# design 1

design_1/metal_stack.png
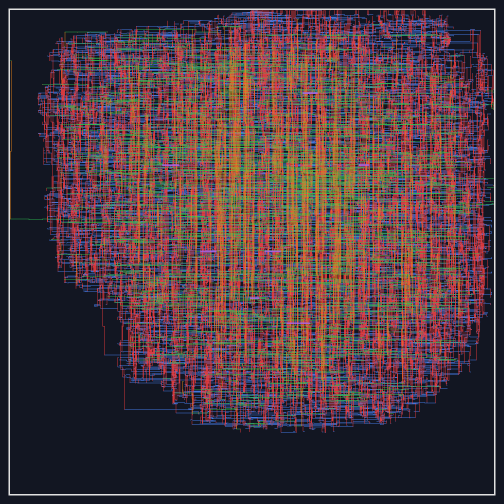

## src/rtl/data_mem_pkg.sv

```systemverilog
// data_mem_pkg
// Shared definitions for the data memory responder:
//   - state_e    : responder FSM states (idle, waiting on latency, responding)
//   - WORD_BYTES : bytes per stored word
//   - field widths for data, address, byte enables, error flag, latency counter
//   - apply_be   : merges store data into an existing word under byte enables
package data_mem_pkg;

  localparam int WORD_BYTES = 4;
  localparam int DATA_W     = 32;
  localparam int ADDR_W     = 32;
  localparam int BE_W       = WORD_BYTES;
  localparam int ERR_W      = 1;
  localparam int CNT_W      = 4;

  typedef enum logic [1:0] {
    ST_IDLE = 2'd0,
    ST_WAIT = 2'd1,
    ST_RESP = 2'd2
  } state_e;

  // Byte-lane merge: lane i of the result comes from new_word when be[i] is set.
  function automatic logic [DATA_W-1:0] apply_be(input logic [DATA_W-1:0] old_word,
                                                 input logic [DATA_W-1:0] new_word,
                                                 input logic [BE_W-1:0]   be);
    logic [DATA_W-1:0] merged;
    merged = old_word;
    for (int i = 0; i < WORD_BYTES; i++) begin
      if (be[i]) begin
        merged[8*i +: 8] = new_word[8*i +: 8];
      end else begin
        merged[8*i +: 8] = old_word[8*i +: 8];
      end
    end
    return merged;
  endfunction

endpackage

```

## src/rtl/data_mem_array.sv

```systemverilog
// data_mem_array
// Word-organised storage with a synchronous byte-enable write port and a
// combinational read port sharing one index. Contents are not reset.
// Ports:
//   clk    : write clock
//   we     : commit a write at the next rising edge
//   idx    : word index for both read and write
//   wdata  : store data
//   be     : byte-lane enables for the write
//   rdata  : word currently at idx
module data_mem_array
  import data_mem_pkg::*;
#(
  parameter int DEPTH_WORDS = 64,
  parameter int IDX_W       = 6
) (
  input  logic              clk,
  input  logic              we,
  input  logic [IDX_W-1:0]  idx,
  input  logic [DATA_W-1:0] wdata,
  input  logic [BE_W-1:0]   be,
  output logic [DATA_W-1:0] rdata
);

  logic [DATA_W-1:0] words [DEPTH_WORDS];

  // Byte-enable write; untouched lanes keep their previous value.
  always_ff @(posedge clk) begin
    if (we) begin
      words[idx] <= apply_be(words[idx], wdata, be);
    end
  end

  assign rdata = words[idx];

endmodule

```

## src/rtl/data_mem_responder.sv

```systemverilog
// data_mem_responder
// Single-outstanding load/store responder with a fixed request-to-response
// latency. A request is captured in IDLE, a counter covers the latency, and
// the memory is touched only on the edge that enters RESP.
// Ports:
//   clk, rst                 : clock, synchronous active-high reset
//   req_valid / req_ready    : request handshake
//   req_we, req_addr,
//   req_wdata, req_be        : request fields (store flag, byte address, data, lanes)
//   resp_valid / resp_ready  : response handshake
//   resp_rdata, resp_err     : load data (0 on stores/errors), error flag
// The storage instance is named d_mem.
module data_mem_responder
  import data_mem_pkg::*;
#(
  parameter int DEPTH_WORDS = 64,
  parameter int LATENCY     = 2
) (
  input  logic        clk,
  input  logic        rst,
  input  logic        req_valid,
  output logic        req_ready,
  input  logic        req_we,
  input  logic [31:0] req_addr,
  input  logic [31:0] req_wdata,
  input  logic [3:0]  req_be,
  output logic        resp_valid,
  input  logic        resp_ready,
  output logic [31:0] resp_rdata,
  output logic        resp_err
);

  localparam int              IDX_W      = (DEPTH_WORDS > 1) ? $clog2(DEPTH_WORDS) : 1;
  localparam logic [32:0]     ADDR_LIMIT = 33'(DEPTH_WORDS) * 33'(WORD_BYTES);
  localparam logic [CNT_W-1:0] CNT_LOAD  = CNT_W'(LATENCY - 1);
  localparam logic [CNT_W-1:0] CNT_ONE   = CNT_W'(1);
  localparam logic            LAT_IS_ONE = (LATENCY == 32'sd1);

  state_e            state_r;
  logic [CNT_W-1:0]  cnt_r;
  logic              we_r;
  logic [ADDR_W-1:0] addr_r;
  logic [DATA_W-1:0] wdata_r;
  logic [BE_W-1:0]   be_r;
  logic              req_ready_r;
  logic              resp_valid_r;
  logic [DATA_W-1:0] resp_rdata_r;
  logic [ERR_W-1:0]  resp_err_r;

  logic              acc_we_s;
  logic [ADDR_W-1:0] acc_addr_s;
  logic [DATA_W-1:0] acc_wdata_s;
  logic [BE_W-1:0]   acc_be_s;
  logic              err_s;
  logic              go_resp_s;
  logic              mem_we_s;
  logic [IDX_W-1:0]  idx_s;
  logic [DATA_W-1:0] mem_rdata_s;
  logic [DATA_W-1:0] resp_data_s;

  // Access fields: with LATENCY=1 the access happens on the capture edge, so
  // the live request is used in IDLE; otherwise the captured copy is used.
  always_comb begin
    acc_we_s    = 1'b0;
    acc_addr_s  = 32'd0;
    acc_wdata_s = 32'd0;
    acc_be_s    = 4'd0;
    if (state_r == ST_IDLE) begin
      acc_we_s    = req_we;
      acc_addr_s  = req_addr;
      acc_wdata_s = req_wdata;
      acc_be_s    = req_be;
    end else begin
      acc_we_s    = we_r;
      acc_addr_s  = addr_r;
      acc_wdata_s = wdata_r;
      acc_be_s    = be_r;
    end
  end

  // Error decode, RESP-entry detection and the single memory access strobe.
  always_comb begin
    err_s = (acc_addr_s[1:0] != 2'b00) || ({1'b0, acc_addr_s} >= ADDR_LIMIT);
    idx_s = acc_addr_s[IDX_W+1:2];
    case (state_r)
      ST_IDLE: go_resp_s = req_valid && LAT_IS_ONE;
      ST_WAIT: go_resp_s = (cnt_r == CNT_ONE);
      ST_RESP: go_resp_s = 1'b0;
      default: go_resp_s = 1'b0;
    endcase
    // Reset on the commit edge must drop the pending store.
    mem_we_s = go_resp_s && acc_we_s && !err_s && !rst;
    if (err_s || acc_we_s) begin
      resp_data_s = 32'd0;
    end else begin
      resp_data_s = mem_rdata_s;
    end
  end

  data_mem_array #(
    .DEPTH_WORDS (DEPTH_WORDS),
    .IDX_W       (IDX_W)
  ) d_mem (
    .clk   (clk),
    .we    (mem_we_s),
    .idx   (idx_s),
    .wdata (acc_wdata_s),
    .be    (acc_be_s),
    .rdata (mem_rdata_s)
  );

  // Responder FSM: capture, latency count, response hold and release.
  always_ff @(posedge clk) begin
    if (rst) begin
      state_r      <= ST_IDLE;
      cnt_r        <= {CNT_W{1'b0}};
      we_r         <= 1'b0;
      addr_r       <= 32'd0;
      wdata_r      <= 32'd0;
      be_r         <= 4'd0;
      req_ready_r  <= 1'b1;
      resp_valid_r <= 1'b0;
      resp_rdata_r <= 32'd0;
      resp_err_r   <= 1'b0;
    end else begin
      case (state_r)
        ST_IDLE: begin
          if (req_valid) begin
            we_r        <= req_we;
            addr_r      <= req_addr;
            wdata_r     <= req_wdata;
            be_r        <= req_be;
            req_ready_r <= 1'b0;
            if (go_resp_s) begin
              state_r      <= ST_RESP;
              cnt_r        <= {CNT_W{1'b0}};
              resp_valid_r <= 1'b1;
              resp_rdata_r <= resp_data_s;
              resp_err_r   <= err_s;
            end else begin
              state_r <= ST_WAIT;
              cnt_r   <= CNT_LOAD;
            end
          end
        end
        ST_WAIT: begin
          if (go_resp_s) begin
            state_r      <= ST_RESP;
            cnt_r        <= {CNT_W{1'b0}};
            resp_valid_r <= 1'b1;
            resp_rdata_r <= resp_data_s;
            resp_err_r   <= err_s;
          end else begin
            cnt_r <= cnt_r - CNT_ONE;
          end
        end
        ST_RESP: begin
          // Response fields hold until taken; req_ready only returns in IDLE.
          if (resp_ready) begin
            state_r      <= ST_IDLE;
            req_ready_r  <= 1'b1;
            resp_valid_r <= 1'b0;
            resp_rdata_r <= 32'd0;
            resp_err_r   <= 1'b0;
          end
        end
        default: begin
          state_r      <= ST_IDLE;
          cnt_r        <= {CNT_W{1'b0}};
          req_ready_r  <= 1'b1;
          resp_valid_r <= 1'b0;
          resp_rdata_r <= 32'd0;
          resp_err_r   <= 1'b0;
        end
      endcase
    end
  end

  assign req_ready  = req_ready_r;
  assign resp_valid = resp_valid_r;
  assign resp_rdata = resp_rdata_r;
  assign resp_err   = resp_err_r;

endmodule

```

## config.mk

```make
export PLATFORM = sky130hd
export DESIGN_NAME = data_mem_responder
export DESIGN_NICKNAME = d
export VERILOG_FILES = /design/src/rtl/data_mem_pkg.sv /design/src/rtl/data_mem_array.sv /design/src/rtl/data_mem_responder.sv
export SDC_FILE = /design/constraint.sdc
export NUM_CORES = 2
export LEC_CHECK = 0
export CORE_MARGIN = 2
export CORE_UTILIZATION = 40
export CTS_CLUSTER_DIAMETER = 200
export DETAILED_ROUTE_END_ITERATION = 10
export SYNTH_ARGS = -nofsm -noshare
export SYNTH_HDL_FRONTEND = slang
export SYNTH_SLANG_ARGS = --single-unit
```

## constraint.sdc

```tcl
create_clock -name clk -period 7.1 [get_ports clk]
set_input_delay 1.42 -clock clk [delete_from_list [all_inputs] [get_ports clk]]
set_output_delay 1.42 -clock clk [all_outputs]
set_load 0.03 [all_outputs]
```

# design 2

## config.mk

```make
export PLATFORM = sky130hd
export DESIGN_NAME = sram_like_mo_handshake
export DESIGN_NICKNAME = d
export VERILOG_FILES = /design/src/rtl/sram_like_mo_handshake.sv
export SDC_FILE = /design/constraint.sdc
export NUM_CORES = 1
export LEC_CHECK = 0
export CAP_MARGIN = 20
export CELL_PAD_IN_SITES_DETAIL_PLACEMENT = 0
export CELL_PAD_IN_SITES_GLOBAL_PLACEMENT = 2
export CORE_UTILIZATION = 40
export DETAILED_ROUTE_END_ITERATION = 8
export PLACE_DENSITY_LB_ADDON = 0.1
export SLEW_MARGIN = 20
export SYNTH_ARGS = -nofsm -noshare
export SYNTH_HDL_FRONTEND = slang
export SYNTH_SLANG_ARGS = --single-unit
```

## constraint.sdc

```tcl
create_clock -name clk -period 8.05 [get_ports clk]
set_input_delay 0.805 -clock clk [delete_from_list [all_inputs] [get_ports clk]]
set_output_delay 0.805 -clock clk [all_outputs]
set_load 0.01 [all_outputs]
```

## src/rtl/sram_like_mo_handshake.sv

```systemverilog
// sram_like_mo_handshake: multi-outstanding SRAM-like master handshake with in-order tag return; optional watchdog via SRAM_HS_TIMEOUT_EN
module sram_like_mo_handshake #(
  parameter int ID_W      = 32,
  parameter int TAG_W     = 4,
  parameter int MAX_OUTST = 4,
  parameter int TIMEOUT   = 1024
) (
  input  logic                           clk,
  input  logic                           resetn,
  input  logic [ID_W-1:0]                unique_id,
  input  logic                           force_req,
  input  logic                           need_req,
  input  logic [TAG_W-1:0]               tag_in,
  output logic                           busy,
  output logic                           req,
  input  logic                           addr_ok,
  input  logic                           data_ok,
  output logic                           resp_valid,
  output logic [TAG_W-1:0]               resp_tag,
  output logic [$clog2(MAX_OUTST+1)-1:0] outstanding,
  output logic                           err
);
  localparam int CW = $clog2(MAX_OUTST + 1);
  localparam int PW = (MAX_OUTST > 1) ? $clog2(MAX_OUTST) : 1;

  typedef enum logic {IDLE, HOLD} state_t;

  state_t            state, state_next;
  logic [ID_W-1:0]   id_prev;
  logic [TAG_W-1:0]  hold_tag, cur_tag;
  logic [TAG_W-1:0]  fifo [MAX_OUTST];
  logic [PW-1:0]     wr_ptr, rd_ptr;
  logic [CW-1:0]     count, cnt_next;
  logic              accept, dq, bypass, push, pop, spurious, timeout_hit;

  function automatic logic [PW-1:0] ptr_inc(input logic [PW-1:0] p);
    return (p == PW'(MAX_OUTST - 1)) ? '0 : p + PW'(1);
  endfunction

  // request generation: fresh id/force in IDLE, unconditional replay of the held request in HOLD
  always_comb begin
    state_next = state;
    req        = 1'b0;
    cur_tag    = tag_in;
    if (state == HOLD) begin
      req     = 1'b1;
      cur_tag = hold_tag;
      if (addr_ok) state_next = IDLE;
    end else begin
      req = need_req && (unique_id != id_prev || force_req) && (count < CW'(MAX_OUTST));
      if (req && !addr_ok) state_next = HOLD;
    end
  end

  // a response with nothing tracked and nothing being accepted is spurious; zero-latency accept+response bypasses the FIFO
  assign accept      = req && addr_ok;
  assign dq          = data_ok && (count != '0 || accept);
  assign bypass      = data_ok && accept && count == '0;
  assign push        = accept && !bypass;
  assign pop         = dq && !bypass;
  assign spurious    = data_ok && !dq;
  assign cnt_next    = count + CW'(push) - CW'(pop);
  assign resp_valid  = dq;
  assign resp_tag    = bypass ? cur_tag : fifo[rd_ptr];
  assign busy        = (state == IDLE && req && !addr_ok) || state == HOLD || cnt_next != '0;
  assign outstanding = count;

  // handshake state, request identity/tag capture and occupancy tracking
  always_ff @(posedge clk or negedge resetn) begin
    if (!resetn) begin
      state    <= IDLE;
      id_prev  <= '1;
      hold_tag <= '0;
      count    <= '0;
      wr_ptr   <= '0;
      rd_ptr   <= '0;
    end else begin
      state <= state_next;
      count <= cnt_next;
      if (state == IDLE && req) begin
        id_prev  <= unique_id;
        hold_tag <= tag_in;
      end
      if (push) wr_ptr <= ptr_inc(wr_ptr);
      if (pop) rd_ptr <= ptr_inc(rd_ptr);
    end
  end

  // tag storage needs no reset: only entries between the pointers are ever read
  always_ff @(posedge clk) begin
    if (push) fifo[wr_ptr] <= cur_tag;
  end

`ifdef SRAM_HS_TIMEOUT_EN
  localparam int WW = $clog2(TIMEOUT + 1);
  logic [WW-1:0] wd;

  // watchdog counts stalled cycles while responses are owed, saturating at TIMEOUT
  always_ff @(posedge clk or negedge resetn) begin
    if (!resetn) wd <= '0;
    else if (data_ok || count == '0) wd <= '0;
    else if (wd != WW'(TIMEOUT)) wd <= wd + WW'(1);
  end

  assign timeout_hit = count != '0 && !data_ok && wd == WW'(TIMEOUT - 1);
`else
  assign timeout_hit = 1'b0;
`endif

  // sticky error flag
  always_ff @(posedge clk or negedge resetn) begin
    if (!resetn) err <= 1'b0;
    else if (spurious || timeout_hit) err <= 1'b1;
  end
endmodule
```

# design 3

===== src/rtl/path_reorder.sv =====
// path_reorder
// Captures a goal-first solver path (first beat (13,13), last beat (1,1)),
// validates it while it streams in, then replays it start-first on a
// valid/ready output. A rejected frame produces a single error beat.
//
// Ports
//   clk           : single clock, all state on rising edge
//   rst_n         : synchronous active-low reset
//   in_valid      : upstream path-beat strobe (frame = contiguous burst)
//   in_not_valid  : upstream "maze unsolvable" flag, qualified by in_valid
//   in_x, in_y    : upstream column / row, legal range 1..13
//   out_ready     : downstream accept
//   out_valid     : output beat valid
//   out_x, out_y  : forward-order column / row
//   out_last      : final beat of a frame
//   path_err      : frame rejected, qualified by out_valid
//   path_len      : number of captured coordinates, held until next frame
module path_reorder #(
    parameter int DEPTH = 169
) (
    input  logic       clk,
    input  logic       rst_n,
    input  logic       in_valid,
    input  logic       in_not_valid,
    input  logic [3:0] in_x,
    input  logic [3:0] in_y,
    input  logic       out_ready,
    output logic       out_valid,
    output logic [3:0] out_x,
    output logic [3:0] out_y,
    output logic       out_last,
    output logic       path_err,
    output logic [7:0] path_len
);

    typedef enum logic [1:0] {
        S_IDLE    = 2'd0,
        S_CAPTURE = 2'd1,
        S_PLAY    = 2'd2,
        S_FAIL    = 2'd3
    } state_t;

    localparam logic [7:0] L_DEPTH = 8'(DEPTH);

    logic [3:0] r_mem_x [0:DEPTH-1];
    logic [3:0] r_mem_y [0:DEPTH-1];

    state_t     r_state;
    logic       r_err;
    logic [7:0] r_rd;
    logic [3:0] r_prev_x;
    logic [3:0] r_prev_y;

    logic       w_beat_bad;
    logic       w_full;
    logic       w_end_ok;
    logic       w_wr_en;
    logic [7:0] w_wr_idx;
    logic [7:0] w_rd_next;
    logic [7:0] w_last_idx;

    // Coordinate lies inside the 13x13 maze interior.
    function automatic logic coord_ok(input logic [3:0] c);
        return (c >= 4'd1) && (c <= 4'd13);
    endfunction

    // Unsigned distance between two 4-bit coordinates (no wrap).
    function automatic logic [3:0] abs_diff(input logic [3:0] a, input logic [3:0] b);
        return (a > b) ? (a - b) : (b - a);
    endfunction

    // Exactly one axis moves by exactly one.
    function automatic logic step_ok(input logic [3:0] ax, input logic [3:0] ay,
                                     input logic [3:0] bx, input logic [3:0] by);
        logic [3:0] dx;
        logic [3:0] dy;
        dx = abs_diff(ax, bx);
        dy = abs_diff(ay, by);
        return ((dx == 4'd1) && (dy == 4'd0)) || ((dx == 4'd0) && (dy == 4'd1));
    endfunction

    // Per-beat validation and index arithmetic.
    always_comb begin
        w_beat_bad = 1'b0;
        w_full     = (path_len == L_DEPTH);
        w_end_ok   = (r_prev_x == 4'd1) && (r_prev_y == 4'd1);
        w_rd_next  = r_rd - 8'd1;
        w_last_idx = path_len - 8'd1;
        w_wr_en    = 1'b0;
        w_wr_idx   = 8'd0;
        if (r_state == S_IDLE) begin
            // First beat must be the goal; its range is implied by that.
            w_beat_bad = !((in_x == 4'd13) && (in_y == 4'd13));
            w_wr_en    = rst_n && in_valid && !in_not_valid;
            w_wr_idx   = 8'd0;
        end else if (r_state == S_CAPTURE) begin
            w_beat_bad = in_not_valid || w_full || !coord_ok(in_x) || !coord_ok(in_y)
                         || !step_ok(r_prev_x, r_prev_y, in_x, in_y);
            w_wr_en    = rst_n && in_valid && !w_full;
            w_wr_idx   = path_len;
        end else begin
            w_beat_bad = 1'b0;
            w_wr_en    = 1'b0;
            w_wr_idx   = 8'd0;
        end
    end

    // Path storage; contents are don't-care after reset so it carries none.
    always_ff @(posedge clk) begin
        if (w_wr_en) begin
            r_mem_x[w_wr_idx] <= in_x;
            r_mem_y[w_wr_idx] <= in_y;
        end
    end

    // Frame FSM with registered output beat.
    always_ff @(posedge clk) begin
        if (!rst_n) begin
            r_state   <= S_IDLE;
            r_err     <= 1'b0;
            r_rd      <= 8'd0;
            r_prev_x  <= 4'd0;
            r_prev_y  <= 4'd0;
            out_valid <= 1'b0;
            out_x     <= 4'd0;
            out_y     <= 4'd0;
            out_last  <= 1'b0;
            path_err  <= 1'b0;
            path_len  <= 8'd0;
        end else begin
            case (r_state)
                S_IDLE: begin
                    if (in_valid) begin
                        if (in_not_valid) begin
                            r_state   <= S_FAIL;
                            path_len  <= 8'd0;
                            out_valid <= 1'b1;
                            path_err  <= 1'b1;
                            out_last  <= 1'b1;
                            out_x     <= 4'd0;
                            out_y     <= 4'd0;
                        end else begin
                            r_state  <= S_CAPTURE;
                            path_len <= 8'd1;
                            r_err    <= w_beat_bad;
                            r_prev_x <= in_x;
                            r_prev_y <= in_y;
                        end
                    end
                end
                S_CAPTURE: begin
                    if (in_valid) begin
                        if (w_beat_bad) begin
                            r_err <= 1'b1;
                        end
                        // A beat beyond capacity is dropped; length saturates.
                        if (!w_full) begin
                            path_len <= path_len + 8'd1;
                            r_prev_x <= in_x;
                            r_prev_y <= in_y;
                        end
                    end else if (r_err || !w_end_ok) begin
                        r_state   <= S_FAIL;
                        out_valid <= 1'b1;
                        path_err  <= 1'b1;
                        out_last  <= 1'b1;
                        out_x     <= 4'd0;
                        out_y     <= 4'd0;
                    end else begin
                        // Replay starts from the newest entry, which is the maze start.
                        r_state   <= S_PLAY;
                        r_rd      <= w_last_idx;
                        out_valid <= 1'b1;
                        path_err  <= 1'b0;
                        out_x     <= r_mem_x[w_last_idx];
                        out_y     <= r_mem_y[w_last_idx];
                        out_last  <= (w_last_idx == 8'd0);
                    end
                end
                S_PLAY: begin
                    if (out_ready) begin
                        if (out_last) begin
                            r_state   <= S_IDLE;
                            out_valid <= 1'b0;
                            out_last  <= 1'b0;
                            out_x     <= 4'd0;
                            out_y     <= 4'd0;
                        end else begin
                            r_rd     <= w_rd_next;
                            out_x    <= r_mem_x[w_rd_next];
                            out_y    <= r_mem_y[w_rd_next];
                            out_last <= (w_rd_next == 8'd0);
                        end
                    end
                end
                S_FAIL: begin
                    if (out_ready) begin
                        r_state   <= S_IDLE;
                        r_err     <= 1'b0;
                        out_valid <= 1'b0;
                        path_err  <= 1'b0;
                        out_last  <= 1'b0;
                    end
                end
                default: begin
                    r_state   <= S_IDLE;
                    out_valid <= 1'b0;
                end
            endcase
        end
    end

endmodule


===== config.mk =====
export PLATFORM = sky130hd
export DESIGN_NAME = path_reorder
export DESIGN_NICKNAME = d
export VERILOG_FILES = /design/src/rtl/path_reorder.sv
export SDC_FILE = /design/constraint.sdc
export NUM_CORES = 2
export LEC_CHECK = 0
export CAP_MARGIN = 10
export CORE_UTILIZATION = 55
export CTS_BUF_LIST = sky130_fd_sc_hd__clkbuf_4 sky130_fd_sc_hd__clkbuf_8 sky130_fd_sc_hd__clkbuf_16
export CTS_CLUSTER_DIAMETER = 60
export CTS_CLUSTER_SIZE = 20
export DETAILED_ROUTE_END_ITERATION = 8
export PLACE_DENSITY_LB_ADDON = 0.05
export SLEW_MARGIN = 20
export SYNTH_ARGS = -nofsm -noshare
export SYNTH_HDL_FRONTEND = slang
export SYNTH_SLANG_ARGS = --single-unit

===== constraint.sdc =====
create_clock -name clk -period 4.6 [get_ports clk]
set_input_delay 0.92 -clock clk [delete_from_list [all_inputs] [get_ports clk]]
set_output_delay 0.92 -clock clk [all_outputs]
set_load 0.1 [all_outputs]

# design 4

`config.mk`:
```
export PLATFORM = sky130hd
export DESIGN_NAME = arrow_stream_writer
export DESIGN_NICKNAME = d
export VERILOG_FILES = /design/src/rtl/arrow_stream_writer.sv
export SDC_FILE = /design/constraint.sdc
export NUM_CORES = 1
export LEC_CHECK = 0
export CAP_MARGIN = 20
export CORE_ASPECT_RATIO = 1.1
export CORE_MARGIN = 8
export CORE_UTILIZATION = 55
export DETAILED_ROUTE_END_ITERATION = 7
export PLACE_DENSITY = 0.82
export SLEW_MARGIN = 25
export SYNTH_ARGS = -nofsm -noshare
export SYNTH_HDL_FRONTEND = slang
export SYNTH_SLANG_ARGS = --single-unit
```
`constraint.sdc`:
```
create_clock -name clock -period 9.8 [get_ports clock]
set_clock_uncertainty 0.1 [all_clocks]
set_input_delay 1.47 -clock clock [delete_from_list [all_inputs] [get_ports clock]]
set_output_delay 1.47 -clock clock [all_outputs]
set_load 0.02 [all_outputs]
```
`src/rtl/arrow_stream_writer.sv`:
```
// Game-side arrow scroller: shifts the 26-slot arrow field one slot per step, loads new
// arrows from the chart feed, judges both players' presses and runs the start/drain/done FSM.
module arrow_stream_writer #(
  parameter int TICK_DIV       = 3125000,
  parameter int HIT_FIRST      = 23,
  parameter int HIT_CENTER     = 24,
  parameter int HIT_LAST       = 25,
  parameter int INDICATOR_HOLD = 8
) (
  input  logic        clock,
  input  logic        resetn,
  input  logic        start,
  input  logic        chart_done,
  input  logic [2:0]  next_arrow,
  input  logic        next_valid,
  output logic        next_ready,
  input  logic [2:0]  p1_press,
  input  logic [2:0]  p2_press,
  output logic [77:0] arrow_array,
  output logic [1:0]  p1_indicator,
  output logic [1:0]  p2_indicator,
  output logic        step,
  output logic        finished
);

  localparam int SLOTS  = 26;
  localparam int DIV_W  = $clog2(TICK_DIV);
  localparam int HOLD_W = $clog2(INDICATOR_HOLD + 1);

  localparam logic [DIV_W-1:0]  DIV_LAST  = DIV_W'(TICK_DIV - 1);
  localparam logic [HOLD_W-1:0] HOLD_LOAD = HOLD_W'(INDICATOR_HOLD);
  localparam logic [HOLD_W-1:0] HOLD_ONE  = HOLD_W'(1);

  localparam logic [1:0] IND_NONE = 2'b00;
  localparam logic [1:0] IND_BAD  = 2'b01;
  localparam logic [1:0] IND_GOOD = 2'b10;
  localparam logic [1:0] IND_EXC  = 2'b11;

  typedef enum logic [1:0] {S_IDLE, S_RUN, S_DRAIN, S_DONE} state_t;

  state_t              state;
  logic [DIV_W-1:0]    div;
  logic [SLOTS-1:0]    claim     [2];
  logic [SLOTS-1:0]    claim_nxt [2];
  logic [1:0]          ind       [2];
  logic [1:0]          ind_nxt   [2];
  logic [HOLD_W-1:0]   hold      [2];
  logic [HOLD_W-1:0]   hold_nxt  [2];
  logic [2:0]          press     [2];
  int                  hit_pos   [2];
  logic                active;
  logic [2:0]          slot0_new;
  logic [3*SLOTS-1:0]  shifted;

  // Unused codes 101/111 enter the field as empty slots.
  function automatic logic [2:0] clean_code(input logic [2:0] c);
    return (c == 3'b101 || c == 3'b111) ? 3'b000 : c;
  endfunction

  // Returns the slot an unclaimed matching arrow sits in, centre first, or -1.
  function automatic int find_slot(input logic [3*SLOTS-1:0] arr,
                                   input logic [SLOTS-1:0] cl,
                                   input logic [2:0] code);
    int r;
    r = -1;
    if (!cl[HIT_CENTER] && arr[3*HIT_CENTER +: 3] == code)
      r = HIT_CENTER;
    else if (!cl[HIT_LAST] && arr[3*HIT_LAST +: 3] == code)
      r = HIT_LAST;
    else if (!cl[HIT_FIRST] && arr[3*HIT_FIRST +: 3] == code)
      r = HIT_FIRST;
    return r;
  endfunction

  assign active     = (state == S_RUN) || (state == S_DRAIN);
  assign step       = active && (div == DIV_LAST);
  assign next_ready = step && (state == S_RUN) && !chart_done;
  assign slot0_new  = (next_ready && next_valid) ? clean_code(next_arrow) : 3'b000;
  assign shifted    = {arrow_array[3*SLOTS-4:0], slot0_new};
  assign press[0]   = p1_press;
  assign press[1]   = p2_press;
  assign finished   = (state == S_DONE);
  assign p1_indicator = ind[0];
  assign p2_indicator = ind[1];

  // Per-player judging: decay, then miss, then press; later events overwrite earlier ones.
  always_comb begin
    for (int p = 0; p < 2; p++) begin
      hit_pos[p]   = find_slot(arrow_array, claim[p], press[p]);
      claim_nxt[p] = step ? {claim[p][SLOTS-2:0], 1'b0} : claim[p];
      ind_nxt[p]   = ind[p];
      hold_nxt[p]  = hold[p];
      if (step && hold[p] != '0) begin
        hold_nxt[p] = hold[p] - 1'b1;
        if (hold[p] == HOLD_ONE)
          ind_nxt[p] = IND_NONE;
      end
      if (step && arrow_array[3*SLOTS-1 -: 3] != 3'b000 && !claim[p][SLOTS-1]) begin
        ind_nxt[p]  = IND_BAD;
        hold_nxt[p] = HOLD_LOAD;
      end
      if (active && press[p] != 3'b000) begin
        hold_nxt[p] = HOLD_LOAD;
        if (hit_pos[p] < 0) begin
          ind_nxt[p] = IND_BAD;
        end else begin
          ind_nxt[p] = (hit_pos[p] == HIT_CENTER) ? IND_EXC : IND_GOOD;
          // A claim riding the step moves with its arrow; past the last slot it falls off.
          claim_nxt[p] = claim_nxt[p] | (26'd1 << (hit_pos[p] + (step ? 1 : 0)));
        end
      end
    end
  end

  always_ff @(posedge clock or negedge resetn) begin
    if (!resetn) begin
      state       <= S_IDLE;
      div         <= '0;
      arrow_array <= '0;
      for (int p = 0; p < 2; p++) begin
        claim[p] <= '0;
        ind[p]   <= IND_NONE;
        hold[p]  <= '0;
      end
    end else begin
      case (state)
        S_IDLE, S_DONE: begin
          if (start) begin
            state       <= S_RUN;
            div         <= '0;
            arrow_array <= '0;
            for (int p = 0; p < 2; p++) begin
              claim[p] <= '0;
              ind[p]   <= IND_NONE;
              hold[p]  <= '0;
            end
          end
        end
        S_RUN, S_DRAIN: begin
          div <= step ? '0 : div + 1'b1;
          for (int p = 0; p < 2; p++) begin
            claim[p] <= claim_nxt[p];
            ind[p]   <= ind_nxt[p];
            hold[p]  <= hold_nxt[p];
          end
          if (step) begin
            arrow_array <= shifted;
            if (state == S_RUN && chart_done)
              state <= S_DRAIN;
            else if (state == S_DRAIN && shifted == '0)
              state <= S_DONE;
          end
        end
        default: state <= S_IDLE;
      endcase
    end
  end

endmodule

```
design_3/metal_stack.png
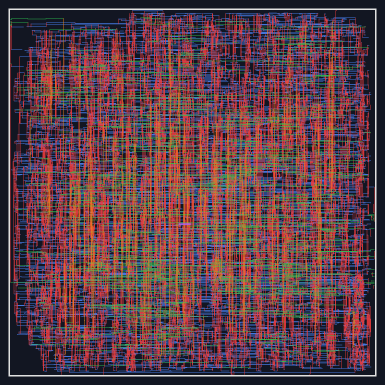
Key: met2 = red [wire length 100 mm]; met3 = green [wire length 23.1 mm]; met5 = purple [wire length 10.1 µm]; met1 = blue [wire length 79.8 mm]; met4 = orange [wire length 12,000 µm]

==> GITHUB_STEP_SUMMARY, design 3 <==
## PnR job results

| Metric | Value |
|---|---|
| H-tree depth | `3` |
| Hold Crit Depth | `2` |
| Crit-path slowest cell | `nor4_1` |
| Outcome | `finished, final reports clean` |
| Setup violations, final | `0` |
| Floorplan Nets | `3,698` |
| Final hold slack | `0.482 ns` |
| Post-CTS Setup Repair Bufs | `0` |
| GRT overflow | `0` |
| Largest cells by area after synthesis | `edfxtp_1, mux4_2, nand2_1, dfxtp_1, nand3_1` |
| # IOs | `32` |
| Inserted Clock Buffers | `119` |
| Post-synth top area cell | `edfxtp_1` |
| Commonest Layout Cell | `edfxtp_1` |
| Worst reg2reg path depth | `12` |
| Die width | `350 µm` |
| Post-synthesis compound-gate area fraction | `2.42%` |
| Syn Inst Count | `between 3,000 and 4,000` |
| Highest Clock Rate | `0.223 GHz` |
| Core Region | `0.120 mm²` |
| Synth Area per Inst | `~18 µm²` |
| Largest class | `sequential cells` |
| Beginning of the worst hold path | `path_err$_SDFFE_PN0P_` |
| First-pass GRT wire length | `304 mm` |
[design 3: state kept, by name (all words and copies together) (netlist names)]
register,cells
out_valid,1
path_len,8
r_err,1
out_x,4
r_state,2
out_last,1
out_y,4
r_prev_x,4
path_err,1
r_mem_x,676
r_mem_y,676
r_prev_y,4
r_rd,8
[design 3: layer usage]
metal  part of all wire (%)  vias up
li1                       -    15768
met1                     37    21222
met2                     47     2712
met3                     11      454
met4                    5.6        2
met5                 0.0046        -
[design 3: worst max path at each step]
stage / to / cells after the start
after floorplan: out_y[0]$_SDFFE_PN0P_ / 17
after global placement: out_x[2]$_SDFFE_PN0P_ / 9
after detailed placement: out_x[2]$_SDFFE_PN0P_ / 9
after CTS: out_x[2]$_SDFFE_PN0P_ / 12
after global routing: out_y[2]$_SDFFE_PN0P_ / 12
final: out_y[2]$_SDFFE_PN0P_ / 12
[design 3: power by group]
part	switching (µW)	total (µW)	internal [µW]	leakage, µW
clock network	5360	10700	5320	0.00203
registers	135	14100	13900	0.0125
logic	10200	16600	6320	0.00884
total	15700	41300	25600	0.0233
design_1/clock_map.png
The bar under the picture is 100 µm long.
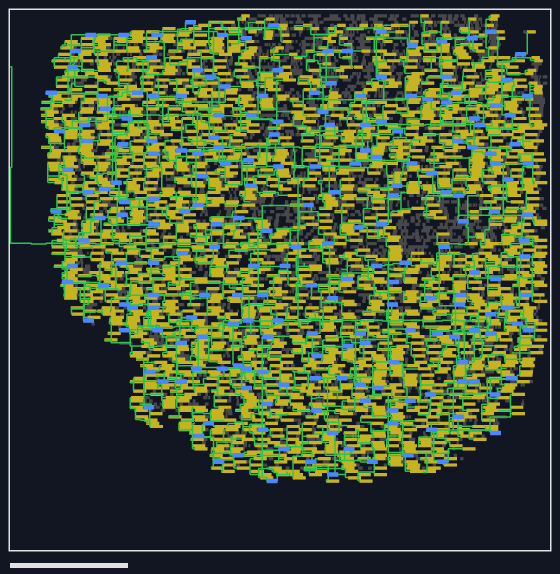
Key: cells driving clock nets = blue [count 212]; clock wires = green [length 23.6 mm]; flip-flops = yellow [count 2,158]
There are 213 routed clock nets. Position of the flops: widely spread.
Clk power: 11,000 µW
Clock Skews: 0.0715 ns
clk latency late pin: 0.88 ns
Clk network pwr share: 35.7%

## Picture notes: design_1/metal_stack.png
Key: met4 = orange [wire length 18,400 µm]; met1 = blue [wire length 113 mm]; met5 = purple [wire length 91.1 µm]; met2 = red [wire length 137 mm]; met3 = green [wire length 43.7 mm]

==> GITHUB_STEP_SUMMARY, design 1 <==
## PnR job results

| Metric | Value |
|---|---|
| Hold Crit Depth | `2` |
| DRC violations left | `0` |
| Final hold vios | `0` |
| CP Launch Type | `flop` |
| GR Util met2 | `43.2%` |
| Clock root cell | `clkbuf_16` |
| Total number of yosys warnings | `0` |
| Synth-to-Final Area Change | `17.3%` |
| Inserted Clock Buffers | `212` |
| Outcome | `finished, violations left` |
| Area leader share | `74.7%` |
| Failing checks | `max-capacitance violations` |
| Syn Inst Count | `5,144` |
| First-pass GRT wire length | `between 400 and 500 mm` |
| Vias in the first global route | `roughly 51,000` |
| Setup violations, final | `0` |
| Relative slew slack | `2.44%` |
| Max-cap violations | `1` |
| Synth unique cells | `around 80` |
-- design 1: registers in the layout, summed over array words and instances, names as in the netlist, 2 cells and up --
register and flops:
addr_r 32, be_r 4, cnt_r 4, d_mem.words 2048, resp_rdata 32, state_r 2, wdata_r 32
-- design 1: cell type report --
type / instances / area [µm²] / area share (%)
timing repair buffer: 497 / 4870 / 5.04
multi-input combinational: 2586 / 17900 / 18.5
inverter: 15 / 56.3 / 0.0582
clock buffer: 265 / 5610 / 5.81
sequential: 2158 / 63700 / 65.9
clock inverter: 119 / 1150 / 1.19
tap: 2688 / 3360 / 3.48
antenna: 5 / 12.5 / 0.0129
-- design 1: where the power goes --
group	internal [µW]	switching, µW	leakage (µW)
logic	1190	3750	0.00756
clock network	6150	4880	0.00331
registers	14900	33.1	0.0194
-- design 1: cell usage after synthesis, drive strengths merged, types with 32 or more instances --
cell,instances
edfxtp,2048
nand2,401
a22oi,338
a21oi,294
o21ai,253
a221oi,224
buf,216
mux2i,178
clkbuf,169
o22ai,162
nor2,147
dfxtp,110
a222oi,86
nand3,65
nor3,64
a22o,32
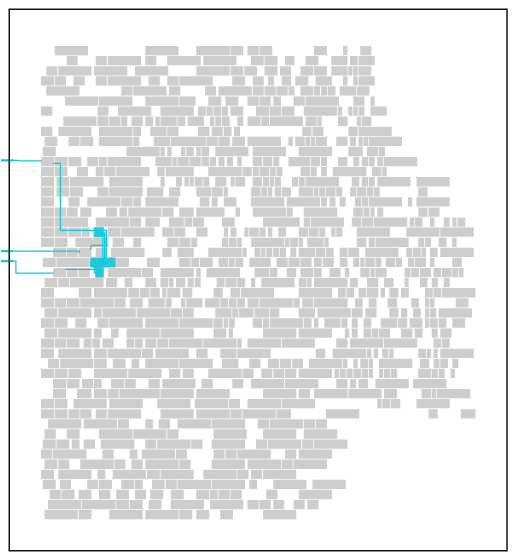
design_4/port_nets.png
Key: next_arrow = cyan [bits 3, direction input, edge west, end cells 5, buffers 3, wire 137 µm]

==> GITHUB_STEP_SUMMARY, design 4 <==
## PnR job results

| Metric | Value |
|---|---|
| Data required, critical path | `between 8 and 9 ns` |
| Synth top cell by count | `dfrtp_1` |
| CTS tree | `done` |
| Outcome | `finished, final reports clean` |
| Multi-In Gates | `527` |
| Area leader share | `about half` |
| Post-synth area from yosys stat | `0.00840 mm²` |
| Final WS setup | `4.60 ns` |
| Non-clk invs | `31` |
| Final hold slack | `0.395 ns` |
| Via/cell ratio | `~6.7` |
| Post-Syn Area | `~0.0084 mm²` |
| Layout cells sized above 1 | `6.52%` |
| Placed Instances | `just over 1,000` |
| Critical Path AT | `3.63 ns` |
| Crit-path max FO | `39` |
| Count of library flops with an enable pin | `0` |
| Tally of filler cells in the layout | `1,103` |
| H-tree depth | `4` |
| Final period util | `53.1%` |
| PostCTS Resize Cnt | `0` |
| DR iter-0 viols | `694` |
| Post-CTS Setup Repair Bufs | `0` |
| Worst reg-to-reg setup slack | `5.01 ns` |
| Core Region | `0.0150 mm²` |
| Largest net degree at the start of global routing | `around 86` |
| Setup CP Type | `reg2out` |
| Synth-to-Final Area Change | `18.8%` |
| Critical Path End | `next_ready` |
| CTS Buffer Depth | `2` |
design 4: state kept, by name, indices dropped and copies added (netlist names):
| signal | cells |
|---|---|
| state | 2 |
| hold | 8 |
| p1_indicator | 2 |
| p2_indicator | 2 |
| claim | 52 |
| div | 22 |
| arrow_array | 78 |
design 4: layout by cell type (no fill, tap or decap), types with 16 or more instances in the layout:
master           count
dfrtp_1            166
ha_1                24
nor2_1              16
a21oi_1             23
nand2_1             40
nor4_1              26
nand3_1             23
nand4_1             18
a22o_1             111
clkbuf_16           17
clkdlybuf4s50_1     97
inv_1               29
o21ai_0             37
a21o_1              21
design 4: cell families after synthesis:
group                      Yosys count  synth area share (%)
AOI/OAI and AO/OA                  263                  23.5
xor gates and xnor gates            20                  2.09
adders and majority gates           24                  3.58
buffers and inverters               84                  5.14
DFF                                166                  49.5
muxes                               11                  1.33
and+or+nand+nor                    209                  14.9
design 4: power by group:
part	internal (µW)	total, µW	switching (µW)
Combinational	120	358	238
Sequential	730	776	45.8
Clock	361	664	303
design 4: layer usage:
metal	track usage, %	vias up	part of all wire, %
li1	-	3123	-
met1	29.5	3529	41
met2	37.5	309	47
met3	6.73	65	7.7
met4	11.2	0	3.8
met5	0	-	0
design_2/metal_stack.png
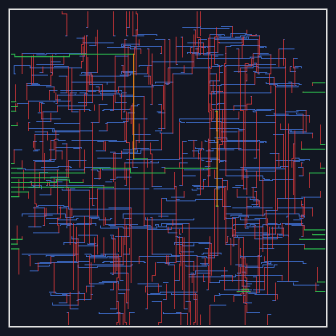
Key: met2 = red [wire length 2,610 µm]; met1 = blue [wire length 2,480 µm]; met4 = orange [wire length 57.1 µm]; met3 = green [wire length 244 µm]

design_2/gate_families.png
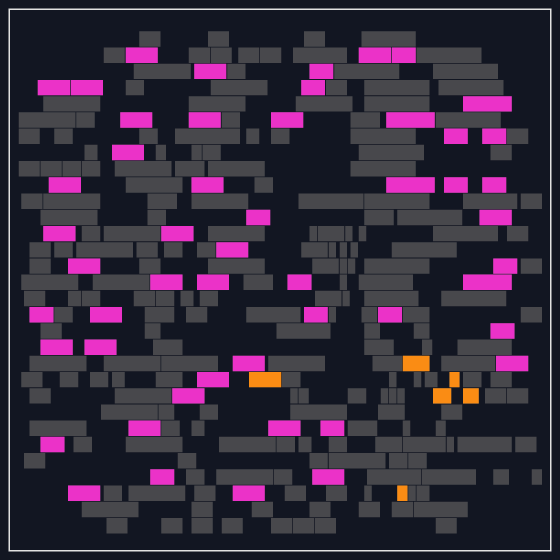
Key: multiplexers = magenta [cells 51, most used mux2_4, where widely spread]; inverting AOI/OAI gates = orange [cells 6, most used o21ai_0]

==> GITHUB_STEP_SUMMARY, design 2 <==
## PnR job results

| Metric | Value |
|---|---|
| Synth-to-Final Area Change | `25.0%` |
| Crit path depth | `15` |
| Clk latency late pin | `around 0.33 ns` |
| Outcome | `finished, final reports clean` |
| Largest net degree at the start of global routing | `46` |
| Clk cell area share | `about 5.7%` |
| Synth Area per Inst | `approximately 15 µm²` |
| Final period util | `approximately 64%` |
| Yosys adder share | `3.43%` |
| Synth Area in XOR/XNOR | `9.50%` |
| Layout cells sized above 1 | `39.8%` |
| Clock root cell | `clkbuf_8` |
| Commonest Layout Cell | `clkdlybuf4s50_1` |
| GR Util met2 | `22.2%` |
| Post-synthesis compound-gate area fraction | `2.23%` |
| Die Footprint | `0.00820 mm²` |
| HPWL after DPL | `roughly 3.8 mm` |
| Post-synth area from yosys stat | `0.00314 mm²` |
| Busiest grt layer | `met2` |
| Logic gate fraction of the total cell area | `between 30% and 40%` |
| Largest class | `sequential cells` |
| Synth Seq Share | `52.5%` |
| Peak supply drop | `0.160 mV` |
| Crit path buf inv count | `3` |
| P_seq | `~610 µW` |
| Largest Register | `id_prev` |
| Antenna Cells | `0` |
| Clock transition at path regs | `roughly 0.07 ns` |
| Hold Crit Depth | `1` |
-- design 2: cells in the mapped netlist --
library cell	n	area share, %
xnor2_1	33	9.2
dfstp_2	32	27
mux2_4	30	14
mux2_2	17	6.1
edfxtp_1	16	15
dfrtp_1	13	10
inv_1	13	1.6
ha_1	7	2.8
nand4_1	7	1.4
nor2_1	7	0.84
buf_12	4	2.6
mux4_2	4	2.9
nor3_1	4	0.64
o21ai_0	2	0.32
a21boi_0	1	0.24
a21o_1	1	0.24
a311oi_2	1	0.48
a31o_2	1	0.28
buf_6	1	0.36
clkbuf_1	1	0.12
fa_1	1	0.64
nand2_1	1	0.12
nand2b_1	1	0.20
nand3_1	1	0.16
nor2b_4	1	0.44
nor4_1	1	0.20
nor4_2	1	0.40
o2111ai_1	1	0.28
o211ai_2	1	0.40
xor2_1	1	0.28
-- design 2: worst register-to-register path, cell delays in order (launching register included) --
cell	delay, ns
dfstp_2	0.54
xnor2_1	0.12
nand4_1	0.13
nor4_2	0.34
a311oi_2	0.23
o211ai_2	0.37
ha_1	0.20
inv_1	0.04
ha_1	0.18
fa_1	0.37
xnor2_1	0.17
xnor2_1	0.16

# design 5

design_5/gate_families.png
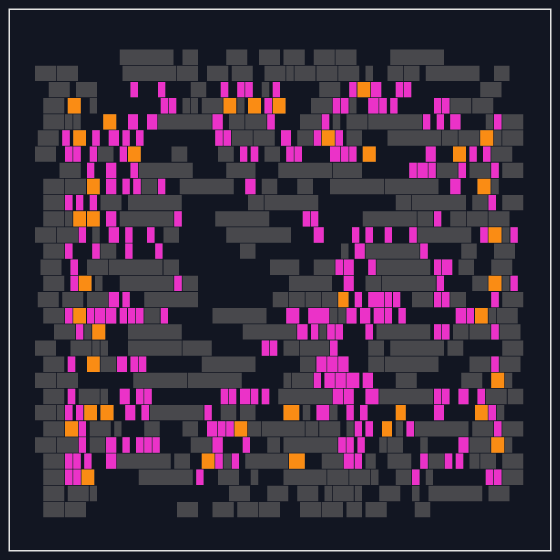

<file path="src/rtl/mips_pkg.sv">
// Shared constants and types for the writeback path into the register file.
package mips_pkg;

   localparam logic [4:0] REG_ZERO = 5'd0;

   typedef enum logic [1:0] {
      WB_IDLE,
      WB_WRITE,
      WB_BLOCKED
   } wb_state_t;

   localparam int WB_ALU  = 0;
   localparam int WB_LOAD = 1;
   localparam int WB_MDU  = 2;

endpackage

</file>
<file path="src/rtl/regfile_wb_arbiter_rr_pick.sv">
// Combinational round-robin picker: lowest requester at or above ptr wins,
// otherwise the lowest requester overall (wrap-around).
module rr_pick #(
   parameter int N     = 3,
   parameter int IDX_W = $clog2(N)
) (
   input  logic [N-1:0]     req,
   input  logic [IDX_W-1:0] ptr,
   output logic [N-1:0]     gnt,
   output logic [IDX_W-1:0] idx,
   output logic             any
);

   logic [N-1:0] mask_hi;
   logic [N-1:0] masked;
   logic [N-1:0] sel;

   always_comb begin
      mask_hi = '0;
      for (int i = 0; i < N; i++) begin
         mask_hi[i] = (i >= int'(ptr));
      end
      masked = req & mask_hi;
      sel    = (|masked) ? masked : req;
      any    = |req;
      gnt    = '0;
      idx    = '0;
      // walk downward so the lowest set bit is the last one written
      for (int i = N - 1; i >= 0; i--) begin
         if (sel[i]) begin
            gnt    = '0;
            gnt[i] = 1'b1;
            idx    = IDX_W'(i);
         end
      end
   end

endmodule

</file>
<file path="src/rtl/regfile_wb_arbiter.sv">
// Round-robin arbiter sharing the register file write port among writeback
// sources, with one registered output stage that can be held by rf_block.
//
//   state      | meaning
//   WB_IDLE    | output stage empty
//   WB_WRITE   | rf_we=1 this cycle, write commits at the next edge
//   WB_BLOCKED | write held while the core owns the port, rf_we=0
module regfile_wb_arbiter
   import mips_pkg::*;
#(
   parameter int NUM_REQ = 3,
   parameter int DATA_W  = 32,
   parameter int ADDR_W  = 5,
   parameter int IDX_W   = $clog2(NUM_REQ)
) (
   input  logic                      clk,
   input  logic                      rst_n,
   input  logic [NUM_REQ-1:0]        req_valid,
   output logic [NUM_REQ-1:0]        req_ready,
   input  logic [NUM_REQ*ADDR_W-1:0] req_addr,
   input  logic [NUM_REQ*DATA_W-1:0] req_data,
   input  logic                      rf_block,
   output logic                      rf_we,
   output logic [ADDR_W-1:0]         rf_waddr,
   output logic [DATA_W-1:0]         rf_wdata,
   output logic [IDX_W-1:0]          grant_id,
   output logic                      busy
);

   wb_state_t          state_q, state_d;
   logic [IDX_W-1:0]   rr_ptr_q, rr_ptr_d;
   logic [ADDR_W-1:0]  waddr_q, waddr_d;
   logic [DATA_W-1:0]  wdata_q, wdata_d;
   logic [IDX_W-1:0]   grant_id_q, grant_id_d;

   logic [NUM_REQ-1:0] pick_gnt;
   logic [IDX_W-1:0]   pick_idx;
   logic               pick_any;
   logic               out_free;
   logic               accept;
   logic [ADDR_W-1:0]  win_addr;
   logic [DATA_W-1:0]  win_data;
   logic               win_zero;

   rr_pick #(.N(NUM_REQ), .IDX_W(IDX_W)) u_pick (
      .req (req_valid),
      .ptr (rr_ptr_q),
      .gnt (pick_gnt),
      .idx (pick_idx),
      .any (pick_any)
   );

   assign out_free = (state_q == WB_IDLE) || (state_q == WB_WRITE);
   // rst_n gating keeps ready low while reset is held, even with IDLE state
   assign accept   = out_free && pick_any && rst_n;
   assign win_addr = req_addr[int'(pick_idx)*ADDR_W +: ADDR_W];
   assign win_data = req_data[int'(pick_idx)*DATA_W +: DATA_W];
   assign win_zero = (win_addr == ADDR_W'(REG_ZERO));

   always_ff @(posedge clk or negedge rst_n) begin
      if (!rst_n) begin
         state_q    <= WB_IDLE;
         rr_ptr_q   <= '0;
         waddr_q    <= '0;
         wdata_q    <= '0;
         grant_id_q <= '0;
      end else begin
         state_q    <= state_d;
         rr_ptr_q   <= rr_ptr_d;
         waddr_q    <= waddr_d;
         wdata_q    <= wdata_d;
         grant_id_q <= grant_id_d;
      end
   end

   always_comb begin
      state_d    = state_q;
      rr_ptr_d   = rr_ptr_q;
      waddr_d    = waddr_q;
      wdata_d    = wdata_q;
      grant_id_d = grant_id_q;
      if (accept) begin
         rr_ptr_d = (int'(pick_idx) == NUM_REQ - 1) ? '0 : pick_idx + IDX_W'(1);
      end
      case (state_q)
         WB_IDLE, WB_WRITE: begin
            // a $zero write is consumed but never reaches the output stage
            if (accept && !win_zero) begin
               state_d    = rf_block ? WB_BLOCKED : WB_WRITE;
               waddr_d    = win_addr;
               wdata_d    = win_data;
               grant_id_d = pick_idx;
            end else begin
               state_d = WB_IDLE;
            end
         end
         WB_BLOCKED: begin
            if (!rf_block) state_d = WB_WRITE;
         end
         default: state_d = WB_IDLE;
      endcase
   end

   always_comb begin
      req_ready = accept ? pick_gnt : '0;
      rf_we     = (state_q == WB_WRITE);
      busy      = (state_q != WB_IDLE);
      rf_waddr  = waddr_q;
      rf_wdata  = wdata_q;
      grant_id  = grant_id_q;
   end

endmodule

</file>
<file path="config.mk">
export PLATFORM = sky130hd
export DESIGN_NAME = regfile_wb_arbiter
export DESIGN_NICKNAME = d
export VERILOG_FILES = /design/src/rtl/mips_pkg.sv /design/src/rtl/regfile_wb_arbiter_rr_pick.sv /design/src/rtl/regfile_wb_arbiter.sv
export SDC_FILE = /design/constraint.sdc
export NUM_CORES = 1
export LEC_CHECK = 0
export ABC_AREA = 1
export CORE_MARGIN = 4
export CORE_UTILIZATION = 37
export DETAILED_ROUTE_END_ITERATION = 8
export PLACE_DENSITY = 0.81
export SYNTH_ARGS = -nofsm -noshare
export SYNTH_HDL_FRONTEND = slang
export SYNTH_SLANG_ARGS = --single-unit
</file>
<file path="constraint.sdc">
create_clock -name clk -period 2.5 [get_ports clk]
set_input_delay 0.375 -clock clk [delete_from_list [all_inputs] [get_ports clk]]
set_output_delay 0.375 -clock clk [all_outputs]
set_load 0.1 [all_outputs]
</file>
# design 6

==> src/rtl/ram_stream_reader.sv <==
// Burst reader: streams LENGTH words from a 1-cycle registered-read RAM port
// onto a valid/ready stream, with a 2-entry output FIFO and credit-gated reads.
module ram_stream_reader #(
    parameter int DW    = 8,
    parameter int WORDS = 256,
    localparam int AW   = $clog2(WORDS),
    localparam int LW   = $clog2(WORDS) + 1
) (
    input  logic          clk,
    input  logic          rst,
    input  logic          start,
    input  logic [AW-1:0] base_addr,
    input  logic [LW-1:0] length,
    output logic          busy,
    output logic          done,
    output logic [AW-1:0] mem_addr,
    output logic          mem_rd,
    output logic          mem_wr,
    output logic [DW-1:0] mem_din,
    input  logic [DW-1:0] mem_qout,
    output logic          m_valid,
    input  logic          m_ready,
    output logic [DW-1:0] m_data,
    output logic          m_last
);

    typedef enum logic [1:0] {
        S_IDLE,
        S_RUN,
        S_DRAIN,
        S_DONE
    } state_t;

    state_t        r_state;
    logic [AW-1:0] r_addr;
    logic          r_rd;
    logic          r_qv;
    logic [LW-1:0] r_remain;
    logic [LW-1:0] r_beats;
    logic [DW-1:0] r_fifo [2];
    logic          r_wptr;
    logic          r_rptr;
    logic [1:0]    r_count;

    logic          w_pop;
    logic          w_cap;
    logic          w_qv_nxt;
    logic          w_issue;
    logic [1:0]    w_cnt_nxt;
    logic [AW-1:0] w_addr_inc;

    // RAM data on the bus is captured when the FIFO has room (or frees a slot
    // this cycle). Uncaptured data stays valid because the address is held,
    // so the RAM output register acts as a third holding slot.
    assign w_pop      = m_valid & m_ready;
    assign w_cap      = r_qv & ((r_count != 2'd2) | w_pop);
    assign w_cnt_nxt  = r_count + 2'(w_cap) - 2'(w_pop);
    assign w_qv_nxt   = r_rd | (r_qv & ~w_cap);
    // A new read moves the address, so it is only issued when the word that
    // will be on the bus next cycle is certain to fit into the FIFO.
    assign w_issue    = (r_state == S_RUN) & (r_remain != '0)
                      & (~w_qv_nxt | (w_cnt_nxt != 2'd2));
    assign w_addr_inc = (r_addr == AW'(WORDS - 1)) ? '0 : r_addr + 1'b1;

    assign busy     = (r_state != S_IDLE);
    assign done     = (r_state == S_DONE);
    assign mem_addr = r_addr;
    assign mem_rd   = r_rd;
    assign mem_wr   = 1'b0;
    assign mem_din  = '0;
    assign m_valid  = (r_count != 2'd0);
    assign m_data   = r_fifo[r_rptr];
    assign m_last   = m_valid & (r_beats == LW'(1));

    // Burst control FSM: read issue, address walk and beat accounting
    always_ff @(posedge clk or posedge rst) begin
        if (rst) begin
            r_state  <= S_IDLE;
            r_addr   <= '0;
            r_rd     <= 1'b0;
            r_remain <= '0;
            r_beats  <= '0;
        end else begin
            r_rd <= 1'b0;
            if (w_pop) begin
                r_beats <= r_beats - 1'b1;
            end
            unique case (r_state)
                S_IDLE: begin
                    if (start) begin
                        r_addr  <= base_addr;
                        r_beats <= length;
                        if (length == '0) begin
                            r_state <= S_DONE;
                        end else begin
                            r_state  <= S_RUN;
                            r_rd     <= 1'b1;
                            r_remain <= length - 1'b1;
                        end
                    end
                end
                S_RUN: begin
                    if (w_issue) begin
                        r_rd     <= 1'b1;
                        r_addr   <= w_addr_inc;
                        r_remain <= r_remain - 1'b1;
                    end
                    if (r_remain == '0) begin
                        r_state <= S_DRAIN;
                    end
                end
                S_DRAIN: begin
                    if (w_pop && (r_beats == LW'(1))) begin
                        r_state <= S_DONE;
                    end
                end
                S_DONE: begin
                    r_state <= S_IDLE;
                end
                default: begin
                    r_state <= S_IDLE;
                end
            endcase
        end
    end

    // Read-data capture and 2-entry output FIFO
    always_ff @(posedge clk or posedge rst) begin
        if (rst) begin
            r_qv      <= 1'b0;
            r_count   <= 2'd0;
            r_wptr    <= 1'b0;
            r_rptr    <= 1'b0;
            r_fifo[0] <= '0;
            r_fifo[1] <= '0;
        end else begin
            r_qv    <= w_qv_nxt;
            r_count <= w_cnt_nxt;
            if (w_cap) begin
                r_fifo[r_wptr] <= mem_qout;
                r_wptr         <= ~r_wptr;
            end
            if (w_pop) begin
                r_rptr <= ~r_rptr;
            end
        end
    end

endmodule

==> config.mk <==
export PLATFORM = sky130hd
export DESIGN_NAME = ram_stream_reader
export DESIGN_NICKNAME = d
export VERILOG_FILES = /design/src/rtl/ram_stream_reader.sv
export SDC_FILE = /design/constraint.sdc
export NUM_CORES = 1
export LEC_CHECK = 0
export ABC_AREA = 0
export CORE_MARGIN = 2
export CORE_UTILIZATION = 35
export DETAILED_ROUTE_END_ITERATION = 12
export PLACE_DENSITY_LB_ADDON = 0.05
export REMOVE_ABC_BUFFERS = 1
export SYNTH_ARGS = -nofsm -noshare
export SYNTH_HDL_FRONTEND = slang
export SYNTH_SLANG_ARGS = --single-unit
==> constraint.sdc <==
create_clock -name clk -period 3.34 [get_ports clk]
set_input_delay 1.002 -clock clk [delete_from_list [all_inputs] [get_ports clk]]
set_output_delay 1.002 -clock clk [all_outputs]
set_load 0.01 [all_outputs]
design_5/clock_map.png
The bar under the picture is 20 µm long.
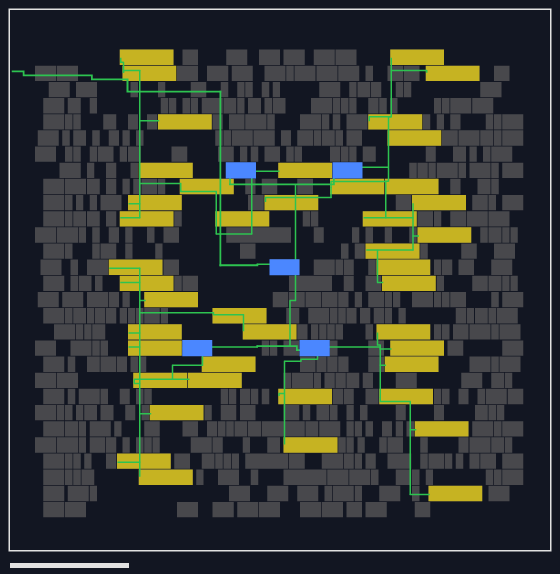
Key: cells driving clock nets = blue [count 5]; clock wires = green [length 499 µm]; flip-flops = yellow [count 43]
There are 6 routed clock nets.
Clk network pwr share: 12.4%
Clk power: 513 µW
Clock Skews: 0.00545 ns
clk latency late pin: 0.29 ns

Notes on design_5/gate_families.png above:
Key: NAND gates = magenta [cells 218, most used nand2_1]; inverting AOI/OAI gates = orange [cells 37, most used a31oi_1, where widely spread]

==> GITHUB_STEP_SUMMARY, design 5 <==
## PnR job results

| Metric | Value |
|---|---|
| Critical Path AT | `around 2 ns` |
| Total GRT Usage | `21.0%` |
| Die width | `90.9 µm` |
| First-pass GRT wire length | `14.3 mm` |
| Inserted Clock Buffers | `5` |
| Comb group | `2620 µW` |
| Max reg flops | `32` |
| Largest net degree at the start of global routing | `between 40 and 50` |
| Flop share of the area | `25.2%` |
| # IOs | `161` |
| CTS Buffer Depth | `2` |
| Max Used Layer | `met4` |
| Final period util | `96.0%` |
| DRC violations left | `0` |
| Final core utilization | `65.8%` |
| Worst slew pin tran | `0.522 ns` |
| Layout non-clock buf frac | `38.6%` |
| Combinational gate area | `0.00130 mm²` |
| Gp weighted congestion | `0.929` |
| Outcome | `finished, final reports clean` |
| Setup CP Type | `in2out` |
| TNS Setup | `0 ns` |
| Setup violations, final | `0` |
| First-pass DRT Iterations | `4` |
| Final nets | `approximately 650` |
==> design 5: logic make-up (layout without fill, tap and decap cells) <==
kind of cell / Yosys count / in the layout / synth area share [%]
flops: 43 / 43 / 42.3
compound gates: 37 / 37 / 9.05
simple gates: 259 / 259 / 41.4
buf+inv: 38 / 194 / 7.23
==> design 5: worst max path at each step <==
stage                                  startpoint                endpoint  slack (ns)
after floorplan           rr_ptr_q[0]$_DFFE_PN0P_            req_ready[2]        0.13
after global placement               req_valid[2]            req_ready[1]        0.15
after detailed placement             req_valid[2]  state_q[0]$_DFFE_PN0P_        0.07
after CTS                            req_valid[2]            req_ready[1]        0.10
after global routing                 req_valid[2]            req_ready[1]       0.005
final                                req_valid[2]            req_ready[1]        0.10
==> design 5: synth_stat cells, drive strengths merged <==
| library cell | number | area, µm² |
|---|---|---|
| a31oi | 32 | 200 |
| clkbuf | 15 | 56.3 |
| dfrtp | 43 | 1080 |
| nand2 | 166 | 631 |
| nand3 | 51 | 260 |
| inv | 12 | 45.0 |
| a21oi | 3 | 15.0 |
| buf | 11 | 82.6 |
| nor3 | 1 | 5.00 |
| nand3b | 1 | 7.51 |
| o21bai | 2 | 15.0 |
| nor2 | 40 | 150 |
design_6/gate_families.png
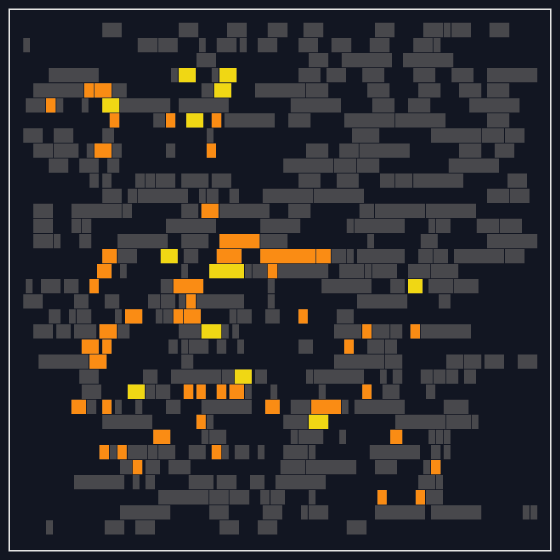
Key: AND-OR and OR-AND gates = yellow [cells 12, most used a22o_1]; inverting AOI/OAI gates = orange [cells 49, most used a21oi_1]

design_6/port_nets.png
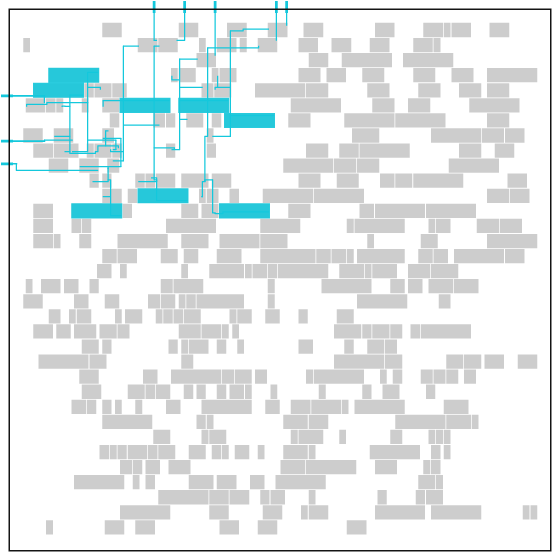
Key: mem_addr = cyan [bits 8, direction output, edge 5 north, 3 west, end cells 8, buffers 8, wire 392 µm]

==> GITHUB_STEP_SUMMARY, design 6 <==
## PnR job results

| Metric | Value |
|---|---|
| Tally of filler cells in the layout | `846` |
| Switch share | `40.6%` |
| Mux share | `12.5%` |
| # hold bufs at CTS | `0` |
| Max incr delay on CP | `approximately 0.53 ns` |
| Outcome | `finished, final reports clean` |
| PostCTS Resize Cnt | `0` |
| TNS Setup | `0 ns` |
| Synth-to-Final Area Change | `27.3%` |
| Beginning of the worst hold path | `r_wptr$_DFFE_PP0P_` |
| Final Cell Area | `between 0.003 and 0.004 mm²` |
| Comb group | `2150 µW` |
| Largest class | `combinational gates` |
| Port bufs | `49` |
| Die Footprint | `~0.0095 mm²` |
| Worst slew pin tran | `0.634 ns` |
| Clk power | `roughly 390 µW` |
| Final hold slack | `0.511 ns` |
| Core Region | `approximately 0.0086 mm²` |
| Clk latency late pin | `0.31 ns` |
| Max Used Layer | `met4` |
| DRC violations left | `0` |
| Power Dens Cells | `967 mW/mm²` |
| Seq pwr share | `32.6%` |
| Vias in the first global route | `2,400` |
| Crit path max-delay family | `simple AND/OR/NAND/NOR gates` |
-- design 6: cell usage after synthesis (3+ instances only) --
cell	count	area (µm²)
a211oi_1	3	22.5
a21oi_1	14	70.1
a22o_1	5	43.8
and3_1	5	31.3
buf_4	9	67.6
clkbuf_1	9	33.8
dfrtp_1	50	1250
ha_1	10	125
inv_1	14	52.6
mux2_2	25	282
mux2i_1	9	90.1
nand2_1	12	45.0
nand2b_1	4	25.0
nand3_1	7	35.0
nand3b_1	3	22.5
nand4_1	5	31.3
nor2_1	27	101
nor3_1	15	75.1
nor4_1	4	25.0
o21ai_0	9	45.0
o21ai_1	5	25.0
o32ai_1	4	35.0
xnor2_1	5	43.8
xor2_1	6	52.6
-- design 6: metrics by stage --
step,total power [µW],setup slack [ns]
6_report,3760,0.293
5_1_grt,4070,0.139
4_1_cts,3720,-0.0225
3_5_place_dp,3310,-0.356
3_3_place_gp,3290,-0.317
2_1_floorplan,2520,0.234
-- design 6: layout by cell type (no fill, tap or decap), drive strengths merged, types with 6 or more instances in the layout --
cell type,instances
a21oi,16
buf,22
clkdlybuf4s50,48
conb,9
dfrtp,50
ha,10
inv,15
mux2,26
mux2i,9
nand2,12
nand3,7
nor2,27
nor3,16
o21ai,14
xor2,6

# design 7

design_7/gate_families.png
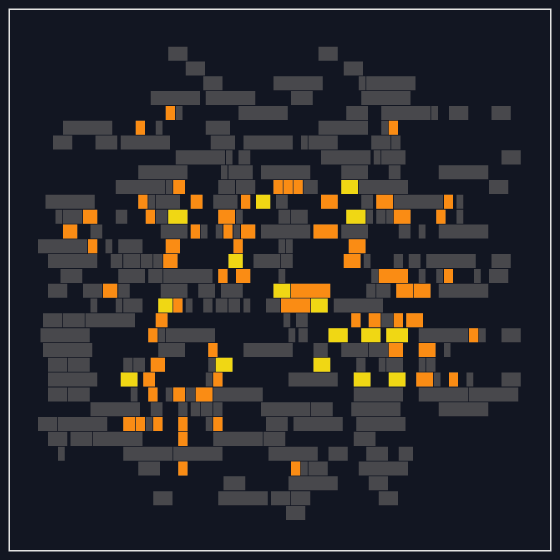

`config.mk`:
```
export PLATFORM = sky130hd
export DESIGN_NAME = pulse_meas
export DESIGN_NICKNAME = d
export VERILOG_FILES = /design/src/rtl/pulse_meas.sv
export SDC_FILE = /design/constraint.sdc
export NUM_CORES = 1
export LEC_CHECK = 0
export CORE_MARGIN = 5
export CORE_UTILIZATION = 36
export CTS_CLUSTER_DIAMETER = 100
export DETAILED_ROUTE_END_ITERATION = 10
export PLACE_DENSITY = 0.57
export SETUP_SLACK_MARGIN = 0.2
export SYNTH_ARGS = -nofsm -noshare
export SYNTH_HDL_FRONTEND = slang
export SYNTH_SLANG_ARGS = --single-unit
```
`constraint.sdc`:
```
create_clock -name CLOCK -period 5.5 [get_ports CLOCK]
set_input_delay 1.65 -clock CLOCK [delete_from_list [all_inputs] [get_ports CLOCK]]
set_output_delay 1.65 -clock CLOCK [all_outputs]
set_load 0.02 [all_outputs]
```
`src/rtl/pulse_meas.sv`:
```
// pulse_meas: measures high time and rising-to-rising period of an asynchronous pulse train.
module pulse_meas #(
    parameter int CNT_W       = 12,
    parameter int TIMEOUT_CYC = 2000
) (
    input  logic             CLOCK,
    input  logic             RESET,
    input  logic             PULSE_IN,
    output logic [CNT_W-1:0] HIGH_COUNT,
    output logic [CNT_W-1:0] PERIOD_COUNT,
    output logic             VALID,
    output logic             TIMEOUT
);
    typedef enum logic [1:0] {IDLE, MEAS_HIGH, MEAS_LOW} state_t;
    localparam logic [CNT_W-1:0] CNT_MAX = '1;
    localparam logic [CNT_W-1:0] TO_CNT  = CNT_W'(TIMEOUT_CYC);
    localparam logic [CNT_W-1:0] ONE     = CNT_W'(1);
    state_t state, state_nx;
    logic s1, s2, s3;
    logic rise, fall, expired, pub, to_set, to_clr;
    logic [CNT_W-1:0] per_cnt, hi_cnt, per_nx, hi_nx, per_inc, hi_inc;
    assign rise    = s2 & ~s3;
    assign fall    = ~s2 & s3;
    assign per_inc = (per_cnt == CNT_MAX) ? per_cnt : per_cnt + ONE;
    assign hi_inc  = (hi_cnt == CNT_MAX) ? hi_cnt : hi_cnt + ONE;
    // a rise arriving on the timeout cycle still completes the period
    assign expired = (per_cnt == TO_CNT) && !rise;
    always_comb begin
        state_nx = state;
        per_nx   = per_cnt;
        hi_nx    = hi_cnt;
        pub      = 1'b0;
        to_set   = 1'b0;
        to_clr   = 1'b0;
        case (state)
            IDLE: begin
                if (rise) begin
                    state_nx = MEAS_HIGH;
                    per_nx   = ONE;
                    hi_nx    = ONE;
                    to_clr   = 1'b1;
                end
            end
            MEAS_HIGH: begin
                if (expired) begin
                    state_nx = IDLE;
                    to_set   = 1'b1;
                end else begin
                    per_nx   = per_inc;
                    hi_nx    = fall ? hi_cnt : hi_inc;
                    state_nx = fall ? MEAS_LOW : MEAS_HIGH;
                end
            end
            MEAS_LOW: begin
                if (rise) begin
                    pub      = 1'b1;
                    per_nx   = ONE;
                    hi_nx    = ONE;
                    state_nx = MEAS_HIGH;
                end else if (expired) begin
                    state_nx = IDLE;
                    to_set   = 1'b1;
                end else begin
                    per_nx = per_inc;
                end
            end
            default: state_nx = IDLE;
        endcase
    end
    always_ff @(posedge CLOCK or posedge RESET) begin
        if (RESET) begin
            s1           <= 1'b0;
            s2           <= 1'b0;
            s3           <= 1'b0;
            state        <= IDLE;
            per_cnt      <= '0;
            hi_cnt       <= '0;
            HIGH_COUNT   <= '0;
            PERIOD_COUNT <= '0;
            VALID        <= 1'b0;
            TIMEOUT      <= 1'b0;
        end else begin
            s1      <= PULSE_IN;
            s2      <= s1;
            s3      <= s2;
            state   <= state_nx;
            per_cnt <= per_nx;
            hi_cnt  <= hi_nx;
            VALID   <= pub;
            TIMEOUT <= to_set | (TIMEOUT & ~to_clr);
            if (pub) begin
                HIGH_COUNT   <= hi_cnt;
                PERIOD_COUNT <= per_cnt;
            end
        end
    end
endmodule
```
# design 8

**config.mk**
```make
export PLATFORM = sky130hd
export DESIGN_NAME = hex_loader_flat
export DESIGN_NICKNAME = d
export VERILOG_FILES = /design/src/rtl/hex_loader_if.sv /design/src/rtl/hex_loader.sv /design/src/flat_wrapper.sv
export SDC_FILE = /design/constraint.sdc
export NUM_CORES = 1
export LEC_CHECK = 0
export ABC_AREA = 1
export CAP_MARGIN = 10
export CORE_MARGIN = 1
export CORE_UTILIZATION = 43
export CTS_CLUSTER_SIZE = 8
export DETAILED_ROUTE_END_ITERATION = 8
export PLACE_DENSITY = 0.73
export SYNTH_ARGS = -nofsm -noshare
export SYNTH_HDL_FRONTEND = slang
export SYNTH_SLANG_ARGS = --single-unit
```
**constraint.sdc**
```tcl
create_clock -name clk -period 4.5 [get_ports clk]
set_input_delay 1.125 -clock clk [delete_from_list [all_inputs] [get_ports clk]]
set_output_delay 1.125 -clock clk [all_outputs]
set_load 0.005 [all_outputs]
```
**src/rtl/hex_loader_if.sv**
```systemverilog
// Character-stream input, memory-write output and load status of the hex image loader.
interface hex_loader_if #(
  parameter int unsigned ADDR_W = 15,
  parameter int unsigned DATA_W = 64
);
  logic [7:0]        in_data;
  logic              in_valid;
  logic              in_last;
  logic              in_ready;
  logic [ADDR_W-1:0] wr_addr;
  logic [DATA_W-1:0] wr_data;
  logic              wr_valid;
  logic              wr_ready;
  logic              cpu_hold;
  logic              done;
  logic              error;

  modport slave (
    input  in_data, in_valid, in_last, wr_ready,
    output in_ready, wr_addr, wr_data, wr_valid, cpu_hold, done, error
  );

  modport master (
    output in_data, in_valid, in_last, wr_ready,
    input  in_ready, wr_addr, wr_data, wr_valid, cpu_hold, done, error
  );
endinterface

```
**src/rtl/hex_loader.sv**
```systemverilog
// Parses an ASCII hex memory image ("@addr", data words, "#" comments) into memory writes
// and holds the downstream cpu in reset until the image has loaded cleanly.
module hex_loader #(
  parameter int unsigned ADDR_W = 15,
  parameter int unsigned DATA_W = 64
) (
  input  logic         clk,
  input  logic         reset,
  hex_loader_if.slave  bus
);
  localparam int unsigned ADDR_DIG = (ADDR_W + 3) / 4;
  localparam int unsigned DATA_DIG = DATA_W / 4;
  localparam int unsigned MAX_DIG  = (DATA_DIG > ADDR_DIG) ? DATA_DIG : ADDR_DIG;
  localparam int unsigned ACC_W    = 4 * MAX_DIG;
  localparam int unsigned CNT_W    = $clog2(MAX_DIG + 1);

  typedef enum logic [2:0] {
    ST_IDLE, ST_ADDR, ST_DATA, ST_COMMENT, ST_WRITE, ST_DONE, ST_ERROR
  } state_t;

  state_t            state;
  logic [ADDR_W-1:0] addr;
  logic [ACC_W-1:0]  acc;
  logic [CNT_W-1:0]  dig;
  logic              last_pend;
  logic              rdy;
  logic              wr_valid;
  logic              done;
  logic              error;
  logic              hold;

  logic              is_hex_c, is_sep_c, is_at_c, is_hash_c, is_lf_c, take_c;
  logic [3:0]        nib_c;
  logic [ACC_W-1:0]  acc_shift_c;

  // Character classification of the current input byte.
  always_comb begin
    is_hex_c = 1'b0;
    nib_c    = 4'h0;
    if (bus.in_data >= 8'h30 && bus.in_data <= 8'h39) begin
      is_hex_c = 1'b1;
      nib_c    = 4'(bus.in_data - 8'h30);
    end else if (bus.in_data >= 8'h61 && bus.in_data <= 8'h66) begin
      is_hex_c = 1'b1;
      nib_c    = 4'(bus.in_data - 8'h57);
    end else if (bus.in_data >= 8'h41 && bus.in_data <= 8'h46) begin
      is_hex_c = 1'b1;
      nib_c    = 4'(bus.in_data - 8'h37);
    end
    is_lf_c     = (bus.in_data == 8'h0A);
    is_sep_c    = (bus.in_data == 8'h20) || (bus.in_data == 8'h09) ||
                  (bus.in_data == 8'h0D) || is_lf_c;
    is_at_c     = (bus.in_data == 8'h40);
    is_hash_c   = (bus.in_data == 8'h23);
    take_c      = bus.in_valid & rdy;
    acc_shift_c = {acc[ACC_W-5:0], nib_c};
  end

  // Parser FSM; every status output changes on the same edge as the state it reflects.
  always_ff @(posedge clk or negedge reset) begin
    if (!reset) begin
      state     <= ST_IDLE;
      addr      <= '0;
      acc       <= '0;
      dig       <= '0;
      last_pend <= 1'b0;
      rdy       <= 1'b0;
      wr_valid  <= 1'b0;
      done      <= 1'b0;
      error     <= 1'b0;
      hold      <= 1'b1;
    end else begin
      case (state)
        ST_IDLE: begin
          rdy <= 1'b1;
          if (take_c) begin
            if (is_hex_c) begin
              acc <= ACC_W'(nib_c);
              dig <= CNT_W'(1);
              if (bus.in_last) begin
                state <= ST_WRITE; rdy <= 1'b0; wr_valid <= 1'b1; last_pend <= 1'b1;
              end else begin
                state <= ST_DATA;
              end
            end else if (is_at_c && !bus.in_last) begin
              acc   <= '0;
              dig   <= '0;
              state <= ST_ADDR;
            end else if (is_hash_c || is_sep_c) begin
              if (bus.in_last) begin
                state <= ST_DONE; rdy <= 1'b0; done <= 1'b1; hold <= 1'b0;
              end else if (is_hash_c) begin
                state <= ST_COMMENT;
              end
            end else begin
              state <= ST_ERROR; rdy <= 1'b0; error <= 1'b1;
            end
          end
        end
        ST_ADDR: begin
          if (take_c) begin
            // An address token may never end the image, and may not be empty or too long.
            if (bus.in_last || !(is_hex_c || is_sep_c) ||
                (is_hex_c && dig == CNT_W'(ADDR_DIG)) || (is_sep_c && dig == '0)) begin
              state <= ST_ERROR; rdy <= 1'b0; error <= 1'b1;
            end else if (is_hex_c) begin
              acc <= acc_shift_c;
              dig <= dig + CNT_W'(1);
            end else begin
              addr  <= acc[ADDR_W-1:0];
              state <= ST_IDLE;
            end
          end
        end
        ST_DATA: begin
          if (take_c) begin
            if ((is_hex_c && dig == CNT_W'(DATA_DIG)) || !(is_hex_c || is_sep_c)) begin
              state <= ST_ERROR; rdy <= 1'b0; error <= 1'b1;
            end else if (is_hex_c) begin
              acc <= acc_shift_c;
              dig <= dig + CNT_W'(1);
              if (bus.in_last) begin
                state <= ST_WRITE; rdy <= 1'b0; wr_valid <= 1'b1; last_pend <= 1'b1;
              end
            end else begin
              state <= ST_WRITE; rdy <= 1'b0; wr_valid <= 1'b1; last_pend <= bus.in_last;
            end
          end
        end
        ST_COMMENT: begin
          if (take_c) begin
            if (bus.in_last) begin
              state <= ST_DONE; rdy <= 1'b0; done <= 1'b1; hold <= 1'b0;
            end else if (is_lf_c) begin
              state <= ST_IDLE;
            end
          end
        end
        ST_WRITE: begin
          if (bus.wr_ready) begin
            addr     <= addr + ADDR_W'(1);
            wr_valid <= 1'b0;
            if (last_pend) begin
              state <= ST_DONE; done <= 1'b1; hold <= 1'b0;
            end else begin
              state <= ST_IDLE; rdy <= 1'b1;
            end
          end
        end
        ST_DONE, ST_ERROR: begin
        end
        default: begin
          state <= ST_ERROR; rdy <= 1'b0; wr_valid <= 1'b0; error <= 1'b1;
        end
      endcase
    end
  end

  assign bus.in_ready = rdy;
  assign bus.wr_addr  = addr;
  assign bus.wr_data  = acc[DATA_W-1:0];
  assign bus.wr_valid = wr_valid;
  assign bus.cpu_hold = hold;
  assign bus.done     = done;
  assign bus.error    = error;
endmodule
```
**src/flat_wrapper.sv**
```systemverilog
// flat-port wrapper written by rule: the top's interface ports become plain ports
module hex_loader_flat 
#(
  parameter int unsigned ADDR_W = 15,
  parameter int unsigned DATA_W = 64
)
  (clk, reset, bus_in_data, bus_in_valid, bus_in_last, bus_wr_ready, bus_in_ready, bus_wr_addr, bus_wr_data, bus_wr_valid, bus_cpu_hold, bus_done, bus_error);
  hex_loader_if #(.ADDR_W(ADDR_W), .DATA_W(DATA_W)) bus_i ();
  input  logic clk;
  input  logic reset;
  input wire logic [$bits(bus_i.in_data)-1:0] bus_in_data;
  input wire logic [$bits(bus_i.in_valid)-1:0] bus_in_valid;
  input wire logic [$bits(bus_i.in_last)-1:0] bus_in_last;
  input wire logic [$bits(bus_i.wr_ready)-1:0] bus_wr_ready;
  output wire logic [$bits(bus_i.in_ready)-1:0] bus_in_ready;
  output wire logic [$bits(bus_i.wr_addr)-1:0] bus_wr_addr;
  output wire logic [$bits(bus_i.wr_data)-1:0] bus_wr_data;
  output wire logic [$bits(bus_i.wr_valid)-1:0] bus_wr_valid;
  output wire logic [$bits(bus_i.cpu_hold)-1:0] bus_cpu_hold;
  output wire logic [$bits(bus_i.done)-1:0] bus_done;
  output wire logic [$bits(bus_i.error)-1:0] bus_error;
  assign bus_i.in_data = bus_in_data;
  assign bus_i.in_valid = bus_in_valid;
  assign bus_i.in_last = bus_in_last;
  assign bus_i.wr_ready = bus_wr_ready;
  assign bus_in_ready = bus_i.in_ready;
  assign bus_wr_addr = bus_i.wr_addr;
  assign bus_wr_data = bus_i.wr_data;
  assign bus_wr_valid = bus_i.wr_valid;
  assign bus_cpu_hold = bus_i.cpu_hold;
  assign bus_done = bus_i.done;
  assign bus_error = bus_i.error;
  hex_loader #(.ADDR_W(ADDR_W), .DATA_W(DATA_W)) u_core (.clk(clk), .reset(reset), .bus(bus_i));
endmodule
```
design_8/gate_families.png
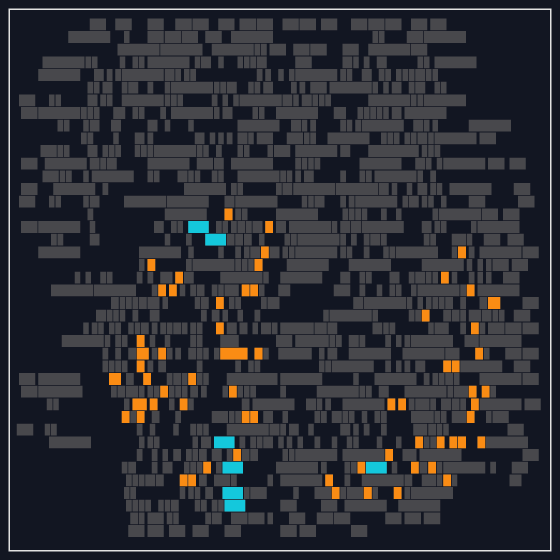
Key: inverting AOI/OAI gates = orange [cells 63, most used o21ai_0]; adder and majority cells = cyan [cells 7, most used ha_1]

design_8/final_clocks.png
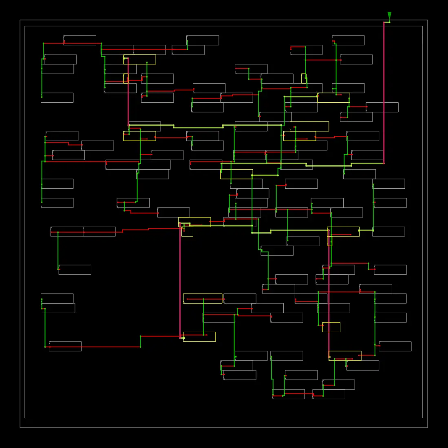
# clock sinks: 93
Clock Skews: 0.00657 ns
final-layout clock buffer total: 13
Inserted Clock Buffers: 9

==> GITHUB_STEP_SUMMARY, design 8 <==
## PnR job results

| Metric | Value |
|---|---|
| Post-Syn Area | `0.00558 mm²` |
| Met1 global-route usage | `30.5%` |
| Clock transition at path regs | `~0.06 ns` |
| Log Warnings | `30` |
| H-tree depth | `3` |
| Count of library flops with an enable pin | `0` |
| Logic gate fraction of the total cell area | `a little under two fifths` |
| Most frequent cells in the layout | `nand2_1, inv_1, nor2_1` |
| Via count | `5,356` |
| Max incr delay on CP | `0.62 ns` |
| TNS Setup | `0 ns` |
| CTS tree | `done` |
| Most used cell, CP | `nand2_1` |
| Clk latency late pin | `0.35 ns` |
| Outcome | `finished, final reports clean` |
| Combinational gate area | `between 0.002 and 0.003 mm²` |
==> design 8: per-stage QoR <==
step / power, µW / setup slack (ns) / util (%)
floorplan: 2080 / 1.66 / -
global placement: 2580 / 0.523 / 52.9
detailed placement: 2580 / 0.466 / 52.9
CTS: 3420 / 0.818 / 55.4
global route: 3650 / 0.536 / 55.4
finish: 3410 / 0.769 / 55.4
==> design 8: sequential cells by signal, summed over array words and instances, names as in the netlist <==
register             flops
u_core.dig               5
u_core.bus.wr_addr      15
u_core.bus.wr_valid      1
u_core.last_pend         1
u_core.bus.done          1
u_core.state             3
u_core.bus.cpu_hold      1
u_core.bus.wr_data      64
u_core.bus.in_ready      1
u_core.bus.error         1
==> design 8: power breakdown <==
part	switching (µW)	internal, µW	total [µW]
sequential	121	944	1070
clock	327	504	831
combinational	1010	498	1510
==> design 8: cell families (layout without fill, tap and decap cells) <==
group / after synthesis / after routing
adder cells (fa/ha/maj): 7 / 7
buffers and inverters: 153 / 231
AND-OR/OR-AND: 64 / 64
flip-flops: 93 / 93
AND/OR/NAND/NOR: 493 / 493
XOR/XNOR: 10 / 10
design_7/metal_stack.png
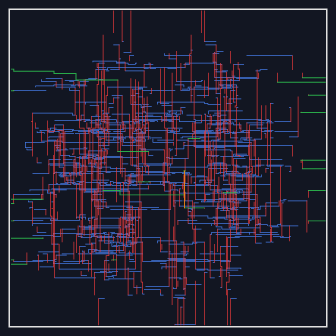
Key: met2 = red [wire length 2,990 µm]; met4 = orange [wire length 11.6 µm]; met3 = green [wire length 180 µm]; met1 = blue [wire length 2,790 µm]
WL/cell: 14.9 µm
via count: 2,161

## Picture notes: design_7/gate_families.png
Key: AND-OR and OR-AND gates = yellow [cells 16, most used a22o_1]; inverting AOI/OAI gates = orange [cells 65, most used o21ai_0]
logic gate fraction of the total cell area: 40.7%
Final Non-Filler Cells: 401
Commonest Layout Cell: dfrtp_1

==> GITHUB_STEP_SUMMARY, design 7 <==
## PnR job results

| Metric | Value |
|---|---|
| Outcome | `finished, final reports clean` |
| R2R Path End | `per_cnt[4]$_DFFE_PP0P_` |
| Inserted Clock Buffers | `5` |
| Beginning of the worst hold path | `s1$_DFF_PP0_` |
| Core Region | `0.00773 mm²` |
| CTS tree | `done` |
| Max incr delay on CP | `0.62 ns` |
| Count of library flops with an enable pin | `0` |
| Layout cells sized above 1 | `between 15 and 20%` |
| GRT met3 Usage | `2.73%` |
| Gp weighted congestion | `about 0.8` |
| Final core utilization | `around 43%` |
| Max Used Layer | `met4` |
| Fp util | `37.0%` |
| Place WS | `2.52 ns` |
| Synth-to-Final Area Change | `15.6%` |
==> design 7: cells by family after synthesis <==
family | count (synthesis) | share of synthesized area, %
adder cells (fa/ha/maj) | 7 | 3.06
multiplexers | 18 | 7.13
AND-OR/OR-AND | 81 | 20.6
buffers and inverters | 25 | 4.77
AND/OR/NAND/NOR | 85 | 16.4
flip-flops | 55 | 48.1
==> design 7: Yosys cell counts, types with 3 or more instances <==
| library cell | instances |
|---|---|
| a31oi_1 | 6 |
| ha_1 | 7 |
| nand2_1 | 24 |
| inv_1 | 14 |
| and3_1 | 5 |
| nand4_1 | 6 |
| nor2_1 | 12 |
| o21ai_0 | 18 |
| a22o_1 | 4 |
| nand3_1 | 9 |
| dfrtp_1 | 55 |
| a21oi_1 | 15 |
| a211o_2 | 3 |
| o31ai_1 | 3 |
| nor3_1 | 5 |
| clkbuf_1 | 5 |
| o2bb2ai_1 | 5 |
| mux2_2 | 15 |
| a221oi_1 | 4 |
==> design 7: area by class of cell <==
class | instances | area [µm²]
inverter | 14 | 52.6
tap | 102 | 128
timing repair buffer | 31 | 303
fill | 750 | 4420
multi-input combinational | 191 | 1350
sequential | 55 | 1380
clock buffer | 8 | 100

## Gallery

Clock network drawn from the DEF.
The bar under the picture is 20 µm long.
panel A
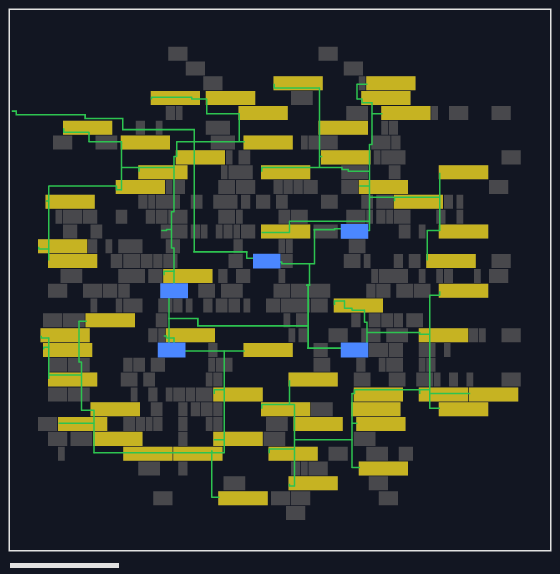
panel B
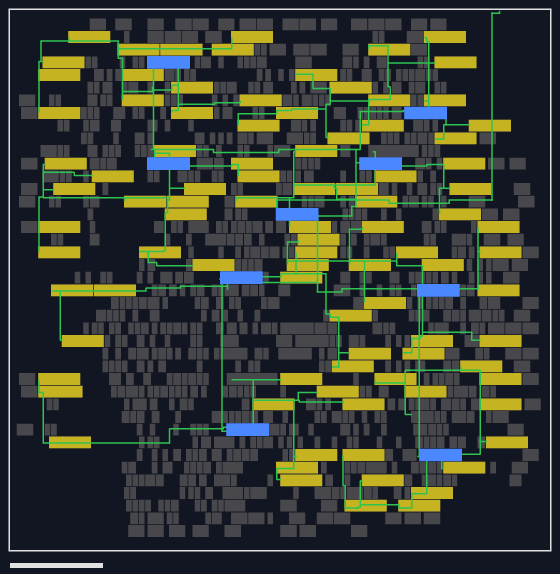
- design 8 = panel B
- design 7 = panel A
- most sequential cells: panel B


# design 9

design_9/gate_families.png
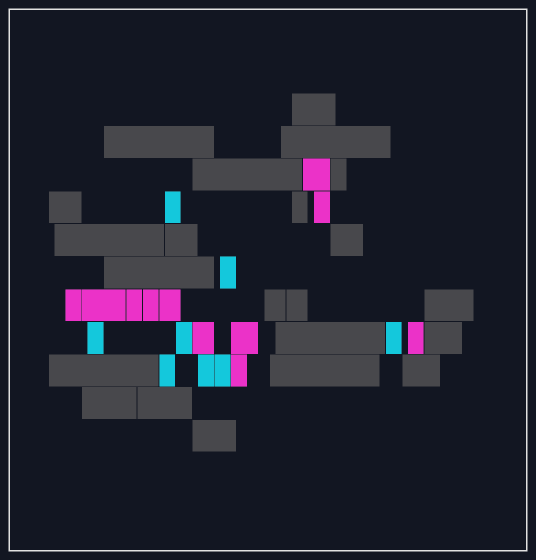

<file path="src/rtl/q_pkg.sv">
// Shared constants and the internal resolution-state encoding for the Q-flop resolver.
package q_pkg;
    localparam int Q_SYNC_STAGES_DEF = 2;
    localparam int Q_HOLD_CYCLES_DEF = 2;
    localparam int Q_TIMEOUT_DEF     = 16;

    typedef enum logic [1:0] {
        Q_UNRES = 2'd0,
        Q_HIGH  = 2'd1,
        Q_LOW   = 2'd2
    } q_res_t;
endpackage

</file>
<file path="src/rtl/q_sync_chain.sv">
// Reset-clearable synchroniser flop chain; kept as its own module so the flops can be
// constrained as a unit. sync_q[0] is the first stage, sync_q[SYNC_STAGES-1] the last.
module q_sync_chain
    import q_pkg::*;
#(
    parameter int SYNC_STAGES = Q_SYNC_STAGES_DEF
) (
    input  logic                   clock,
    input  logic                   reset_l,
    input  logic                   d,
    output logic [SYNC_STAGES-1:0] q
);
    logic [SYNC_STAGES-1:0] sync_q, sync_d;

    always_comb begin
        sync_d = {sync_q[SYNC_STAGES-2:0], d};
    end

    always_ff @(posedge clock or negedge reset_l) begin
        if (!reset_l) sync_q <= '0;
        else          sync_q <= sync_d;
    end

    assign q = sync_q;
endmodule

</file>
<file path="src/rtl/q_resolver_core.sv">
// Q-flop resolver: synchronise data, then flag it resolved once L = SYNC_STAGES+HOLD_CYCLES
// consecutive samples agree. Optional timeout output under `define Q_RESOLVER_TIMEOUT_EN.
module q_resolver_core
    import q_pkg::*;
#(
    parameter int SYNC_STAGES    = Q_SYNC_STAGES_DEF,
    parameter int HOLD_CYCLES    = Q_HOLD_CYCLES_DEF,
    parameter int TIMEOUT_CYCLES = Q_TIMEOUT_DEF
) (
    input  logic clock,
    input  logic reset_l,
    input  logic data,
`ifdef Q_RESOLVER_TIMEOUT_EN
    output logic to_l,
`endif
    output logic rh_l,
    output logic rl_l
);
    localparam int L  = SYNC_STAGES + HOLD_CYCLES;
    localparam int FW = $clog2(L + 1);
    localparam logic [FW-1:0] FILL_MAX = FW'(L);

    logic [SYNC_STAGES-1:0] sync_q;
    logic [SYNC_STAGES-1:0] sync_nxt;
    logic [HOLD_CYCLES-1:0] hist_q, hist_d;
    logic [L-1:0]           win_d;
    logic [FW-1:0]          fill_q, fill_d;
    q_res_t                 res_q, res_d;

    q_sync_chain #(.SYNC_STAGES(SYNC_STAGES)) u_sync (
        .clock   (clock),
        .reset_l (reset_l),
        .d       (data),
        .q       (sync_q)
    );

    // Mirror of the chain's next state so flags reflect the post-shift window.
    assign sync_nxt = {sync_q[SYNC_STAGES-2:0], data};

    if (HOLD_CYCLES == 1) begin : g_hist1
        assign hist_d = sync_q[SYNC_STAGES-1];
    end else begin : g_histn
        assign hist_d = {hist_q[HOLD_CYCLES-2:0], sync_q[SYNC_STAGES-1]};
    end

    always_comb begin
        win_d  = {hist_d, sync_nxt};
        fill_d = (fill_q == FILL_MAX) ? fill_q : fill_q + FW'(1);
        res_d  = Q_UNRES;
        if (fill_d == FILL_MAX) begin
            if (&win_d)       res_d = Q_HIGH;
            else if (~|win_d) res_d = Q_LOW;
        end
    end

    always_ff @(posedge clock or negedge reset_l) begin
        if (!reset_l) begin
            hist_q <= '0;
            fill_q <= '0;
            res_q  <= Q_UNRES;
        end else begin
            hist_q <= hist_d;
            fill_q <= fill_d;
            res_q  <= res_d;
        end
    end

    // Single encoded state guarantees the two flags can never be low together.
    assign rh_l = (res_q != Q_HIGH);
    assign rl_l = (res_q != Q_LOW);

`ifdef Q_RESOLVER_TIMEOUT_EN
    localparam int CW = $clog2(TIMEOUT_CYCLES + 1);
    localparam logic [CW-1:0] TO_MAX = CW'(TIMEOUT_CYCLES);

    logic [CW-1:0] ucnt_q, ucnt_d;
    logic          to_l_q, to_l_d;

    always_comb begin
        ucnt_d = ucnt_q;
        if (res_q != Q_UNRES)
            ucnt_d = '0;
        else if (fill_q == FILL_MAX && ucnt_q != TO_MAX)
            ucnt_d = ucnt_q + CW'(1);
        to_l_d = (res_d != Q_UNRES) ? 1'b1 : (ucnt_d != TO_MAX);
    end

    always_ff @(posedge clock or negedge reset_l) begin
        if (!reset_l) begin
            ucnt_q <= '0;
            to_l_q <= 1'b1;
        end else begin
            ucnt_q <= ucnt_d;
            to_l_q <= to_l_d;
        end
    end

    assign to_l = to_l_q;
`endif
endmodule

</file>
<file path="config.mk">
export PLATFORM = sky130hd
export DESIGN_NAME = q_resolver_core
export DESIGN_NICKNAME = d
export VERILOG_FILES = /design/src/rtl/q_pkg.sv /design/src/rtl/q_sync_chain.sv /design/src/rtl/q_resolver_core.sv
export SDC_FILE = /design/constraint.sdc
export NUM_CORES = 1
export LEC_CHECK = 0
export ABC_AREA = 1
export CAP_MARGIN = 10
export CORE_AREA = 3 3 40 42
export CTS_CLUSTER_SIZE = 40
export DETAILED_ROUTE_END_ITERATION = 10
export DIE_AREA = 0 0 43 45
export GPL_TIMING_DRIVEN = 0
export SYNTH_ARGS = -nofsm -noshare
export SYNTH_HDL_FRONTEND = slang
export SYNTH_SLANG_ARGS = --single-unit
export TNS_END_PERCENT = 30
</file>
<file path="constraint.sdc">
create_clock -name clock -period 1.4 [get_ports clock]
set_clock_uncertainty 0.05 [all_clocks]
set_input_delay 0.28 -clock clock [delete_from_list [all_inputs] [get_ports clock]]
set_output_delay 0.28 -clock clock [all_outputs]
set_load 0.01 [all_outputs]
</file>
# design 10

`src/rtl/mem_access_seq.sv`:
```
// mem_access_seq: sequences data-memory loads/stores over a req/ready
// handshake, stalls the PC while an access is outstanding, gates load
// write-back, flags misaligned accesses and traps hung memory as a fault.
module mem_access_seq #(
  parameter int TIMEOUT = 15,
  parameter int CNT_W   = 4
) (
  input  logic       i_clk,
  input  logic       i_rst,
  input  logic [6:0] i_opcode,
  input  logic [2:0] i_funct3,
  input  logic [1:0] i_addr_lo,
  input  logic       i_dmem_ready,
  output logic       o_dmem_req,
  output logic       o_dmem_we,
  output logic       o_PCEnable,
  output logic       o_regWriteLoad,
  output logic       o_misaligned,
  output logic       o_fault,
  output logic       o_busy
);

  typedef enum logic [1:0] {
    S_IDLE  = 2'd0,
    S_WAIT  = 2'd1,
    S_DONE  = 2'd2,
    S_FAULT = 2'd3
  } state_t;

  // Counter value on the last WAIT cycle before giving up on the memory.
  localparam logic [CNT_W-1:0] TIMEOUT_LAST = CNT_W'(TIMEOUT - 1);

  state_t           state_q, state_d;
  logic [CNT_W-1:0] cnt_q, cnt_d;
  logic             isStore_q, isStore_d;

  logic isLoadOp, isStoreOp, isMemOp, misaligned;

  // Opcode low bits and the signed/unsigned funct3 bit play no part in
  // sequencing; they are gathered here only so they are visibly consumed.
  logic unusedBits;
  assign unusedBits = ^{i_opcode[1:0], i_funct3[2]};

  // Decode the instruction class and the alignment of the requested access.
  always_comb begin
    isLoadOp  = (i_opcode[6:2] == 5'b00000);
    isStoreOp = (i_opcode[6:2] == 5'b01000);
    isMemOp   = isLoadOp | isStoreOp;
    case (i_funct3[1:0])
      2'b00:   misaligned = 1'b0;
      2'b01:   misaligned = i_addr_lo[0];
      2'b10:   misaligned = (i_addr_lo != 2'b00);
      default: misaligned = 1'b1;
    endcase
  end

  // Next-state logic: start accesses from IDLE, count stalled WAIT cycles,
  // and park in FAULT once the memory has been silent for too long.
  always_comb begin
    state_d   = state_q;
    cnt_d     = cnt_q;
    isStore_d = isStore_q;
    case (state_q)
      S_IDLE: begin
        if (isMemOp && !misaligned) begin
          isStore_d = isStoreOp;
          cnt_d     = '0;
          state_d   = i_dmem_ready ? S_DONE : S_WAIT;
        end
      end
      S_WAIT: begin
        if (i_dmem_ready) begin
          state_d = S_DONE;
        end else begin
          cnt_d = cnt_q + 1'b1;
          if ((TIMEOUT != 0) && (cnt_q == TIMEOUT_LAST)) begin
            state_d = S_FAULT;
          end
        end
      end
      S_DONE:  state_d = S_IDLE;
      default: state_d = S_FAULT;
    endcase
  end

  // State, wait counter and latched access direction; reset abandons any
  // access in flight.
  always_ff @(posedge i_clk or posedge i_rst) begin
    if (i_rst) begin
      state_q   <= S_IDLE;
      cnt_q     <= '0;
      isStore_q <= 1'b0;
    end else begin
      state_q   <= state_d;
      cnt_q     <= cnt_d;
      isStore_q <= isStore_d;
    end
  end

  // Outputs follow state and live inputs; everything is held low in reset.
  always_comb begin
    o_dmem_req     = 1'b0;
    o_dmem_we      = 1'b0;
    o_PCEnable     = 1'b0;
    o_regWriteLoad = 1'b0;
    o_misaligned   = 1'b0;
    o_fault        = 1'b0;
    o_busy         = 1'b0;
    if (!i_rst) begin
      case (state_q)
        S_IDLE: begin
          if (!isMemOp) begin
            o_PCEnable     = 1'b1;
            o_regWriteLoad = 1'b1;
          end else if (misaligned) begin
            o_misaligned = 1'b1;
            o_PCEnable   = 1'b1;
          end else begin
            o_dmem_req = 1'b1;
            o_dmem_we  = isStoreOp;
          end
        end
        S_WAIT: begin
          o_dmem_req = 1'b1;
          o_dmem_we  = isStore_q;
          o_busy     = 1'b1;
        end
        S_DONE: begin
          o_PCEnable     = 1'b1;
          o_regWriteLoad = !isStore_q;
          o_busy         = 1'b1;
        end
        default: begin
          o_fault = 1'b1;
          o_busy  = 1'b1;
        end
      endcase
    end
  end

endmodule

```
`config.mk`:
```
export PLATFORM = sky130hd
export DESIGN_NAME = mem_access_seq
export DESIGN_NICKNAME = d
export VERILOG_FILES = /design/src/rtl/mem_access_seq.sv
export SDC_FILE = /design/constraint.sdc
export NUM_CORES = 1
export LEC_CHECK = 0
export CAP_MARGIN = 40
export CORE_MARGIN = 2
export CORE_UTILIZATION = 39
export CTS_BUF_LIST = sky130_fd_sc_hd__clkbuf_4 sky130_fd_sc_hd__clkbuf_8
export CTS_CLUSTER_DIAMETER = 80
export DETAILED_ROUTE_END_ITERATION = 6
export GPL_TIMING_DRIVEN = 0
export PLACE_DENSITY = 0.82
export SLEW_MARGIN = 10
export SYNTH_ARGS = -nofsm -noshare
export SYNTH_HDL_FRONTEND = slang
export SYNTH_SLANG_ARGS = --single-unit
```
`constraint.sdc`:
```
create_clock -name i_clk -period 1.35 [get_ports i_clk]
set_input_delay 0.2025 -clock i_clk [delete_from_list [all_inputs] [get_ports i_clk]]
set_output_delay 0.2025 -clock i_clk [all_outputs]
set_load 0.005 [all_outputs]
```
# design 11

===== src/rtl/sram_port_arbiter_if.sv =====
// Request/response bundle between the two requesters, the arbiter and the SRAM macro.
interface sram_port_arbiter_if #(
  parameter int unsigned AWIDTH = 8,
  parameter int unsigned DWIDTH = 32
);
  logic [1:0]          wbctrl_mem_op;
  logic [AWIDTH-1:0]   wbctrl_mem_addr;
  logic [DWIDTH-1:0]   wbctrl_mem_data;
  logic                mem_opdone;
  logic [DWIDTH-1:0]   sram_data;
  logic [1:0]          core_mem_op;
  logic [AWIDTH-1:0]   core_mem_addr;
  logic [DWIDTH-1:0]   core_mem_data;
  logic                core_mem_opdone;
  logic [DWIDTH-1:0]   core_sram_data;
  logic                busy;
  logic                sram_csb0;
  logic                sram_web0;
  logic [DWIDTH/8-1:0] sram_wmask0;
  logic [AWIDTH-1:0]   sram_addr0;
  logic [DWIDTH-1:0]   sram_din0;
  logic [DWIDTH-1:0]   sram_dout0;

  modport master (
    output wbctrl_mem_op, wbctrl_mem_addr, wbctrl_mem_data,
    output core_mem_op, core_mem_addr, core_mem_data,
    output sram_dout0,
    input  mem_opdone, sram_data, core_mem_opdone, core_sram_data, busy,
    input  sram_csb0, sram_web0, sram_wmask0, sram_addr0, sram_din0
  );

  modport slave (
    input  wbctrl_mem_op, wbctrl_mem_addr, wbctrl_mem_data,
    input  core_mem_op, core_mem_addr, core_mem_data,
    input  sram_dout0,
    output mem_opdone, sram_data, core_mem_opdone, core_sram_data, busy,
    output sram_csb0, sram_web0, sram_wmask0, sram_addr0, sram_din0
  );
endinterface


===== src/rtl/sram_port_arbiter.sv =====
// Round-robin arbiter between the Wishbone controller and the compute core for one
// single-port SRAM; one access at a time, registered strobes, opdone pulse per requester.
module sram_port_arbiter #(
  parameter int unsigned AWIDTH       = 8,
  parameter int unsigned DWIDTH       = 32,
  parameter int unsigned READ_LATENCY = 1
) (
  input logic             clk,
  input logic             reset,
  sram_port_arbiter_if.slave bus
);
  localparam int unsigned MASK_W = DWIDTH / 8;
  localparam int unsigned CNT_W  = 2;
  localparam logic [CNT_W-1:0] LAST_CNT = CNT_W'(READ_LATENCY - 1);

  typedef enum logic [1:0] {S_IDLE, S_ACCESS, S_WAIT, S_DONE} state_t;

  state_t              state_q, state_d;
  logic                grant_q, grant_d;      // 0: Wishbone side, 1: core side
  logic                is_write_q, is_write_d;
  logic [CNT_W-1:0]    cnt_q, cnt_d;
  logic                lock_wb_q, lock_wb_d;
  logic                lock_core_q, lock_core_d;
  logic                rr_q, rr_d;
  logic                csb_q, csb_d;
  logic                web_q, web_d;
  logic [MASK_W-1:0]   wmask_q, wmask_d;
  logic [AWIDTH-1:0]   addr_q, addr_d;
  logic [DWIDTH-1:0]   din_q, din_d;
  logic                wb_done_q, wb_done_d;
  logic                core_done_q, core_done_d;
  logic [DWIDTH-1:0]   wb_rdata_q, wb_rdata_d;
  logic [DWIDTH-1:0]   core_rdata_q, core_rdata_d;
  logic                busy_q, busy_d;

  logic                wb_pend, core_pend, sel, sel_write;
  logic [AWIDTH-1:0]   sel_addr;
  logic [DWIDTH-1:0]   sel_data;

  // State and every output register
  always_ff @(posedge clk or posedge reset) begin
    if (reset) begin
      state_q      <= S_IDLE;
      grant_q      <= 1'b0;
      is_write_q   <= 1'b0;
      cnt_q        <= '0;
      lock_wb_q    <= 1'b0;
      lock_core_q  <= 1'b0;
      rr_q         <= 1'b0;
      csb_q        <= 1'b1;
      web_q        <= 1'b1;
      wmask_q      <= '0;
      addr_q       <= '0;
      din_q        <= '0;
      wb_done_q    <= 1'b0;
      core_done_q  <= 1'b0;
      wb_rdata_q   <= '0;
      core_rdata_q <= '0;
      busy_q       <= 1'b0;
    end else begin
      state_q      <= state_d;
      grant_q      <= grant_d;
      is_write_q   <= is_write_d;
      cnt_q        <= cnt_d;
      lock_wb_q    <= lock_wb_d;
      lock_core_q  <= lock_core_d;
      rr_q         <= rr_d;
      csb_q        <= csb_d;
      web_q        <= web_d;
      wmask_q      <= wmask_d;
      addr_q       <= addr_d;
      din_q        <= din_d;
      wb_done_q    <= wb_done_d;
      core_done_q  <= core_done_d;
      wb_rdata_q   <= wb_rdata_d;
      core_rdata_q <= core_rdata_d;
      busy_q       <= busy_d;
    end
  end

  // Op bit 0 distinguishes read/write (01/11) from none/reserved (00/10)
  assign wb_pend   = bus.wbctrl_mem_op[0] && !lock_wb_q;
  assign core_pend = bus.core_mem_op[0] && !lock_core_q;

  always_comb begin
    state_d      = state_q;
    grant_d      = grant_q;
    is_write_d   = is_write_q;
    cnt_d        = cnt_q;
    lock_wb_d    = lock_wb_q && bus.wbctrl_mem_op[0];
    lock_core_d  = lock_core_q && bus.core_mem_op[0];
    rr_d         = rr_q;
    csb_d        = 1'b1;
    web_d        = 1'b1;
    wmask_d      = '0;
    addr_d       = addr_q;
    din_d        = din_q;
    wb_done_d    = 1'b0;
    core_done_d  = 1'b0;
    wb_rdata_d   = wb_rdata_q;
    core_rdata_d = core_rdata_q;
    sel          = (wb_pend && core_pend) ? rr_q : core_pend;
    sel_write    = sel ? (bus.core_mem_op == 2'b11) : (bus.wbctrl_mem_op == 2'b11);
    sel_addr     = sel ? bus.core_mem_addr : bus.wbctrl_mem_addr;
    sel_data     = sel ? bus.core_mem_data : bus.wbctrl_mem_data;

    unique case (state_q)
      S_IDLE: begin
        if (wb_pend || core_pend) begin
          grant_d    = sel;
          is_write_d = sel_write;
          csb_d      = 1'b0;
          addr_d     = sel_addr;
          if (sel_write) begin
            web_d   = 1'b0;
            wmask_d = {MASK_W{1'b1}};
            din_d   = sel_data;
          end
          state_d = S_ACCESS;
        end
      end
      S_ACCESS: begin
        cnt_d = '0;
        if (is_write_q) begin
          wb_done_d   = !grant_q;
          core_done_d = grant_q;
          state_d     = S_DONE;
        end else begin
          state_d = S_WAIT;
        end
      end
      S_WAIT: begin
        if (cnt_q == LAST_CNT) begin
          if (grant_q) core_rdata_d = bus.sram_dout0;
          else         wb_rdata_d   = bus.sram_dout0;
          wb_done_d   = !grant_q;
          core_done_d = grant_q;
          state_d     = S_DONE;
        end else begin
          cnt_d = cnt_q + CNT_W'(1);
        end
      end
      S_DONE: begin
        // Lock stops a requester still holding its op from being served twice
        if (grant_q) lock_core_d = 1'b1;
        else         lock_wb_d   = 1'b1;
        rr_d    = !grant_q;
        state_d = S_IDLE;
      end
      default: state_d = S_IDLE;
    endcase

    busy_d = (state_d != S_IDLE);
  end

  assign bus.sram_csb0       = csb_q;
  assign bus.sram_web0       = web_q;
  assign bus.sram_wmask0     = wmask_q;
  assign bus.sram_addr0      = addr_q;
  assign bus.sram_din0       = din_q;
  assign bus.mem_opdone      = wb_done_q;
  assign bus.core_mem_opdone = core_done_q;
  assign bus.sram_data       = wb_rdata_q;
  assign bus.core_sram_data  = core_rdata_q;
  assign bus.busy            = busy_q;
endmodule


===== src/flat_wrapper.sv =====
// flat-port wrapper written by rule: the top's interface ports become plain ports
module sram_port_arbiter_flat 
#(
  parameter int unsigned AWIDTH       = 8,
  parameter int unsigned DWIDTH       = 32,
  parameter int unsigned READ_LATENCY = 1
)
  (clk, reset, bus_wbctrl_mem_op, bus_wbctrl_mem_addr, bus_wbctrl_mem_data, bus_core_mem_op, bus_core_mem_addr, bus_core_mem_data, bus_sram_dout0, bus_mem_opdone, bus_sram_data, bus_core_mem_opdone, bus_core_sram_data, bus_busy, bus_sram_csb0, bus_sram_web0, bus_sram_wmask0, bus_sram_addr0, bus_sram_din0);
  sram_port_arbiter_if #(.AWIDTH(AWIDTH), .DWIDTH(DWIDTH)) bus_i ();
  input logic clk;
  input logic reset;
  input wire logic [$bits(bus_i.wbctrl_mem_op)-1:0] bus_wbctrl_mem_op;
  input wire logic [$bits(bus_i.wbctrl_mem_addr)-1:0] bus_wbctrl_mem_addr;
  input wire logic [$bits(bus_i.wbctrl_mem_data)-1:0] bus_wbctrl_mem_data;
  input wire logic [$bits(bus_i.core_mem_op)-1:0] bus_core_mem_op;
  input wire logic [$bits(bus_i.core_mem_addr)-1:0] bus_core_mem_addr;
  input wire logic [$bits(bus_i.core_mem_data)-1:0] bus_core_mem_data;
  input wire logic [$bits(bus_i.sram_dout0)-1:0] bus_sram_dout0;
  output wire logic [$bits(bus_i.mem_opdone)-1:0] bus_mem_opdone;
  output wire logic [$bits(bus_i.sram_data)-1:0] bus_sram_data;
  output wire logic [$bits(bus_i.core_mem_opdone)-1:0] bus_core_mem_opdone;
  output wire logic [$bits(bus_i.core_sram_data)-1:0] bus_core_sram_data;
  output wire logic [$bits(bus_i.busy)-1:0] bus_busy;
  output wire logic [$bits(bus_i.sram_csb0)-1:0] bus_sram_csb0;
  output wire logic [$bits(bus_i.sram_web0)-1:0] bus_sram_web0;
  output wire logic [$bits(bus_i.sram_wmask0)-1:0] bus_sram_wmask0;
  output wire logic [$bits(bus_i.sram_addr0)-1:0] bus_sram_addr0;
  output wire logic [$bits(bus_i.sram_din0)-1:0] bus_sram_din0;
  assign bus_i.wbctrl_mem_op = bus_wbctrl_mem_op;
  assign bus_i.wbctrl_mem_addr = bus_wbctrl_mem_addr;
  assign bus_i.wbctrl_mem_data = bus_wbctrl_mem_data;
  assign bus_i.core_mem_op = bus_core_mem_op;
  assign bus_i.core_mem_addr = bus_core_mem_addr;
  assign bus_i.core_mem_data = bus_core_mem_data;
  assign bus_i.sram_dout0 = bus_sram_dout0;
  assign bus_mem_opdone = bus_i.mem_opdone;
  assign bus_sram_data = bus_i.sram_data;
  assign bus_core_mem_opdone = bus_i.core_mem_opdone;
  assign bus_core_sram_data = bus_i.core_sram_data;
  assign bus_busy = bus_i.busy;
  assign bus_sram_csb0 = bus_i.sram_csb0;
  assign bus_sram_web0 = bus_i.sram_web0;
  assign bus_sram_wmask0 = bus_i.sram_wmask0;
  assign bus_sram_addr0 = bus_i.sram_addr0;
  assign bus_sram_din0 = bus_i.sram_din0;
  sram_port_arbiter #(.AWIDTH(AWIDTH), .DWIDTH(DWIDTH), .READ_LATENCY(READ_LATENCY)) u_core (.clk(clk), .reset(reset), .bus(bus_i));
endmodule

===== config.mk =====
export PLATFORM = sky130hd
export DESIGN_NAME = sram_port_arbiter_flat
export DESIGN_NICKNAME = d
export VERILOG_FILES = /design/src/rtl/sram_port_arbiter_if.sv /design/src/rtl/sram_port_arbiter.sv /design/src/flat_wrapper.sv
export SDC_FILE = /design/constraint.sdc
export NUM_CORES = 1
export LEC_CHECK = 0
export ABC_AREA = 1
export ABC_CLOCK_PERIOD_IN_PS = 11950
export CAP_MARGIN = 20
export CELL_PAD_IN_SITES_DETAIL_PLACEMENT = 2
export CELL_PAD_IN_SITES_GLOBAL_PLACEMENT = 2
export CORE_ASPECT_RATIO = 2
export CORE_MARGIN = 3
export CORE_UTILIZATION = 25
export DETAILED_ROUTE_END_ITERATION = 6
export GPL_ROUTABILITY_DRIVEN = 0
export PLACE_DENSITY = 0.88
export SYNTH_ARGS = -nofsm -noshare
export SYNTH_HDL_FRONTEND = slang
export SYNTH_SLANG_ARGS = --single-unit

===== constraint.sdc =====
create_clock -name clk -period 11.95 [get_ports clk]
set_input_delay 2.9875 -clock clk [delete_from_list [all_inputs] [get_ports clk]]
set_output_delay 2.9875 -clock clk [all_outputs]
set_load 0.01 [all_outputs]

# design 12

**config.mk**
```make
export PLATFORM = sky130hd
export DESIGN_NAME = mix_columns_seq
export DESIGN_NICKNAME = d
export VERILOG_FILES = /design/src/rtl/mix_columns_seq.sv
export SDC_FILE = /design/constraint.sdc
export NUM_CORES = 1
export LEC_CHECK = 0
export ABC_AREA = 1
export CORE_MARGIN = 2
export CORE_UTILIZATION = 45
export DETAILED_ROUTE_END_ITERATION = 7
export GPL_TIMING_DRIVEN = 0
export PLACE_DENSITY = 0.66
export SKIP_CTS_REPAIR_TIMING = 1
export SKIP_LAST_GASP = 1
export SLEW_MARGIN = 5
export SYNTH_ARGS = -nofsm -noshare
export SYNTH_HDL_FRONTEND = slang
export SYNTH_SLANG_ARGS = --single-unit
```
**constraint.sdc**
```tcl
create_clock -name clk -period 16.2 [get_ports clk]
set_input_delay 4.05 -clock clk [delete_from_list [all_inputs] [get_ports clk]]
set_output_delay 4.05 -clock clk [all_outputs]
set_load 0.02 [all_outputs]
```
**src/rtl/mix_columns_seq.sv**
```systemverilog
// rtl/mix_columns_seq.sv - iterative AES MixColumns, one column per clock
// Shares a single GF(2^8) column multiplier across the four columns of a block.
module mix_columns_seq (
  input  logic        clk,
  input  logic        reset,
  input  logic        start,
  input  logic        last_round,
  input  logic [31:0] SR1,
  input  logic [31:0] SR2,
  input  logic [31:0] SR3,
  input  logic [31:0] SR4,
  output logic [31:0] MC1,
  output logic [31:0] MC2,
  output logic [31:0] MC3,
  output logic [31:0] MC4,
  output logic        busy,
  output logic        done
);

  typedef enum logic {IDLE, COL} state_t;

  state_t      state;
  logic [1:0]  col;
  logic        byp;
  logic [31:0] in1, in2, in3, in4;
  logic [31:0] w1, w2, w3, w4;
  logic [31:0] w1_nx, w2_nx, w3_nx, w4_nx;
  logic [7:0]  a0, a1, a2, a3;
  logic [7:0]  b0, b1, b2, b3;

  function automatic logic [7:0] xtime(input logic [7:0] a);
    xtime = {a[6:0], 1'b0} ^ (a[7] ? 8'h1b : 8'h00);
  endfunction

  // Column 0 is the most significant byte of each row word.
  function automatic logic [7:0] pick(input logic [31:0] w, input logic [1:0] c);
    case (c)
      2'd0:    pick = w[31:24];
      2'd1:    pick = w[23:16];
      2'd2:    pick = w[15:8];
      default: pick = w[7:0];
    endcase
  endfunction

  function automatic logic [31:0] place(input logic [31:0] w, input logic [1:0] c,
                                        input logic [7:0] b);
    place = w;
    case (c)
      2'd0:    place[31:24] = b;
      2'd1:    place[23:16] = b;
      2'd2:    place[15:8]  = b;
      default: place[7:0]   = b;
    endcase
  endfunction

  always_comb begin
    a0 = pick(in1, col);
    a1 = pick(in2, col);
    a2 = pick(in3, col);
    a3 = pick(in4, col);
    if (byp) begin
      b0 = a0;
      b1 = a1;
      b2 = a2;
      b3 = a3;
    end else begin
      b0 = xtime(a0) ^ xtime(a1) ^ a1 ^ a2 ^ a3;
      b1 = a0 ^ xtime(a1) ^ xtime(a2) ^ a2 ^ a3;
      b2 = a0 ^ a1 ^ xtime(a2) ^ xtime(a3) ^ a3;
      b3 = xtime(a0) ^ a0 ^ a1 ^ a2 ^ xtime(a3);
    end
    w1_nx = place(w1, col, b0);
    w2_nx = place(w2, col, b1);
    w3_nx = place(w3, col, b2);
    w4_nx = place(w4, col, b3);
  end

  always_ff @(posedge clk or posedge reset) begin
    if (reset) begin
      state <= IDLE;
      col   <= 2'd0;
      byp   <= 1'b0;
      in1   <= '0;
      in2   <= '0;
      in3   <= '0;
      in4   <= '0;
      w1    <= '0;
      w2    <= '0;
      w3    <= '0;
      w4    <= '0;
      MC1   <= '0;
      MC2   <= '0;
      MC3   <= '0;
      MC4   <= '0;
      busy  <= 1'b0;
      done  <= 1'b0;
    end else begin
      done <= 1'b0;
      case (state)
        IDLE: begin
          if (start) begin
            in1   <= SR1;
            in2   <= SR2;
            in3   <= SR3;
            in4   <= SR4;
            byp   <= last_round;
            col   <= 2'd0;
            state <= COL;
            busy  <= 1'b1;
          end
        end
        COL: begin
          w1  <= w1_nx;
          w2  <= w2_nx;
          w3  <= w3_nx;
          w4  <= w4_nx;
          col <= col + 2'd1;
          // Final column: publish including the byte computed on this edge.
          if (col == 2'd3) begin
            MC1   <= w1_nx;
            MC2   <= w2_nx;
            MC3   <= w3_nx;
            MC4   <= w4_nx;
            done  <= 1'b1;
            busy  <= 1'b0;
            state <= IDLE;
          end
        end
        default: state <= IDLE;
      endcase
    end
  end

endmodule

```
design_9/port_nets.png
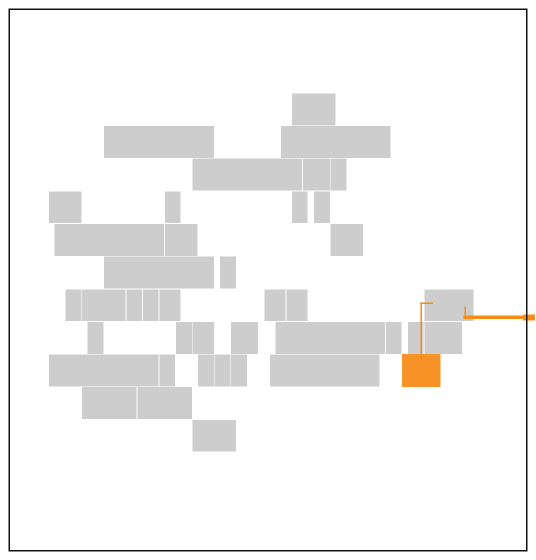
Key: rh_l = orange [bits 1, direction output, edge east, end cells 1, buffers 1, wire 11.4 µm]
# IOs: 5
port bufs: 4

design_9/clock_map.png
The bar under the picture is 10 µm long.
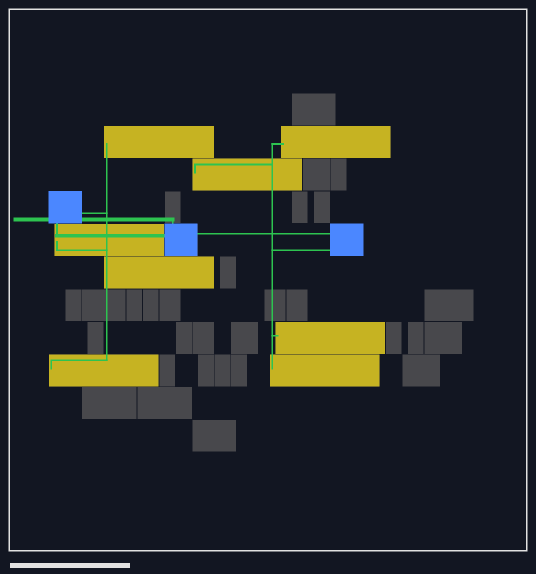
Key: clock wires = green [length 103 µm]; cells driving clock nets = blue [count 3]; flip-flops = yellow [count 8]
There are 4 routed clock nets.
clk latency late pin: 0.24 ns

About design_9/gate_families.png:
Key: NAND gates = magenta [cells 11, most used nand2_1]; inverters = cyan [cells 8, most used inv_1]

==> GITHUB_STEP_SUMMARY, design 9 <==
## PnR job results

| Metric | Value |
|---|---|
| Critical Path AT | `a little under 1 ns` |
| Synth Seq Share | `59.9%` |
| RR Startpoint | `fill_q[0]$_DFF_PN0_` |
| Sequential Area | `200 µm²` |
| Busiest grt layer | `met2` |
| And+or+nand+nor area frac | `23.6%` |
| Setup CP Type | `reg2out` |
| Multi-In Gates | `18` |
| Clock root cell | `clkbuf_4` |
| Crit-path cells | `or2_4 -> buf_6` |
| Layout non-clock buf frac | `under 10%` |
| Dominant non-sequential cell family after synthesis | `simple AND/OR/NAND/NOR gates` |
| GR Util met2 | `8.08%` |
| Post-synth area from yosys stat | `~330 µm²` |
| Flop share of the area | `47.9%` |
| Crit path max-delay family | `flip-flops` |
| Initial antenna violation count | `0` |
| DR iter-0 viols | `4` |
| Outcome | `finished, final reports clean` |
==> design 9: worst min-delay path by stage <==
stage               cells past startpoint  slack [ns]                   to                   from
detailed placement                      0        0.33  hist_q[0]$_DFF_PN0_  u_sync.q[1]$_DFF_PN0_
floorplan                               0       -0.07  fill_q[0]$_DFF_PN0_                reset_l
global placement                        0        0.33  hist_q[0]$_DFF_PN0_  u_sync.q[1]$_DFF_PN0_
global route                            1        0.26  fill_q[1]$_DFF_PN0_                reset_l
finish                                  1        0.26   res_q[1]$_DFF_PN0_                reset_l
CTS                                     1        0.27   res_q[0]$_DFF_PN0_                reset_l
==> design 9: flip-flops by register name, indices dropped and copies added (netlist names) <==
register	flops
fill_q	3
hist_q	1
res_q	2
u_sync.q	2
==> design 9: cells in the final DEF, fill, tap and decap left out, drive strengths merged <==
cell           n
clkdlybuf4s50  2
ha             2
clkbuf         3
nor2           2
dfrtp          8
nand3          3
nand4          1
nor3           2
nand2          7
inv            8
or2            1
buf            1
dlygate4sd2    1
==> design 9: cells by family (layout without fill, tap and decap cells) <==
kind of cell,Yosys count,after routing
simple gates,16,16
flops,8,8
buf+inv,8,15
fa+ha+maj,2,2
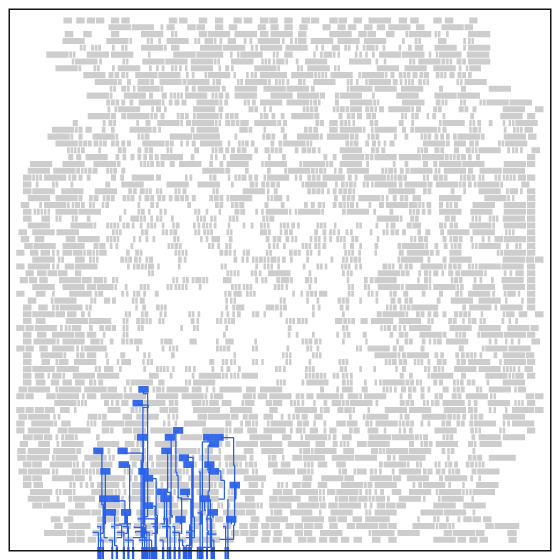
design_12/port_nets.png
Key: SR2 = blue [bits 32, direction input, edge south, end cells 32, buffers 32, wire 1,150 µm]

==> GITHUB_STEP_SUMMARY, design 12 <==
## PnR job results

| Metric | Value |
|---|---|
| Vias in the first global route | `18,124` |
| Relative slew slack | `43.2%` |
| Worst slew pin tran | `0.852 ns` |
| Port bufs | `261` |
| Antenna Cells | `1` |
| Yosys adder share | `0.312%` |
| Inserted Clock Buffers | `43` |
| Final period util | `about a third` |
| Data required, critical path | `12.15 ns` |
| Die Footprint | `0.0462 mm²` |
| DR iter-0 viols | `1,658` |
| Outcome | `finished, final reports clean` |
| Crit path buf inv count | `1` |
| Post-route antenna net violation count | `0` |
| Hold Crit Depth | `2` |
| Sequential Area | `0.00976 mm²` |
| Via count | `between 15,000 and 20,000` |
| Flop count | `around 390` |
| DRC violations left | `0` |
| R2R Path End | `MC2[28]$_DFFE_PP0P_` |
| Num tapcells | `592` |
## design 12: per-stage QoR
stage | hold slack (ns) | std cells | utilization [%] | setup WS (ns)
6_report | 0.471 | 3419 | 56.9 | 10.54
3_5_place_dp | 0.457 | 3339 | 53.3 | 10.09
2_1_floorplan | 0.441 | 2483 | - | 1.31
3_3_place_gp | 0.453 | 3336 | 53.1 | -3.42
4_1_cts | 0.473 | 3418 | 56.9 | 10.51
5_1_grt | 0.481 | 3419 | 56.9 | 10.52
## design 12: cell families after synthesis
kind of cell,after synthesis
compound gates,46
xor+xnor,4
fa+ha+maj,5
buf+inv,187
flops,390
mux,126
simple gates,1725
## design 12: metal layers
layer | up-vias | track usage [%] | wire, µm
met1 | 8928 | 38.9 | 29200
met5 | - | 0 | 0
met2 | 708 | 48.1 | 31700
met4 | 0 | 11.4 | 2520
li1 | 8657 | - | -
met3 | 135 | 5.53 | 4600
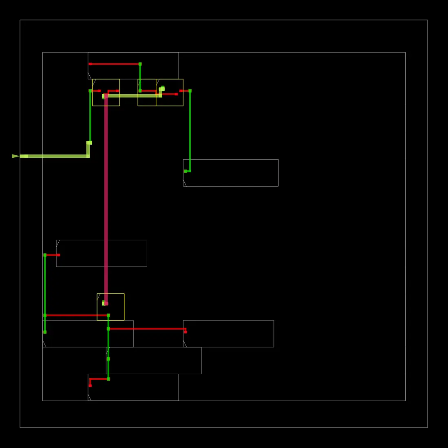
design_10/final_clocks.png
# clock sinks: 7
Clock Skews: 0.00468 ns
Inserted Clock Buffers: 3
flop count: 7

==> GITHUB_STEP_SUMMARY, design 10 <==
## PnR job results

| Metric | Value |
|---|---|
| Final Slew Violations | `0` |
| Highest Clock Rate | `0.618 GHz` |
| CTS Buffer Depth | `2` |
| Layout cells sized above 1 | `a little under 60%` |
| Clk cell area share | `about 2.8%` |
| Setup violations, final | `7` |
| Post-Syn Area | `544 µm²` |
| Data required, critical path | `1.15 ns` |
| Crit path buf inv count | `2` |
| DRC violations left | `0` |
| Count of library flops with an enable pin | `0` |
| Largest net degree at the start of global routing | `9` |
| GRT overflow | `0` |
| Log Warnings | `32` |
| Failing checks | `negative setup slack` |
| Final core utilization | `76.7%` |
| # hold bufs at CTS | `0` |
| Outcome | `finished, violations left` |
| Via count | `695` |
| Final WS setup | `-0.269 ns` |
| WL/cell | `17.7 µm` |
| Number of core rows | `13` |
| CP endpoint kind | `output port` |
| Mux share | `0%` |
[design 10: layer usage]
metal / vias to the layer above / track usage, %
met5: - / 0
met4: 0 / 15.3
met3: 4 / 6.38
met2: 50 / 52.0
li1: 316 / -
met1: 325 / 28.3
[design 10: worst max path at each step]
| stage | startpoint | end | slack [ns] | cells after the start |
|---|---|---|---|---|
| after floorplan | state_q[1]$_DFFE_PP0P_ | o_regWriteLoad | 0.02 | 3 |
| after global placement | i_opcode[6] | o_dmem_we | -1.00 | 5 |
| after detailed placement | i_opcode[6] | o_dmem_we | -0.99 | 5 |
| after CTS | i_opcode[4] | o_dmem_req | -0.22 | 6 |
| after global routing | state_q[1]$_DFFE_PP0P_ | o_dmem_we | -0.33 | 5 |
| final | state_q[1]$_DFFE_PP0P_ | o_dmem_we | -0.27 | 5 |
[design 10: placed cells by master (no fill, tap or decap), types with 2 or more instances in the layout]
cell type and instances:
ha_1 2, buf_8 2, inv_2 2, buf_6 9, buf_4 9, o21ai_1 2
buf_2 8, clkbuf_4 3, nand2_1 4, nor3_2 2, nor3_1 4, dfrtp_1 5
nor2_2 2, dfrtp_2 2, inv_1 3, clkdlybuf4s50_1 2, nand4_1 2, and3_1 2
design_11/port_nets.png
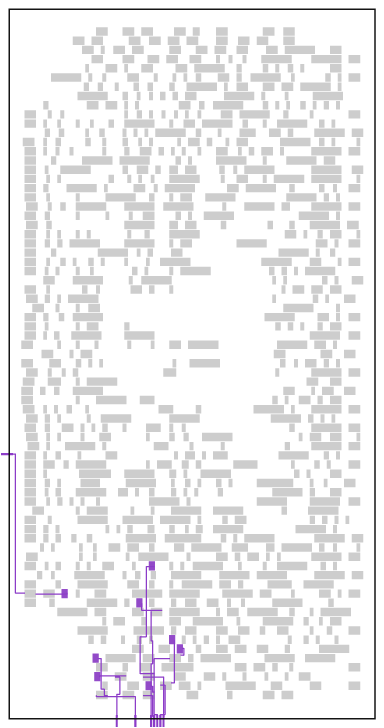
Key: bus_wbctrl_mem_addr = purple [bits 8, direction input, edge 7 south, 1 west, end cells 8, buffers 8, wire 270 µm]
# IOs: 231
port bufs: 230

==> GITHUB_STEP_SUMMARY, design 11 <==
## PnR job results

| Metric | Value |
|---|---|
| Post-synthesis compound-gate area fraction | `9.11%` |
| Outcome | `finished, final reports clean` |
| Max incr delay on CP | `around 1.0 ns` |
| Dominant non-sequential cell family after synthesis | `simple AND/OR/NAND/NOR gates` |
| Largest cells by area after synthesis | `dfrtp_1, nand2_1, nand3_1, o21ai_0, inv_1` |
| Layout cells sized above 1 | `under 10%` |
| Final period util | `between 40% and 50%` |
| RR Startpoint | `u_core.lock_wb_q$_DFF_PP0_` |
| Yosys adder share | `1.46%` |
| Antenna Cells | `0` |
| Final hold vios | `0` |
| H-tree depth | `4` |
| Clk latency late pin | `0.41 ns` |
| Mux share | `0%` |
| R2R Path End | `u_core.bus.sram_din0[28]$_DFFE_PP0P_` |
| Yosys Instances | `598` |
| Die width | `107 µm` |
| Clock root cell | `clkbuf_16` |
==> design 11: state kept, by name (all words and copies together), names as in the netlist <==
register	cells
u_core.is_write_q	1
u_core.grant_q	1
u_core.bus.sram_addr0	8
u_core.state_q	2
u_core.bus.sram_data	32
u_core.rr_q	1
u_core.bus.busy	1
u_core.lock_core_q	1
u_core.lock_wb_q	1
u_core.bus.sram_csb0	1
u_core.bus.core_sram_data	32
u_core.cnt_q	2
u_core.bus.core_mem_opdone	1
u_core.bus.sram_wmask0	1
u_core.bus.mem_opdone	1
u_core.bus.sram_web0	1
u_core.bus.sram_din0	32
==> design 11: cells by family after synthesis <==
kind of cell    count (synthesis)
buf+inv                        84
flops                         119
simple gates                  299
compound gates                 90
fa+ha+maj                       6
==> design 11: layout make-up <==
type	instances	area [µm²]	area share, %
Clock buffer	23	468	5.69
Clock inverter	9	103	1.25
Inverter	47	184	2.24
Multi-Input combinational cell	395	1810	22.0
Sequential cell	119	2980	36.3
Tap cell	262	328	3.99
Timing Repair Buffer	233	2350	28.6

## Gallery

Gate families picked out.
Plate I
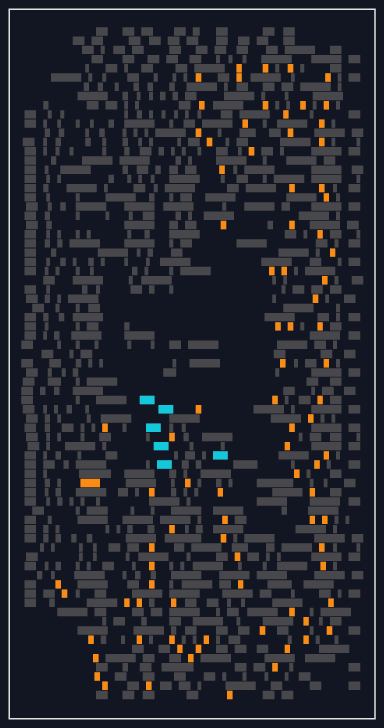
Plate II
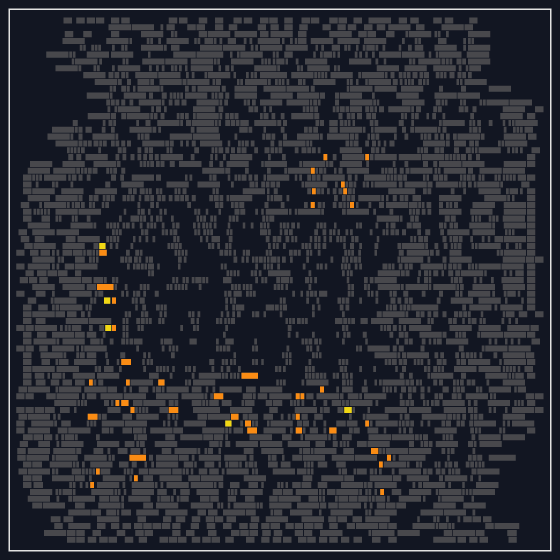
Plate III
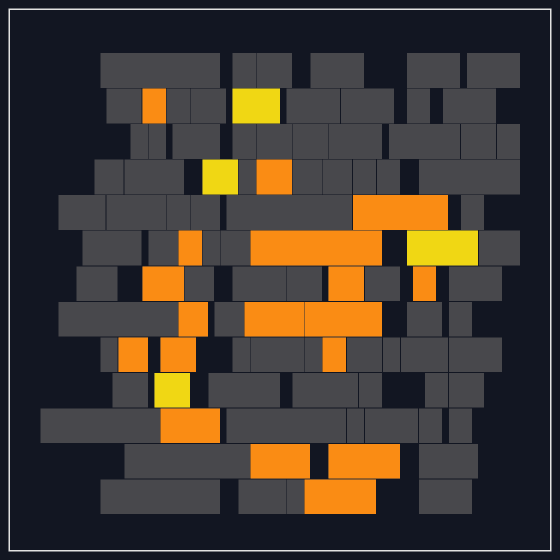
- Plate III = design 10
- Plate I = design 11
- Plate II = design 12

Key to Plate II:
Key: AND-OR and OR-AND gates = yellow [cells 5, most used o21a_1, where west]; inverting AOI/OAI gates = orange [cells 41, most used a21oi_1]


# design 13

design_13/clock_map.png
The bar under the picture is 50 µm long.
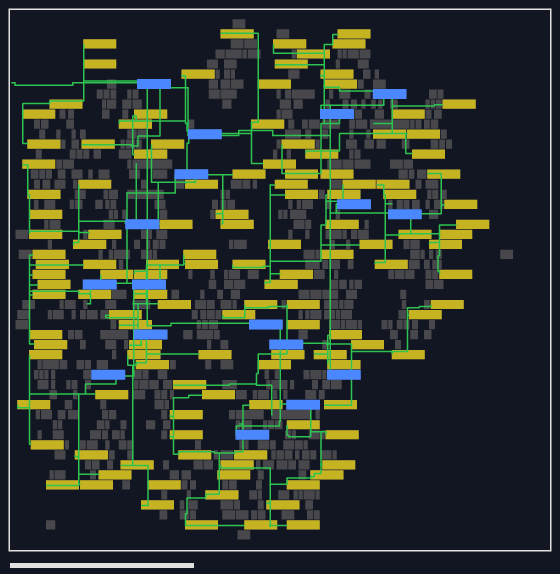

==> src/rtl/keypad_cursor_input.sv <==
// Five-button debounced cursor over a 4x6 virtual keypad; presents the key code
// under the cursor on val and pulses enter_button on each center press.
module keypad_cursor_input #(
  parameter int DEBOUNCE_CYCLES = 1_000_000,
  parameter int CNT_W           = 20
) (
  input  logic       clk,
  input  logic       rst,
  input  logic       btn_up,
  input  logic       btn_down,
  input  logic       btn_left,
  input  logic       btn_right,
  input  logic       btn_center,
  output logic [4:0] val,
  output logic       enter_button,
  output logic [2:0] cursor_row,
  output logic [1:0] cursor_col
);

  localparam logic [CNT_W-1:0] CNT_LAST = CNT_W'(DEBOUNCE_CYCLES - 1);

  // bit order: 0 up, 1 down, 2 left, 3 right, 4 center
  logic [4:0] btn_raw;
  logic [4:0] sync_p0, sync_p1;
  logic [4:0] lvl_p2, lvl_p3;
  logic [4:0] press;
  logic [3:0] pend, pend_n, mv_src, mv_sel, apply;
  logic [2:0] row_n;
  logic [1:0] col_n;

  assign btn_raw = {btn_center, btn_right, btn_left, btn_down, btn_up};

  function automatic logic [2:0] row_step(input logic [2:0] r, input logic dn);
    if (dn) return (r == 3'd5) ? 3'd0 : r + 3'd1;
    return (r == 3'd0) ? 3'd5 : r - 3'd1;
  endfunction

  function automatic logic [1:0] col_step(input logic [1:0] c, input logic rt);
    if (rt) return (c == 2'd3) ? 2'd0 : c + 2'd1;
    return (c == 2'd0) ? 2'd3 : c - 2'd1;
  endfunction

  // Stage p0/p1: two-flop synchronizer
  always_ff @(posedge clk or negedge rst) begin
    if (!rst) begin
      sync_p0 <= '0;
      sync_p1 <= '0;
    end else begin
      sync_p0 <= btn_raw;
      sync_p1 <= sync_p0;
    end
  end

  // Stage p2: per-channel debounce; any sample matching lvl restarts the count
  for (genvar i = 0; i < 5; i++) begin : g_db
    logic [CNT_W-1:0] cnt;
    logic             lvl;

    always_ff @(posedge clk or negedge rst) begin
      if (!rst) begin
        cnt <= '0;
        lvl <= 1'b0;
      end else if (sync_p1[i] == lvl) begin
        cnt <= '0;
      end else if (cnt == CNT_LAST) begin
        lvl <= sync_p1[i];
        cnt <= '0;
      end else begin
        cnt <= cnt + CNT_W'(1);
      end
    end

    assign lvl_p2[i] = lvl;
  end

  // Stage p3: previous level for rising-edge press strobes
  always_ff @(posedge clk or negedge rst) begin
    if (!rst) lvl_p3 <= '0;
    else      lvl_p3 <= lvl_p2;
  end

  assign press = lvl_p2 & ~lvl_p3;

  // A move coinciding with a center press is held one cycle so the entered code is the old one
  always_comb begin
    mv_src = (pend != 4'b0) ? pend : press[3:0];
    mv_sel = 4'b0;
    if      (mv_src[0]) mv_sel = 4'b0001;
    else if (mv_src[1]) mv_sel = 4'b0010;
    else if (mv_src[2]) mv_sel = 4'b0100;
    else if (mv_src[3]) mv_sel = 4'b1000;
    pend_n = press[4] ? mv_sel : 4'b0;
    apply  = press[4] ? 4'b0 : mv_sel;
    row_n  = cursor_row;
    col_n  = cursor_col;
    if (apply[0] || apply[1]) row_n = row_step(cursor_row, apply[1]);
    if (apply[2] || apply[3]) col_n = col_step(cursor_col, apply[3]);
  end

  // Stage p4: registered cursor, key code and enter pulse
  always_ff @(posedge clk or negedge rst) begin
    if (!rst) begin
      cursor_row   <= 3'd0;
      cursor_col   <= 2'd0;
      val          <= 5'd0;
      enter_button <= 1'b0;
      pend         <= 4'b0;
    end else begin
      cursor_row   <= row_n;
      cursor_col   <= col_n;
      val          <= {row_n, col_n};
      enter_button <= press[4];
      pend         <= pend_n;
    end
  end

endmodule

==> config.mk <==
export PLATFORM = sky130hd
export DESIGN_NAME = keypad_cursor_input
export DESIGN_NICKNAME = d
export VERILOG_FILES = /design/src/rtl/keypad_cursor_input.sv
export SDC_FILE = /design/constraint.sdc
export NUM_CORES = 1
export LEC_CHECK = 0
export CORE_UTILIZATION = 30
export DETAILED_ROUTE_END_ITERATION = 16
export PLACE_DENSITY = 0.5
export SYNTH_ARGS = -nofsm -noshare
export SYNTH_HDL_FRONTEND = slang
export SYNTH_SLANG_ARGS = --single-unit
==> constraint.sdc <==
create_clock -name clk -period 6.4 [get_ports clk]
set_clock_uncertainty 0.1 [all_clocks]
set_input_delay 1.92 -clock clk [delete_from_list [all_inputs] [get_ports clk]]
set_output_delay 1.92 -clock clk [all_outputs]
set_load 0.02 [all_outputs]
# design 14

## config.mk

```make
export PLATFORM = sky130hd
export DESIGN_NAME = phy_free_list
export DESIGN_NICKNAME = d
export VERILOG_FILES = /design/src/rtl/phy_free_list.sv
export SDC_FILE = /design/constraint.sdc
export NUM_CORES = 2
export LEC_CHECK = 0
export CAP_MARGIN = 15
export CORE_UTILIZATION = 58
export DETAILED_ROUTE_END_ITERATION = 7
export GPL_ROUTABILITY_DRIVEN = 1
export GPL_TIMING_DRIVEN = 1
export PLACE_DENSITY_LB_ADDON = 0.1
export SYNTH_ARGS = -nofsm -noshare
export SYNTH_HDL_FRONTEND = slang
export SYNTH_SLANG_ARGS = --single-unit
export TNS_END_PERCENT = 10
```

## constraint.sdc

```tcl
create_clock -name clk -period 7 [get_ports clk]
set_input_delay 1.4 -clock clk [delete_from_list [all_inputs] [get_ports clk]]
set_output_delay 1.4 -clock clk [all_outputs]
set_load 0.01 [all_outputs]
```

## src/rtl/phy_free_list.sv

```systemverilog
// Circular FIFO of free physical register tags feeding rename (Rd_phy).
// Commit returns stale tags; a flush rebuilds the post-reset free set.
module phy_free_list #(
  parameter int PHY_W    = 8,
  parameter int NUM_PHY  = 256,
  parameter int NUM_ARCH = 32
) (
  input  logic             clk,
  input  logic             reset,
  input  logic             alloc_req,
  output logic [PHY_W-1:0] alloc_phy,
  output logic             alloc_valid,
  input  logic             release_valid,
  input  logic [PHY_W-1:0] release_phy,
  input  logic             exception,
  input  logic             mret_sig,
  output logic [PHY_W:0]   free_count,
  output logic             empty,
  output logic             overflow_err
);

  localparam int NUM_FREE = NUM_PHY - NUM_ARCH;
  localparam logic [PHY_W-1:0] TAIL_INIT  = PHY_W'(NUM_FREE);
  localparam logic [PHY_W:0]   COUNT_INIT = (PHY_W+1)'(NUM_FREE);
  localparam logic [PHY_W:0]   COUNT_FULL = (PHY_W+1)'(NUM_PHY);

  // Handshake: a tag is consumed on every rising edge where alloc_valid is
  // high; alloc_req is a request, not held. Release has no back-pressure.

  logic [PHY_W-1:0] mem_q [NUM_PHY];
  logic [PHY_W-1:0] mem_d [NUM_PHY];
  logic [PHY_W-1:0] head_q, head_d;
  logic [PHY_W-1:0] tail_q, tail_d;
  logic [PHY_W:0]   count_q, count_d;
  logic             overflow_q, overflow_d;

  logic flush;
  logic grant;
  logic rel_ok;
  logic rel_accept;
  logic full;

  function automatic logic [PHY_W-1:0] init_entry(input int idx);
    return (idx < NUM_FREE) ? PHY_W'(idx + NUM_ARCH) : '0;
  endfunction

  assign flush = exception | mret_sig;
  assign full  = (count_q == COUNT_FULL);
  assign grant = alloc_req & (count_q != '0) & ~flush;
  assign rel_ok = release_valid & (release_phy != '0) & ~flush;
  // A full FIFO can still take a release when a grant frees a slot on the same edge.
  assign rel_accept = rel_ok & (~full | grant);

  assign alloc_valid  = grant;
  assign alloc_phy    = grant ? mem_q[head_q] : '0;
  assign free_count   = count_q;
  assign empty        = (count_q == '0);
  assign overflow_err = overflow_q;

  always_comb begin
    mem_d      = mem_q;
    head_d     = head_q;
    tail_d     = tail_q;
    count_d    = count_q;
    overflow_d = overflow_q;
    if (flush) begin
      for (int i = 0; i < NUM_PHY; i++) mem_d[i] = init_entry(i);
      head_d  = '0;
      tail_d  = TAIL_INIT;
      count_d = COUNT_INIT;
    end else begin
      if (rel_accept) begin
        mem_d[tail_q] = release_phy;
        tail_d        = tail_q + 1'b1;
      end
      if (grant) head_d = head_q + 1'b1;
      if (rel_ok && !rel_accept) overflow_d = 1'b1;
      case ({rel_accept, grant})
        2'b10:   count_d = count_q + 1'b1;
        2'b01:   count_d = count_q - 1'b1;
        default: count_d = count_q;
      endcase
    end
  end

  always_ff @(posedge clk or negedge reset) begin
    if (!reset) begin
      for (int i = 0; i < NUM_PHY; i++) mem_q[i] <= init_entry(i);
      head_q     <= '0;
      tail_q     <= TAIL_INIT;
      count_q    <= COUNT_INIT;
      overflow_q <= 1'b0;
    end else begin
      mem_q      <= mem_d;
      head_q     <= head_d;
      tail_q     <= tail_d;
      count_q    <= count_d;
      overflow_q <= overflow_d;
    end
  end

endmodule

```

# design 15

===== src/rtl/pipeline_hazard_ctrl.sv =====
`default_nettype none
// ============================================================================
// Module   : pipeline_hazard_ctrl
// Purpose  : Central stall/flush controller for a 5-stage pipeline
//            (IF_ID, ID_EXE, EXE_MEM, MEM_WB pipeline registers).
//            - Detects load-use hazards between EXE and ID.
//            - Applies branch redirects resolved in MEM.
//            - Sequences multi-cycle data-memory accesses through a
//              req/ack handshake with a timeout that traps into ERR.
//            - Keeps saturating stall / flush performance counters.
// Ports    :
//   clk, rst                  clock, synchronous active-high reset
//   id_rs, id_rt, id_uses_rt  source operands of the instruction in ID
//   ex_mem_to_reg, ex_dest    load flag / destination of the EXE instruction
//   mem_branch, mem_zero      branch resolution from EXE_MEM
//   mem_read, mem_write       MEM-stage data-memory access
//   dmem_ack                  data memory completes the access this cycle
//   dmem_req                  data memory request
//   pc_write, pc_src          PC enable, PC source (1 = branch target)
//   *_en / *_flush            pipeline register load enables / bubble loads
//   timeout_err               sticky memory-timeout flag
//   stall_cnt, flush_cnt      saturating performance counters
// Revision : 1.0 - initial release
// ============================================================================
module pipeline_hazard_ctrl #(
   parameter int TIMEOUT = 15,
   parameter int WAIT_W  = 4,
   parameter int CNT_W   = 16
) (
   input  logic             clk,
   input  logic             rst,
   input  logic [4:0]       id_rs,
   input  logic [4:0]       id_rt,
   input  logic             id_uses_rt,
   input  logic             ex_mem_to_reg,
   input  logic [4:0]       ex_dest,
   input  logic             mem_branch,
   input  logic             mem_zero,
   input  logic             mem_read,
   input  logic             mem_write,
   input  logic             dmem_ack,
   output logic             dmem_req,
   output logic             pc_write,
   output logic             pc_src,
   output logic             if_id_en,
   output logic             id_exe_en,
   output logic             exe_mem_en,
   output logic             mem_wb_en,
   output logic             if_id_flush,
   output logic             id_exe_flush,
   output logic             exe_mem_flush,
   output logic             mem_wb_flush,
   output logic             timeout_err,
   output logic [CNT_W-1:0] stall_cnt,
   output logic [CNT_W-1:0] flush_cnt
);

   typedef enum logic [1:0] {
      ST_RUN      = 2'd0,
      ST_MEM_WAIT = 2'd1,
      ST_ERR      = 2'd2
   } state_t;

   localparam logic [WAIT_W-1:0] C_TIMEOUT = WAIT_W'(TIMEOUT);
   localparam logic [CNT_W-1:0]  C_CNT_MAX = '1;

   state_t              r_state;
   state_t              w_state_next;
   logic [WAIT_W-1:0]   r_wait_cnt;
   logic [WAIT_W-1:0]   w_wait_next;
   logic [CNT_W-1:0]    r_stall_cnt;
   logic [CNT_W-1:0]    r_flush_cnt;
   logic                r_timeout_err;

   logic w_mem_access;
   logic w_hazard;
   logic w_freeze;
   logic w_active;
   logic w_branch_taken;
   logic w_load_use;

   assign w_mem_access = mem_read | mem_write;

   // The EXE load result is not available until after MEM; a dependent ID
   // instruction must wait one cycle. Register 0 is hard-wired, never a hazard.
   assign w_hazard = ex_mem_to_reg & (ex_dest != 5'd0) &
                     ((ex_dest == id_rs) | (id_uses_rt & (ex_dest == id_rt)));

   // Freeze: the MEM access has not completed, so everything upstream holds
   // and MEM_WB receives a bubble. Hazards are only evaluated when not frozen.
   assign w_freeze = ((r_state == ST_RUN)      & w_mem_access & ~dmem_ack) |
                     ((r_state == ST_MEM_WAIT) & ~dmem_ack);
   assign w_active = ((r_state == ST_RUN)      & ~w_freeze) |
                     ((r_state == ST_MEM_WAIT) & dmem_ack);

   // A taken branch squashes the ID instruction, so it overrides a load-use stall.
   assign w_branch_taken = w_active & mem_branch & mem_zero;
   assign w_load_use     = w_active & ~w_branch_taken & w_hazard;

   // ------------------------------------------------------------------------
   // State register
   // ------------------------------------------------------------------------
   always_ff @(posedge clk) begin
      if (rst) begin
         r_state    <= ST_RUN;
         r_wait_cnt <= '0;
      end else begin
         r_state    <= w_state_next;
         r_wait_cnt <= w_wait_next;
      end
   end

   // ------------------------------------------------------------------------
   // Next state and pipeline control outputs
   // ------------------------------------------------------------------------
   always_comb begin
      w_state_next  = r_state;
      w_wait_next   = r_wait_cnt;
      dmem_req      = w_mem_access;
      pc_write      = 1'b1;
      pc_src        = 1'b0;
      if_id_en      = 1'b1;
      id_exe_en     = 1'b1;
      exe_mem_en    = 1'b1;
      mem_wb_en     = 1'b1;
      if_id_flush   = 1'b0;
      id_exe_flush  = 1'b0;
      exe_mem_flush = 1'b0;
      mem_wb_flush  = 1'b0;

      if (r_state == ST_ERR) begin
         // Trapped: the pipeline is fully frozen until reset.
         dmem_req   = 1'b0;
         pc_write   = 1'b0;
         if_id_en   = 1'b0;
         id_exe_en  = 1'b0;
         exe_mem_en = 1'b0;
         mem_wb_en  = 1'b0;
      end else if (w_freeze) begin
         pc_write     = 1'b0;
         if_id_en     = 1'b0;
         id_exe_en    = 1'b0;
         exe_mem_en   = 1'b0;
         mem_wb_flush = 1'b1;
         // Wait counter holds the number of frozen cycles including this one.
         w_wait_next  = (r_state == ST_RUN) ? WAIT_W'(1) : r_wait_cnt + WAIT_W'(1);
         w_state_next = (w_wait_next == C_TIMEOUT) ? ST_ERR : ST_MEM_WAIT;
      end else begin
         w_state_next = ST_RUN;
         w_wait_next  = '0;
         if (w_branch_taken) begin
            pc_src        = 1'b1;
            if_id_flush   = 1'b1;
            id_exe_flush  = 1'b1;
            exe_mem_flush = 1'b1;
         end else if (w_load_use) begin
            pc_write     = 1'b0;
            if_id_en     = 1'b0;
            id_exe_flush = 1'b1;
         end
      end

      // While reset is held every register loads a bubble and the PC holds.
      if (rst) begin
         dmem_req      = 1'b0;
         pc_write      = 1'b0;
         pc_src        = 1'b0;
         if_id_en      = 1'b1;
         id_exe_en     = 1'b1;
         exe_mem_en    = 1'b1;
         mem_wb_en     = 1'b1;
         if_id_flush   = 1'b1;
         id_exe_flush  = 1'b1;
         exe_mem_flush = 1'b1;
         mem_wb_flush  = 1'b1;
      end
   end

   // ------------------------------------------------------------------------
   // Sticky timeout flag and saturating performance counters
   // ------------------------------------------------------------------------
   always_ff @(posedge clk) begin
      if (rst) begin
         r_timeout_err <= 1'b0;
         r_stall_cnt   <= '0;
         r_flush_cnt   <= '0;
      end else begin
         if (w_state_next == ST_ERR) begin
            r_timeout_err <= 1'b1;
         end
         if ((w_freeze | w_load_use) && (r_stall_cnt != C_CNT_MAX)) begin
            r_stall_cnt <= r_stall_cnt + CNT_W'(1);
         end
         if (w_branch_taken && (r_flush_cnt != C_CNT_MAX)) begin
            r_flush_cnt <= r_flush_cnt + CNT_W'(1);
         end
      end
   end

   assign timeout_err = r_timeout_err;
   assign stall_cnt   = r_stall_cnt;
   assign flush_cnt   = r_flush_cnt;

endmodule
`default_nettype wire


===== config.mk =====
export PLATFORM = sky130hd
export DESIGN_NAME = pipeline_hazard_ctrl
export DESIGN_NICKNAME = d
export VERILOG_FILES = /design/src/rtl/pipeline_hazard_ctrl.sv
export SDC_FILE = /design/constraint.sdc
export NUM_CORES = 1
export LEC_CHECK = 0
export ABC_CLOCK_PERIOD_IN_PS = 3300
export CORE_ASPECT_RATIO = 0.9
export CORE_UTILIZATION = 37
export DETAILED_ROUTE_END_ITERATION = 8
export GPL_TIMING_DRIVEN = 0
export PLACE_DENSITY = 0.67
export SETUP_SLACK_MARGIN = 0.05
export SYNTH_ARGS = -nofsm -noshare
export SYNTH_HDL_FRONTEND = slang
export SYNTH_SLANG_ARGS = --single-unit
export TNS_END_PERCENT = 1

===== constraint.sdc =====
create_clock -name clk -period 3.3 [get_ports clk]
set_input_delay 0.825 -clock clk [delete_from_list [all_inputs] [get_ports clk]]
set_output_delay 0.825 -clock clk [all_outputs]
set_load 0.03 [all_outputs]

design_14/metal_stack.png
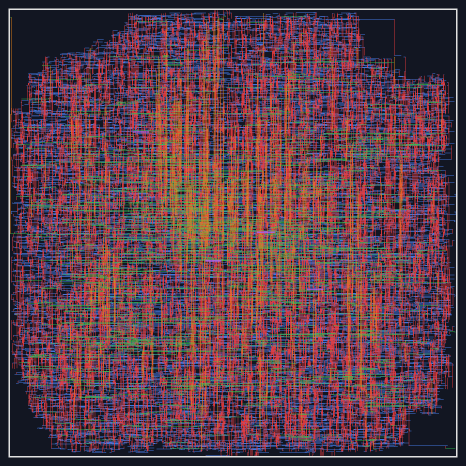
Key: met1 = blue [wire length 126 mm]; met3 = green [wire length 27.9 mm]; met4 = orange [wire length 16,000 µm]; met2 = red [wire length 140 mm]; met5 = purple [wire length 57.0 µm]

==> GITHUB_STEP_SUMMARY, design 14 <==
## PnR job results

| Metric | Value |
|---|---|
| Met3 wire length | `between 20 and 30 mm` |
| Largest cells by area after synthesis | `dfrtp_1, dfstp_2, mux2i_1, mux4_2, nand2_1` |
| DR iter-0 viols | `8,414` |
| Synth unique cells | `55` |
| Synth Area per Inst | `11.3 µm²` |
| DRC violations left | `8` |
| Peak supply drop | `0.223 mV` |
| Core Region | `0.176 mm²` |
| Worst slew pin tran | `1.31 ns` |
| WL met1 | `126 mm` |
| Worst reg2reg path depth | `11` |
| Drt total wl | `about 310 mm` |
| Hold worst-path end | `overflow_err$_DFFE_PN0P_` |
| Hold Crit Depth | `1` |
| Placed Area | `~0.11 mm²` |
| Setup violations, final | `0` |
| RR Startpoint | `free_count[4]$_DFFE_PN0P_` |
| Final hold slack | `~0.46 ns` |
| Failing checks | `design-rule violations` |
| Max-cap violations | `0` |
| TNS Setup | `0 ns` |
| WL/cell | `roughly 27 µm` |
| Synth top cell by count | `nand2_1` |
| Post-route antenna net violation count | `0` |
| Clock root cell | `clkbuf_16` |
| Outcome | `finished, violations left` |
| Power Dens Cells | `224 mW/mm²` |
design 14: layer usage:
metal	global-route usage, %	vias up
li1	-	31301
met1	49.6	37673
met2	51.8	3325
met3	7.69	757
met4	16.4	8
met5	0	-
design 14: final cells by class:
| type | instances | area (µm²) |
|---|---|---|
| clock inverter | 83 | 1100 |
| sequential | 2074 | 53100 |
| fill | 13579 | 63300 |
| multi-input combinational | 6292 | 47100 |
| tap | 2340 | 2930 |
| clock buffer | 331 | 6450 |
| timing repair buffer | 211 | 2320 |
| inverter | 10 | 37.5 |
| antenna | 4 | 10.0 |
design 14: cell families (layout without fill, tap and decap cells):
family	Yosys count	in the layout	share of synthesized area, %
simple gates	3751	3751	16.8
flops	2074	2074	51.5
mux	1951	1951	25.1
buf+inv	764	635	2.97
compound gates	562	562	3.30
xor+xnor	15	15	0.127
fa+ha+maj	13	13	0.165
other cells	0	4	0
design 14: state kept, by name (all words and copies together) (netlist names):
register	flops
free_count	9
mem_q	2048
tail_q	8
overflow_err	1
head_q	8
design 14: power by group:
group	total (µW)	internal [µW]	switching (µW)
sequential	12000	12000	10.6
clock	12200	7130	5050
combinational	1140	239	900
total	25400	19400	5960
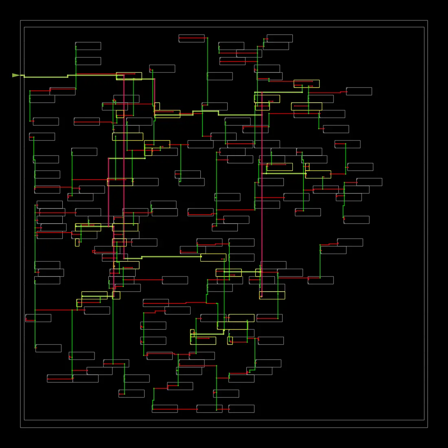
design_13/final_clocks.png
clk latency late pin: 0.42 ns
final-layout clock buffer total: 22

## Picture notes: design_13/clock_map.png
Key: clock wires = green [length 1,940 µm]; cells driving clock nets = blue [count 17]; flip-flops = yellow [count 130]
Position of the flops: widely spread. There are 18 routed clock nets.

==> GITHUB_STEP_SUMMARY, design 13 <==
## PnR job results

| Metric | Value |
|---|---|
| Outcome | `finished, final reports clean` |
| Mux share | `under 10%` |
| Non-clk invs | `27` |
| Final core utilization | `35.8%` |
| First-pass GRT wire length | `about 22 mm` |
| Hold worst-path end | `sync_p1[3]$_DFF_PN0_` |
| Clock root cell | `clkbuf_16` |
| Synth Area in XOR/XNOR | `7.82%` |
| Highest Clock Rate | `0.272 GHz` |
| Worst slew pin tran | `0.788 ns` |
| P_leak | `0.00282 µW` |
| Main power group | `the clock network` |
| Sequential Area | `~0.0033 mm²` |
| Hold Crit Depth | `0` |
| Port bufs | `17` |
| CTS tree | `done` |
| Layout non-clock buf frac | `2.61%` |
| Registers, synthesis | `roughly 130` |
| Total number of yosys warnings | `0` |
| WL met1 | `5.87 mm` |
| Comb group | `approximately 50 µW` |
## design 13: registers in the layout (all words and copies together), names as in the netlist, 3 cells and up
signal,cells
sync_p1,5
cursor_row,3
pend,4
g_db.lvl,5
g_db.cnt,100
sync_p0,5
lvl_p3,5
## design 13: Yosys cell counts, drive strengths merged
library cell	n	area, µm²
mux2	5	56.3
nand4	4	25.0
o211a	1	10.0
or4bb	1	11.3
or4	19	143
a21oi	40	200
dfrtp	130	3250
o21ai	24	120
o2111ai	1	8.76
or3	29	181
nor3	17	85.1
a211o	2	17.5
inv	27	101
xor2	16	140
and3	6	38.8
nor4bb	1	10.0
buf	8	52.6
a211oi	2	15.0
mux2i	2	20.0
and4	4	35.0
o21a	2	15.0
nor2	70	263
a31o	2	17.5
nand3	44	233
o31ai	20	191
o32ai	1	8.76
clkbuf	16	60.1
nor2b	1	6.26
ha	8	100
nand2	45	169
o221ai	1	8.76
or2	2	12.5
nor4b	10	87.6
and2	5	31.3
a31oi	3	18.8
nand2b	3	18.8
nor4	14	87.6
xnor2	40	350
a22oi	1	7.51
or4b	6	60.1
design_15/metal_stack.png
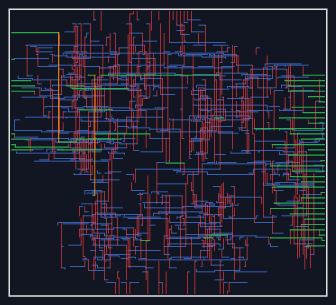
Key: met1 = blue [wire length 2,160 µm]; met3 = green [wire length 430 µm]; met4 = orange [wire length 58.5 µm]; met2 = red [wire length 2,300 µm]
WL/cell: 12.9 µm
Total GRT Usage: 17.2%
via count: 1,929
drt total wl: 4.95 mm

==> GITHUB_STEP_SUMMARY, design 15 <==
## PnR job results

| Metric | Value |
|---|---|
| GR Util met2 | `29.0%` |
| Data required, critical path | `2.47 ns` |
| # IOs | `roughly 68` |
| Critical Path End | `if_id_en` |
| Die Footprint | `0.00586 mm²` |
| GRT overflow | `0` |
| CTS tree | `done` |
| Commonest Layout Cell | `nor2_1` |
| Post-synth ARST share | `0%` |
| Final hold slack | `between 0.4 and 0.5 ns` |
| Max incr delay on CP | `0.48 ns` |
| Busiest grt layer | `met2` |
| Log Warnings | `28` |
| Setup CP Type | `in2out` |
| Clk latency late pin | `0.28 ns` |
| Synth-to-Final Area Change | `43.6%` |
| Port bufs | `between 60 and 70` |
| Final hold vios | `0` |
| DR iter-0 viols | `99` |
| Tally of filler cells in the layout | `519` |
| Final Cell Area | `0.00295 mm²` |
| Flop count | `39` |
| Outcome | `finished, final reports clean` |
| Crit-path cells | `clkdlybuf4s50_1 -> xnor2_1 -> nand2_1 -> o22ai_2 -> a21oi_4 -> nor2b_4 -> or2_4 -> buf_6` |
| Crit path buf inv count | `2` |
| Inserted Clock Buffers | `5` |
| Final-layout clock buffer total | `6` |
## design 15: logic make-up after synthesis
group / share of synthesized area, %
multiplexers: 0.487
buffers and inverters: 4.56
AND/OR/NAND/NOR: 30.0
AND-OR/OR-AND: 8.09
XOR/XNOR: 17.0
adder cells (fa/ha/maj): 1.83
flip-flops: 38.0
## design 15: sequential cells by signal, summed over array words and instances, names as in the netlist
signal	flops
flush_cnt	16
r_state	2
r_wait_cnt	4
stall_cnt	16
timeout_err	1
## design 15: where the power goes
part / total [µW] / internal (µW) / switching, µW
clock network: 324 / 164 / 160
logic: 153 / 72.7 / 80.4
registers: 483 / 476 / 6.86
## design 15: synthesized netlist by cell type (2+ instances only)
master	n	area share (%)
xor2_1	11	4.7
a21oi_1	6	1.5
or4_1	2	0.73
clkbuf_1	6	1.1
o21ai_0	3	0.73
nor2_1	47	8.6
nor3b_1	3	1.1
and3_1	3	0.91
dfxtp_1	39	38
nor4b_1	2	0.85
ha_1	3	1.8
xnor2_1	29	12
nand4_1	9	2.7
buf_4	2	0.73
and4_1	2	0.85
inv_1	6	1.1
nor3_1	6	1.5
nor4_1	6	1.8
nand2_1	18	3.3
buf_6	3	1.6
or2_2	2	0.61
nand3_1	11	2.7

# design 16

`src/rtl/cart_eeprom_ctrl.sv`:
```
// Microwire (93C46-class, x16) EEPROM controller for cartridge save memory.
// Decodes the C4h..C8h register window and sequences select/header/data/
// deselect/ready-poll frames on the EEPROM pins.
module cart_eeprom_ctrl #(
    parameter int CLK_DIV     = 4,
    parameter int ADDR_W      = 6,
    parameter int TIMEOUT_CYC = 4096
) (
    input  logic       CLK,
    input  logic       RSTn,
    input  logic [7:0] ADDR,
    input  logic       WR,
    input  logic [7:0] WDATA,
    output logic [7:0] RDATA,
    output logic       EECS,
    output logic       EESK,
    output logic       EEDI,
    input  logic       EEDO
);
    localparam int HDR_W = 3 + ADDR_W;
    localparam int CW    = $clog2(2*CLK_DIV + 1);
    localparam int BW    = $clog2((HDR_W > 16) ? HDR_W : 16);
    localparam int TW    = $clog2(TIMEOUT_CYC + 1);

    typedef enum logic [2:0] {IDLE, SELECT, HDR, DOUT, DIN, DESEL, POLL} state_t;

    // frame latched on an accepted GO
    typedef struct packed {
        logic [1:0]        op;
        logic [ADDR_W-1:0] addr;
    } frame_t;

    state_t            state, state_d;
    frame_t            fr_q;
    logic [CW-1:0]     cnt, cnt_d;
    logic [BW-1:0]     bidx, bidx_d;
    logic [TW-1:0]     pcnt, pcnt_d;
    logic [15:0]       data_q;
    logic [ADDR_W-1:0] waddr_q;
    logic              done_q, tmo_q;
    logic              start, fin_ok, fin_tmo, shift_in;

    wire       sel_cmd  = WR && (ADDR == 8'hC8);
    wire       go       = sel_cmd && WDATA[7];
    wire       abort    = sel_cmd && WDATA[6];
    wire       busy     = (state != IDLE);
    wire       cell_end = (cnt == CW'(2*CLK_DIV - 1));
    wire [1:0] sub      = fr_q.addr[ADDR_W-1 -: 2];
    wire       ext      = (fr_q.op == 2'b00);
    wire       has_dout = (fr_q.op == 2'b01) || (ext && sub == 2'b01);
    wire       has_din  = (fr_q.op == 2'b10);
    wire       has_poll = (fr_q.op == 2'b01) || (fr_q.op == 2'b11) ||
                          (ext && (sub == 2'b01 || sub == 2'b10));
    wire [HDR_W-1:0] hdr_bits = {1'b1, fr_q.op, fr_q.addr};
    wire       unused_wdata = ^WDATA[5:2];

    // state register
    always_ff @(posedge CLK or negedge RSTn) begin
        if (!RSTn) begin
            state <= IDLE;
            cnt   <= '0;
            bidx  <= '0;
            pcnt  <= '0;
        end else begin
            state <= state_d;
            cnt   <= cnt_d;
            bidx  <= bidx_d;
            pcnt  <= pcnt_d;
        end
    end

    // next-state: bit-cell timing, frame sequencing, poll exit, abort override
    always_comb begin
        state_d  = state;
        cnt_d    = cnt + CW'(1);
        bidx_d   = bidx;
        pcnt_d   = pcnt;
        start    = 1'b0;
        fin_ok   = 1'b0;
        fin_tmo  = 1'b0;
        shift_in = 1'b0;
        case (state)
            IDLE: begin
                cnt_d = '0;
                if (go) begin
                    state_d = SELECT;
                    start   = 1'b1;
                end
            end
            SELECT: if (cnt == CW'(CLK_DIV - 1)) begin
                state_d = HDR;
                cnt_d   = '0;
                bidx_d  = BW'(HDR_W - 1);
            end
            HDR: if (cell_end) begin
                cnt_d = '0;
                if (bidx != '0) bidx_d = bidx - BW'(1);
                else begin
                    bidx_d = BW'(15);
                    if (has_dout)     state_d = DOUT;
                    else if (has_din) state_d = DIN;
                    else              state_d = DESEL;
                end
            end
            DOUT: if (cell_end) begin
                cnt_d = '0;
                if (bidx != '0) bidx_d = bidx - BW'(1);
                else            state_d = DESEL;
            end
            DIN: if (cell_end) begin
                cnt_d    = '0;
                shift_in = 1'b1;
                if (bidx != '0) bidx_d = bidx - BW'(1);
                else            state_d = DESEL;
            end
            DESEL: if (cell_end) begin
                cnt_d = '0;
                if (has_poll) begin
                    state_d = POLL;
                    pcnt_d  = '0;
                end else begin
                    state_d = IDLE;
                    fin_ok  = 1'b1;
                end
            end
            POLL: begin
                cnt_d = '0;
                if (EEDO) begin
                    state_d = IDLE;
                    fin_ok  = 1'b1;
                end else if (pcnt == TW'(TIMEOUT_CYC - 1)) begin
                    state_d = IDLE;
                    fin_tmo = 1'b1;
                end else begin
                    pcnt_d = pcnt + TW'(1);
                end
            end
            default: state_d = IDLE;
        endcase
        if (abort && busy) begin
            state_d  = IDLE;
            cnt_d    = '0;
            fin_ok   = 1'b0;
            fin_tmo  = 1'b0;
            shift_in = 1'b0;
        end
    end

    // status flags and frame latch
    always_ff @(posedge CLK or negedge RSTn) begin
        if (!RSTn) begin
            done_q <= 1'b0;
            tmo_q  <= 1'b0;
            fr_q   <= '0;
        end else begin
            if (start) begin
                done_q <= 1'b0;
                tmo_q  <= 1'b0;
                fr_q   <= '{op: WDATA[1:0], addr: waddr_q};
            end
            if (abort && busy) done_q <= 1'b0;
            if (fin_ok)        done_q <= 1'b1;
            if (fin_tmo)       tmo_q  <= 1'b1;
        end
    end

    // data/address registers: host writes only while idle, DIN shifts MSB first
    always_ff @(posedge CLK or negedge RSTn) begin
        if (!RSTn) begin
            data_q  <= '0;
            waddr_q <= '0;
        end else if (shift_in) begin
            data_q <= {data_q[14:0], EEDO};
        end else if (WR && !busy) begin
            case (ADDR)
                8'hC4:   data_q[7:0]  <= WDATA;
                8'hC5:   data_q[15:8] <= WDATA;
                8'hC6:   waddr_q      <= WDATA[ADDR_W-1:0];
                default: ;
            endcase
        end
    end

    // pin decode: SK low then high within each cell, DI held for the whole cell
    always_comb begin
        EECS = (state == SELECT) || (state == HDR) || (state == DOUT) ||
               (state == DIN) || (state == POLL);
        EESK = ((state == HDR) || (state == DOUT) || (state == DIN)) &&
               (cnt >= CW'(CLK_DIV));
        EEDI = 1'b0;
        if (state == HDR)       EEDI = hdr_bits[bidx];
        else if (state == DOUT) EEDI = data_q[bidx];
    end

    // register read mux
    always_comb begin
        case (ADDR)
            8'hC4:   RDATA = data_q[7:0];
            8'hC5:   RDATA = data_q[15:8];
            8'hC6:   RDATA = 8'(waddr_q);
            8'hC8:   RDATA = {5'b0, tmo_q, done_q, busy};
            default: RDATA = 8'hFF;
        endcase
    end
endmodule
```
`config.mk`:
```
export PLATFORM = sky130hd
export DESIGN_NAME = cart_eeprom_ctrl
export DESIGN_NICKNAME = d
export VERILOG_FILES = /design/src/rtl/cart_eeprom_ctrl.sv
export SDC_FILE = /design/constraint.sdc
export NUM_CORES = 1
export LEC_CHECK = 0
export CAP_MARGIN = 5
export CORE_ASPECT_RATIO = 0.6
export CORE_MARGIN = 4
export CORE_UTILIZATION = 45
export CTS_CLUSTER_DIAMETER = 100
export DETAILED_ROUTE_END_ITERATION = 8
export PLACE_DENSITY_LB_ADDON = 0.1
export SYNTH_ARGS = -nofsm -noshare
export SYNTH_HDL_FRONTEND = slang
export SYNTH_SLANG_ARGS = --single-unit
```
`constraint.sdc`:
```
create_clock -name CLK -period 3.2 [get_ports CLK]
set_input_delay 0.48 -clock CLK [delete_from_list [all_inputs] [get_ports CLK]]
set_output_delay 0.48 -clock CLK [all_outputs]
set_load 0.01 [all_outputs]
```
# design 17

## src/rtl/usrt_pkg.sv

```systemverilog
// Shared APB-master state encoding and USRT register map for the bus master and its sequencers.
// Pure declarations: no logic, no latency, no flow control.
package usrt_pkg;

   typedef enum logic [1:0] {
      IDLE   = 2'd0,
      SETUP  = 2'd1,
      ACCESS = 2'd2,
      RESP   = 2'd3
   } apb_state_t;

   localparam logic [31:0] USRT_TX_ADDR      = 32'h0000_0000;
   localparam logic [31:0] USRT_RX_ADDR      = 32'h0000_0004;
   localparam logic [31:0] USRT_STAT_WR_ADDR = 32'h0000_0008;
   localparam logic [31:0] USRT_STAT_RD_ADDR = 32'h0000_000C;

endpackage

```

## src/rtl/apb_wdog.sv

```systemverilog
// Wait-state watchdog: clear wins over increment; expired_o is combinational off the count.
// Flags expiry when TIMEOUT-1 wait cycles have been counted; no flow control.
module apb_wdog #(
   parameter int TIMEOUT = 16,
   localparam int W = $clog2(TIMEOUT) + 1
) (
   input  logic clk_i,
   input  logic rst_ni,
   input  logic clr_i,
   input  logic inc_i,
   output logic expired_o
);

   logic [W-1:0] cnt_q;
   logic [W-1:0] cnt_d;

   always_comb begin
      cnt_d = cnt_q;
      if (clr_i) begin
         cnt_d = '0;
      end else if (inc_i) begin
         cnt_d = cnt_q + W'(1);
      end
   end

   always_ff @(posedge clk_i) begin
      if (!rst_ni) begin
         cnt_q <= '0;
      end else begin
         cnt_q <= cnt_d;
      end
   end

   assign expired_o = (cnt_q == W'(TIMEOUT - 1));

endmodule

```

## src/rtl/apb_master.sv

```systemverilog
// Command-driven APB master: one transfer in flight, response 3 cycles after the command cycle (+1 per wait).
// Command stalls (Cmd_Ready=0) outside IDLE; response holds until Rsp_Ready; watchdog aborts hung slaves.
module apb_master
   import usrt_pkg::*;
#(
   parameter int ADDR_W  = 32,
   parameter int DATA_W  = 8,
   parameter int TIMEOUT = 16
) (
   input  logic              i_Pclk,
   input  logic              i_Preset,
   input  logic              i_Cmd_Valid,
   output logic              o_Cmd_Ready,
   input  logic              i_Cmd_Write,
   input  logic [ADDR_W-1:0] i_Cmd_Addr,
   input  logic [DATA_W-1:0] i_Cmd_Wdata,
   output logic              o_Rsp_Valid,
   input  logic              i_Rsp_Ready,
   output logic [DATA_W-1:0] o_Rsp_Rdata,
   output logic              o_Rsp_Err,
   output logic              o_Psel,
   output logic              o_Penable,
   output logic              o_Pwrite,
   output logic [ADDR_W-1:0] o_Paddr,
   output logic [DATA_W-1:0] o_Pwdata,
   input  logic [DATA_W-1:0] i_Prdata,
   input  logic              i_Pready
);

   apb_state_t        state_q;
   logic              cmd_rdy_q;
   logic              psel_q;
   logic              penable_q;
   logic              pwrite_q;
   logic [ADDR_W-1:0] paddr_q;
   logic [DATA_W-1:0] pwdata_q;
   logic              rsp_vld_q;
   logic [DATA_W-1:0] rsp_rdata_q;
   logic              rsp_err_q;

   logic cmd_fire;
   logic wdog_inc;
   logic wdog_exp;

   assign cmd_fire = (state_q == IDLE) && i_Cmd_Valid && cmd_rdy_q;
   assign wdog_inc = (state_q == ACCESS) && !i_Pready && !wdog_exp;

   apb_wdog #(
      .TIMEOUT (TIMEOUT)
   ) u_wdog (
      .clk_i     (i_Pclk),
      .rst_ni    (i_Preset),
      .clr_i     (cmd_fire),
      .inc_i     (wdog_inc),
      .expired_o (wdog_exp)
   );

   always_ff @(posedge i_Pclk) begin
      if (!i_Preset) begin
         state_q     <= IDLE;
         cmd_rdy_q   <= 1'b0;
         psel_q      <= 1'b0;
         penable_q   <= 1'b0;
         pwrite_q    <= 1'b0;
         paddr_q     <= '0;
         pwdata_q    <= '0;
         rsp_vld_q   <= 1'b0;
         rsp_rdata_q <= '0;
         rsp_err_q   <= 1'b0;
      end else begin
         unique case (state_q)
            IDLE: begin
               if (cmd_fire) begin
                  cmd_rdy_q <= 1'b0;
                  psel_q    <= 1'b1;
                  pwrite_q  <= i_Cmd_Write;
                  paddr_q   <= i_Cmd_Addr;
                  // Reads leave the last write data on the bus rather than toggling it.
                  if (i_Cmd_Write) begin
                     pwdata_q <= i_Cmd_Wdata;
                  end
                  state_q   <= SETUP;
               end else begin
                  cmd_rdy_q <= 1'b1;
               end
            end
            SETUP: begin
               penable_q <= 1'b1;
               state_q   <= ACCESS;
            end
            ACCESS: begin
               // Pready on the expiry cycle still completes the transfer normally.
               if (i_Pready) begin
                  psel_q      <= 1'b0;
                  penable_q   <= 1'b0;
                  rsp_vld_q   <= 1'b1;
                  rsp_rdata_q <= pwrite_q ? '0 : i_Prdata;
                  rsp_err_q   <= 1'b0;
                  state_q     <= RESP;
               end else if (wdog_exp) begin
                  psel_q      <= 1'b0;
                  penable_q   <= 1'b0;
                  rsp_vld_q   <= 1'b1;
                  rsp_rdata_q <= '0;
                  rsp_err_q   <= 1'b1;
                  state_q     <= RESP;
               end
            end
            RESP: begin
               if (i_Rsp_Ready) begin
                  rsp_vld_q <= 1'b0;
                  cmd_rdy_q <= 1'b1;
                  state_q   <= IDLE;
               end
            end
            default: begin
               state_q <= IDLE;
            end
         endcase
      end
   end

   assign o_Cmd_Ready = cmd_rdy_q;
   assign o_Psel      = psel_q;
   assign o_Penable   = penable_q;
   assign o_Pwrite    = pwrite_q;
   assign o_Paddr     = paddr_q;
   assign o_Pwdata    = pwdata_q;
   assign o_Rsp_Valid = rsp_vld_q;
   assign o_Rsp_Rdata = rsp_rdata_q;
   assign o_Rsp_Err   = rsp_err_q;

endmodule

```

## config.mk

```make
export PLATFORM = sky130hd
export DESIGN_NAME = apb_master
export DESIGN_NICKNAME = d
export VERILOG_FILES = /design/src/rtl/usrt_pkg.sv /design/src/rtl/apb_wdog.sv /design/src/rtl/apb_master.sv
export SDC_FILE = /design/constraint.sdc
export NUM_CORES = 1
export LEC_CHECK = 0
export CAP_MARGIN = 20
export CORE_ASPECT_RATIO = 1.4
export CORE_UTILIZATION = 39
export CTS_CLUSTER_SIZE = 8
export DETAILED_ROUTE_END_ITERATION = 8
export PLACE_DENSITY = 0.74
export SYNTH_ARGS = -nofsm -noshare
export SYNTH_HDL_FRONTEND = slang
export SYNTH_HIERARCHICAL = 1
export SYNTH_SLANG_ARGS = --single-unit
```

## constraint.sdc

```tcl
create_clock -name i_Pclk -period 3 [get_ports i_Pclk]
set_input_delay 0.6 -clock i_Pclk [delete_from_list [all_inputs] [get_ports i_Pclk]]
set_output_delay 0.6 -clock i_Pclk [all_outputs]
set_load 0.02 [all_outputs]
```

design_17/final_clocks.png
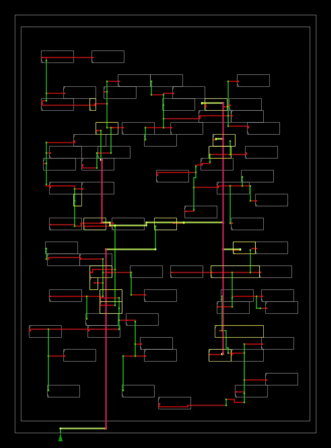
Clock Skews: 0.00703 ns
# clock sinks: 61
final-layout clock buffer total: 12
clk latency late pin: 0.33 ns

==> GITHUB_STEP_SUMMARY, design 17 <==
## PnR job results

| Metric | Value |
|---|---|
| CTS Buffer Depth | `2` |
| Most frequent cells in the layout | `clkdlybuf4s50_1, nand2_1, dfxtp_1` |
| Count of library flops with an enable pin | `0` |
| Non-clk invs | `4` |
| Final Slew Violations | `0` |
| Logic gate fraction of the total cell area | `29.4%` |
| Outcome | `finished, final reports clean` |
| Hold worst-path end | `o_Paddr[15]$_SDFFE_PN0P_` |
| Post-CTS Setup Repair Bufs | `0` |
| Max reg flops | `32` |
| Peak supply drop | `~0.35 mV` |
| Multi-In Gates | `184` |
| Relative slew slack | `60.9%` |
| DRC violations left | `0` |
| CP Launch Type | `flop` |
| Commonest Layout Cell | `clkdlybuf4s50_1` |
| Post-synth ARST share | `0%` |
| Fp util | `41.0%` |
| Crit-path cells | `ha_1 -> and3_1 -> ha_1 -> nor3b_2 -> nor3_1 -> o211a_1` |
| Synth Seq Share | `50.5%` |
| Initial antenna violation count | `0` |
| Max incr delay on CP | `0.52 ns` |
| CP Launch Point | `u_wdog/cnt_q[0]$_SDFFE_PP0P_` |
-- design 17: metrics by stage --
| step | worst slack [ns] | utilization, % | std cells |
|---|---|---|---|
| after detailed placement | 0.840 | 59.7 | 430 |
| after global placement | 0.902 | 59.7 | 430 |
| after floorplan | 1.37 | - | 263 |
| after global routing | 0.835 | 63.5 | 446 |
| final | 0.952 | 63.5 | 446 |
| after CTS | 0.971 | 63.5 | 446 |
-- design 17: cells by family after synthesis --
group | share of synthesized area [%]
adders and majority gates | 3.62
xor gates and xnor gates | 0.362
muxes | 1.24
AOI/OAI and AO/OA | 19.5
DFF | 50.5
buffers and inverters | 3.98
and+or+nand+nor | 20.8
-- design 17: routing by layer --
metal / global-route usage, % / vias up / part of all wire, %
li1: - / 1093 / -
met3: 3.95 / 9 / 6.3
met1: 21.8 / 981 / 42
met4: 9.90 / 0 / 1.9
met5: 0 / - / 0
met2: 31.6 / 68 / 50
-- design 17: power by group --
| group | switching, µW | internal [µW] |
|---|---|---|
| clock | 299 | 510 |
| sequential | 72.3 | 929 |
| combinational | 430 | 384 |
design_16/clock_map.png
The bar under the picture is 20 µm long.
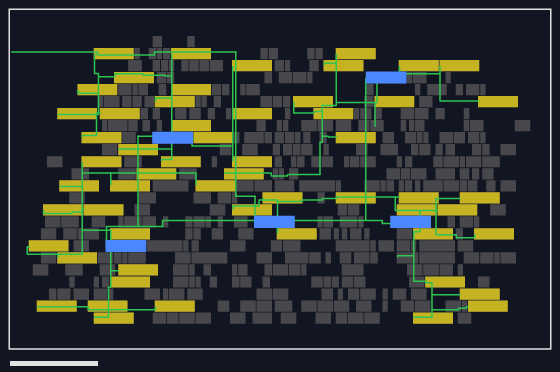
Key: cells driving clock nets = blue [count 5]; flip-flops = yellow [count 56]; clock wires = green [length 771 µm]
There are 6 routed clock nets. Position of the flops: widely spread.
Clock Skews: 0.00518 ns
Clk power: 565 µW

==> GITHUB_STEP_SUMMARY, design 16 <==
## PnR job results

| Metric | Value |
|---|---|
| Outcome | `finished, final reports clean` |
| Flop share of the area | `34.2%` |
| Sequential Area | `0.00140 mm²` |
| Post-synth ARST share | `100%` |
| Final WS setup | `0.135 ns` |
| Max-cap violations | `0` |
| Synth unique cells | `61` |
| Synth top cell by count | `dfrtp_1` |
| Overall power | `1810 µW` |
| First-pass DRT Iterations | `4` |
| Post-synth top cells | `dfrtp_1, nand2_1, mux2i_1, nor2_1, a21oi_1` |
| Crit-path max FO | `6` |
| GRT overflow | `0` |
| Total number of yosys warnings | `0` |
| Cell-internal power | `1240 µW` |
| DRC violations left | `0` |
| Final Cell Area | `0.00410 mm²` |
| Layout non-clock buf frac | `9.77%` |
| Post-synth top area cell | `dfrtp_1` |
| Count of library flops with an enable pin | `0` |
| RSZ-0062 raised after global routing | `no` |
==> design 16: worst paths after layout <==
check | cells past startpoint | startpoint | endpoint | slack [ns]
worst max-delay path | 6 | ADDR[5] | RDATA[3] | 0.14
worst min-delay path | 1 | RSTn | data_q[11]$_DFFE_PN0P_ | 0.28
worst max register to register | 7 | bidx[0]$_DFFE_PN0P_ | bidx[3]$_DFFE_PN0P_ | 0.37
worst min register to register | 1 | cnt[0]$_DFF_PN0_ | cnt[0]$_DFF_PN0_ | 0.47
max in group asynchronous | 2 | RSTn | done_q$_DFFE_PN0P_ | 2.21
min in group CLK | 1 | cnt[0]$_DFF_PN0_ | cnt[0]$_DFF_PN0_ | 0.47
==> design 16: critical path: stages <==
cell and delay, ns:
clkdlybuf4s50_1 0.42, and4bb_2 0.32, nand3b_1 0.23, buf_4 0.24
o21ai_0 0.28, clkdlybuf4s50_1 0.60
==> design 16: metal layers <==
metal  track usage (%)  wire, µm  part of all wire (%)
met3              4.08       545                   6.0
met2              25.7      3450                    38
met5                 0         0                     0
met1              35.8      4980                    55
met4              4.25        99                   1.1

==> gallery <==
Metal layers overlaid.
image #1
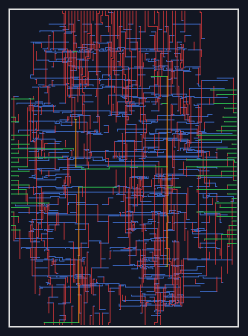
image #2
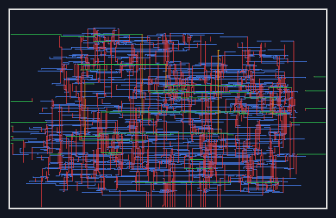
Of these, most wire: image #2
| from | picture |
|---|---|
| design 16 | image #2 |
| design 17 | image #1 |

Key to image #1:
Key: met3 = green [wire length 368 µm]; met4 = orange [wire length 112 µm]; met2 = red [wire length 2,910 µm]; met1 = blue [wire length 2,450 µm]


# design 18

design_18/gate_families.png
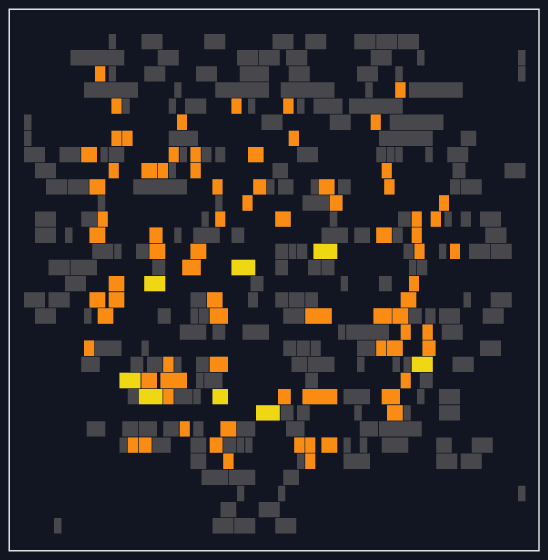

`config.mk`:
```
export PLATFORM = sky130hd
export DESIGN_NAME = gcd_ctrl_flat
export DESIGN_NICKNAME = d
export VERILOG_FILES = /design/src/rtl/gcd_ctrl_if.sv /design/src/rtl/gcd_ctrl.sv /design/src/flat_wrapper.sv
export SDC_FILE = /design/constraint.sdc
export NUM_CORES = 1
export LEC_CHECK = 0
export CELL_PAD_IN_SITES_DETAIL_PLACEMENT = 0
export CELL_PAD_IN_SITES_GLOBAL_PLACEMENT = 1
export CORE_AREA = 2 2 87 89
export DETAILED_ROUTE_END_ITERATION = 7
export DIE_AREA = 0 0 89 91
export PLACE_DENSITY_LB_ADDON = 0.1
export SLEW_MARGIN = 20
export SYNTH_ARGS = -nofsm -noshare
export SYNTH_HDL_FRONTEND = slang
export SYNTH_SLANG_ARGS = --single-unit
```
`constraint.sdc`:
```
create_clock -name clk -period 6.35 [get_ports clk]
set_clock_uncertainty 0.1 [all_clocks]
set_input_delay 1.27 -clock clk [delete_from_list [all_inputs] [get_ports clk]]
set_output_delay 1.27 -clock clk [all_outputs]
set_load 0.03 [all_outputs]
```
`src/rtl/gcd_ctrl_if.sv`:
```
// Operand/result bus between the GCD controller and its environment.
// The controller uses the slave modport; the operand registers and requester use master.
interface gcd_ctrl_if #(
  parameter int unsigned W = 7
);
  logic         start;
  logic [W-1:0] a_in;
  logic [W-1:0] b_in;
  logic [W-1:0] ta_q;
  logic [W-1:0] tb_q;
  logic         a_ld;
  logic         b_ld;
  logic [W-1:0] ta_in;
  logic [W-1:0] tb_in;
  logic         busy;
  logic         done;
  logic [W-1:0] gcd_out;
  logic [W-1:0] iter_cnt;

  modport master (
    output start, a_in, b_in, ta_q, tb_q,
    input  a_ld, b_ld, ta_in, tb_in, busy, done, gcd_out, iter_cnt
  );

  modport slave (
    input  start, a_in, b_in, ta_q, tb_q,
    output a_ld, b_ld, ta_in, tb_in, busy, done, gcd_out, iter_cnt
  );
endinterface

```
`src/rtl/gcd_ctrl.sv`:
```
// Subtractive GCD sequencer driving external A/B operand registers.
// Define GCD_ITER_CNT_EN to implement the saturating subtraction counter on iter_cnt.
module gcd_ctrl #(
  parameter int unsigned W = 7
) (
  input  logic       clk,
  input  logic       rst,
  gcd_ctrl_if.slave  bus
);

  typedef enum logic [1:0] {
    IDLE = 2'd0,
    CMP  = 2'd1,
    DONE = 2'd2
  } state_t;

  state_t       state_q, state_d;
  logic [W-1:0] gcd_q, gcd_d;
`ifdef GCD_ITER_CNT_EN
  logic [W-1:0] iter_q, iter_d;
`endif

  // Next-state, operand-register control and result capture
  always_comb begin
    state_d   = state_q;
    gcd_d     = gcd_q;
    bus.a_ld  = 1'b0;
    bus.b_ld  = 1'b0;
    bus.ta_in = bus.ta_q;
    bus.tb_in = bus.tb_q;
`ifdef GCD_ITER_CNT_EN
    iter_d    = iter_q;
`endif
    unique case (state_q)
      IDLE: begin
        if (bus.start) begin
          bus.a_ld  = 1'b1;
          bus.b_ld  = 1'b1;
          bus.ta_in = bus.a_in;
          bus.tb_in = bus.b_in;
`ifdef GCD_ITER_CNT_EN
          iter_d    = '0;
`endif
          state_d   = CMP;
        end
      end
      CMP: begin
        if ((bus.ta_q == '0) || (bus.tb_q == '0) || (bus.ta_q == bus.tb_q)) begin
          // A zero operand yields the other one; both zero yields zero
          gcd_d   = (bus.ta_q == '0) ? bus.tb_q : bus.ta_q;
          state_d = DONE;
        end else if (bus.ta_q > bus.tb_q) begin
          bus.a_ld  = 1'b1;
          bus.ta_in = bus.ta_q - bus.tb_q;
`ifdef GCD_ITER_CNT_EN
          iter_d    = (iter_q == '1) ? iter_q : iter_q + W'(1);
`endif
        end else begin
          bus.b_ld  = 1'b1;
          bus.tb_in = bus.tb_q - bus.ta_q;
`ifdef GCD_ITER_CNT_EN
          iter_d    = (iter_q == '1) ? iter_q : iter_q + W'(1);
`endif
        end
      end
      DONE: begin
        state_d = IDLE;
      end
      default: begin
        state_d = IDLE;
      end
    endcase
  end

  always_ff @(posedge clk or posedge rst) begin
    if (rst) begin
      state_q <= IDLE;
      gcd_q   <= '0;
    end else begin
      state_q <= state_d;
      gcd_q   <= gcd_d;
    end
  end

`ifdef GCD_ITER_CNT_EN
  always_ff @(posedge clk or posedge rst) begin
    if (rst) begin
      iter_q <= '0;
    end else begin
      iter_q <= iter_d;
    end
  end

  assign bus.iter_cnt = iter_q;
`else
  assign bus.iter_cnt = '0;
`endif

  assign bus.busy    = (state_q == CMP);
  assign bus.done    = (state_q == DONE);
  assign bus.gcd_out = gcd_q;

endmodule

```
`src/flat_wrapper.sv`:
```
// flat-port wrapper written by rule: the top's interface ports become plain ports
module gcd_ctrl_flat 
#(
  parameter int unsigned W = 7
)
  (clk, rst, bus_start, bus_a_in, bus_b_in, bus_ta_q, bus_tb_q, bus_a_ld, bus_b_ld, bus_ta_in, bus_tb_in, bus_busy, bus_done, bus_gcd_out, bus_iter_cnt);
  gcd_ctrl_if #(.W(W)) bus_i ();
  input  logic clk;
  input  logic rst;
  input wire logic [$bits(bus_i.start)-1:0] bus_start;
  input wire logic [$bits(bus_i.a_in)-1:0] bus_a_in;
  input wire logic [$bits(bus_i.b_in)-1:0] bus_b_in;
  input wire logic [$bits(bus_i.ta_q)-1:0] bus_ta_q;
  input wire logic [$bits(bus_i.tb_q)-1:0] bus_tb_q;
  output wire logic [$bits(bus_i.a_ld)-1:0] bus_a_ld;
  output wire logic [$bits(bus_i.b_ld)-1:0] bus_b_ld;
  output wire logic [$bits(bus_i.ta_in)-1:0] bus_ta_in;
  output wire logic [$bits(bus_i.tb_in)-1:0] bus_tb_in;
  output wire logic [$bits(bus_i.busy)-1:0] bus_busy;
  output wire logic [$bits(bus_i.done)-1:0] bus_done;
  output wire logic [$bits(bus_i.gcd_out)-1:0] bus_gcd_out;
  output wire logic [$bits(bus_i.iter_cnt)-1:0] bus_iter_cnt;
  assign bus_i.start = bus_start;
  assign bus_i.a_in = bus_a_in;
  assign bus_i.b_in = bus_b_in;
  assign bus_i.ta_q = bus_ta_q;
  assign bus_i.tb_q = bus_tb_q;
  assign bus_a_ld = bus_i.a_ld;
  assign bus_b_ld = bus_i.b_ld;
  assign bus_ta_in = bus_i.ta_in;
  assign bus_tb_in = bus_i.tb_in;
  assign bus_busy = bus_i.busy;
  assign bus_done = bus_i.done;
  assign bus_gcd_out = bus_i.gcd_out;
  assign bus_iter_cnt = bus_i.iter_cnt;
  gcd_ctrl #(.W(W)) u_core (.clk(clk), .rst(rst), .bus(bus_i));
endmodule
```
# design 19

## src/rtl/ntt_last_stage_pipe.sv

```systemverilog
// Final-layer Kyber NTT/INTT butterfly stage with self-generated twiddle addresses.
// NTT: Cooley-Tukey butterfly. INTT: Gentleman-Sande butterfly, then both outputs
// scaled by NINV. Four stages in both modes, so output alignment is mode independent.
// The twiddle ROM is expected to share the en clock-enable, so tw_data holds during stalls.
module ntt_last_stage_pipe #(
  parameter int unsigned W            = 12,
  parameter int unsigned Q            = 3329,
  parameter int unsigned NINV         = 3303,
  parameter int unsigned AW           = 7,
  parameter int unsigned TW_BASE      = 64,
  parameter int unsigned TW_CNT       = 64,
  parameter int unsigned PAIRS_PER_TW = 1
) (
  input  logic          clk,
  input  logic          rst,
  input  logic          en,
  input  logic          clr,
  input  logic          mode,
  input  logic          in_valid,
  input  logic [W-1:0]  i1,
  input  logic [W-1:0]  i2,
  output logic [AW-1:0] tw_addr,
  input  logic [W-1:0]  tw_data,
  output logic          out_valid,
  output logic [W-1:0]  o1,
  output logic [W-1:0]  o2
);

  localparam logic [AW-1:0] AddrLo = AW'(TW_BASE);
  localparam logic [AW-1:0] AddrHi = AW'(TW_BASE + TW_CNT - 1);
  localparam int unsigned   CW     = (PAIRS_PER_TW > 1) ? $clog2(PAIRS_PER_TW) : 1;
  localparam logic [CW-1:0] CntLast = CW'(PAIRS_PER_TW - 1);

  function automatic logic [W-1:0] mod_add(input logic [W-1:0] x, input logic [W-1:0] y);
    logic [W:0] s;
    s = {1'b0, x} + {1'b0, y};
    if (s >= (W+1)'(Q)) s = s - (W+1)'(Q);
    return s[W-1:0];
  endfunction

  function automatic logic [W-1:0] mod_sub(input logic [W-1:0] x, input logic [W-1:0] y);
    logic [W:0] d;
    d = {1'b0, x} - {1'b0, y};
    if (x < y) d = d + (W+1)'(Q);
    return d[W-1:0];
  endfunction

  function automatic logic [W-1:0] mod_mul(input logic [W-1:0] x, input logic [W-1:0] y);
    logic [2*W-1:0] p;
    p = {{W{1'b0}}, x} * {{W{1'b0}}, y};
    return W'(p % (2*W)'(Q));
  endfunction

  // Address generation state
  logic [AW-1:0] addr_q, addr_d, start_addr, cur_addr, next_addr;
  logic [CW-1:0] cnt_q, cnt_d, cur_cnt;
  logic          last_mode_q, last_mode_d;
  logic          accept, seq_start;

  // Pipeline state
  logic          v1_q, m1_q, v2_q, m2_q, v3_q, m3_q;
  logic [W-1:0]  a1_q, b1_q, x2_q, y2_q, w2_q, x3_q, y3_q;
  logic [W-1:0]  x2_d, y2_d, x3_d, y3_d, o1_d, o2_d;

  // Next twiddle address / pair counter; a mode change restarts the sequence on the
  // very pair that carries it, so the start address is muxed onto tw_addr that cycle.
  always_comb begin
    start_addr  = mode ? AddrHi : AddrLo;
    accept      = en & in_valid & ~clr;
    seq_start   = accept & (mode != last_mode_q);
    cur_addr    = seq_start ? start_addr : addr_q;
    cur_cnt     = seq_start ? '0 : cnt_q;
    if (mode) next_addr = (cur_addr == AddrLo) ? AddrHi : cur_addr - AW'(1);
    else      next_addr = (cur_addr == AddrHi) ? AddrLo : cur_addr + AW'(1);
    addr_d      = addr_q;
    cnt_d       = cnt_q;
    last_mode_d = last_mode_q;
    if (clr) begin
      addr_d      = start_addr;
      cnt_d       = '0;
      last_mode_d = mode;
    end else if (accept) begin
      last_mode_d = mode;
      if (cur_cnt == CntLast) begin
        cnt_d  = '0;
        addr_d = next_addr;
      end else begin
        cnt_d  = cur_cnt + CW'(1);
        addr_d = cur_addr;
      end
    end
  end

  assign tw_addr = cur_addr;

  // Butterfly datapath per stage; mode travels with the data
  always_comb begin
    x2_d = m1_q ? mod_add(a1_q, b1_q) : a1_q;
    y2_d = m1_q ? mod_sub(a1_q, b1_q) : mod_mul(b1_q, tw_data);
    x3_d = m2_q ? x2_q : mod_add(x2_q, y2_q);
    y3_d = m2_q ? mod_mul(y2_q, w2_q) : mod_sub(x2_q, y2_q);
    o1_d = m3_q ? mod_mul(x3_q, W'(NINV)) : x3_q;
    o2_d = m3_q ? mod_mul(y3_q, W'(NINV)) : y3_q;
  end

  // Address generator registers
  always_ff @(posedge clk or negedge rst) begin
    if (!rst) begin
      addr_q      <= AddrLo;
      cnt_q       <= '0;
      last_mode_q <= 1'b0;
    end else if (en) begin
      addr_q      <= addr_d;
      cnt_q       <= cnt_d;
      last_mode_q <= last_mode_d;
    end
  end

  // Pipeline registers; clr only drops valid bits, outputs hold when no result arrives
  always_ff @(posedge clk or negedge rst) begin
    if (!rst) begin
      v1_q <= 1'b0; m1_q <= 1'b0; a1_q <= '0; b1_q <= '0;
      v2_q <= 1'b0; m2_q <= 1'b0; x2_q <= '0; y2_q <= '0; w2_q <= '0;
      v3_q <= 1'b0; m3_q <= 1'b0; x3_q <= '0; y3_q <= '0;
      out_valid <= 1'b0; o1 <= '0; o2 <= '0;
    end else if (en) begin
      m1_q <= mode; a1_q <= i1; b1_q <= i2;
      m2_q <= m1_q; x2_q <= x2_d; y2_q <= y2_d; w2_q <= tw_data;
      m3_q <= m2_q; x3_q <= x3_d; y3_q <= y3_d;
      if (v3_q && !clr) begin
        o1 <= o1_d;
        o2 <= o2_d;
      end
      if (clr) begin
        v1_q <= 1'b0; v2_q <= 1'b0; v3_q <= 1'b0; out_valid <= 1'b0;
      end else begin
        v1_q <= in_valid; v2_q <= v1_q; v3_q <= v2_q; out_valid <= v3_q;
      end
    end
  end

endmodule
```

## config.mk

```make
export PLATFORM = sky130hd
export DESIGN_NAME = ntt_last_stage_pipe
export DESIGN_NICKNAME = d
export VERILOG_FILES = /design/src/rtl/ntt_last_stage_pipe.sv
export SDC_FILE = /design/constraint.sdc
export NUM_CORES = 2
export LEC_CHECK = 0
export CORE_MARGIN = 4
export CORE_UTILIZATION = 40
export CTS_BUF_LIST = sky130_fd_sc_hd__clkbuf_4 sky130_fd_sc_hd__clkbuf_8
export DETAILED_ROUTE_END_ITERATION = 12
export GPL_TIMING_DRIVEN = 0
export PLACE_DENSITY = 0.64
export RECOVER_POWER = 50
export SLEW_MARGIN = 20
export SYNTH_ARGS = -nofsm -noshare
export SYNTH_HDL_FRONTEND = slang
export SYNTH_SLANG_ARGS = --single-unit
```

## constraint.sdc

```tcl
create_clock -name clk -period 37.2 [get_ports clk]
set_input_delay 5.58 -clock clk [delete_from_list [all_inputs] [get_ports clk]]
set_output_delay 5.58 -clock clk [all_outputs]
set_load 0.01 [all_outputs]
```

design_18/port_nets.png
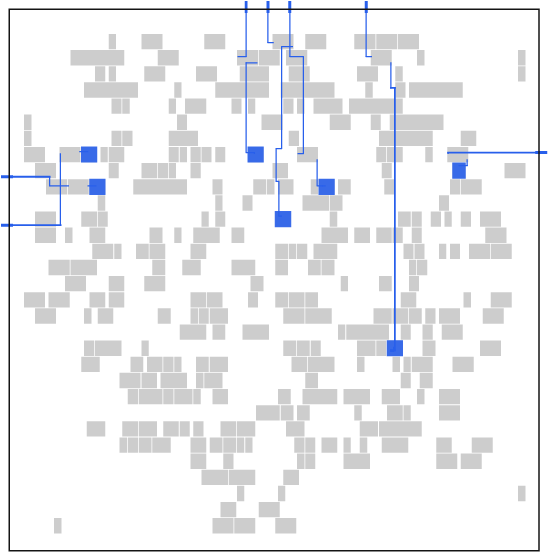
Key: bus_b_in = blue [bits 7, direction input, edge 4 north, 2 west, 1 east, end cells 7, buffers 7, wire 210 µm]
port bufs: 55
# IOs: 63

design_18/final_clocks.png
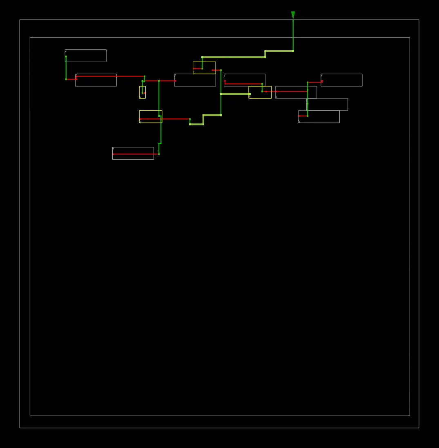
clk latency late pin: 0.23 ns
flop count: 9

About design_18/gate_families.png:
Key: AND-OR and OR-AND gates = yellow [cells 8]; inverting AOI/OAI gates = orange [cells 78, most used a21oi_1]
Commonest Layout Cell: clkdlybuf4s50_1
Final Non-Filler Cells: 394
logic gate fraction of the total cell area: 53.9%

==> GITHUB_STEP_SUMMARY, design 18 <==
## PnR job results

| Metric | Value |
|---|---|
| Final Cell Area | `between 0.002 and 0.0025 mm²` |
| CP Launch Point | `bus_tb_q[2]` |
| Outcome | `finished, final reports clean` |
| Crit-path max FO | `9` |
| Dominant non-sequential cell family after synthesis | `AND-OR/OR-AND gates` |
| Hold worst-path end | `u_core.bus.gcd_out[3]$_DFFE_PP0P_` |
| Post-Syn Area | `0.00175 mm²` |
| PostCTS Resize Cnt | `0` |
| Setup CP Type | `in2out` |
| Post-CTS Setup Repair Bufs | `0` |
| DR iter-0 viols | `100` |
| CTS tree | `done` |
| Via count | `roughly 2,000` |
| WL met1 | `about 3 mm` |
| R2R Path End | `u_core.bus.gcd_out[4]$_DFFE_PP0P_` |
| Final hold vios | `0` |
| Data required, critical path | `4.98 ns` |
| Clock root cell | `clkbuf_8` |
| Worst reg-to-reg setup slack | `3.80 ns` |
| Largest class | `combinational gates` |
| HPWL after DPL | `5.36 mm` |
| WL met2 | `approximately 3.1 mm` |
| Multi-In Gates | `194` |
| GRT overflow | `0` |
| Type of the tightest min-delay check | `reg2reg` |
==> design 18: registers in the layout, indices dropped and copies added, names as in the netlist <==
name / count
u_core.bus.gcd_out: 7
u_core.state_q: 2
==> design 18: critical path, cell delays in order <==
cell	delay, ns
clkdlybuf4s50_1	0.59
inv_1	0.11
ha_1	0.45
nand3_1	0.12
or2_1	0.16
and3_1	0.34
nand2_2	0.16
o311ai_0	0.49
clkdlybuf4s50_1	0.77
==> design 18: per-stage QoR <==
stage          hold WS, ns  utilization, %  cells
2_1_floorplan        0.586               -    251
3_3_place_gp         0.418            33.1    390
3_5_place_dp         0.424            33.1    390
4_1_cts              0.435            33.7    394
5_1_grt              0.463            33.7    394
6_report             0.428            33.7    394
design_19/gate_families.png
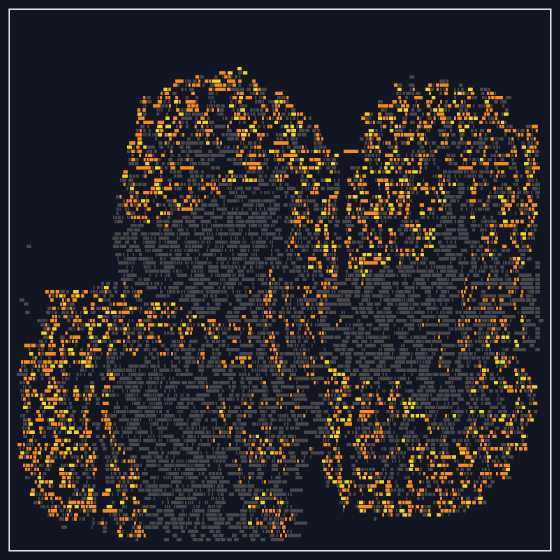
Key: AND-OR and OR-AND gates = yellow [cells 395, most used a21o_1, where widely spread]; inverting AOI/OAI gates = orange [cells 1,546, most used a21oi_1, where widely spread]
logic gate fraction of the total cell area: 81.7%
Final Non-Filler Cells: 8,097
Commonest Layout Cell: nand2_1

design_19/final_clocks.png
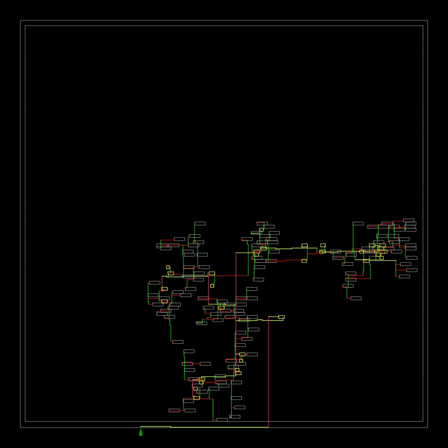
clk latency late pin: 0.52 ns
# clock sinks: 123

==> GITHUB_STEP_SUMMARY, design 19 <==
## PnR job results

| Metric | Value |
|---|---|
| Drt total wl | `136 mm` |
| Ys flop type | `dfrtp_1` |
| Fp util | `roughly 40%` |
| Placed Instances | `8,061` |
| R2R Path End | `y2_q[10]$_DFFE_PN0P_` |
| Final Cell Area | `0.0514 mm²` |
| RSZ-0062 raised after global routing | `no` |
| Type of the tightest min-delay check | `reg2reg` |
| CP Launch Type | `input pin` |
| Worst reg-to-reg setup slack | `16.37 ns` |
| Failing checks | `max-capacitance violations, max-slew violations` |
| Yosys Instances | `6,376` |
| DRC violations left | `0` |
| Outcome | `finished, violations left` |
| Critical Path End | `y2_q[10]$_DFFE_PN0P_` |
| Final Slew Violations | `roughly 130` |
| Most frequent cells in the layout | `nand2_1, inv_1, nor2_1` |
| Floorplan Nets | `7,081` |
| Number of core rows | `127` |
| Core Region | `0.120 mm²` |
| Data required, critical path | `37.57 ns` |
| Max-cap violations | `2` |
| RR Startpoint | `b1_q[6]$_DFFE_PN0P_` |
| Total GRT Usage | `21.0%` |
| Die width | `approximately 360 µm` |
| Clock Skews | `0.0268 ns` |
| Crit path depth | `69` |
==> design 19: kinds of logic after synthesis <==
group | share of synthesized area, %
AND/OR/NAND/NOR | 23.4
XOR/XNOR | 9.17
multiplexers | 2.69
AND-OR/OR-AND | 29.7
adder cells (fa/ha/maj) | 22.2
flip-flops | 6.37
buffers and inverters | 6.57
==> design 19: layer usage <==
metal / part of all wire, % / routed length [µm] / vias to the layer above
met5: 0.029 / 40 / -
met4: 2.3 / 3100 / 6
met3: 4.6 / 6310 / 191
met2: 47 / 64700 / 1075
met1: 46 / 62200 / 22961
li1: - / - / 23355
==> design 19: final cells by class <==
cell class	count	area, µm²
diodes	3	7.51
plain buffers	215	1010
clock buffers	18	248
clock inverters	14	150
fillers	12274	68500
inverters	575	2160
multi-input cells	5463	42100
flip-flops and latches	123	3080
well taps	1612	2020
repair buffers	74	723
==> design 19: sequential cells by signal, indices dropped and copies added (netlist names) <==
register     count
a1_q            12
b1_q            12
o1              12
o2              12
w2_q            12
x2_q            12
x3_q            12
y2_q            12
y3_q            12
addr_q           7
last_mode_q      1
m1_q             1
m2_q             1
m3_q             1
out_valid        1
v1_q             1
v2_q             1
v3_q             1

==> screenshots <==
Clock network drawn from the DEF.
(a)
The bar under the picture is 100 µm long.
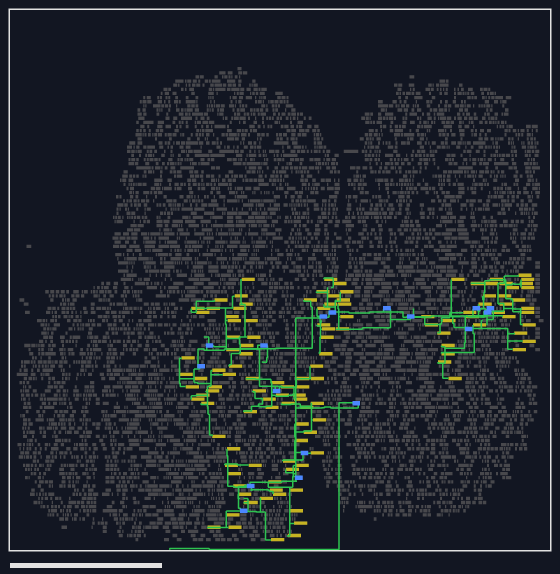
(b)
The bar under the picture is 20 µm long.
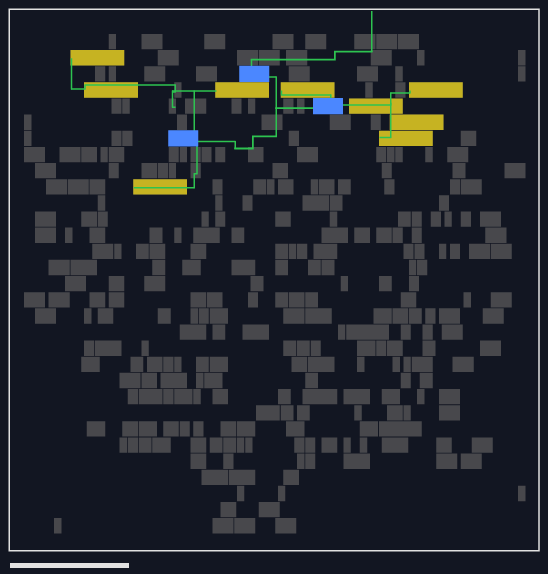
(a): design 19
(b): design 18
- largest die: (a)
- most sequential cells: (a)


# design 20

design_20/metal_stack.png
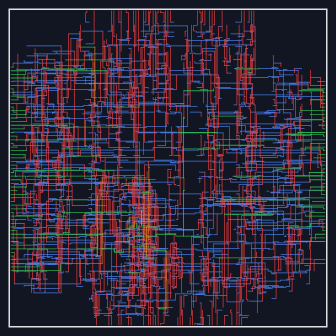

**src/rtl/riscv_pkg.sv**
```systemverilog
`default_nettype none
// ============================================================================
// Module      : riscv_pkg
// Description : Shared types and constants for the RISC-V fetch path.
//               - NOP encoding used for fetch-fault entries
//               - RUN/HALT fetch state encoding
//               - Default reset PC
//               - Queue entry layout {pc, inst, fault} (65 bits)
// Revision    : 1.0 - initial release
// ============================================================================
package riscv_pkg;

  localparam logic [31:0] C_NOP_INST         = 32'h0000_0013;
  localparam logic [31:0] C_DEFAULT_RESET_PC = 32'h0000_0000;

  typedef enum logic [0:0] {
    ST_RUN  = 1'b0,
    ST_HALT = 1'b1
  } fetch_state_e;

  typedef struct packed {
    logic [31:0] pc;
    logic [31:0] inst;
    logic        fault;
  } fetch_entry_t;

endpackage : riscv_pkg
`default_nettype wire

```
**src/rtl/fetch_unit_if.sv**
```systemverilog
`default_nettype none
// ============================================================================
// Module      : fetch_unit_if
// Description : Bus bundle between the fetch unit, the instruction memory,
//               the redirect source and decode.
//   master (fetch unit): drives imem_addr, inst_valid, inst_out, inst_pc,
//                        inst_fault, q_count; samples imem_rd,
//                        redirect_valid, redirect_pc, inst_ready.
//   slave  (environment): the opposite directions.
// Revision    : 1.0 - initial release
// ============================================================================
interface fetch_unit_if #(
  parameter int DEPTH = 2
);
  localparam int CW = $clog2(DEPTH) + 1;

  logic [31:0]   imem_addr;
  logic [31:0]   imem_rd;
  logic          redirect_valid;
  logic [31:0]   redirect_pc;
  logic          inst_valid;
  logic          inst_ready;
  logic [31:0]   inst_out;
  logic [31:0]   inst_pc;
  logic          inst_fault;
  logic [CW-1:0] q_count;

  modport master (
    output imem_addr,
    input  imem_rd,
    input  redirect_valid,
    input  redirect_pc,
    output inst_valid,
    input  inst_ready,
    output inst_out,
    output inst_pc,
    output inst_fault,
    output q_count
  );

  modport slave (
    input  imem_addr,
    output imem_rd,
    output redirect_valid,
    output redirect_pc,
    input  inst_valid,
    output inst_ready,
    input  inst_out,
    input  inst_pc,
    input  inst_fault,
    input  q_count
  );

endinterface : fetch_unit_if
`default_nettype wire

```
**src/rtl/fetch_queue.sv**
```systemverilog
`default_nettype none
// ============================================================================
// Module      : fetch_queue
// Description : DEPTH-entry in-order synchronous FIFO of fetch entries.
//               Supports push and pop in the same cycle while full, and a
//               synchronous flush that empties the queue (flush wins over
//               push and pop).
//   clk, reset   : clock, synchronous active-high reset
//   i_flush      : discard all entries
//   i_push       : write i_push_data
//   i_push_data  : {pc, inst, fault}
//   i_pop        : retire head (ignored when empty)
//   o_count      : occupancy
//   o_head       : head entry (all zero when empty)
//   o_valid      : head valid
// Revision    : 1.0 - initial release
// ============================================================================
module fetch_queue
  import riscv_pkg::*;
#(
  parameter int  DEPTH = 2,
  localparam int PW    = $clog2(DEPTH),
  localparam int CW    = $clog2(DEPTH) + 1
) (
  input  wire logic          clk,
  input  wire logic          reset,
  input  wire logic          i_flush,
  input  wire logic          i_push,
  input  wire fetch_entry_t  i_push_data,
  input  wire logic          i_pop,
  output logic [CW-1:0]      o_count,
  output fetch_entry_t       o_head,
  output logic               o_valid
);

  fetch_entry_t  r_mem [DEPTH];
  logic [PW-1:0] r_wr_ptr;
  logic [PW-1:0] r_rd_ptr;
  logic [CW-1:0] r_count;

  logic w_pop;
  logic w_push;

  assign w_pop  = i_pop & (r_count != '0);
  // A full queue still accepts a push when the head leaves this cycle.
  assign w_push = i_push & ((r_count < CW'(DEPTH)) | w_pop);

  always_ff @(posedge clk) begin
    if (reset || i_flush) begin
      r_wr_ptr <= '0;
      r_rd_ptr <= '0;
      r_count  <= '0;
    end else begin
      if (w_push) r_wr_ptr <= r_wr_ptr + PW'(1);
      if (w_pop)  r_rd_ptr <= r_rd_ptr + PW'(1);
      r_count <= r_count + CW'(w_push) - CW'(w_pop);
    end
  end

  // Storage needs no reset: entries are only visible through r_count.
  always_ff @(posedge clk) begin
    if (w_push && !reset && !i_flush) begin
      r_mem[r_wr_ptr] <= i_push_data;
    end
  end

  assign o_count = r_count;
  assign o_valid = (r_count != '0);
  assign o_head  = o_valid ? r_mem[r_rd_ptr] : '0;

endmodule : fetch_queue
`default_nettype wire

```
**src/rtl/fetch_unit.sv**
```systemverilog
`default_nettype none
// ============================================================================
// Module      : fetch_unit
// Description : Instruction fetch sequencer. Owns the fetch PC, reads the
//               word-addressed instruction memory, and queues
//               {pc, inst, fault} for decode. Redirects flush the queue;
//               a misaligned or out-of-range PC produces one fault entry
//               (NOP, fault=1) and halts fetch until a redirect or reset.
//   clk   : clock
//   reset : synchronous active-high reset
//   bus   : fetch_unit_if.master (imem, redirect, decode handshake, q_count)
// Revision    : 1.0 - initial release
// ============================================================================
module fetch_unit
  import riscv_pkg::*;
#(
  parameter logic [31:0] RESET_PC   = C_DEFAULT_RESET_PC,
  parameter int          DEPTH      = 2,
  parameter int          IMEM_WORDS = 32
) (
  input  wire logic     clk,
  input  wire logic     reset,
  fetch_unit_if.master  bus
);

  localparam int          CW         = $clog2(DEPTH) + 1;
  localparam logic [31:0] C_PC_LIMIT = 32'(IMEM_WORDS * 4);

  logic [31:0]   r_fetch_pc;
  fetch_state_e  r_state;

  logic          w_pop;
  logic          w_can_enq;
  logic          w_legal;
  logic          w_push;
  logic [CW-1:0] w_count;
  logic          w_valid;
  fetch_entry_t  w_head;
  fetch_entry_t  w_push_data;

  assign w_pop     = w_valid & bus.inst_ready;
  assign w_can_enq = (r_state == ST_RUN) & ((w_count < CW'(DEPTH)) | w_pop);
  assign w_legal   = (r_fetch_pc[1:0] == 2'b00) & (r_fetch_pc < C_PC_LIMIT);
  // Anything enqueued in a redirect cycle belongs to the old path.
  assign w_push    = w_can_enq & ~bus.redirect_valid;

  assign w_push_data.pc    = r_fetch_pc;
  assign w_push_data.inst  = w_legal ? bus.imem_rd : C_NOP_INST;
  assign w_push_data.fault = ~w_legal;

  always_ff @(posedge clk) begin
    if (reset) begin
      r_fetch_pc <= RESET_PC;
      r_state    <= ST_RUN;
    end else if (bus.redirect_valid) begin
      r_fetch_pc <= bus.redirect_pc;
      r_state    <= ST_RUN;
    end else if (w_can_enq) begin
      if (w_legal) begin
        r_fetch_pc <= r_fetch_pc + 32'd4;
      end else begin
        // PC held so imem_addr keeps pointing at the faulting address.
        r_state <= ST_HALT;
      end
    end
  end

  fetch_queue #(
    .DEPTH (DEPTH)
  ) u_queue (
    .clk         (clk),
    .reset       (reset),
    .i_flush     (bus.redirect_valid),
    .i_push      (w_push),
    .i_push_data (w_push_data),
    .i_pop       (w_pop),
    .o_count     (w_count),
    .o_head      (w_head),
    .o_valid     (w_valid)
  );

  assign bus.imem_addr  = r_fetch_pc;
  assign bus.inst_valid = w_valid;
  assign bus.inst_out   = w_head.inst;
  assign bus.inst_pc    = w_head.pc;
  assign bus.inst_fault = w_head.fault;
  assign bus.q_count    = w_count;

endmodule : fetch_unit
`default_nettype wire

```
**src/flat_wrapper.sv**
```systemverilog
// flat-port wrapper written by rule: the top's interface ports become plain ports
module fetch_unit_flat import riscv_pkg::*;
#(
  parameter logic [31:0] RESET_PC   = C_DEFAULT_RESET_PC,
  parameter int          DEPTH      = 2,
  parameter int          IMEM_WORDS = 32
)
  (clk, reset, bus_imem_addr, bus_imem_rd, bus_redirect_valid, bus_redirect_pc, bus_inst_valid, bus_inst_ready, bus_inst_out, bus_inst_pc, bus_inst_fault, bus_q_count);
  fetch_unit_if #(.DEPTH(DEPTH)) bus_i ();
  input  wire logic clk;
  input  wire logic reset;
  output wire logic [$bits(bus_i.imem_addr)-1:0] bus_imem_addr;
  input wire logic [$bits(bus_i.imem_rd)-1:0] bus_imem_rd;
  input wire logic [$bits(bus_i.redirect_valid)-1:0] bus_redirect_valid;
  input wire logic [$bits(bus_i.redirect_pc)-1:0] bus_redirect_pc;
  output wire logic [$bits(bus_i.inst_valid)-1:0] bus_inst_valid;
  input wire logic [$bits(bus_i.inst_ready)-1:0] bus_inst_ready;
  output wire logic [$bits(bus_i.inst_out)-1:0] bus_inst_out;
  output wire logic [$bits(bus_i.inst_pc)-1:0] bus_inst_pc;
  output wire logic [$bits(bus_i.inst_fault)-1:0] bus_inst_fault;
  output wire logic [$bits(bus_i.q_count)-1:0] bus_q_count;
  assign bus_imem_addr = bus_i.imem_addr;
  assign bus_i.imem_rd = bus_imem_rd;
  assign bus_i.redirect_valid = bus_redirect_valid;
  assign bus_i.redirect_pc = bus_redirect_pc;
  assign bus_inst_valid = bus_i.inst_valid;
  assign bus_i.inst_ready = bus_inst_ready;
  assign bus_inst_out = bus_i.inst_out;
  assign bus_inst_pc = bus_i.inst_pc;
  assign bus_inst_fault = bus_i.inst_fault;
  assign bus_q_count = bus_i.q_count;
  fetch_unit #(.RESET_PC(RESET_PC), .DEPTH(DEPTH), .IMEM_WORDS(IMEM_WORDS)) u_core (.clk(clk), .reset(reset), .bus(bus_i));
endmodule
```
**config.mk**
```make
export PLATFORM = sky130hd
export DESIGN_NAME = fetch_unit_flat
export DESIGN_NICKNAME = d
export VERILOG_FILES = /design/src/rtl/riscv_pkg.sv /design/src/rtl/fetch_unit_if.sv /design/src/rtl/fetch_queue.sv /design/src/rtl/fetch_unit.sv /design/src/flat_wrapper.sv
export SDC_FILE = /design/constraint.sdc
export NUM_CORES = 1
export LEC_CHECK = 0
export CAP_MARGIN = 30
export CORE_MARGIN = 2
export CORE_UTILIZATION = 54
export DETAILED_ROUTE_END_ITERATION = 6
export PLACE_DENSITY = 0.94
export SLEW_MARGIN = 20
export SYNTH_ARGS = -nofsm -noshare
export SYNTH_HDL_FRONTEND = slang
export SYNTH_HIERARCHICAL = 1
export SYNTH_SLANG_ARGS = --single-unit
```
**constraint.sdc**
```tcl
create_clock -name clk -period 9.1 [get_ports clk]
set_clock_uncertainty 0.05 [all_clocks]
set_input_delay 1.365 -clock clk [delete_from_list [all_inputs] [get_ports clk]]
set_output_delay 1.365 -clock clk [all_outputs]
set_load 0.02 [all_outputs]
```
# design 21

==> config.mk <==
export PLATFORM = sky130hd
export DESIGN_NAME = maindec
export DESIGN_NICKNAME = d
export VERILOG_FILES = /design/src/rtl/maindec_pkg.sv /design/src/rtl/maindec_ctrl.sv /design/src/rtl/maindec.sv
export SDC_FILE = /design/constraint.sdc
export NUM_CORES = 1
export LEC_CHECK = 0
export ABC_CLOCK_PERIOD_IN_PS = 1400
export CORE_MARGIN = 4
export CORE_UTILIZATION = 35
export DETAILED_ROUTE_END_ITERATION = 10
export MAX_ROUTING_LAYER = met4
export PLACE_DENSITY = 0.72
export SLEW_MARGIN = 20
export SYNTH_ARGS = -nofsm -noshare
export SYNTH_HDL_FRONTEND = slang
export SYNTH_HIERARCHICAL = 1
export SYNTH_SLANG_ARGS = --single-unit
==> constraint.sdc <==
create_clock -name clk -period 1.4 [get_ports clk]
set_input_delay 0.28 -clock clk [delete_from_list [all_inputs] [get_ports clk]]
set_output_delay 0.28 -clock clk [all_outputs]
set_load 0.05 [all_outputs]
==> src/rtl/maindec_pkg.sv <==
// Shared declarations for the multi-cycle MIPS controller: opcodes, main FSM
// states, the bundled control word and the aluop codes handed to aludec.
// Optional build macro: MAINDEC_BNE_EN adds the bne instruction and its BNEEX state.
package mips_decls_p;

    typedef enum logic [5:0] {
        OP_RTYPE = 6'b000000,
        OP_J     = 6'b000010,
        OP_BEQ   = 6'b000100,
        OP_BNE   = 6'b000101,
        OP_ADDI  = 6'b001000,
        OP_LW    = 6'b100011,
        OP_SW    = 6'b101011
    } opcode_t;

    typedef enum logic [3:0] {
        FETCH   = 4'd0,
        DECODE  = 4'd1,
        MEMADR  = 4'd2,
        MEMRD   = 4'd3,
        MEMWB   = 4'd4,
        MEMWR   = 4'd5,
        RTYPEEX = 4'd6,
        RTYPEWB = 4'd7,
        BEQEX   = 4'd8,
        ADDIEX  = 4'd9,
        ADDIWB  = 4'd10,
`ifdef MAINDEC_BNE_EN
        BNEEX   = 4'd12,
`endif
        JEX     = 4'd11
    } state_t;

    localparam logic [1:0] ALUOP_ADD   = 2'b00;
    localparam logic [1:0] ALUOP_SUB   = 2'b01;
    localparam logic [1:0] ALUOP_FUNCT = 2'b10;

    // Every datapath control produced by the main decoder except illegal.
    typedef struct packed {
        logic       pcwrite;
        logic       memwrite;
        logic       irwrite;
        logic       regwrite;
        logic       alusrca;
        logic       branch;
        logic       bne;
        logic       iord;
        logic       memtoreg;
        logic       regdst;
        logic [1:0] alusrcb;
        logic [1:0] pcsrc;
        logic [1:0] aluop;
    } ctrl_t;

endpackage

==> src/rtl/maindec_ctrl.sv <==
// Moore output decoder of the main FSM: maps each state to its control word.
// Optional build macro: MAINDEC_BNE_EN enables the BNEEX decode.
module maindec_ctrl
    import mips_decls_p::*;
(
    input  state_t state,
    output ctrl_t  ctrl
);

    // Per-state control word; anything not named stays 0, including unused encodings.
    always_comb begin
        ctrl = '0;
        case (state)
            FETCH: begin
                ctrl.irwrite = 1'b1;
                ctrl.pcwrite = 1'b1;
                ctrl.alusrcb = 2'b01;
                ctrl.aluop   = ALUOP_ADD;
            end
            DECODE: begin
                ctrl.alusrcb = 2'b11;
                ctrl.aluop   = ALUOP_ADD;
            end
            MEMADR: begin
                ctrl.alusrca = 1'b1;
                ctrl.alusrcb = 2'b10;
            end
            MEMRD: begin
                ctrl.iord = 1'b1;
            end
            MEMWB: begin
                ctrl.regwrite = 1'b1;
                ctrl.memtoreg = 1'b1;
            end
            MEMWR: begin
                ctrl.iord     = 1'b1;
                ctrl.memwrite = 1'b1;
            end
            RTYPEEX: begin
                ctrl.alusrca = 1'b1;
                ctrl.aluop   = ALUOP_FUNCT;
            end
            RTYPEWB: begin
                ctrl.regwrite = 1'b1;
                ctrl.regdst   = 1'b1;
            end
            BEQEX: begin
                ctrl.alusrca = 1'b1;
                ctrl.aluop   = ALUOP_SUB;
                ctrl.branch  = 1'b1;
                ctrl.pcsrc   = 2'b01;
            end
            ADDIEX: begin
                ctrl.alusrca = 1'b1;
                ctrl.alusrcb = 2'b10;
            end
            ADDIWB: begin
                ctrl.regwrite = 1'b1;
            end
            JEX: begin
                ctrl.pcwrite = 1'b1;
                ctrl.pcsrc   = 2'b10;
            end
`ifdef MAINDEC_BNE_EN
            BNEEX: begin
                ctrl.alusrca = 1'b1;
                ctrl.aluop   = ALUOP_SUB;
                ctrl.bne     = 1'b1;
                ctrl.pcsrc   = 2'b01;
            end
`endif
            default: ctrl = '0;
        endcase
    end

endmodule

==> src/rtl/maindec.sv <==
// Main control FSM of the multi-cycle MIPS controller. Holds the state
// register, next-state logic, reset gating of write enables and the
// illegal-opcode flag; the per-state outputs come from maindec_ctrl.
// Optional build macro: MAINDEC_BNE_EN adds op 000101 (bne) via BNEEX.
module maindec
    import mips_decls_p::*;
(
    input  logic       clk,
    input  logic       reset,
    input  logic [5:0] op,
    output logic       pcwrite,
    output logic       memwrite,
    output logic       irwrite,
    output logic       regwrite,
    output logic       alusrca,
    output logic       branch,
    output logic       bne,
    output logic       iord,
    output logic       memtoreg,
    output logic       regdst,
    output logic [1:0] alusrcb,
    output logic [1:0] pcsrc,
    output logic [1:0] aluop,
    output logic       illegal
);

    state_t state_reg;
    state_t state_next;
    ctrl_t  ctrl;
    logic   illegal_next;

    // State register; reset (active low) returns to FETCH without waiting for clk.
    always_ff @(posedge clk or negedge reset) begin
        if (!reset) begin
            state_reg <= FETCH;
        end else begin
            state_reg <= state_next;
        end
    end

    // Next state; op matters only in DECODE and MEMADR.
    always_comb begin
        state_next   = FETCH;
        illegal_next = 1'b0;
        case (state_reg)
            FETCH:  state_next = DECODE;
            DECODE: begin
                case (op)
                    OP_LW, OP_SW: state_next = MEMADR;
                    OP_RTYPE:     state_next = RTYPEEX;
                    OP_BEQ:       state_next = BEQEX;
                    OP_ADDI:      state_next = ADDIEX;
                    OP_J:         state_next = JEX;
`ifdef MAINDEC_BNE_EN
                    OP_BNE:       state_next = BNEEX;
`endif
                    default: begin
                        state_next   = FETCH;
                        illegal_next = 1'b1;
                    end
                endcase
            end
            MEMADR:  state_next = (op == OP_LW) ? MEMRD : MEMWR;
            MEMRD:   state_next = MEMWB;
            RTYPEEX: state_next = RTYPEWB;
            ADDIEX:  state_next = ADDIWB;
            default: state_next = FETCH;
        endcase
    end

    maindec_ctrl u_ctrl (
        .state (state_reg),
        .ctrl  (ctrl)
    );

    // Write enables are suppressed for as long as reset is held low, so a
    // reset arriving mid-instruction cannot let a stray write through.
    assign pcwrite  = ctrl.pcwrite  & reset;
    assign memwrite = ctrl.memwrite & reset;
    assign irwrite  = ctrl.irwrite  & reset;
    assign regwrite = ctrl.regwrite & reset;
    assign branch   = ctrl.branch   & reset;
    assign bne      = ctrl.bne      & reset;
    assign alusrca  = ctrl.alusrca;
    assign iord     = ctrl.iord;
    assign memtoreg = ctrl.memtoreg;
    assign regdst   = ctrl.regdst;
    assign alusrcb  = ctrl.alusrcb;
    assign pcsrc    = ctrl.pcsrc;
    assign aluop    = ctrl.aluop;
    assign illegal  = illegal_next;

endmodule

# design 22

[src/rtl/riscv_issue_pair_pkg.sv]
// Shared types for the dual-issue instruction buffer: RV32 opcodes, ABI register names,
// queue entry layout and the canonical NOP encoding.
package riscv_issue_pair_pkg;

  typedef enum logic [6:0] {
    OPC_LOAD     = 7'b0000011,
    OPC_MISC_MEM = 7'b0001111,
    OPC_OP_IMM   = 7'b0010011,
    OPC_AUIPC    = 7'b0010111,
    OPC_STORE    = 7'b0100011,
    OPC_OP       = 7'b0110011,
    OPC_LUI      = 7'b0110111,
    OPC_BRANCH   = 7'b1100011,
    OPC_JALR     = 7'b1100111,
    OPC_JAL      = 7'b1101111,
    OPC_SYSTEM   = 7'b1110011
  } opcode_t;

  typedef enum logic [4:0] {
    ABI_ZERO = 5'd0, ABI_RA, ABI_SP, ABI_GP, ABI_TP, ABI_T0, ABI_T1, ABI_T2,
    ABI_S0, ABI_S1, ABI_A0, ABI_A1, ABI_A2, ABI_A3, ABI_A4, ABI_A5,
    ABI_A6, ABI_A7, ABI_S2, ABI_S3, ABI_S4, ABI_S5, ABI_S6, ABI_S7,
    ABI_S8, ABI_S9, ABI_S10, ABI_S11, ABI_T3, ABI_T4, ABI_T5, ABI_T6
  } abi_reg_t;

  typedef struct packed {
    logic [31:0] pc;
    logic [31:0] inst;
  } issue_entry_t;

  localparam logic [31:0] ISSUE_NOP = 32'h0000_0013;

  // Branches and stores have no destination register; everything else may write rd.
  function automatic logic writes_rd(input opcode_t op);
    logic w;
    case (op)
      OPC_BRANCH, OPC_STORE: w = 1'b0;
      default:               w = 1'b1;
    endcase
    return w;
  endfunction

endpackage

[src/rtl/riscv_issue_pair_if.sv]
// Fetch/issue/decoder-side bundle of the issue buffer. master is the surrounding
// front/back-end, slave is the buffer itself.
interface riscv_issue_pair_if;
  logic [1:0]  fetch_valid;
  logic [31:0] fetch_pc;
  logic [31:0] fetch_inst0;
  logic [31:0] fetch_inst1;
  logic        fetch_ready;
  logic        iss_stall;
  logic        iss0_valid;
  logic [31:0] iss0_pc;
  logic [31:0] iss0_inst;
  logic        iss1_valid;
  logic [31:0] iss1_pc;
  logic [31:0] iss1_inst;
  logic [31:0] p2_inst;
  logic        p2_noex;

  modport master (
    output fetch_valid, fetch_pc, fetch_inst0, fetch_inst1, iss_stall, p2_noex,
    input  fetch_ready, iss0_valid, iss0_pc, iss0_inst, iss1_valid, iss1_pc, iss1_inst,
           p2_inst
  );

  modport slave (
    input  fetch_valid, fetch_pc, fetch_inst0, fetch_inst1, iss_stall, p2_noex,
    output fetch_ready, iss0_valid, iss0_pc, iss0_inst, iss1_valid, iss1_pc, iss1_inst,
           p2_inst
  );
endinterface

[src/rtl/riscv_issue_hazard.sv]
// Intra-pair hazard check: slot1 may not issue alongside slot0 when slot0 is a
// control-flow/system op, or when slot1 touches slot0's destination register.
module riscv_issue_hazard
  import riscv_issue_pair_pkg::*;
(
  input  logic [31:0] slot0_inst,
  input  logic [31:0] slot1_inst,
  output logic        hz
);

  opcode_t  op0;
  abi_reg_t rd0;
  logic     ctrl_hz;
  logic     reg_hz;
  logic     unused_bits;

  assign op0 = opcode_t'(slot0_inst[6:0]);
  assign rd0 = abi_reg_t'(slot0_inst[11:7]);

  // Control-flow and system ops in slot0 always pin slot1.
  always_comb begin
    ctrl_hz = 1'b0;
    case (op0)
      OPC_BRANCH, OPC_JAL, OPC_JALR, OPC_SYSTEM: ctrl_hz = 1'b1;
      default:                                   ctrl_hz = 1'b0;
    endcase
  end

  // Raw field compare: slot1's rd/rs1/rs2 positions against slot0's rd (covers RAW and WAW).
  always_comb begin
    reg_hz = 1'b0;
    if (writes_rd(op0) && (rd0 != ABI_ZERO)) begin
      reg_hz = (slot1_inst[19:15] == rd0) ||
               (slot1_inst[24:20] == rd0) ||
               (slot1_inst[11:7]  == rd0);
    end else begin
      reg_hz = 1'b0;
    end
  end

  assign hz = ctrl_hz | reg_hz;

  assign unused_bits = ^{slot0_inst[31:12], slot1_inst[31:25], slot1_inst[14:12],
                         slot1_inst[6:0]};

endmodule

[src/rtl/riscv_issue_pair.sv]
// Dual-issue instruction buffer: circular queue of {pc, inst} between fetch and the two
// decode pipes, issuing the oldest entry to pipe 1 and the next one to pipe 2 when legal.
module riscv_issue_pair
  import riscv_issue_pair_pkg::*;
#(
  parameter int DEPTH = 4
) (
  input  logic                 clk,
  input  logic                 rst,
  input  logic                 flush,
  riscv_issue_pair_if.slave    bus,
  output logic [31:0]          dual_cnt
);

  localparam int PW = $clog2(DEPTH);
  localparam int CW = $clog2(DEPTH + 1);

  issue_entry_t    mem_r [DEPTH];
  logic [PW-1:0]   head_r;
  logic [PW-1:0]   tail_r;
  logic [CW-1:0]   count_r;

  logic [PW-1:0]   head_nx1_s;
  logic [PW-1:0]   tail_nx1_s;
  logic [CW-1:0]   free_s;
  logic [CW-1:0]   enq_n_s;
  logic [CW-1:0]   deq_n_s;
  logic            fetch_ready_s;
  logic            iss0_s;
  logic            iss1_s;
  logic            hz_s;
  issue_entry_t    slot0_s;
  issue_entry_t    slot1_s;

  assign head_nx1_s = head_r + PW'(1'b1);
  assign tail_nx1_s = tail_r + PW'(1'b1);
  assign slot0_s    = mem_r[head_r];
  assign slot1_s    = mem_r[head_nx1_s];

  // Two free slots are required even for a single-instruction fetch, so readiness only
  // depends on registered occupancy and never on this cycle's issue.
  assign free_s        = CW'(DEPTH) - count_r;
  assign fetch_ready_s = !flush && (free_s >= CW'(2'd2));

  // Number of entries written this cycle; the illegal 2'b10 pattern writes nothing.
  always_comb begin
    enq_n_s = '0;
    if (fetch_ready_s) begin
      case (bus.fetch_valid)
        2'b01:   enq_n_s = CW'(2'd1);
        2'b11:   enq_n_s = CW'(2'd2);
        default: enq_n_s = '0;
      endcase
    end else begin
      enq_n_s = '0;
    end
  end

  riscv_issue_hazard u_hazard (
    .slot0_inst (slot0_s.inst),
    .slot1_inst (slot1_s.inst),
    .hz         (hz_s)
  );

  assign iss0_s  = !flush && !bus.iss_stall && (count_r >= CW'(2'd1));
  assign iss1_s  = iss0_s && (count_r >= CW'(2'd2)) && !bus.p2_noex && !hz_s;
  assign deq_n_s = CW'(iss0_s) + CW'(iss1_s);

  assign bus.fetch_ready = fetch_ready_s;
  assign bus.iss0_valid  = iss0_s;
  assign bus.iss0_pc     = slot0_s.pc;
  assign bus.iss0_inst   = slot0_s.inst;
  assign bus.iss1_valid  = iss1_s;
  assign bus.iss1_pc     = slot1_s.pc;
  assign bus.iss1_inst   = slot1_s.inst;
  assign bus.p2_inst     = (count_r >= CW'(2'd2)) ? slot1_s.inst : ISSUE_NOP;

  // Queue storage: inst0 at tail, inst1 (pc+4) at tail+1.
  always_ff @(posedge clk) begin
    if (rst) begin
      for (int i = 0; i < DEPTH; i++) begin
        mem_r[i] <= '0;
      end
    end else begin
      if (enq_n_s != '0) begin
        mem_r[tail_r] <= '{pc: bus.fetch_pc, inst: bus.fetch_inst0};
      end
      if (enq_n_s == CW'(2'd2)) begin
        mem_r[tail_nx1_s] <= '{pc: bus.fetch_pc + 32'd4, inst: bus.fetch_inst1};
      end
    end
  end

  // Pointers, occupancy and dual-issue counter; flush empties the queue in place.
  always_ff @(posedge clk) begin
    if (rst) begin
      head_r   <= '0;
      tail_r   <= '0;
      count_r  <= '0;
      dual_cnt <= 32'd0;
    end else if (flush) begin
      head_r   <= tail_r;
      tail_r   <= tail_r;
      count_r  <= '0;
      dual_cnt <= dual_cnt;
    end else begin
      head_r   <= head_r + PW'(deq_n_s);
      tail_r   <= tail_r + PW'(enq_n_s);
      count_r  <= count_r + enq_n_s - deq_n_s;
      dual_cnt <= iss1_s ? (dual_cnt + 32'd1) : dual_cnt;
    end
  end

endmodule

[src/flat_wrapper.sv]
// flat-port wrapper written by rule: the top's interface ports become plain ports
module riscv_issue_pair_flat import riscv_issue_pair_pkg::*;
#(
  parameter int DEPTH = 4
)
  (clk, rst, flush, dual_cnt, bus_fetch_valid, bus_fetch_pc, bus_fetch_inst0, bus_fetch_inst1, bus_iss_stall, bus_p2_noex, bus_fetch_ready, bus_iss0_valid, bus_iss0_pc, bus_iss0_inst, bus_iss1_valid, bus_iss1_pc, bus_iss1_inst, bus_p2_inst);
  riscv_issue_pair_if bus_i ();
  input  logic clk;
  input  logic rst;
  input  logic flush;
  output logic [31:0] dual_cnt;
  input wire logic [$bits(bus_i.fetch_valid)-1:0] bus_fetch_valid;
  input wire logic [$bits(bus_i.fetch_pc)-1:0] bus_fetch_pc;
  input wire logic [$bits(bus_i.fetch_inst0)-1:0] bus_fetch_inst0;
  input wire logic [$bits(bus_i.fetch_inst1)-1:0] bus_fetch_inst1;
  input wire logic [$bits(bus_i.iss_stall)-1:0] bus_iss_stall;
  input wire logic [$bits(bus_i.p2_noex)-1:0] bus_p2_noex;
  output wire logic [$bits(bus_i.fetch_ready)-1:0] bus_fetch_ready;
  output wire logic [$bits(bus_i.iss0_valid)-1:0] bus_iss0_valid;
  output wire logic [$bits(bus_i.iss0_pc)-1:0] bus_iss0_pc;
  output wire logic [$bits(bus_i.iss0_inst)-1:0] bus_iss0_inst;
  output wire logic [$bits(bus_i.iss1_valid)-1:0] bus_iss1_valid;
  output wire logic [$bits(bus_i.iss1_pc)-1:0] bus_iss1_pc;
  output wire logic [$bits(bus_i.iss1_inst)-1:0] bus_iss1_inst;
  output wire logic [$bits(bus_i.p2_inst)-1:0] bus_p2_inst;
  assign bus_i.fetch_valid = bus_fetch_valid;
  assign bus_i.fetch_pc = bus_fetch_pc;
  assign bus_i.fetch_inst0 = bus_fetch_inst0;
  assign bus_i.fetch_inst1 = bus_fetch_inst1;
  assign bus_i.iss_stall = bus_iss_stall;
  assign bus_i.p2_noex = bus_p2_noex;
  assign bus_fetch_ready = bus_i.fetch_ready;
  assign bus_iss0_valid = bus_i.iss0_valid;
  assign bus_iss0_pc = bus_i.iss0_pc;
  assign bus_iss0_inst = bus_i.iss0_inst;
  assign bus_iss1_valid = bus_i.iss1_valid;
  assign bus_iss1_pc = bus_i.iss1_pc;
  assign bus_iss1_inst = bus_i.iss1_inst;
  assign bus_p2_inst = bus_i.p2_inst;
  riscv_issue_pair #(.DEPTH(DEPTH)) u_core (.clk(clk), .rst(rst), .flush(flush), .bus(bus_i), .dual_cnt(dual_cnt));
endmodule
[config.mk]
export PLATFORM = sky130hd
export DESIGN_NAME = riscv_issue_pair_flat
export DESIGN_NICKNAME = d
export VERILOG_FILES = /design/src/rtl/riscv_issue_pair_pkg.sv /design/src/rtl/riscv_issue_pair_if.sv /design/src/rtl/riscv_issue_hazard.sv /design/src/rtl/riscv_issue_pair.sv /design/src/flat_wrapper.sv
export SDC_FILE = /design/constraint.sdc
export NUM_CORES = 1
export LEC_CHECK = 0
export CAP_MARGIN = 20
export CORE_MARGIN = 1
export CORE_UTILIZATION = 54
export CTS_CLUSTER_DIAMETER = 120
export DETAILED_ROUTE_END_ITERATION = 16
export GPL_TIMING_DRIVEN = 0
export HOLD_SLACK_MARGIN = 0.03
export PLACE_DENSITY_LB_ADDON = 0.1
export SLEW_MARGIN = 20
export SYNTH_ARGS = -nofsm -noshare
export SYNTH_HDL_FRONTEND = slang
export SYNTH_SLANG_ARGS = --single-unit
[constraint.sdc]
create_clock -name clk -period 7.1 [get_ports clk]
set_clock_uncertainty 0.2 [all_clocks]
set_input_delay 1.42 -clock clk [delete_from_list [all_inputs] [get_ports clk]]
set_output_delay 1.42 -clock clk [all_outputs]
set_load 0.01 [all_outputs]

==> notes/layouts.md <==
Pictures saved along the way, in no particular order.

The clock network.
shot_01.png
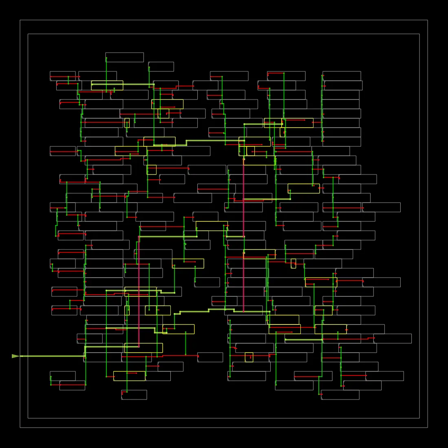
shot_02.png
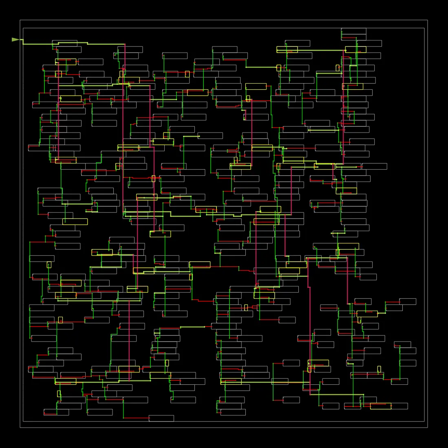
shot_03.png
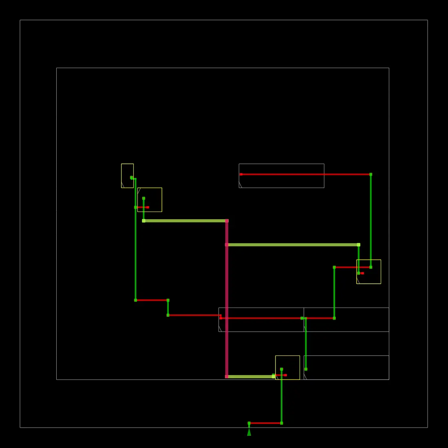
Design 20 is shot_01.png.
Design 22 is shot_02.png.
Design 21 is shot_03.png.

design_22/metal_stack.png
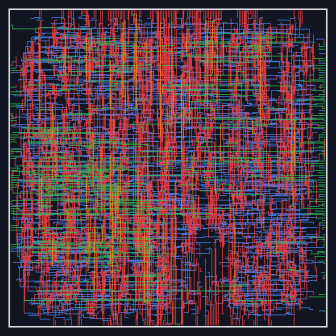
Key: met3 = green [wire length 6,190 µm]; met1 = blue [wire length 20.7 mm]; met2 = red [wire length 27.6 mm]; met4 = orange [wire length 2,270 µm]

==> GITHUB_STEP_SUMMARY, design 22 <==
## PnR job results

| Metric | Value |
|---|---|
| Outcome | `finished, final reports clean` |
| # hold bufs at CTS | `0` |
| Crit path buf inv count | `8` |
| Hold worst-path end | `u_core.dual_cnt[19]$_SDFFE_PP0P_` |
| Hold Crit Depth | `2` |
| TNS Setup | `0 ns` |
| R2R Path End | `u_core.count_r[2]$_SDFF_PP0_` |
| RR Startpoint | `u_core.head_r[0]$_SDFF_PP0_` |
| Die width | `180 µm` |
| Final nets | `just under 2,000` |
| Vias in the first global route | `14,315` |
| Layout cells sized above 1 | `a little over a tenth` |
| Fp util | `55.6%` |
| Placed Instances | `approximately 2,200` |
| Max-cap violations | `0` |
| Post-synth ARST share | `0%` |
| WL/cell | `25.3 µm` |
| HPWL after DPL | `38.8 mm` |
| Post-synthesis compound-gate area fraction | `13.8%` |
| Crit-path max FO | `10` |
| Synth Seq Share | `49.3%` |
## design 22: worst reg2reg max path: stages (launching register included)
cell,delay (ns)
dfxtp_1,0.39
buf_6,0.21
mux4_1,0.70
mux2_2,0.32
o311ai_2,0.34
o21bai_2,0.21
a21boi_4,0.35
buf_6,0.19
buf_4,0.19
inv_1,0.09
ha_1,0.33
ha_1,0.31
inv_1,0.06
ha_1,0.13
inv_1,0.05
fa_1,0.37
xnor2_1,0.17
xnor2_1,0.14
nor3_1,0.06
## design 22: final cells by class
class,instances,area share (%)
Timing Repair Buffer,289,13.7
Tap cell,396,2.27
Multi-Input combinational cell,1047,37.3
Sequential cell,295,38.9
Buffer,136,2.56
Antenna cell,5,0.0574
Clock inverter,16,0.580
Inverter,16,0.276
Clock buffer,44,4.37
## design 22: per-layer routing
metal	routed length [µm]	global-route usage (%)	vias to the layer above
met5	0	0	-
met4	2270	14.4	0
met3	6190	6.14	187
met2	27600	57.3	1065
met1	20700	44.2	7290
li1	-	-	6414
## design 22: flip-flops by register name (all words and copies together), names as in the netlist
register and count:
u_core.mem_r 256, u_core.tail_r 2, u_core.dual_cnt 32, u_core.head_r 2
u_core.count_r 3
design_21/metal_stack.png
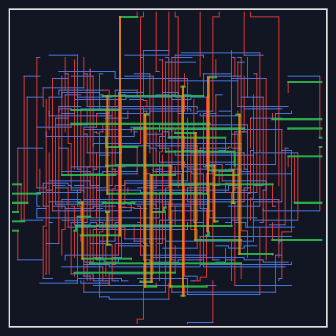
Key: met4 = orange [wire length 220 µm]; met1 = blue [wire length 1,210 µm]; met3 = green [wire length 298 µm]; met2 = red [wire length 1,610 µm]

==> GITHUB_STEP_SUMMARY, design 21 <==
## PnR job results

| Metric | Value |
|---|---|
| Outcome | `finished, violations left` |
| Failing checks | `negative setup slack` |
| Setup violations, final | `18` |
| Multi-In Gates | `53` |
| Ys flop type | `dfrtp_1` |
| Data required, critical path | `1.12 ns` |
| NetSw | `992 µW` |
| Highest Clock Rate | `about 0.54 GHz` |
| Layout cells sized above 1 | `between 60% and 70%` |
| Final nets | `between 100 and 150` |
| Post-route antenna net violation count | `0` |
| # clock sinks | `4` |
| Setup CP Type | `reg2out` |
| Clock Skews | `0.00852 ns` |
| Final Slew Violations | `0` |
| Core Region | `0.00133 mm²` |
| Log Warnings | `30` |
| DIE HEIGHT | `46.2 µm` |
| Final WS setup | `-0.467 ns` |
| Comb group | `1590 µW` |
| Count of library flops with an enable pin | `0` |
| Post-Syn Area | `512 µm²` |
| Post-synth top cells | `and2_1, nor2_1, nor3_1, buf_4, dfrtp_1` |
| Final Critical Period | `1.87 ns` |
| Post-synth area from yosys stat | `approximately 510 µm²` |
| Critical Path End | `memwrite` |
| Area leader share | `19.6%` |
| # hold bufs at CTS | `0` |
| Clk latency late pin | `0.27 ns` |
design 21: per-layer routing:
metal | wire length [µm] | global-route usage [%] | part of all wire (%) | up-vias
met5 | 0 | - | 0 | -
met4 | 219 | 10.2 | 6.5 | 0
met3 | 297 | 6.64 | 8.9 | 27
met2 | 1610 | 40.4 | 48 | 76
met1 | 1210 | 22.7 | 36 | 408
li1 | - | - | - | 342
design 21: critical path, stage by stage (launching register included):
cell,delay [ns]
dfrtp_2,0.44
buf_6,0.16
or2b_1,0.29
nor2_1,0.13
and2_4,0.17
buf_12,0.13
design 21: kinds of logic after synthesis:
logic type      share of synthesized area (%)
buf+inv                                  10.3
simple gates                             41.1
compound gates                           23.2
other cells                             0.733
flops                                    19.6
xor+xnor                                 5.14
design 21: metrics by stage:
stage                     total power (µW)  hold WS (ns)
after floorplan                        952       -0.0156
after global placement                1500         0.646
after detailed placement              1540         0.673
after CTS                             1750         0.464
after global routing                  2030         0.495
final                                 1980         0.489
design 21: timing repair:
action	4_1_cts	5_1_grt
endpoints found under the setup margin	19	18
pin swaps	6	7
resized	17	23
buffers inserted	2	3
endpoints found under the hold margin	0	0
design_20/clock_map.png
The bar under the picture is 20 µm long.
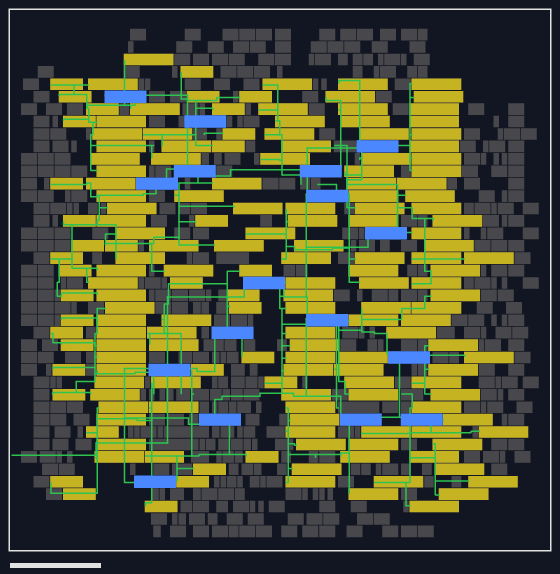
Key: clock wires = green [length 1,620 µm]; cells driving clock nets = blue [count 17]; flip-flops = yellow [count 168]
Position of the flops: widely spread.

About design_20/metal_stack.png:
Key: met2 = red [wire length 7,410 µm]; met1 = blue [wire length 5,840 µm]; met4 = orange [wire length 229 µm]; met3 = green [wire length 1,350 µm]

==> GITHUB_STEP_SUMMARY, design 20 <==
## PnR job results

| Metric | Value |
|---|---|
| Beginning of the worst hold path | `u_core/bus.imem_addr[28]$_SDFFE_PP0P_` |
| PostCTS Resize Cnt | `0` |
| Synth unique cells | `39` |
| CP Launch Point | `bus_inst_ready` |
| Clock root cell | `clkbuf_16` |
| Final WS setup | `4.98 ns` |
| Cell-internal power | `roughly 1300 µW` |
| Worst reg2reg path depth | `9` |
| And+or+nand+nor area frac | `11.0%` |
| Sequential Area | `~0.0047 mm²` |
| Synth top cell by count | `edfxtp_1` |
| Hold Crit Depth | `0` |
| Dominant non-sequential cell family after synthesis | `multiplexers` |
| Flop count | `168` |
| DRC violations left | `0` |
| Syn Inst Count | `529` |
| Placed Instances | `813` |
| Outcome | `finished, final reports clean` |
| Comb group | `between 150 and 200 µW` |
| Total number of yosys warnings | `6` |
| Setup CP Type | `in2reg` |
| CP Launch Type | `input pin` |
| NetSw | `roughly 380 µW` |
| Post-synth top cells | `edfxtp_1, nor2_1, mux2i_1, dfxtp_1, buf_4` |
| TNS Setup | `0 ns` |
| Number of non-clock buffers | `about 170` |
| Area leader share | `55.4%` |
| Post-route antenna net violation count | `0` |
| GRT overflow | `0` |
| Multi-In Gates | `290` |
[design 20: layout by cell type (no fill, tap or decap), drive strengths merged, types with 2 or more instances in the layout]
cell,n
or2,2
clkinv,2
a21oi,5
clkbuf,24
a21boi,2
inv,15
o211ai,3
or4,4
nor2b,2
and2,30
o31a,2
nand3,4
nor4,7
nor2,99
o311ai,2
edfxtp,130
nand2,5
buf,8
clkdlybuf4s50,166
o21ai,4
or3,6
ha,2
nor3,5
dfxtp,38
mux2i,95
[design 20: how the worst max path moves through the flow]
| stage | end | slack (ns) | cells past startpoint |
|---|---|---|---|
| 2_1_floorplan | u_core/u_queue/r_mem[0][0]$_DFFE_PP_ | 3.67 | 5 |
| 3_3_place_gp | u_core/u_queue/r_mem[0][48]$_DFFE_PP_ | 4.71 | 7 |
| 3_5_place_dp | u_core/u_queue/r_mem[1][47]$_DFFE_PP_ | 4.60 | 7 |
| 4_1_cts | u_core/u_queue/r_mem[0][57]$_DFFE_PP_ | 5.02 | 7 |
| 5_1_grt | u_core/u_queue/r_mem[1][63]$_DFFE_PP_ | 4.82 | 7 |
| 6_report | u_core/u_queue/r_mem[1][23]$_DFFE_PP_ | 4.98 | 7 |


## Gallery

I/O nets highlighted.
picture 1
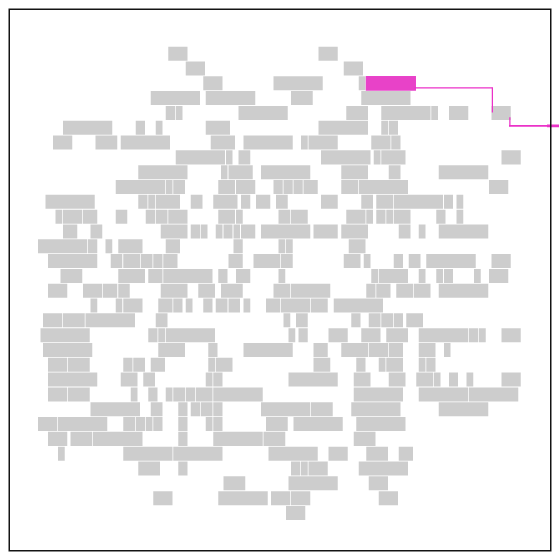
picture 2
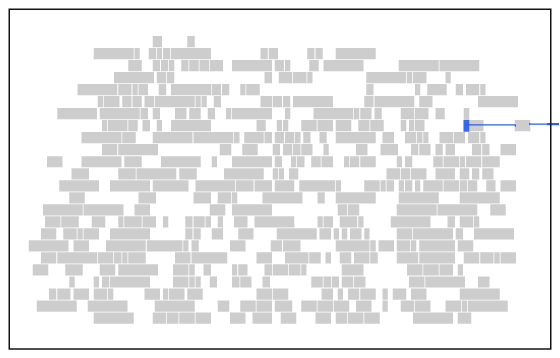
picture 3
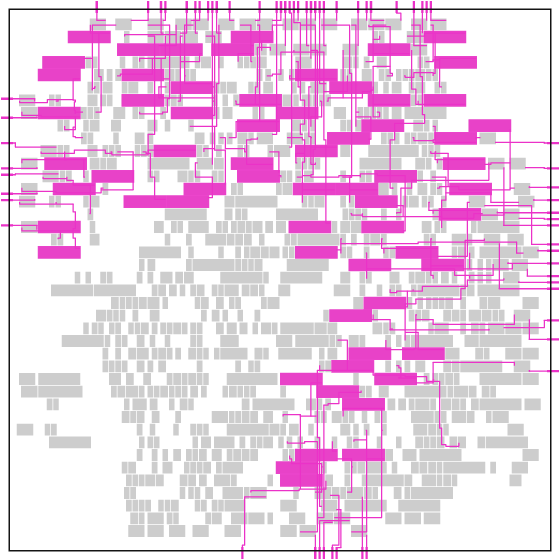
picture 4
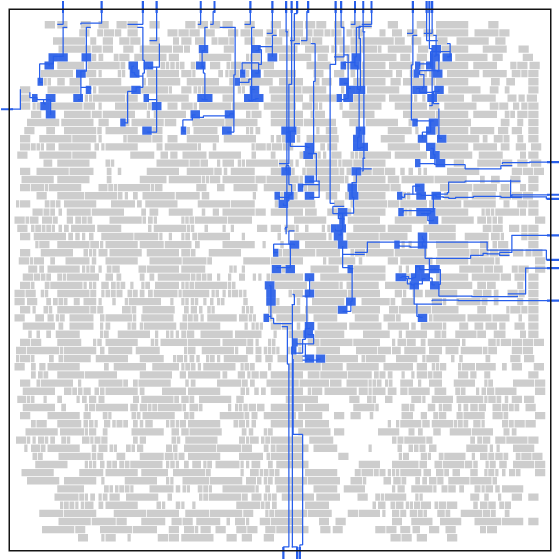
picture 5
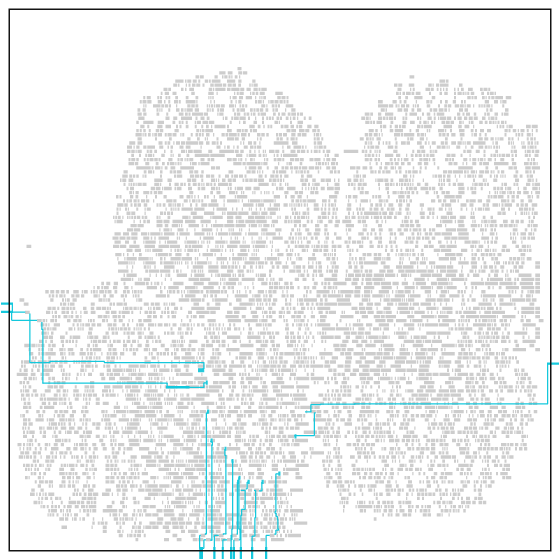
picture 6
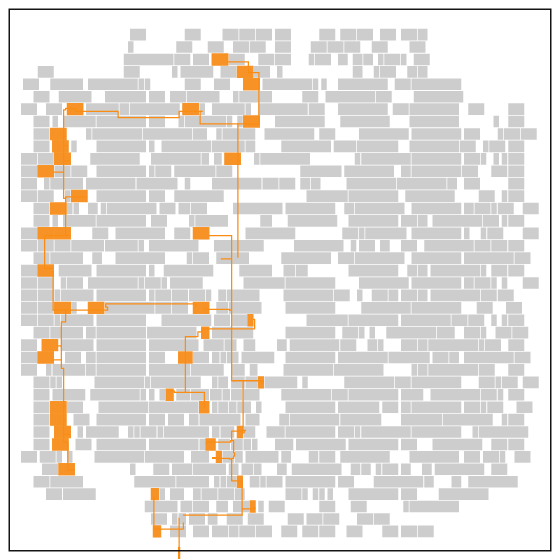
The one with the fewest cells is picture 1.
The one with the most cells is picture 5.
design 8 -> picture 3
design 19 -> picture 5
design 7 -> picture 1
design 16 -> picture 2
design 22 -> picture 4
design 20 -> picture 6

Key to picture 5:
Key: i2 = cyan [bits 12, direction input, edge 9 south, 2 west, 1 east, end cells 12, buffers 12, wire 1,120 µm]


==> screenshots <==
The clock network.
(a)
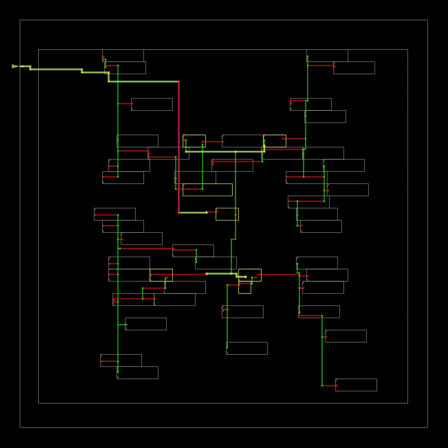
(b)
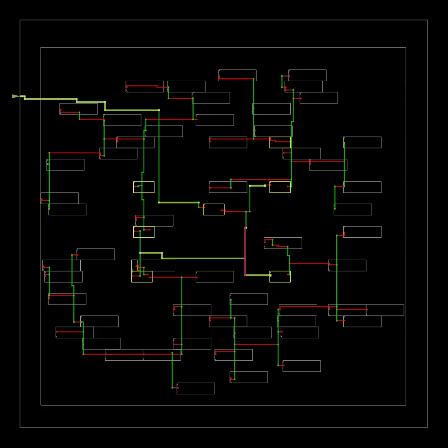
(c)
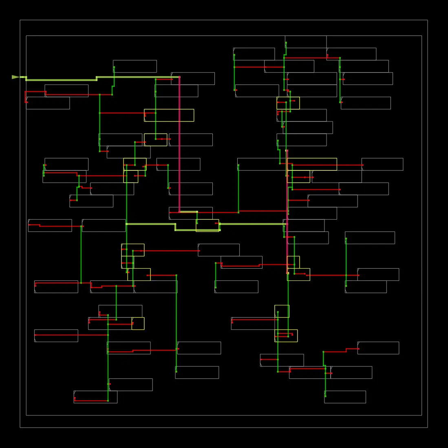
(d)
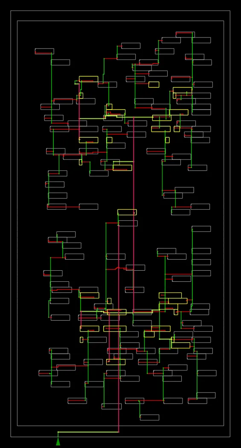
(e)
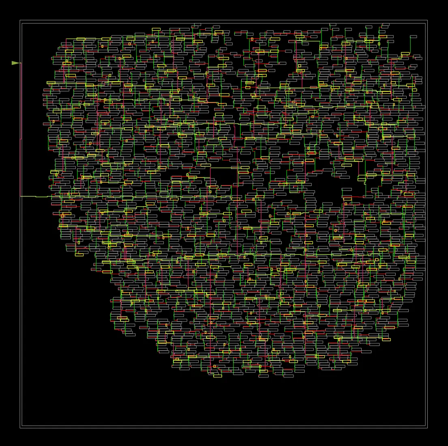
(f)
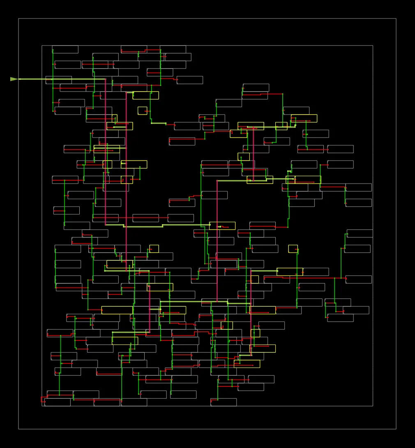
design 1: (e)
design 4: (f)
design 7: (b)
design 11: (d)
design 2: (c)
design 5: (a)

Power is estimated from default activity; no workload was simulated.
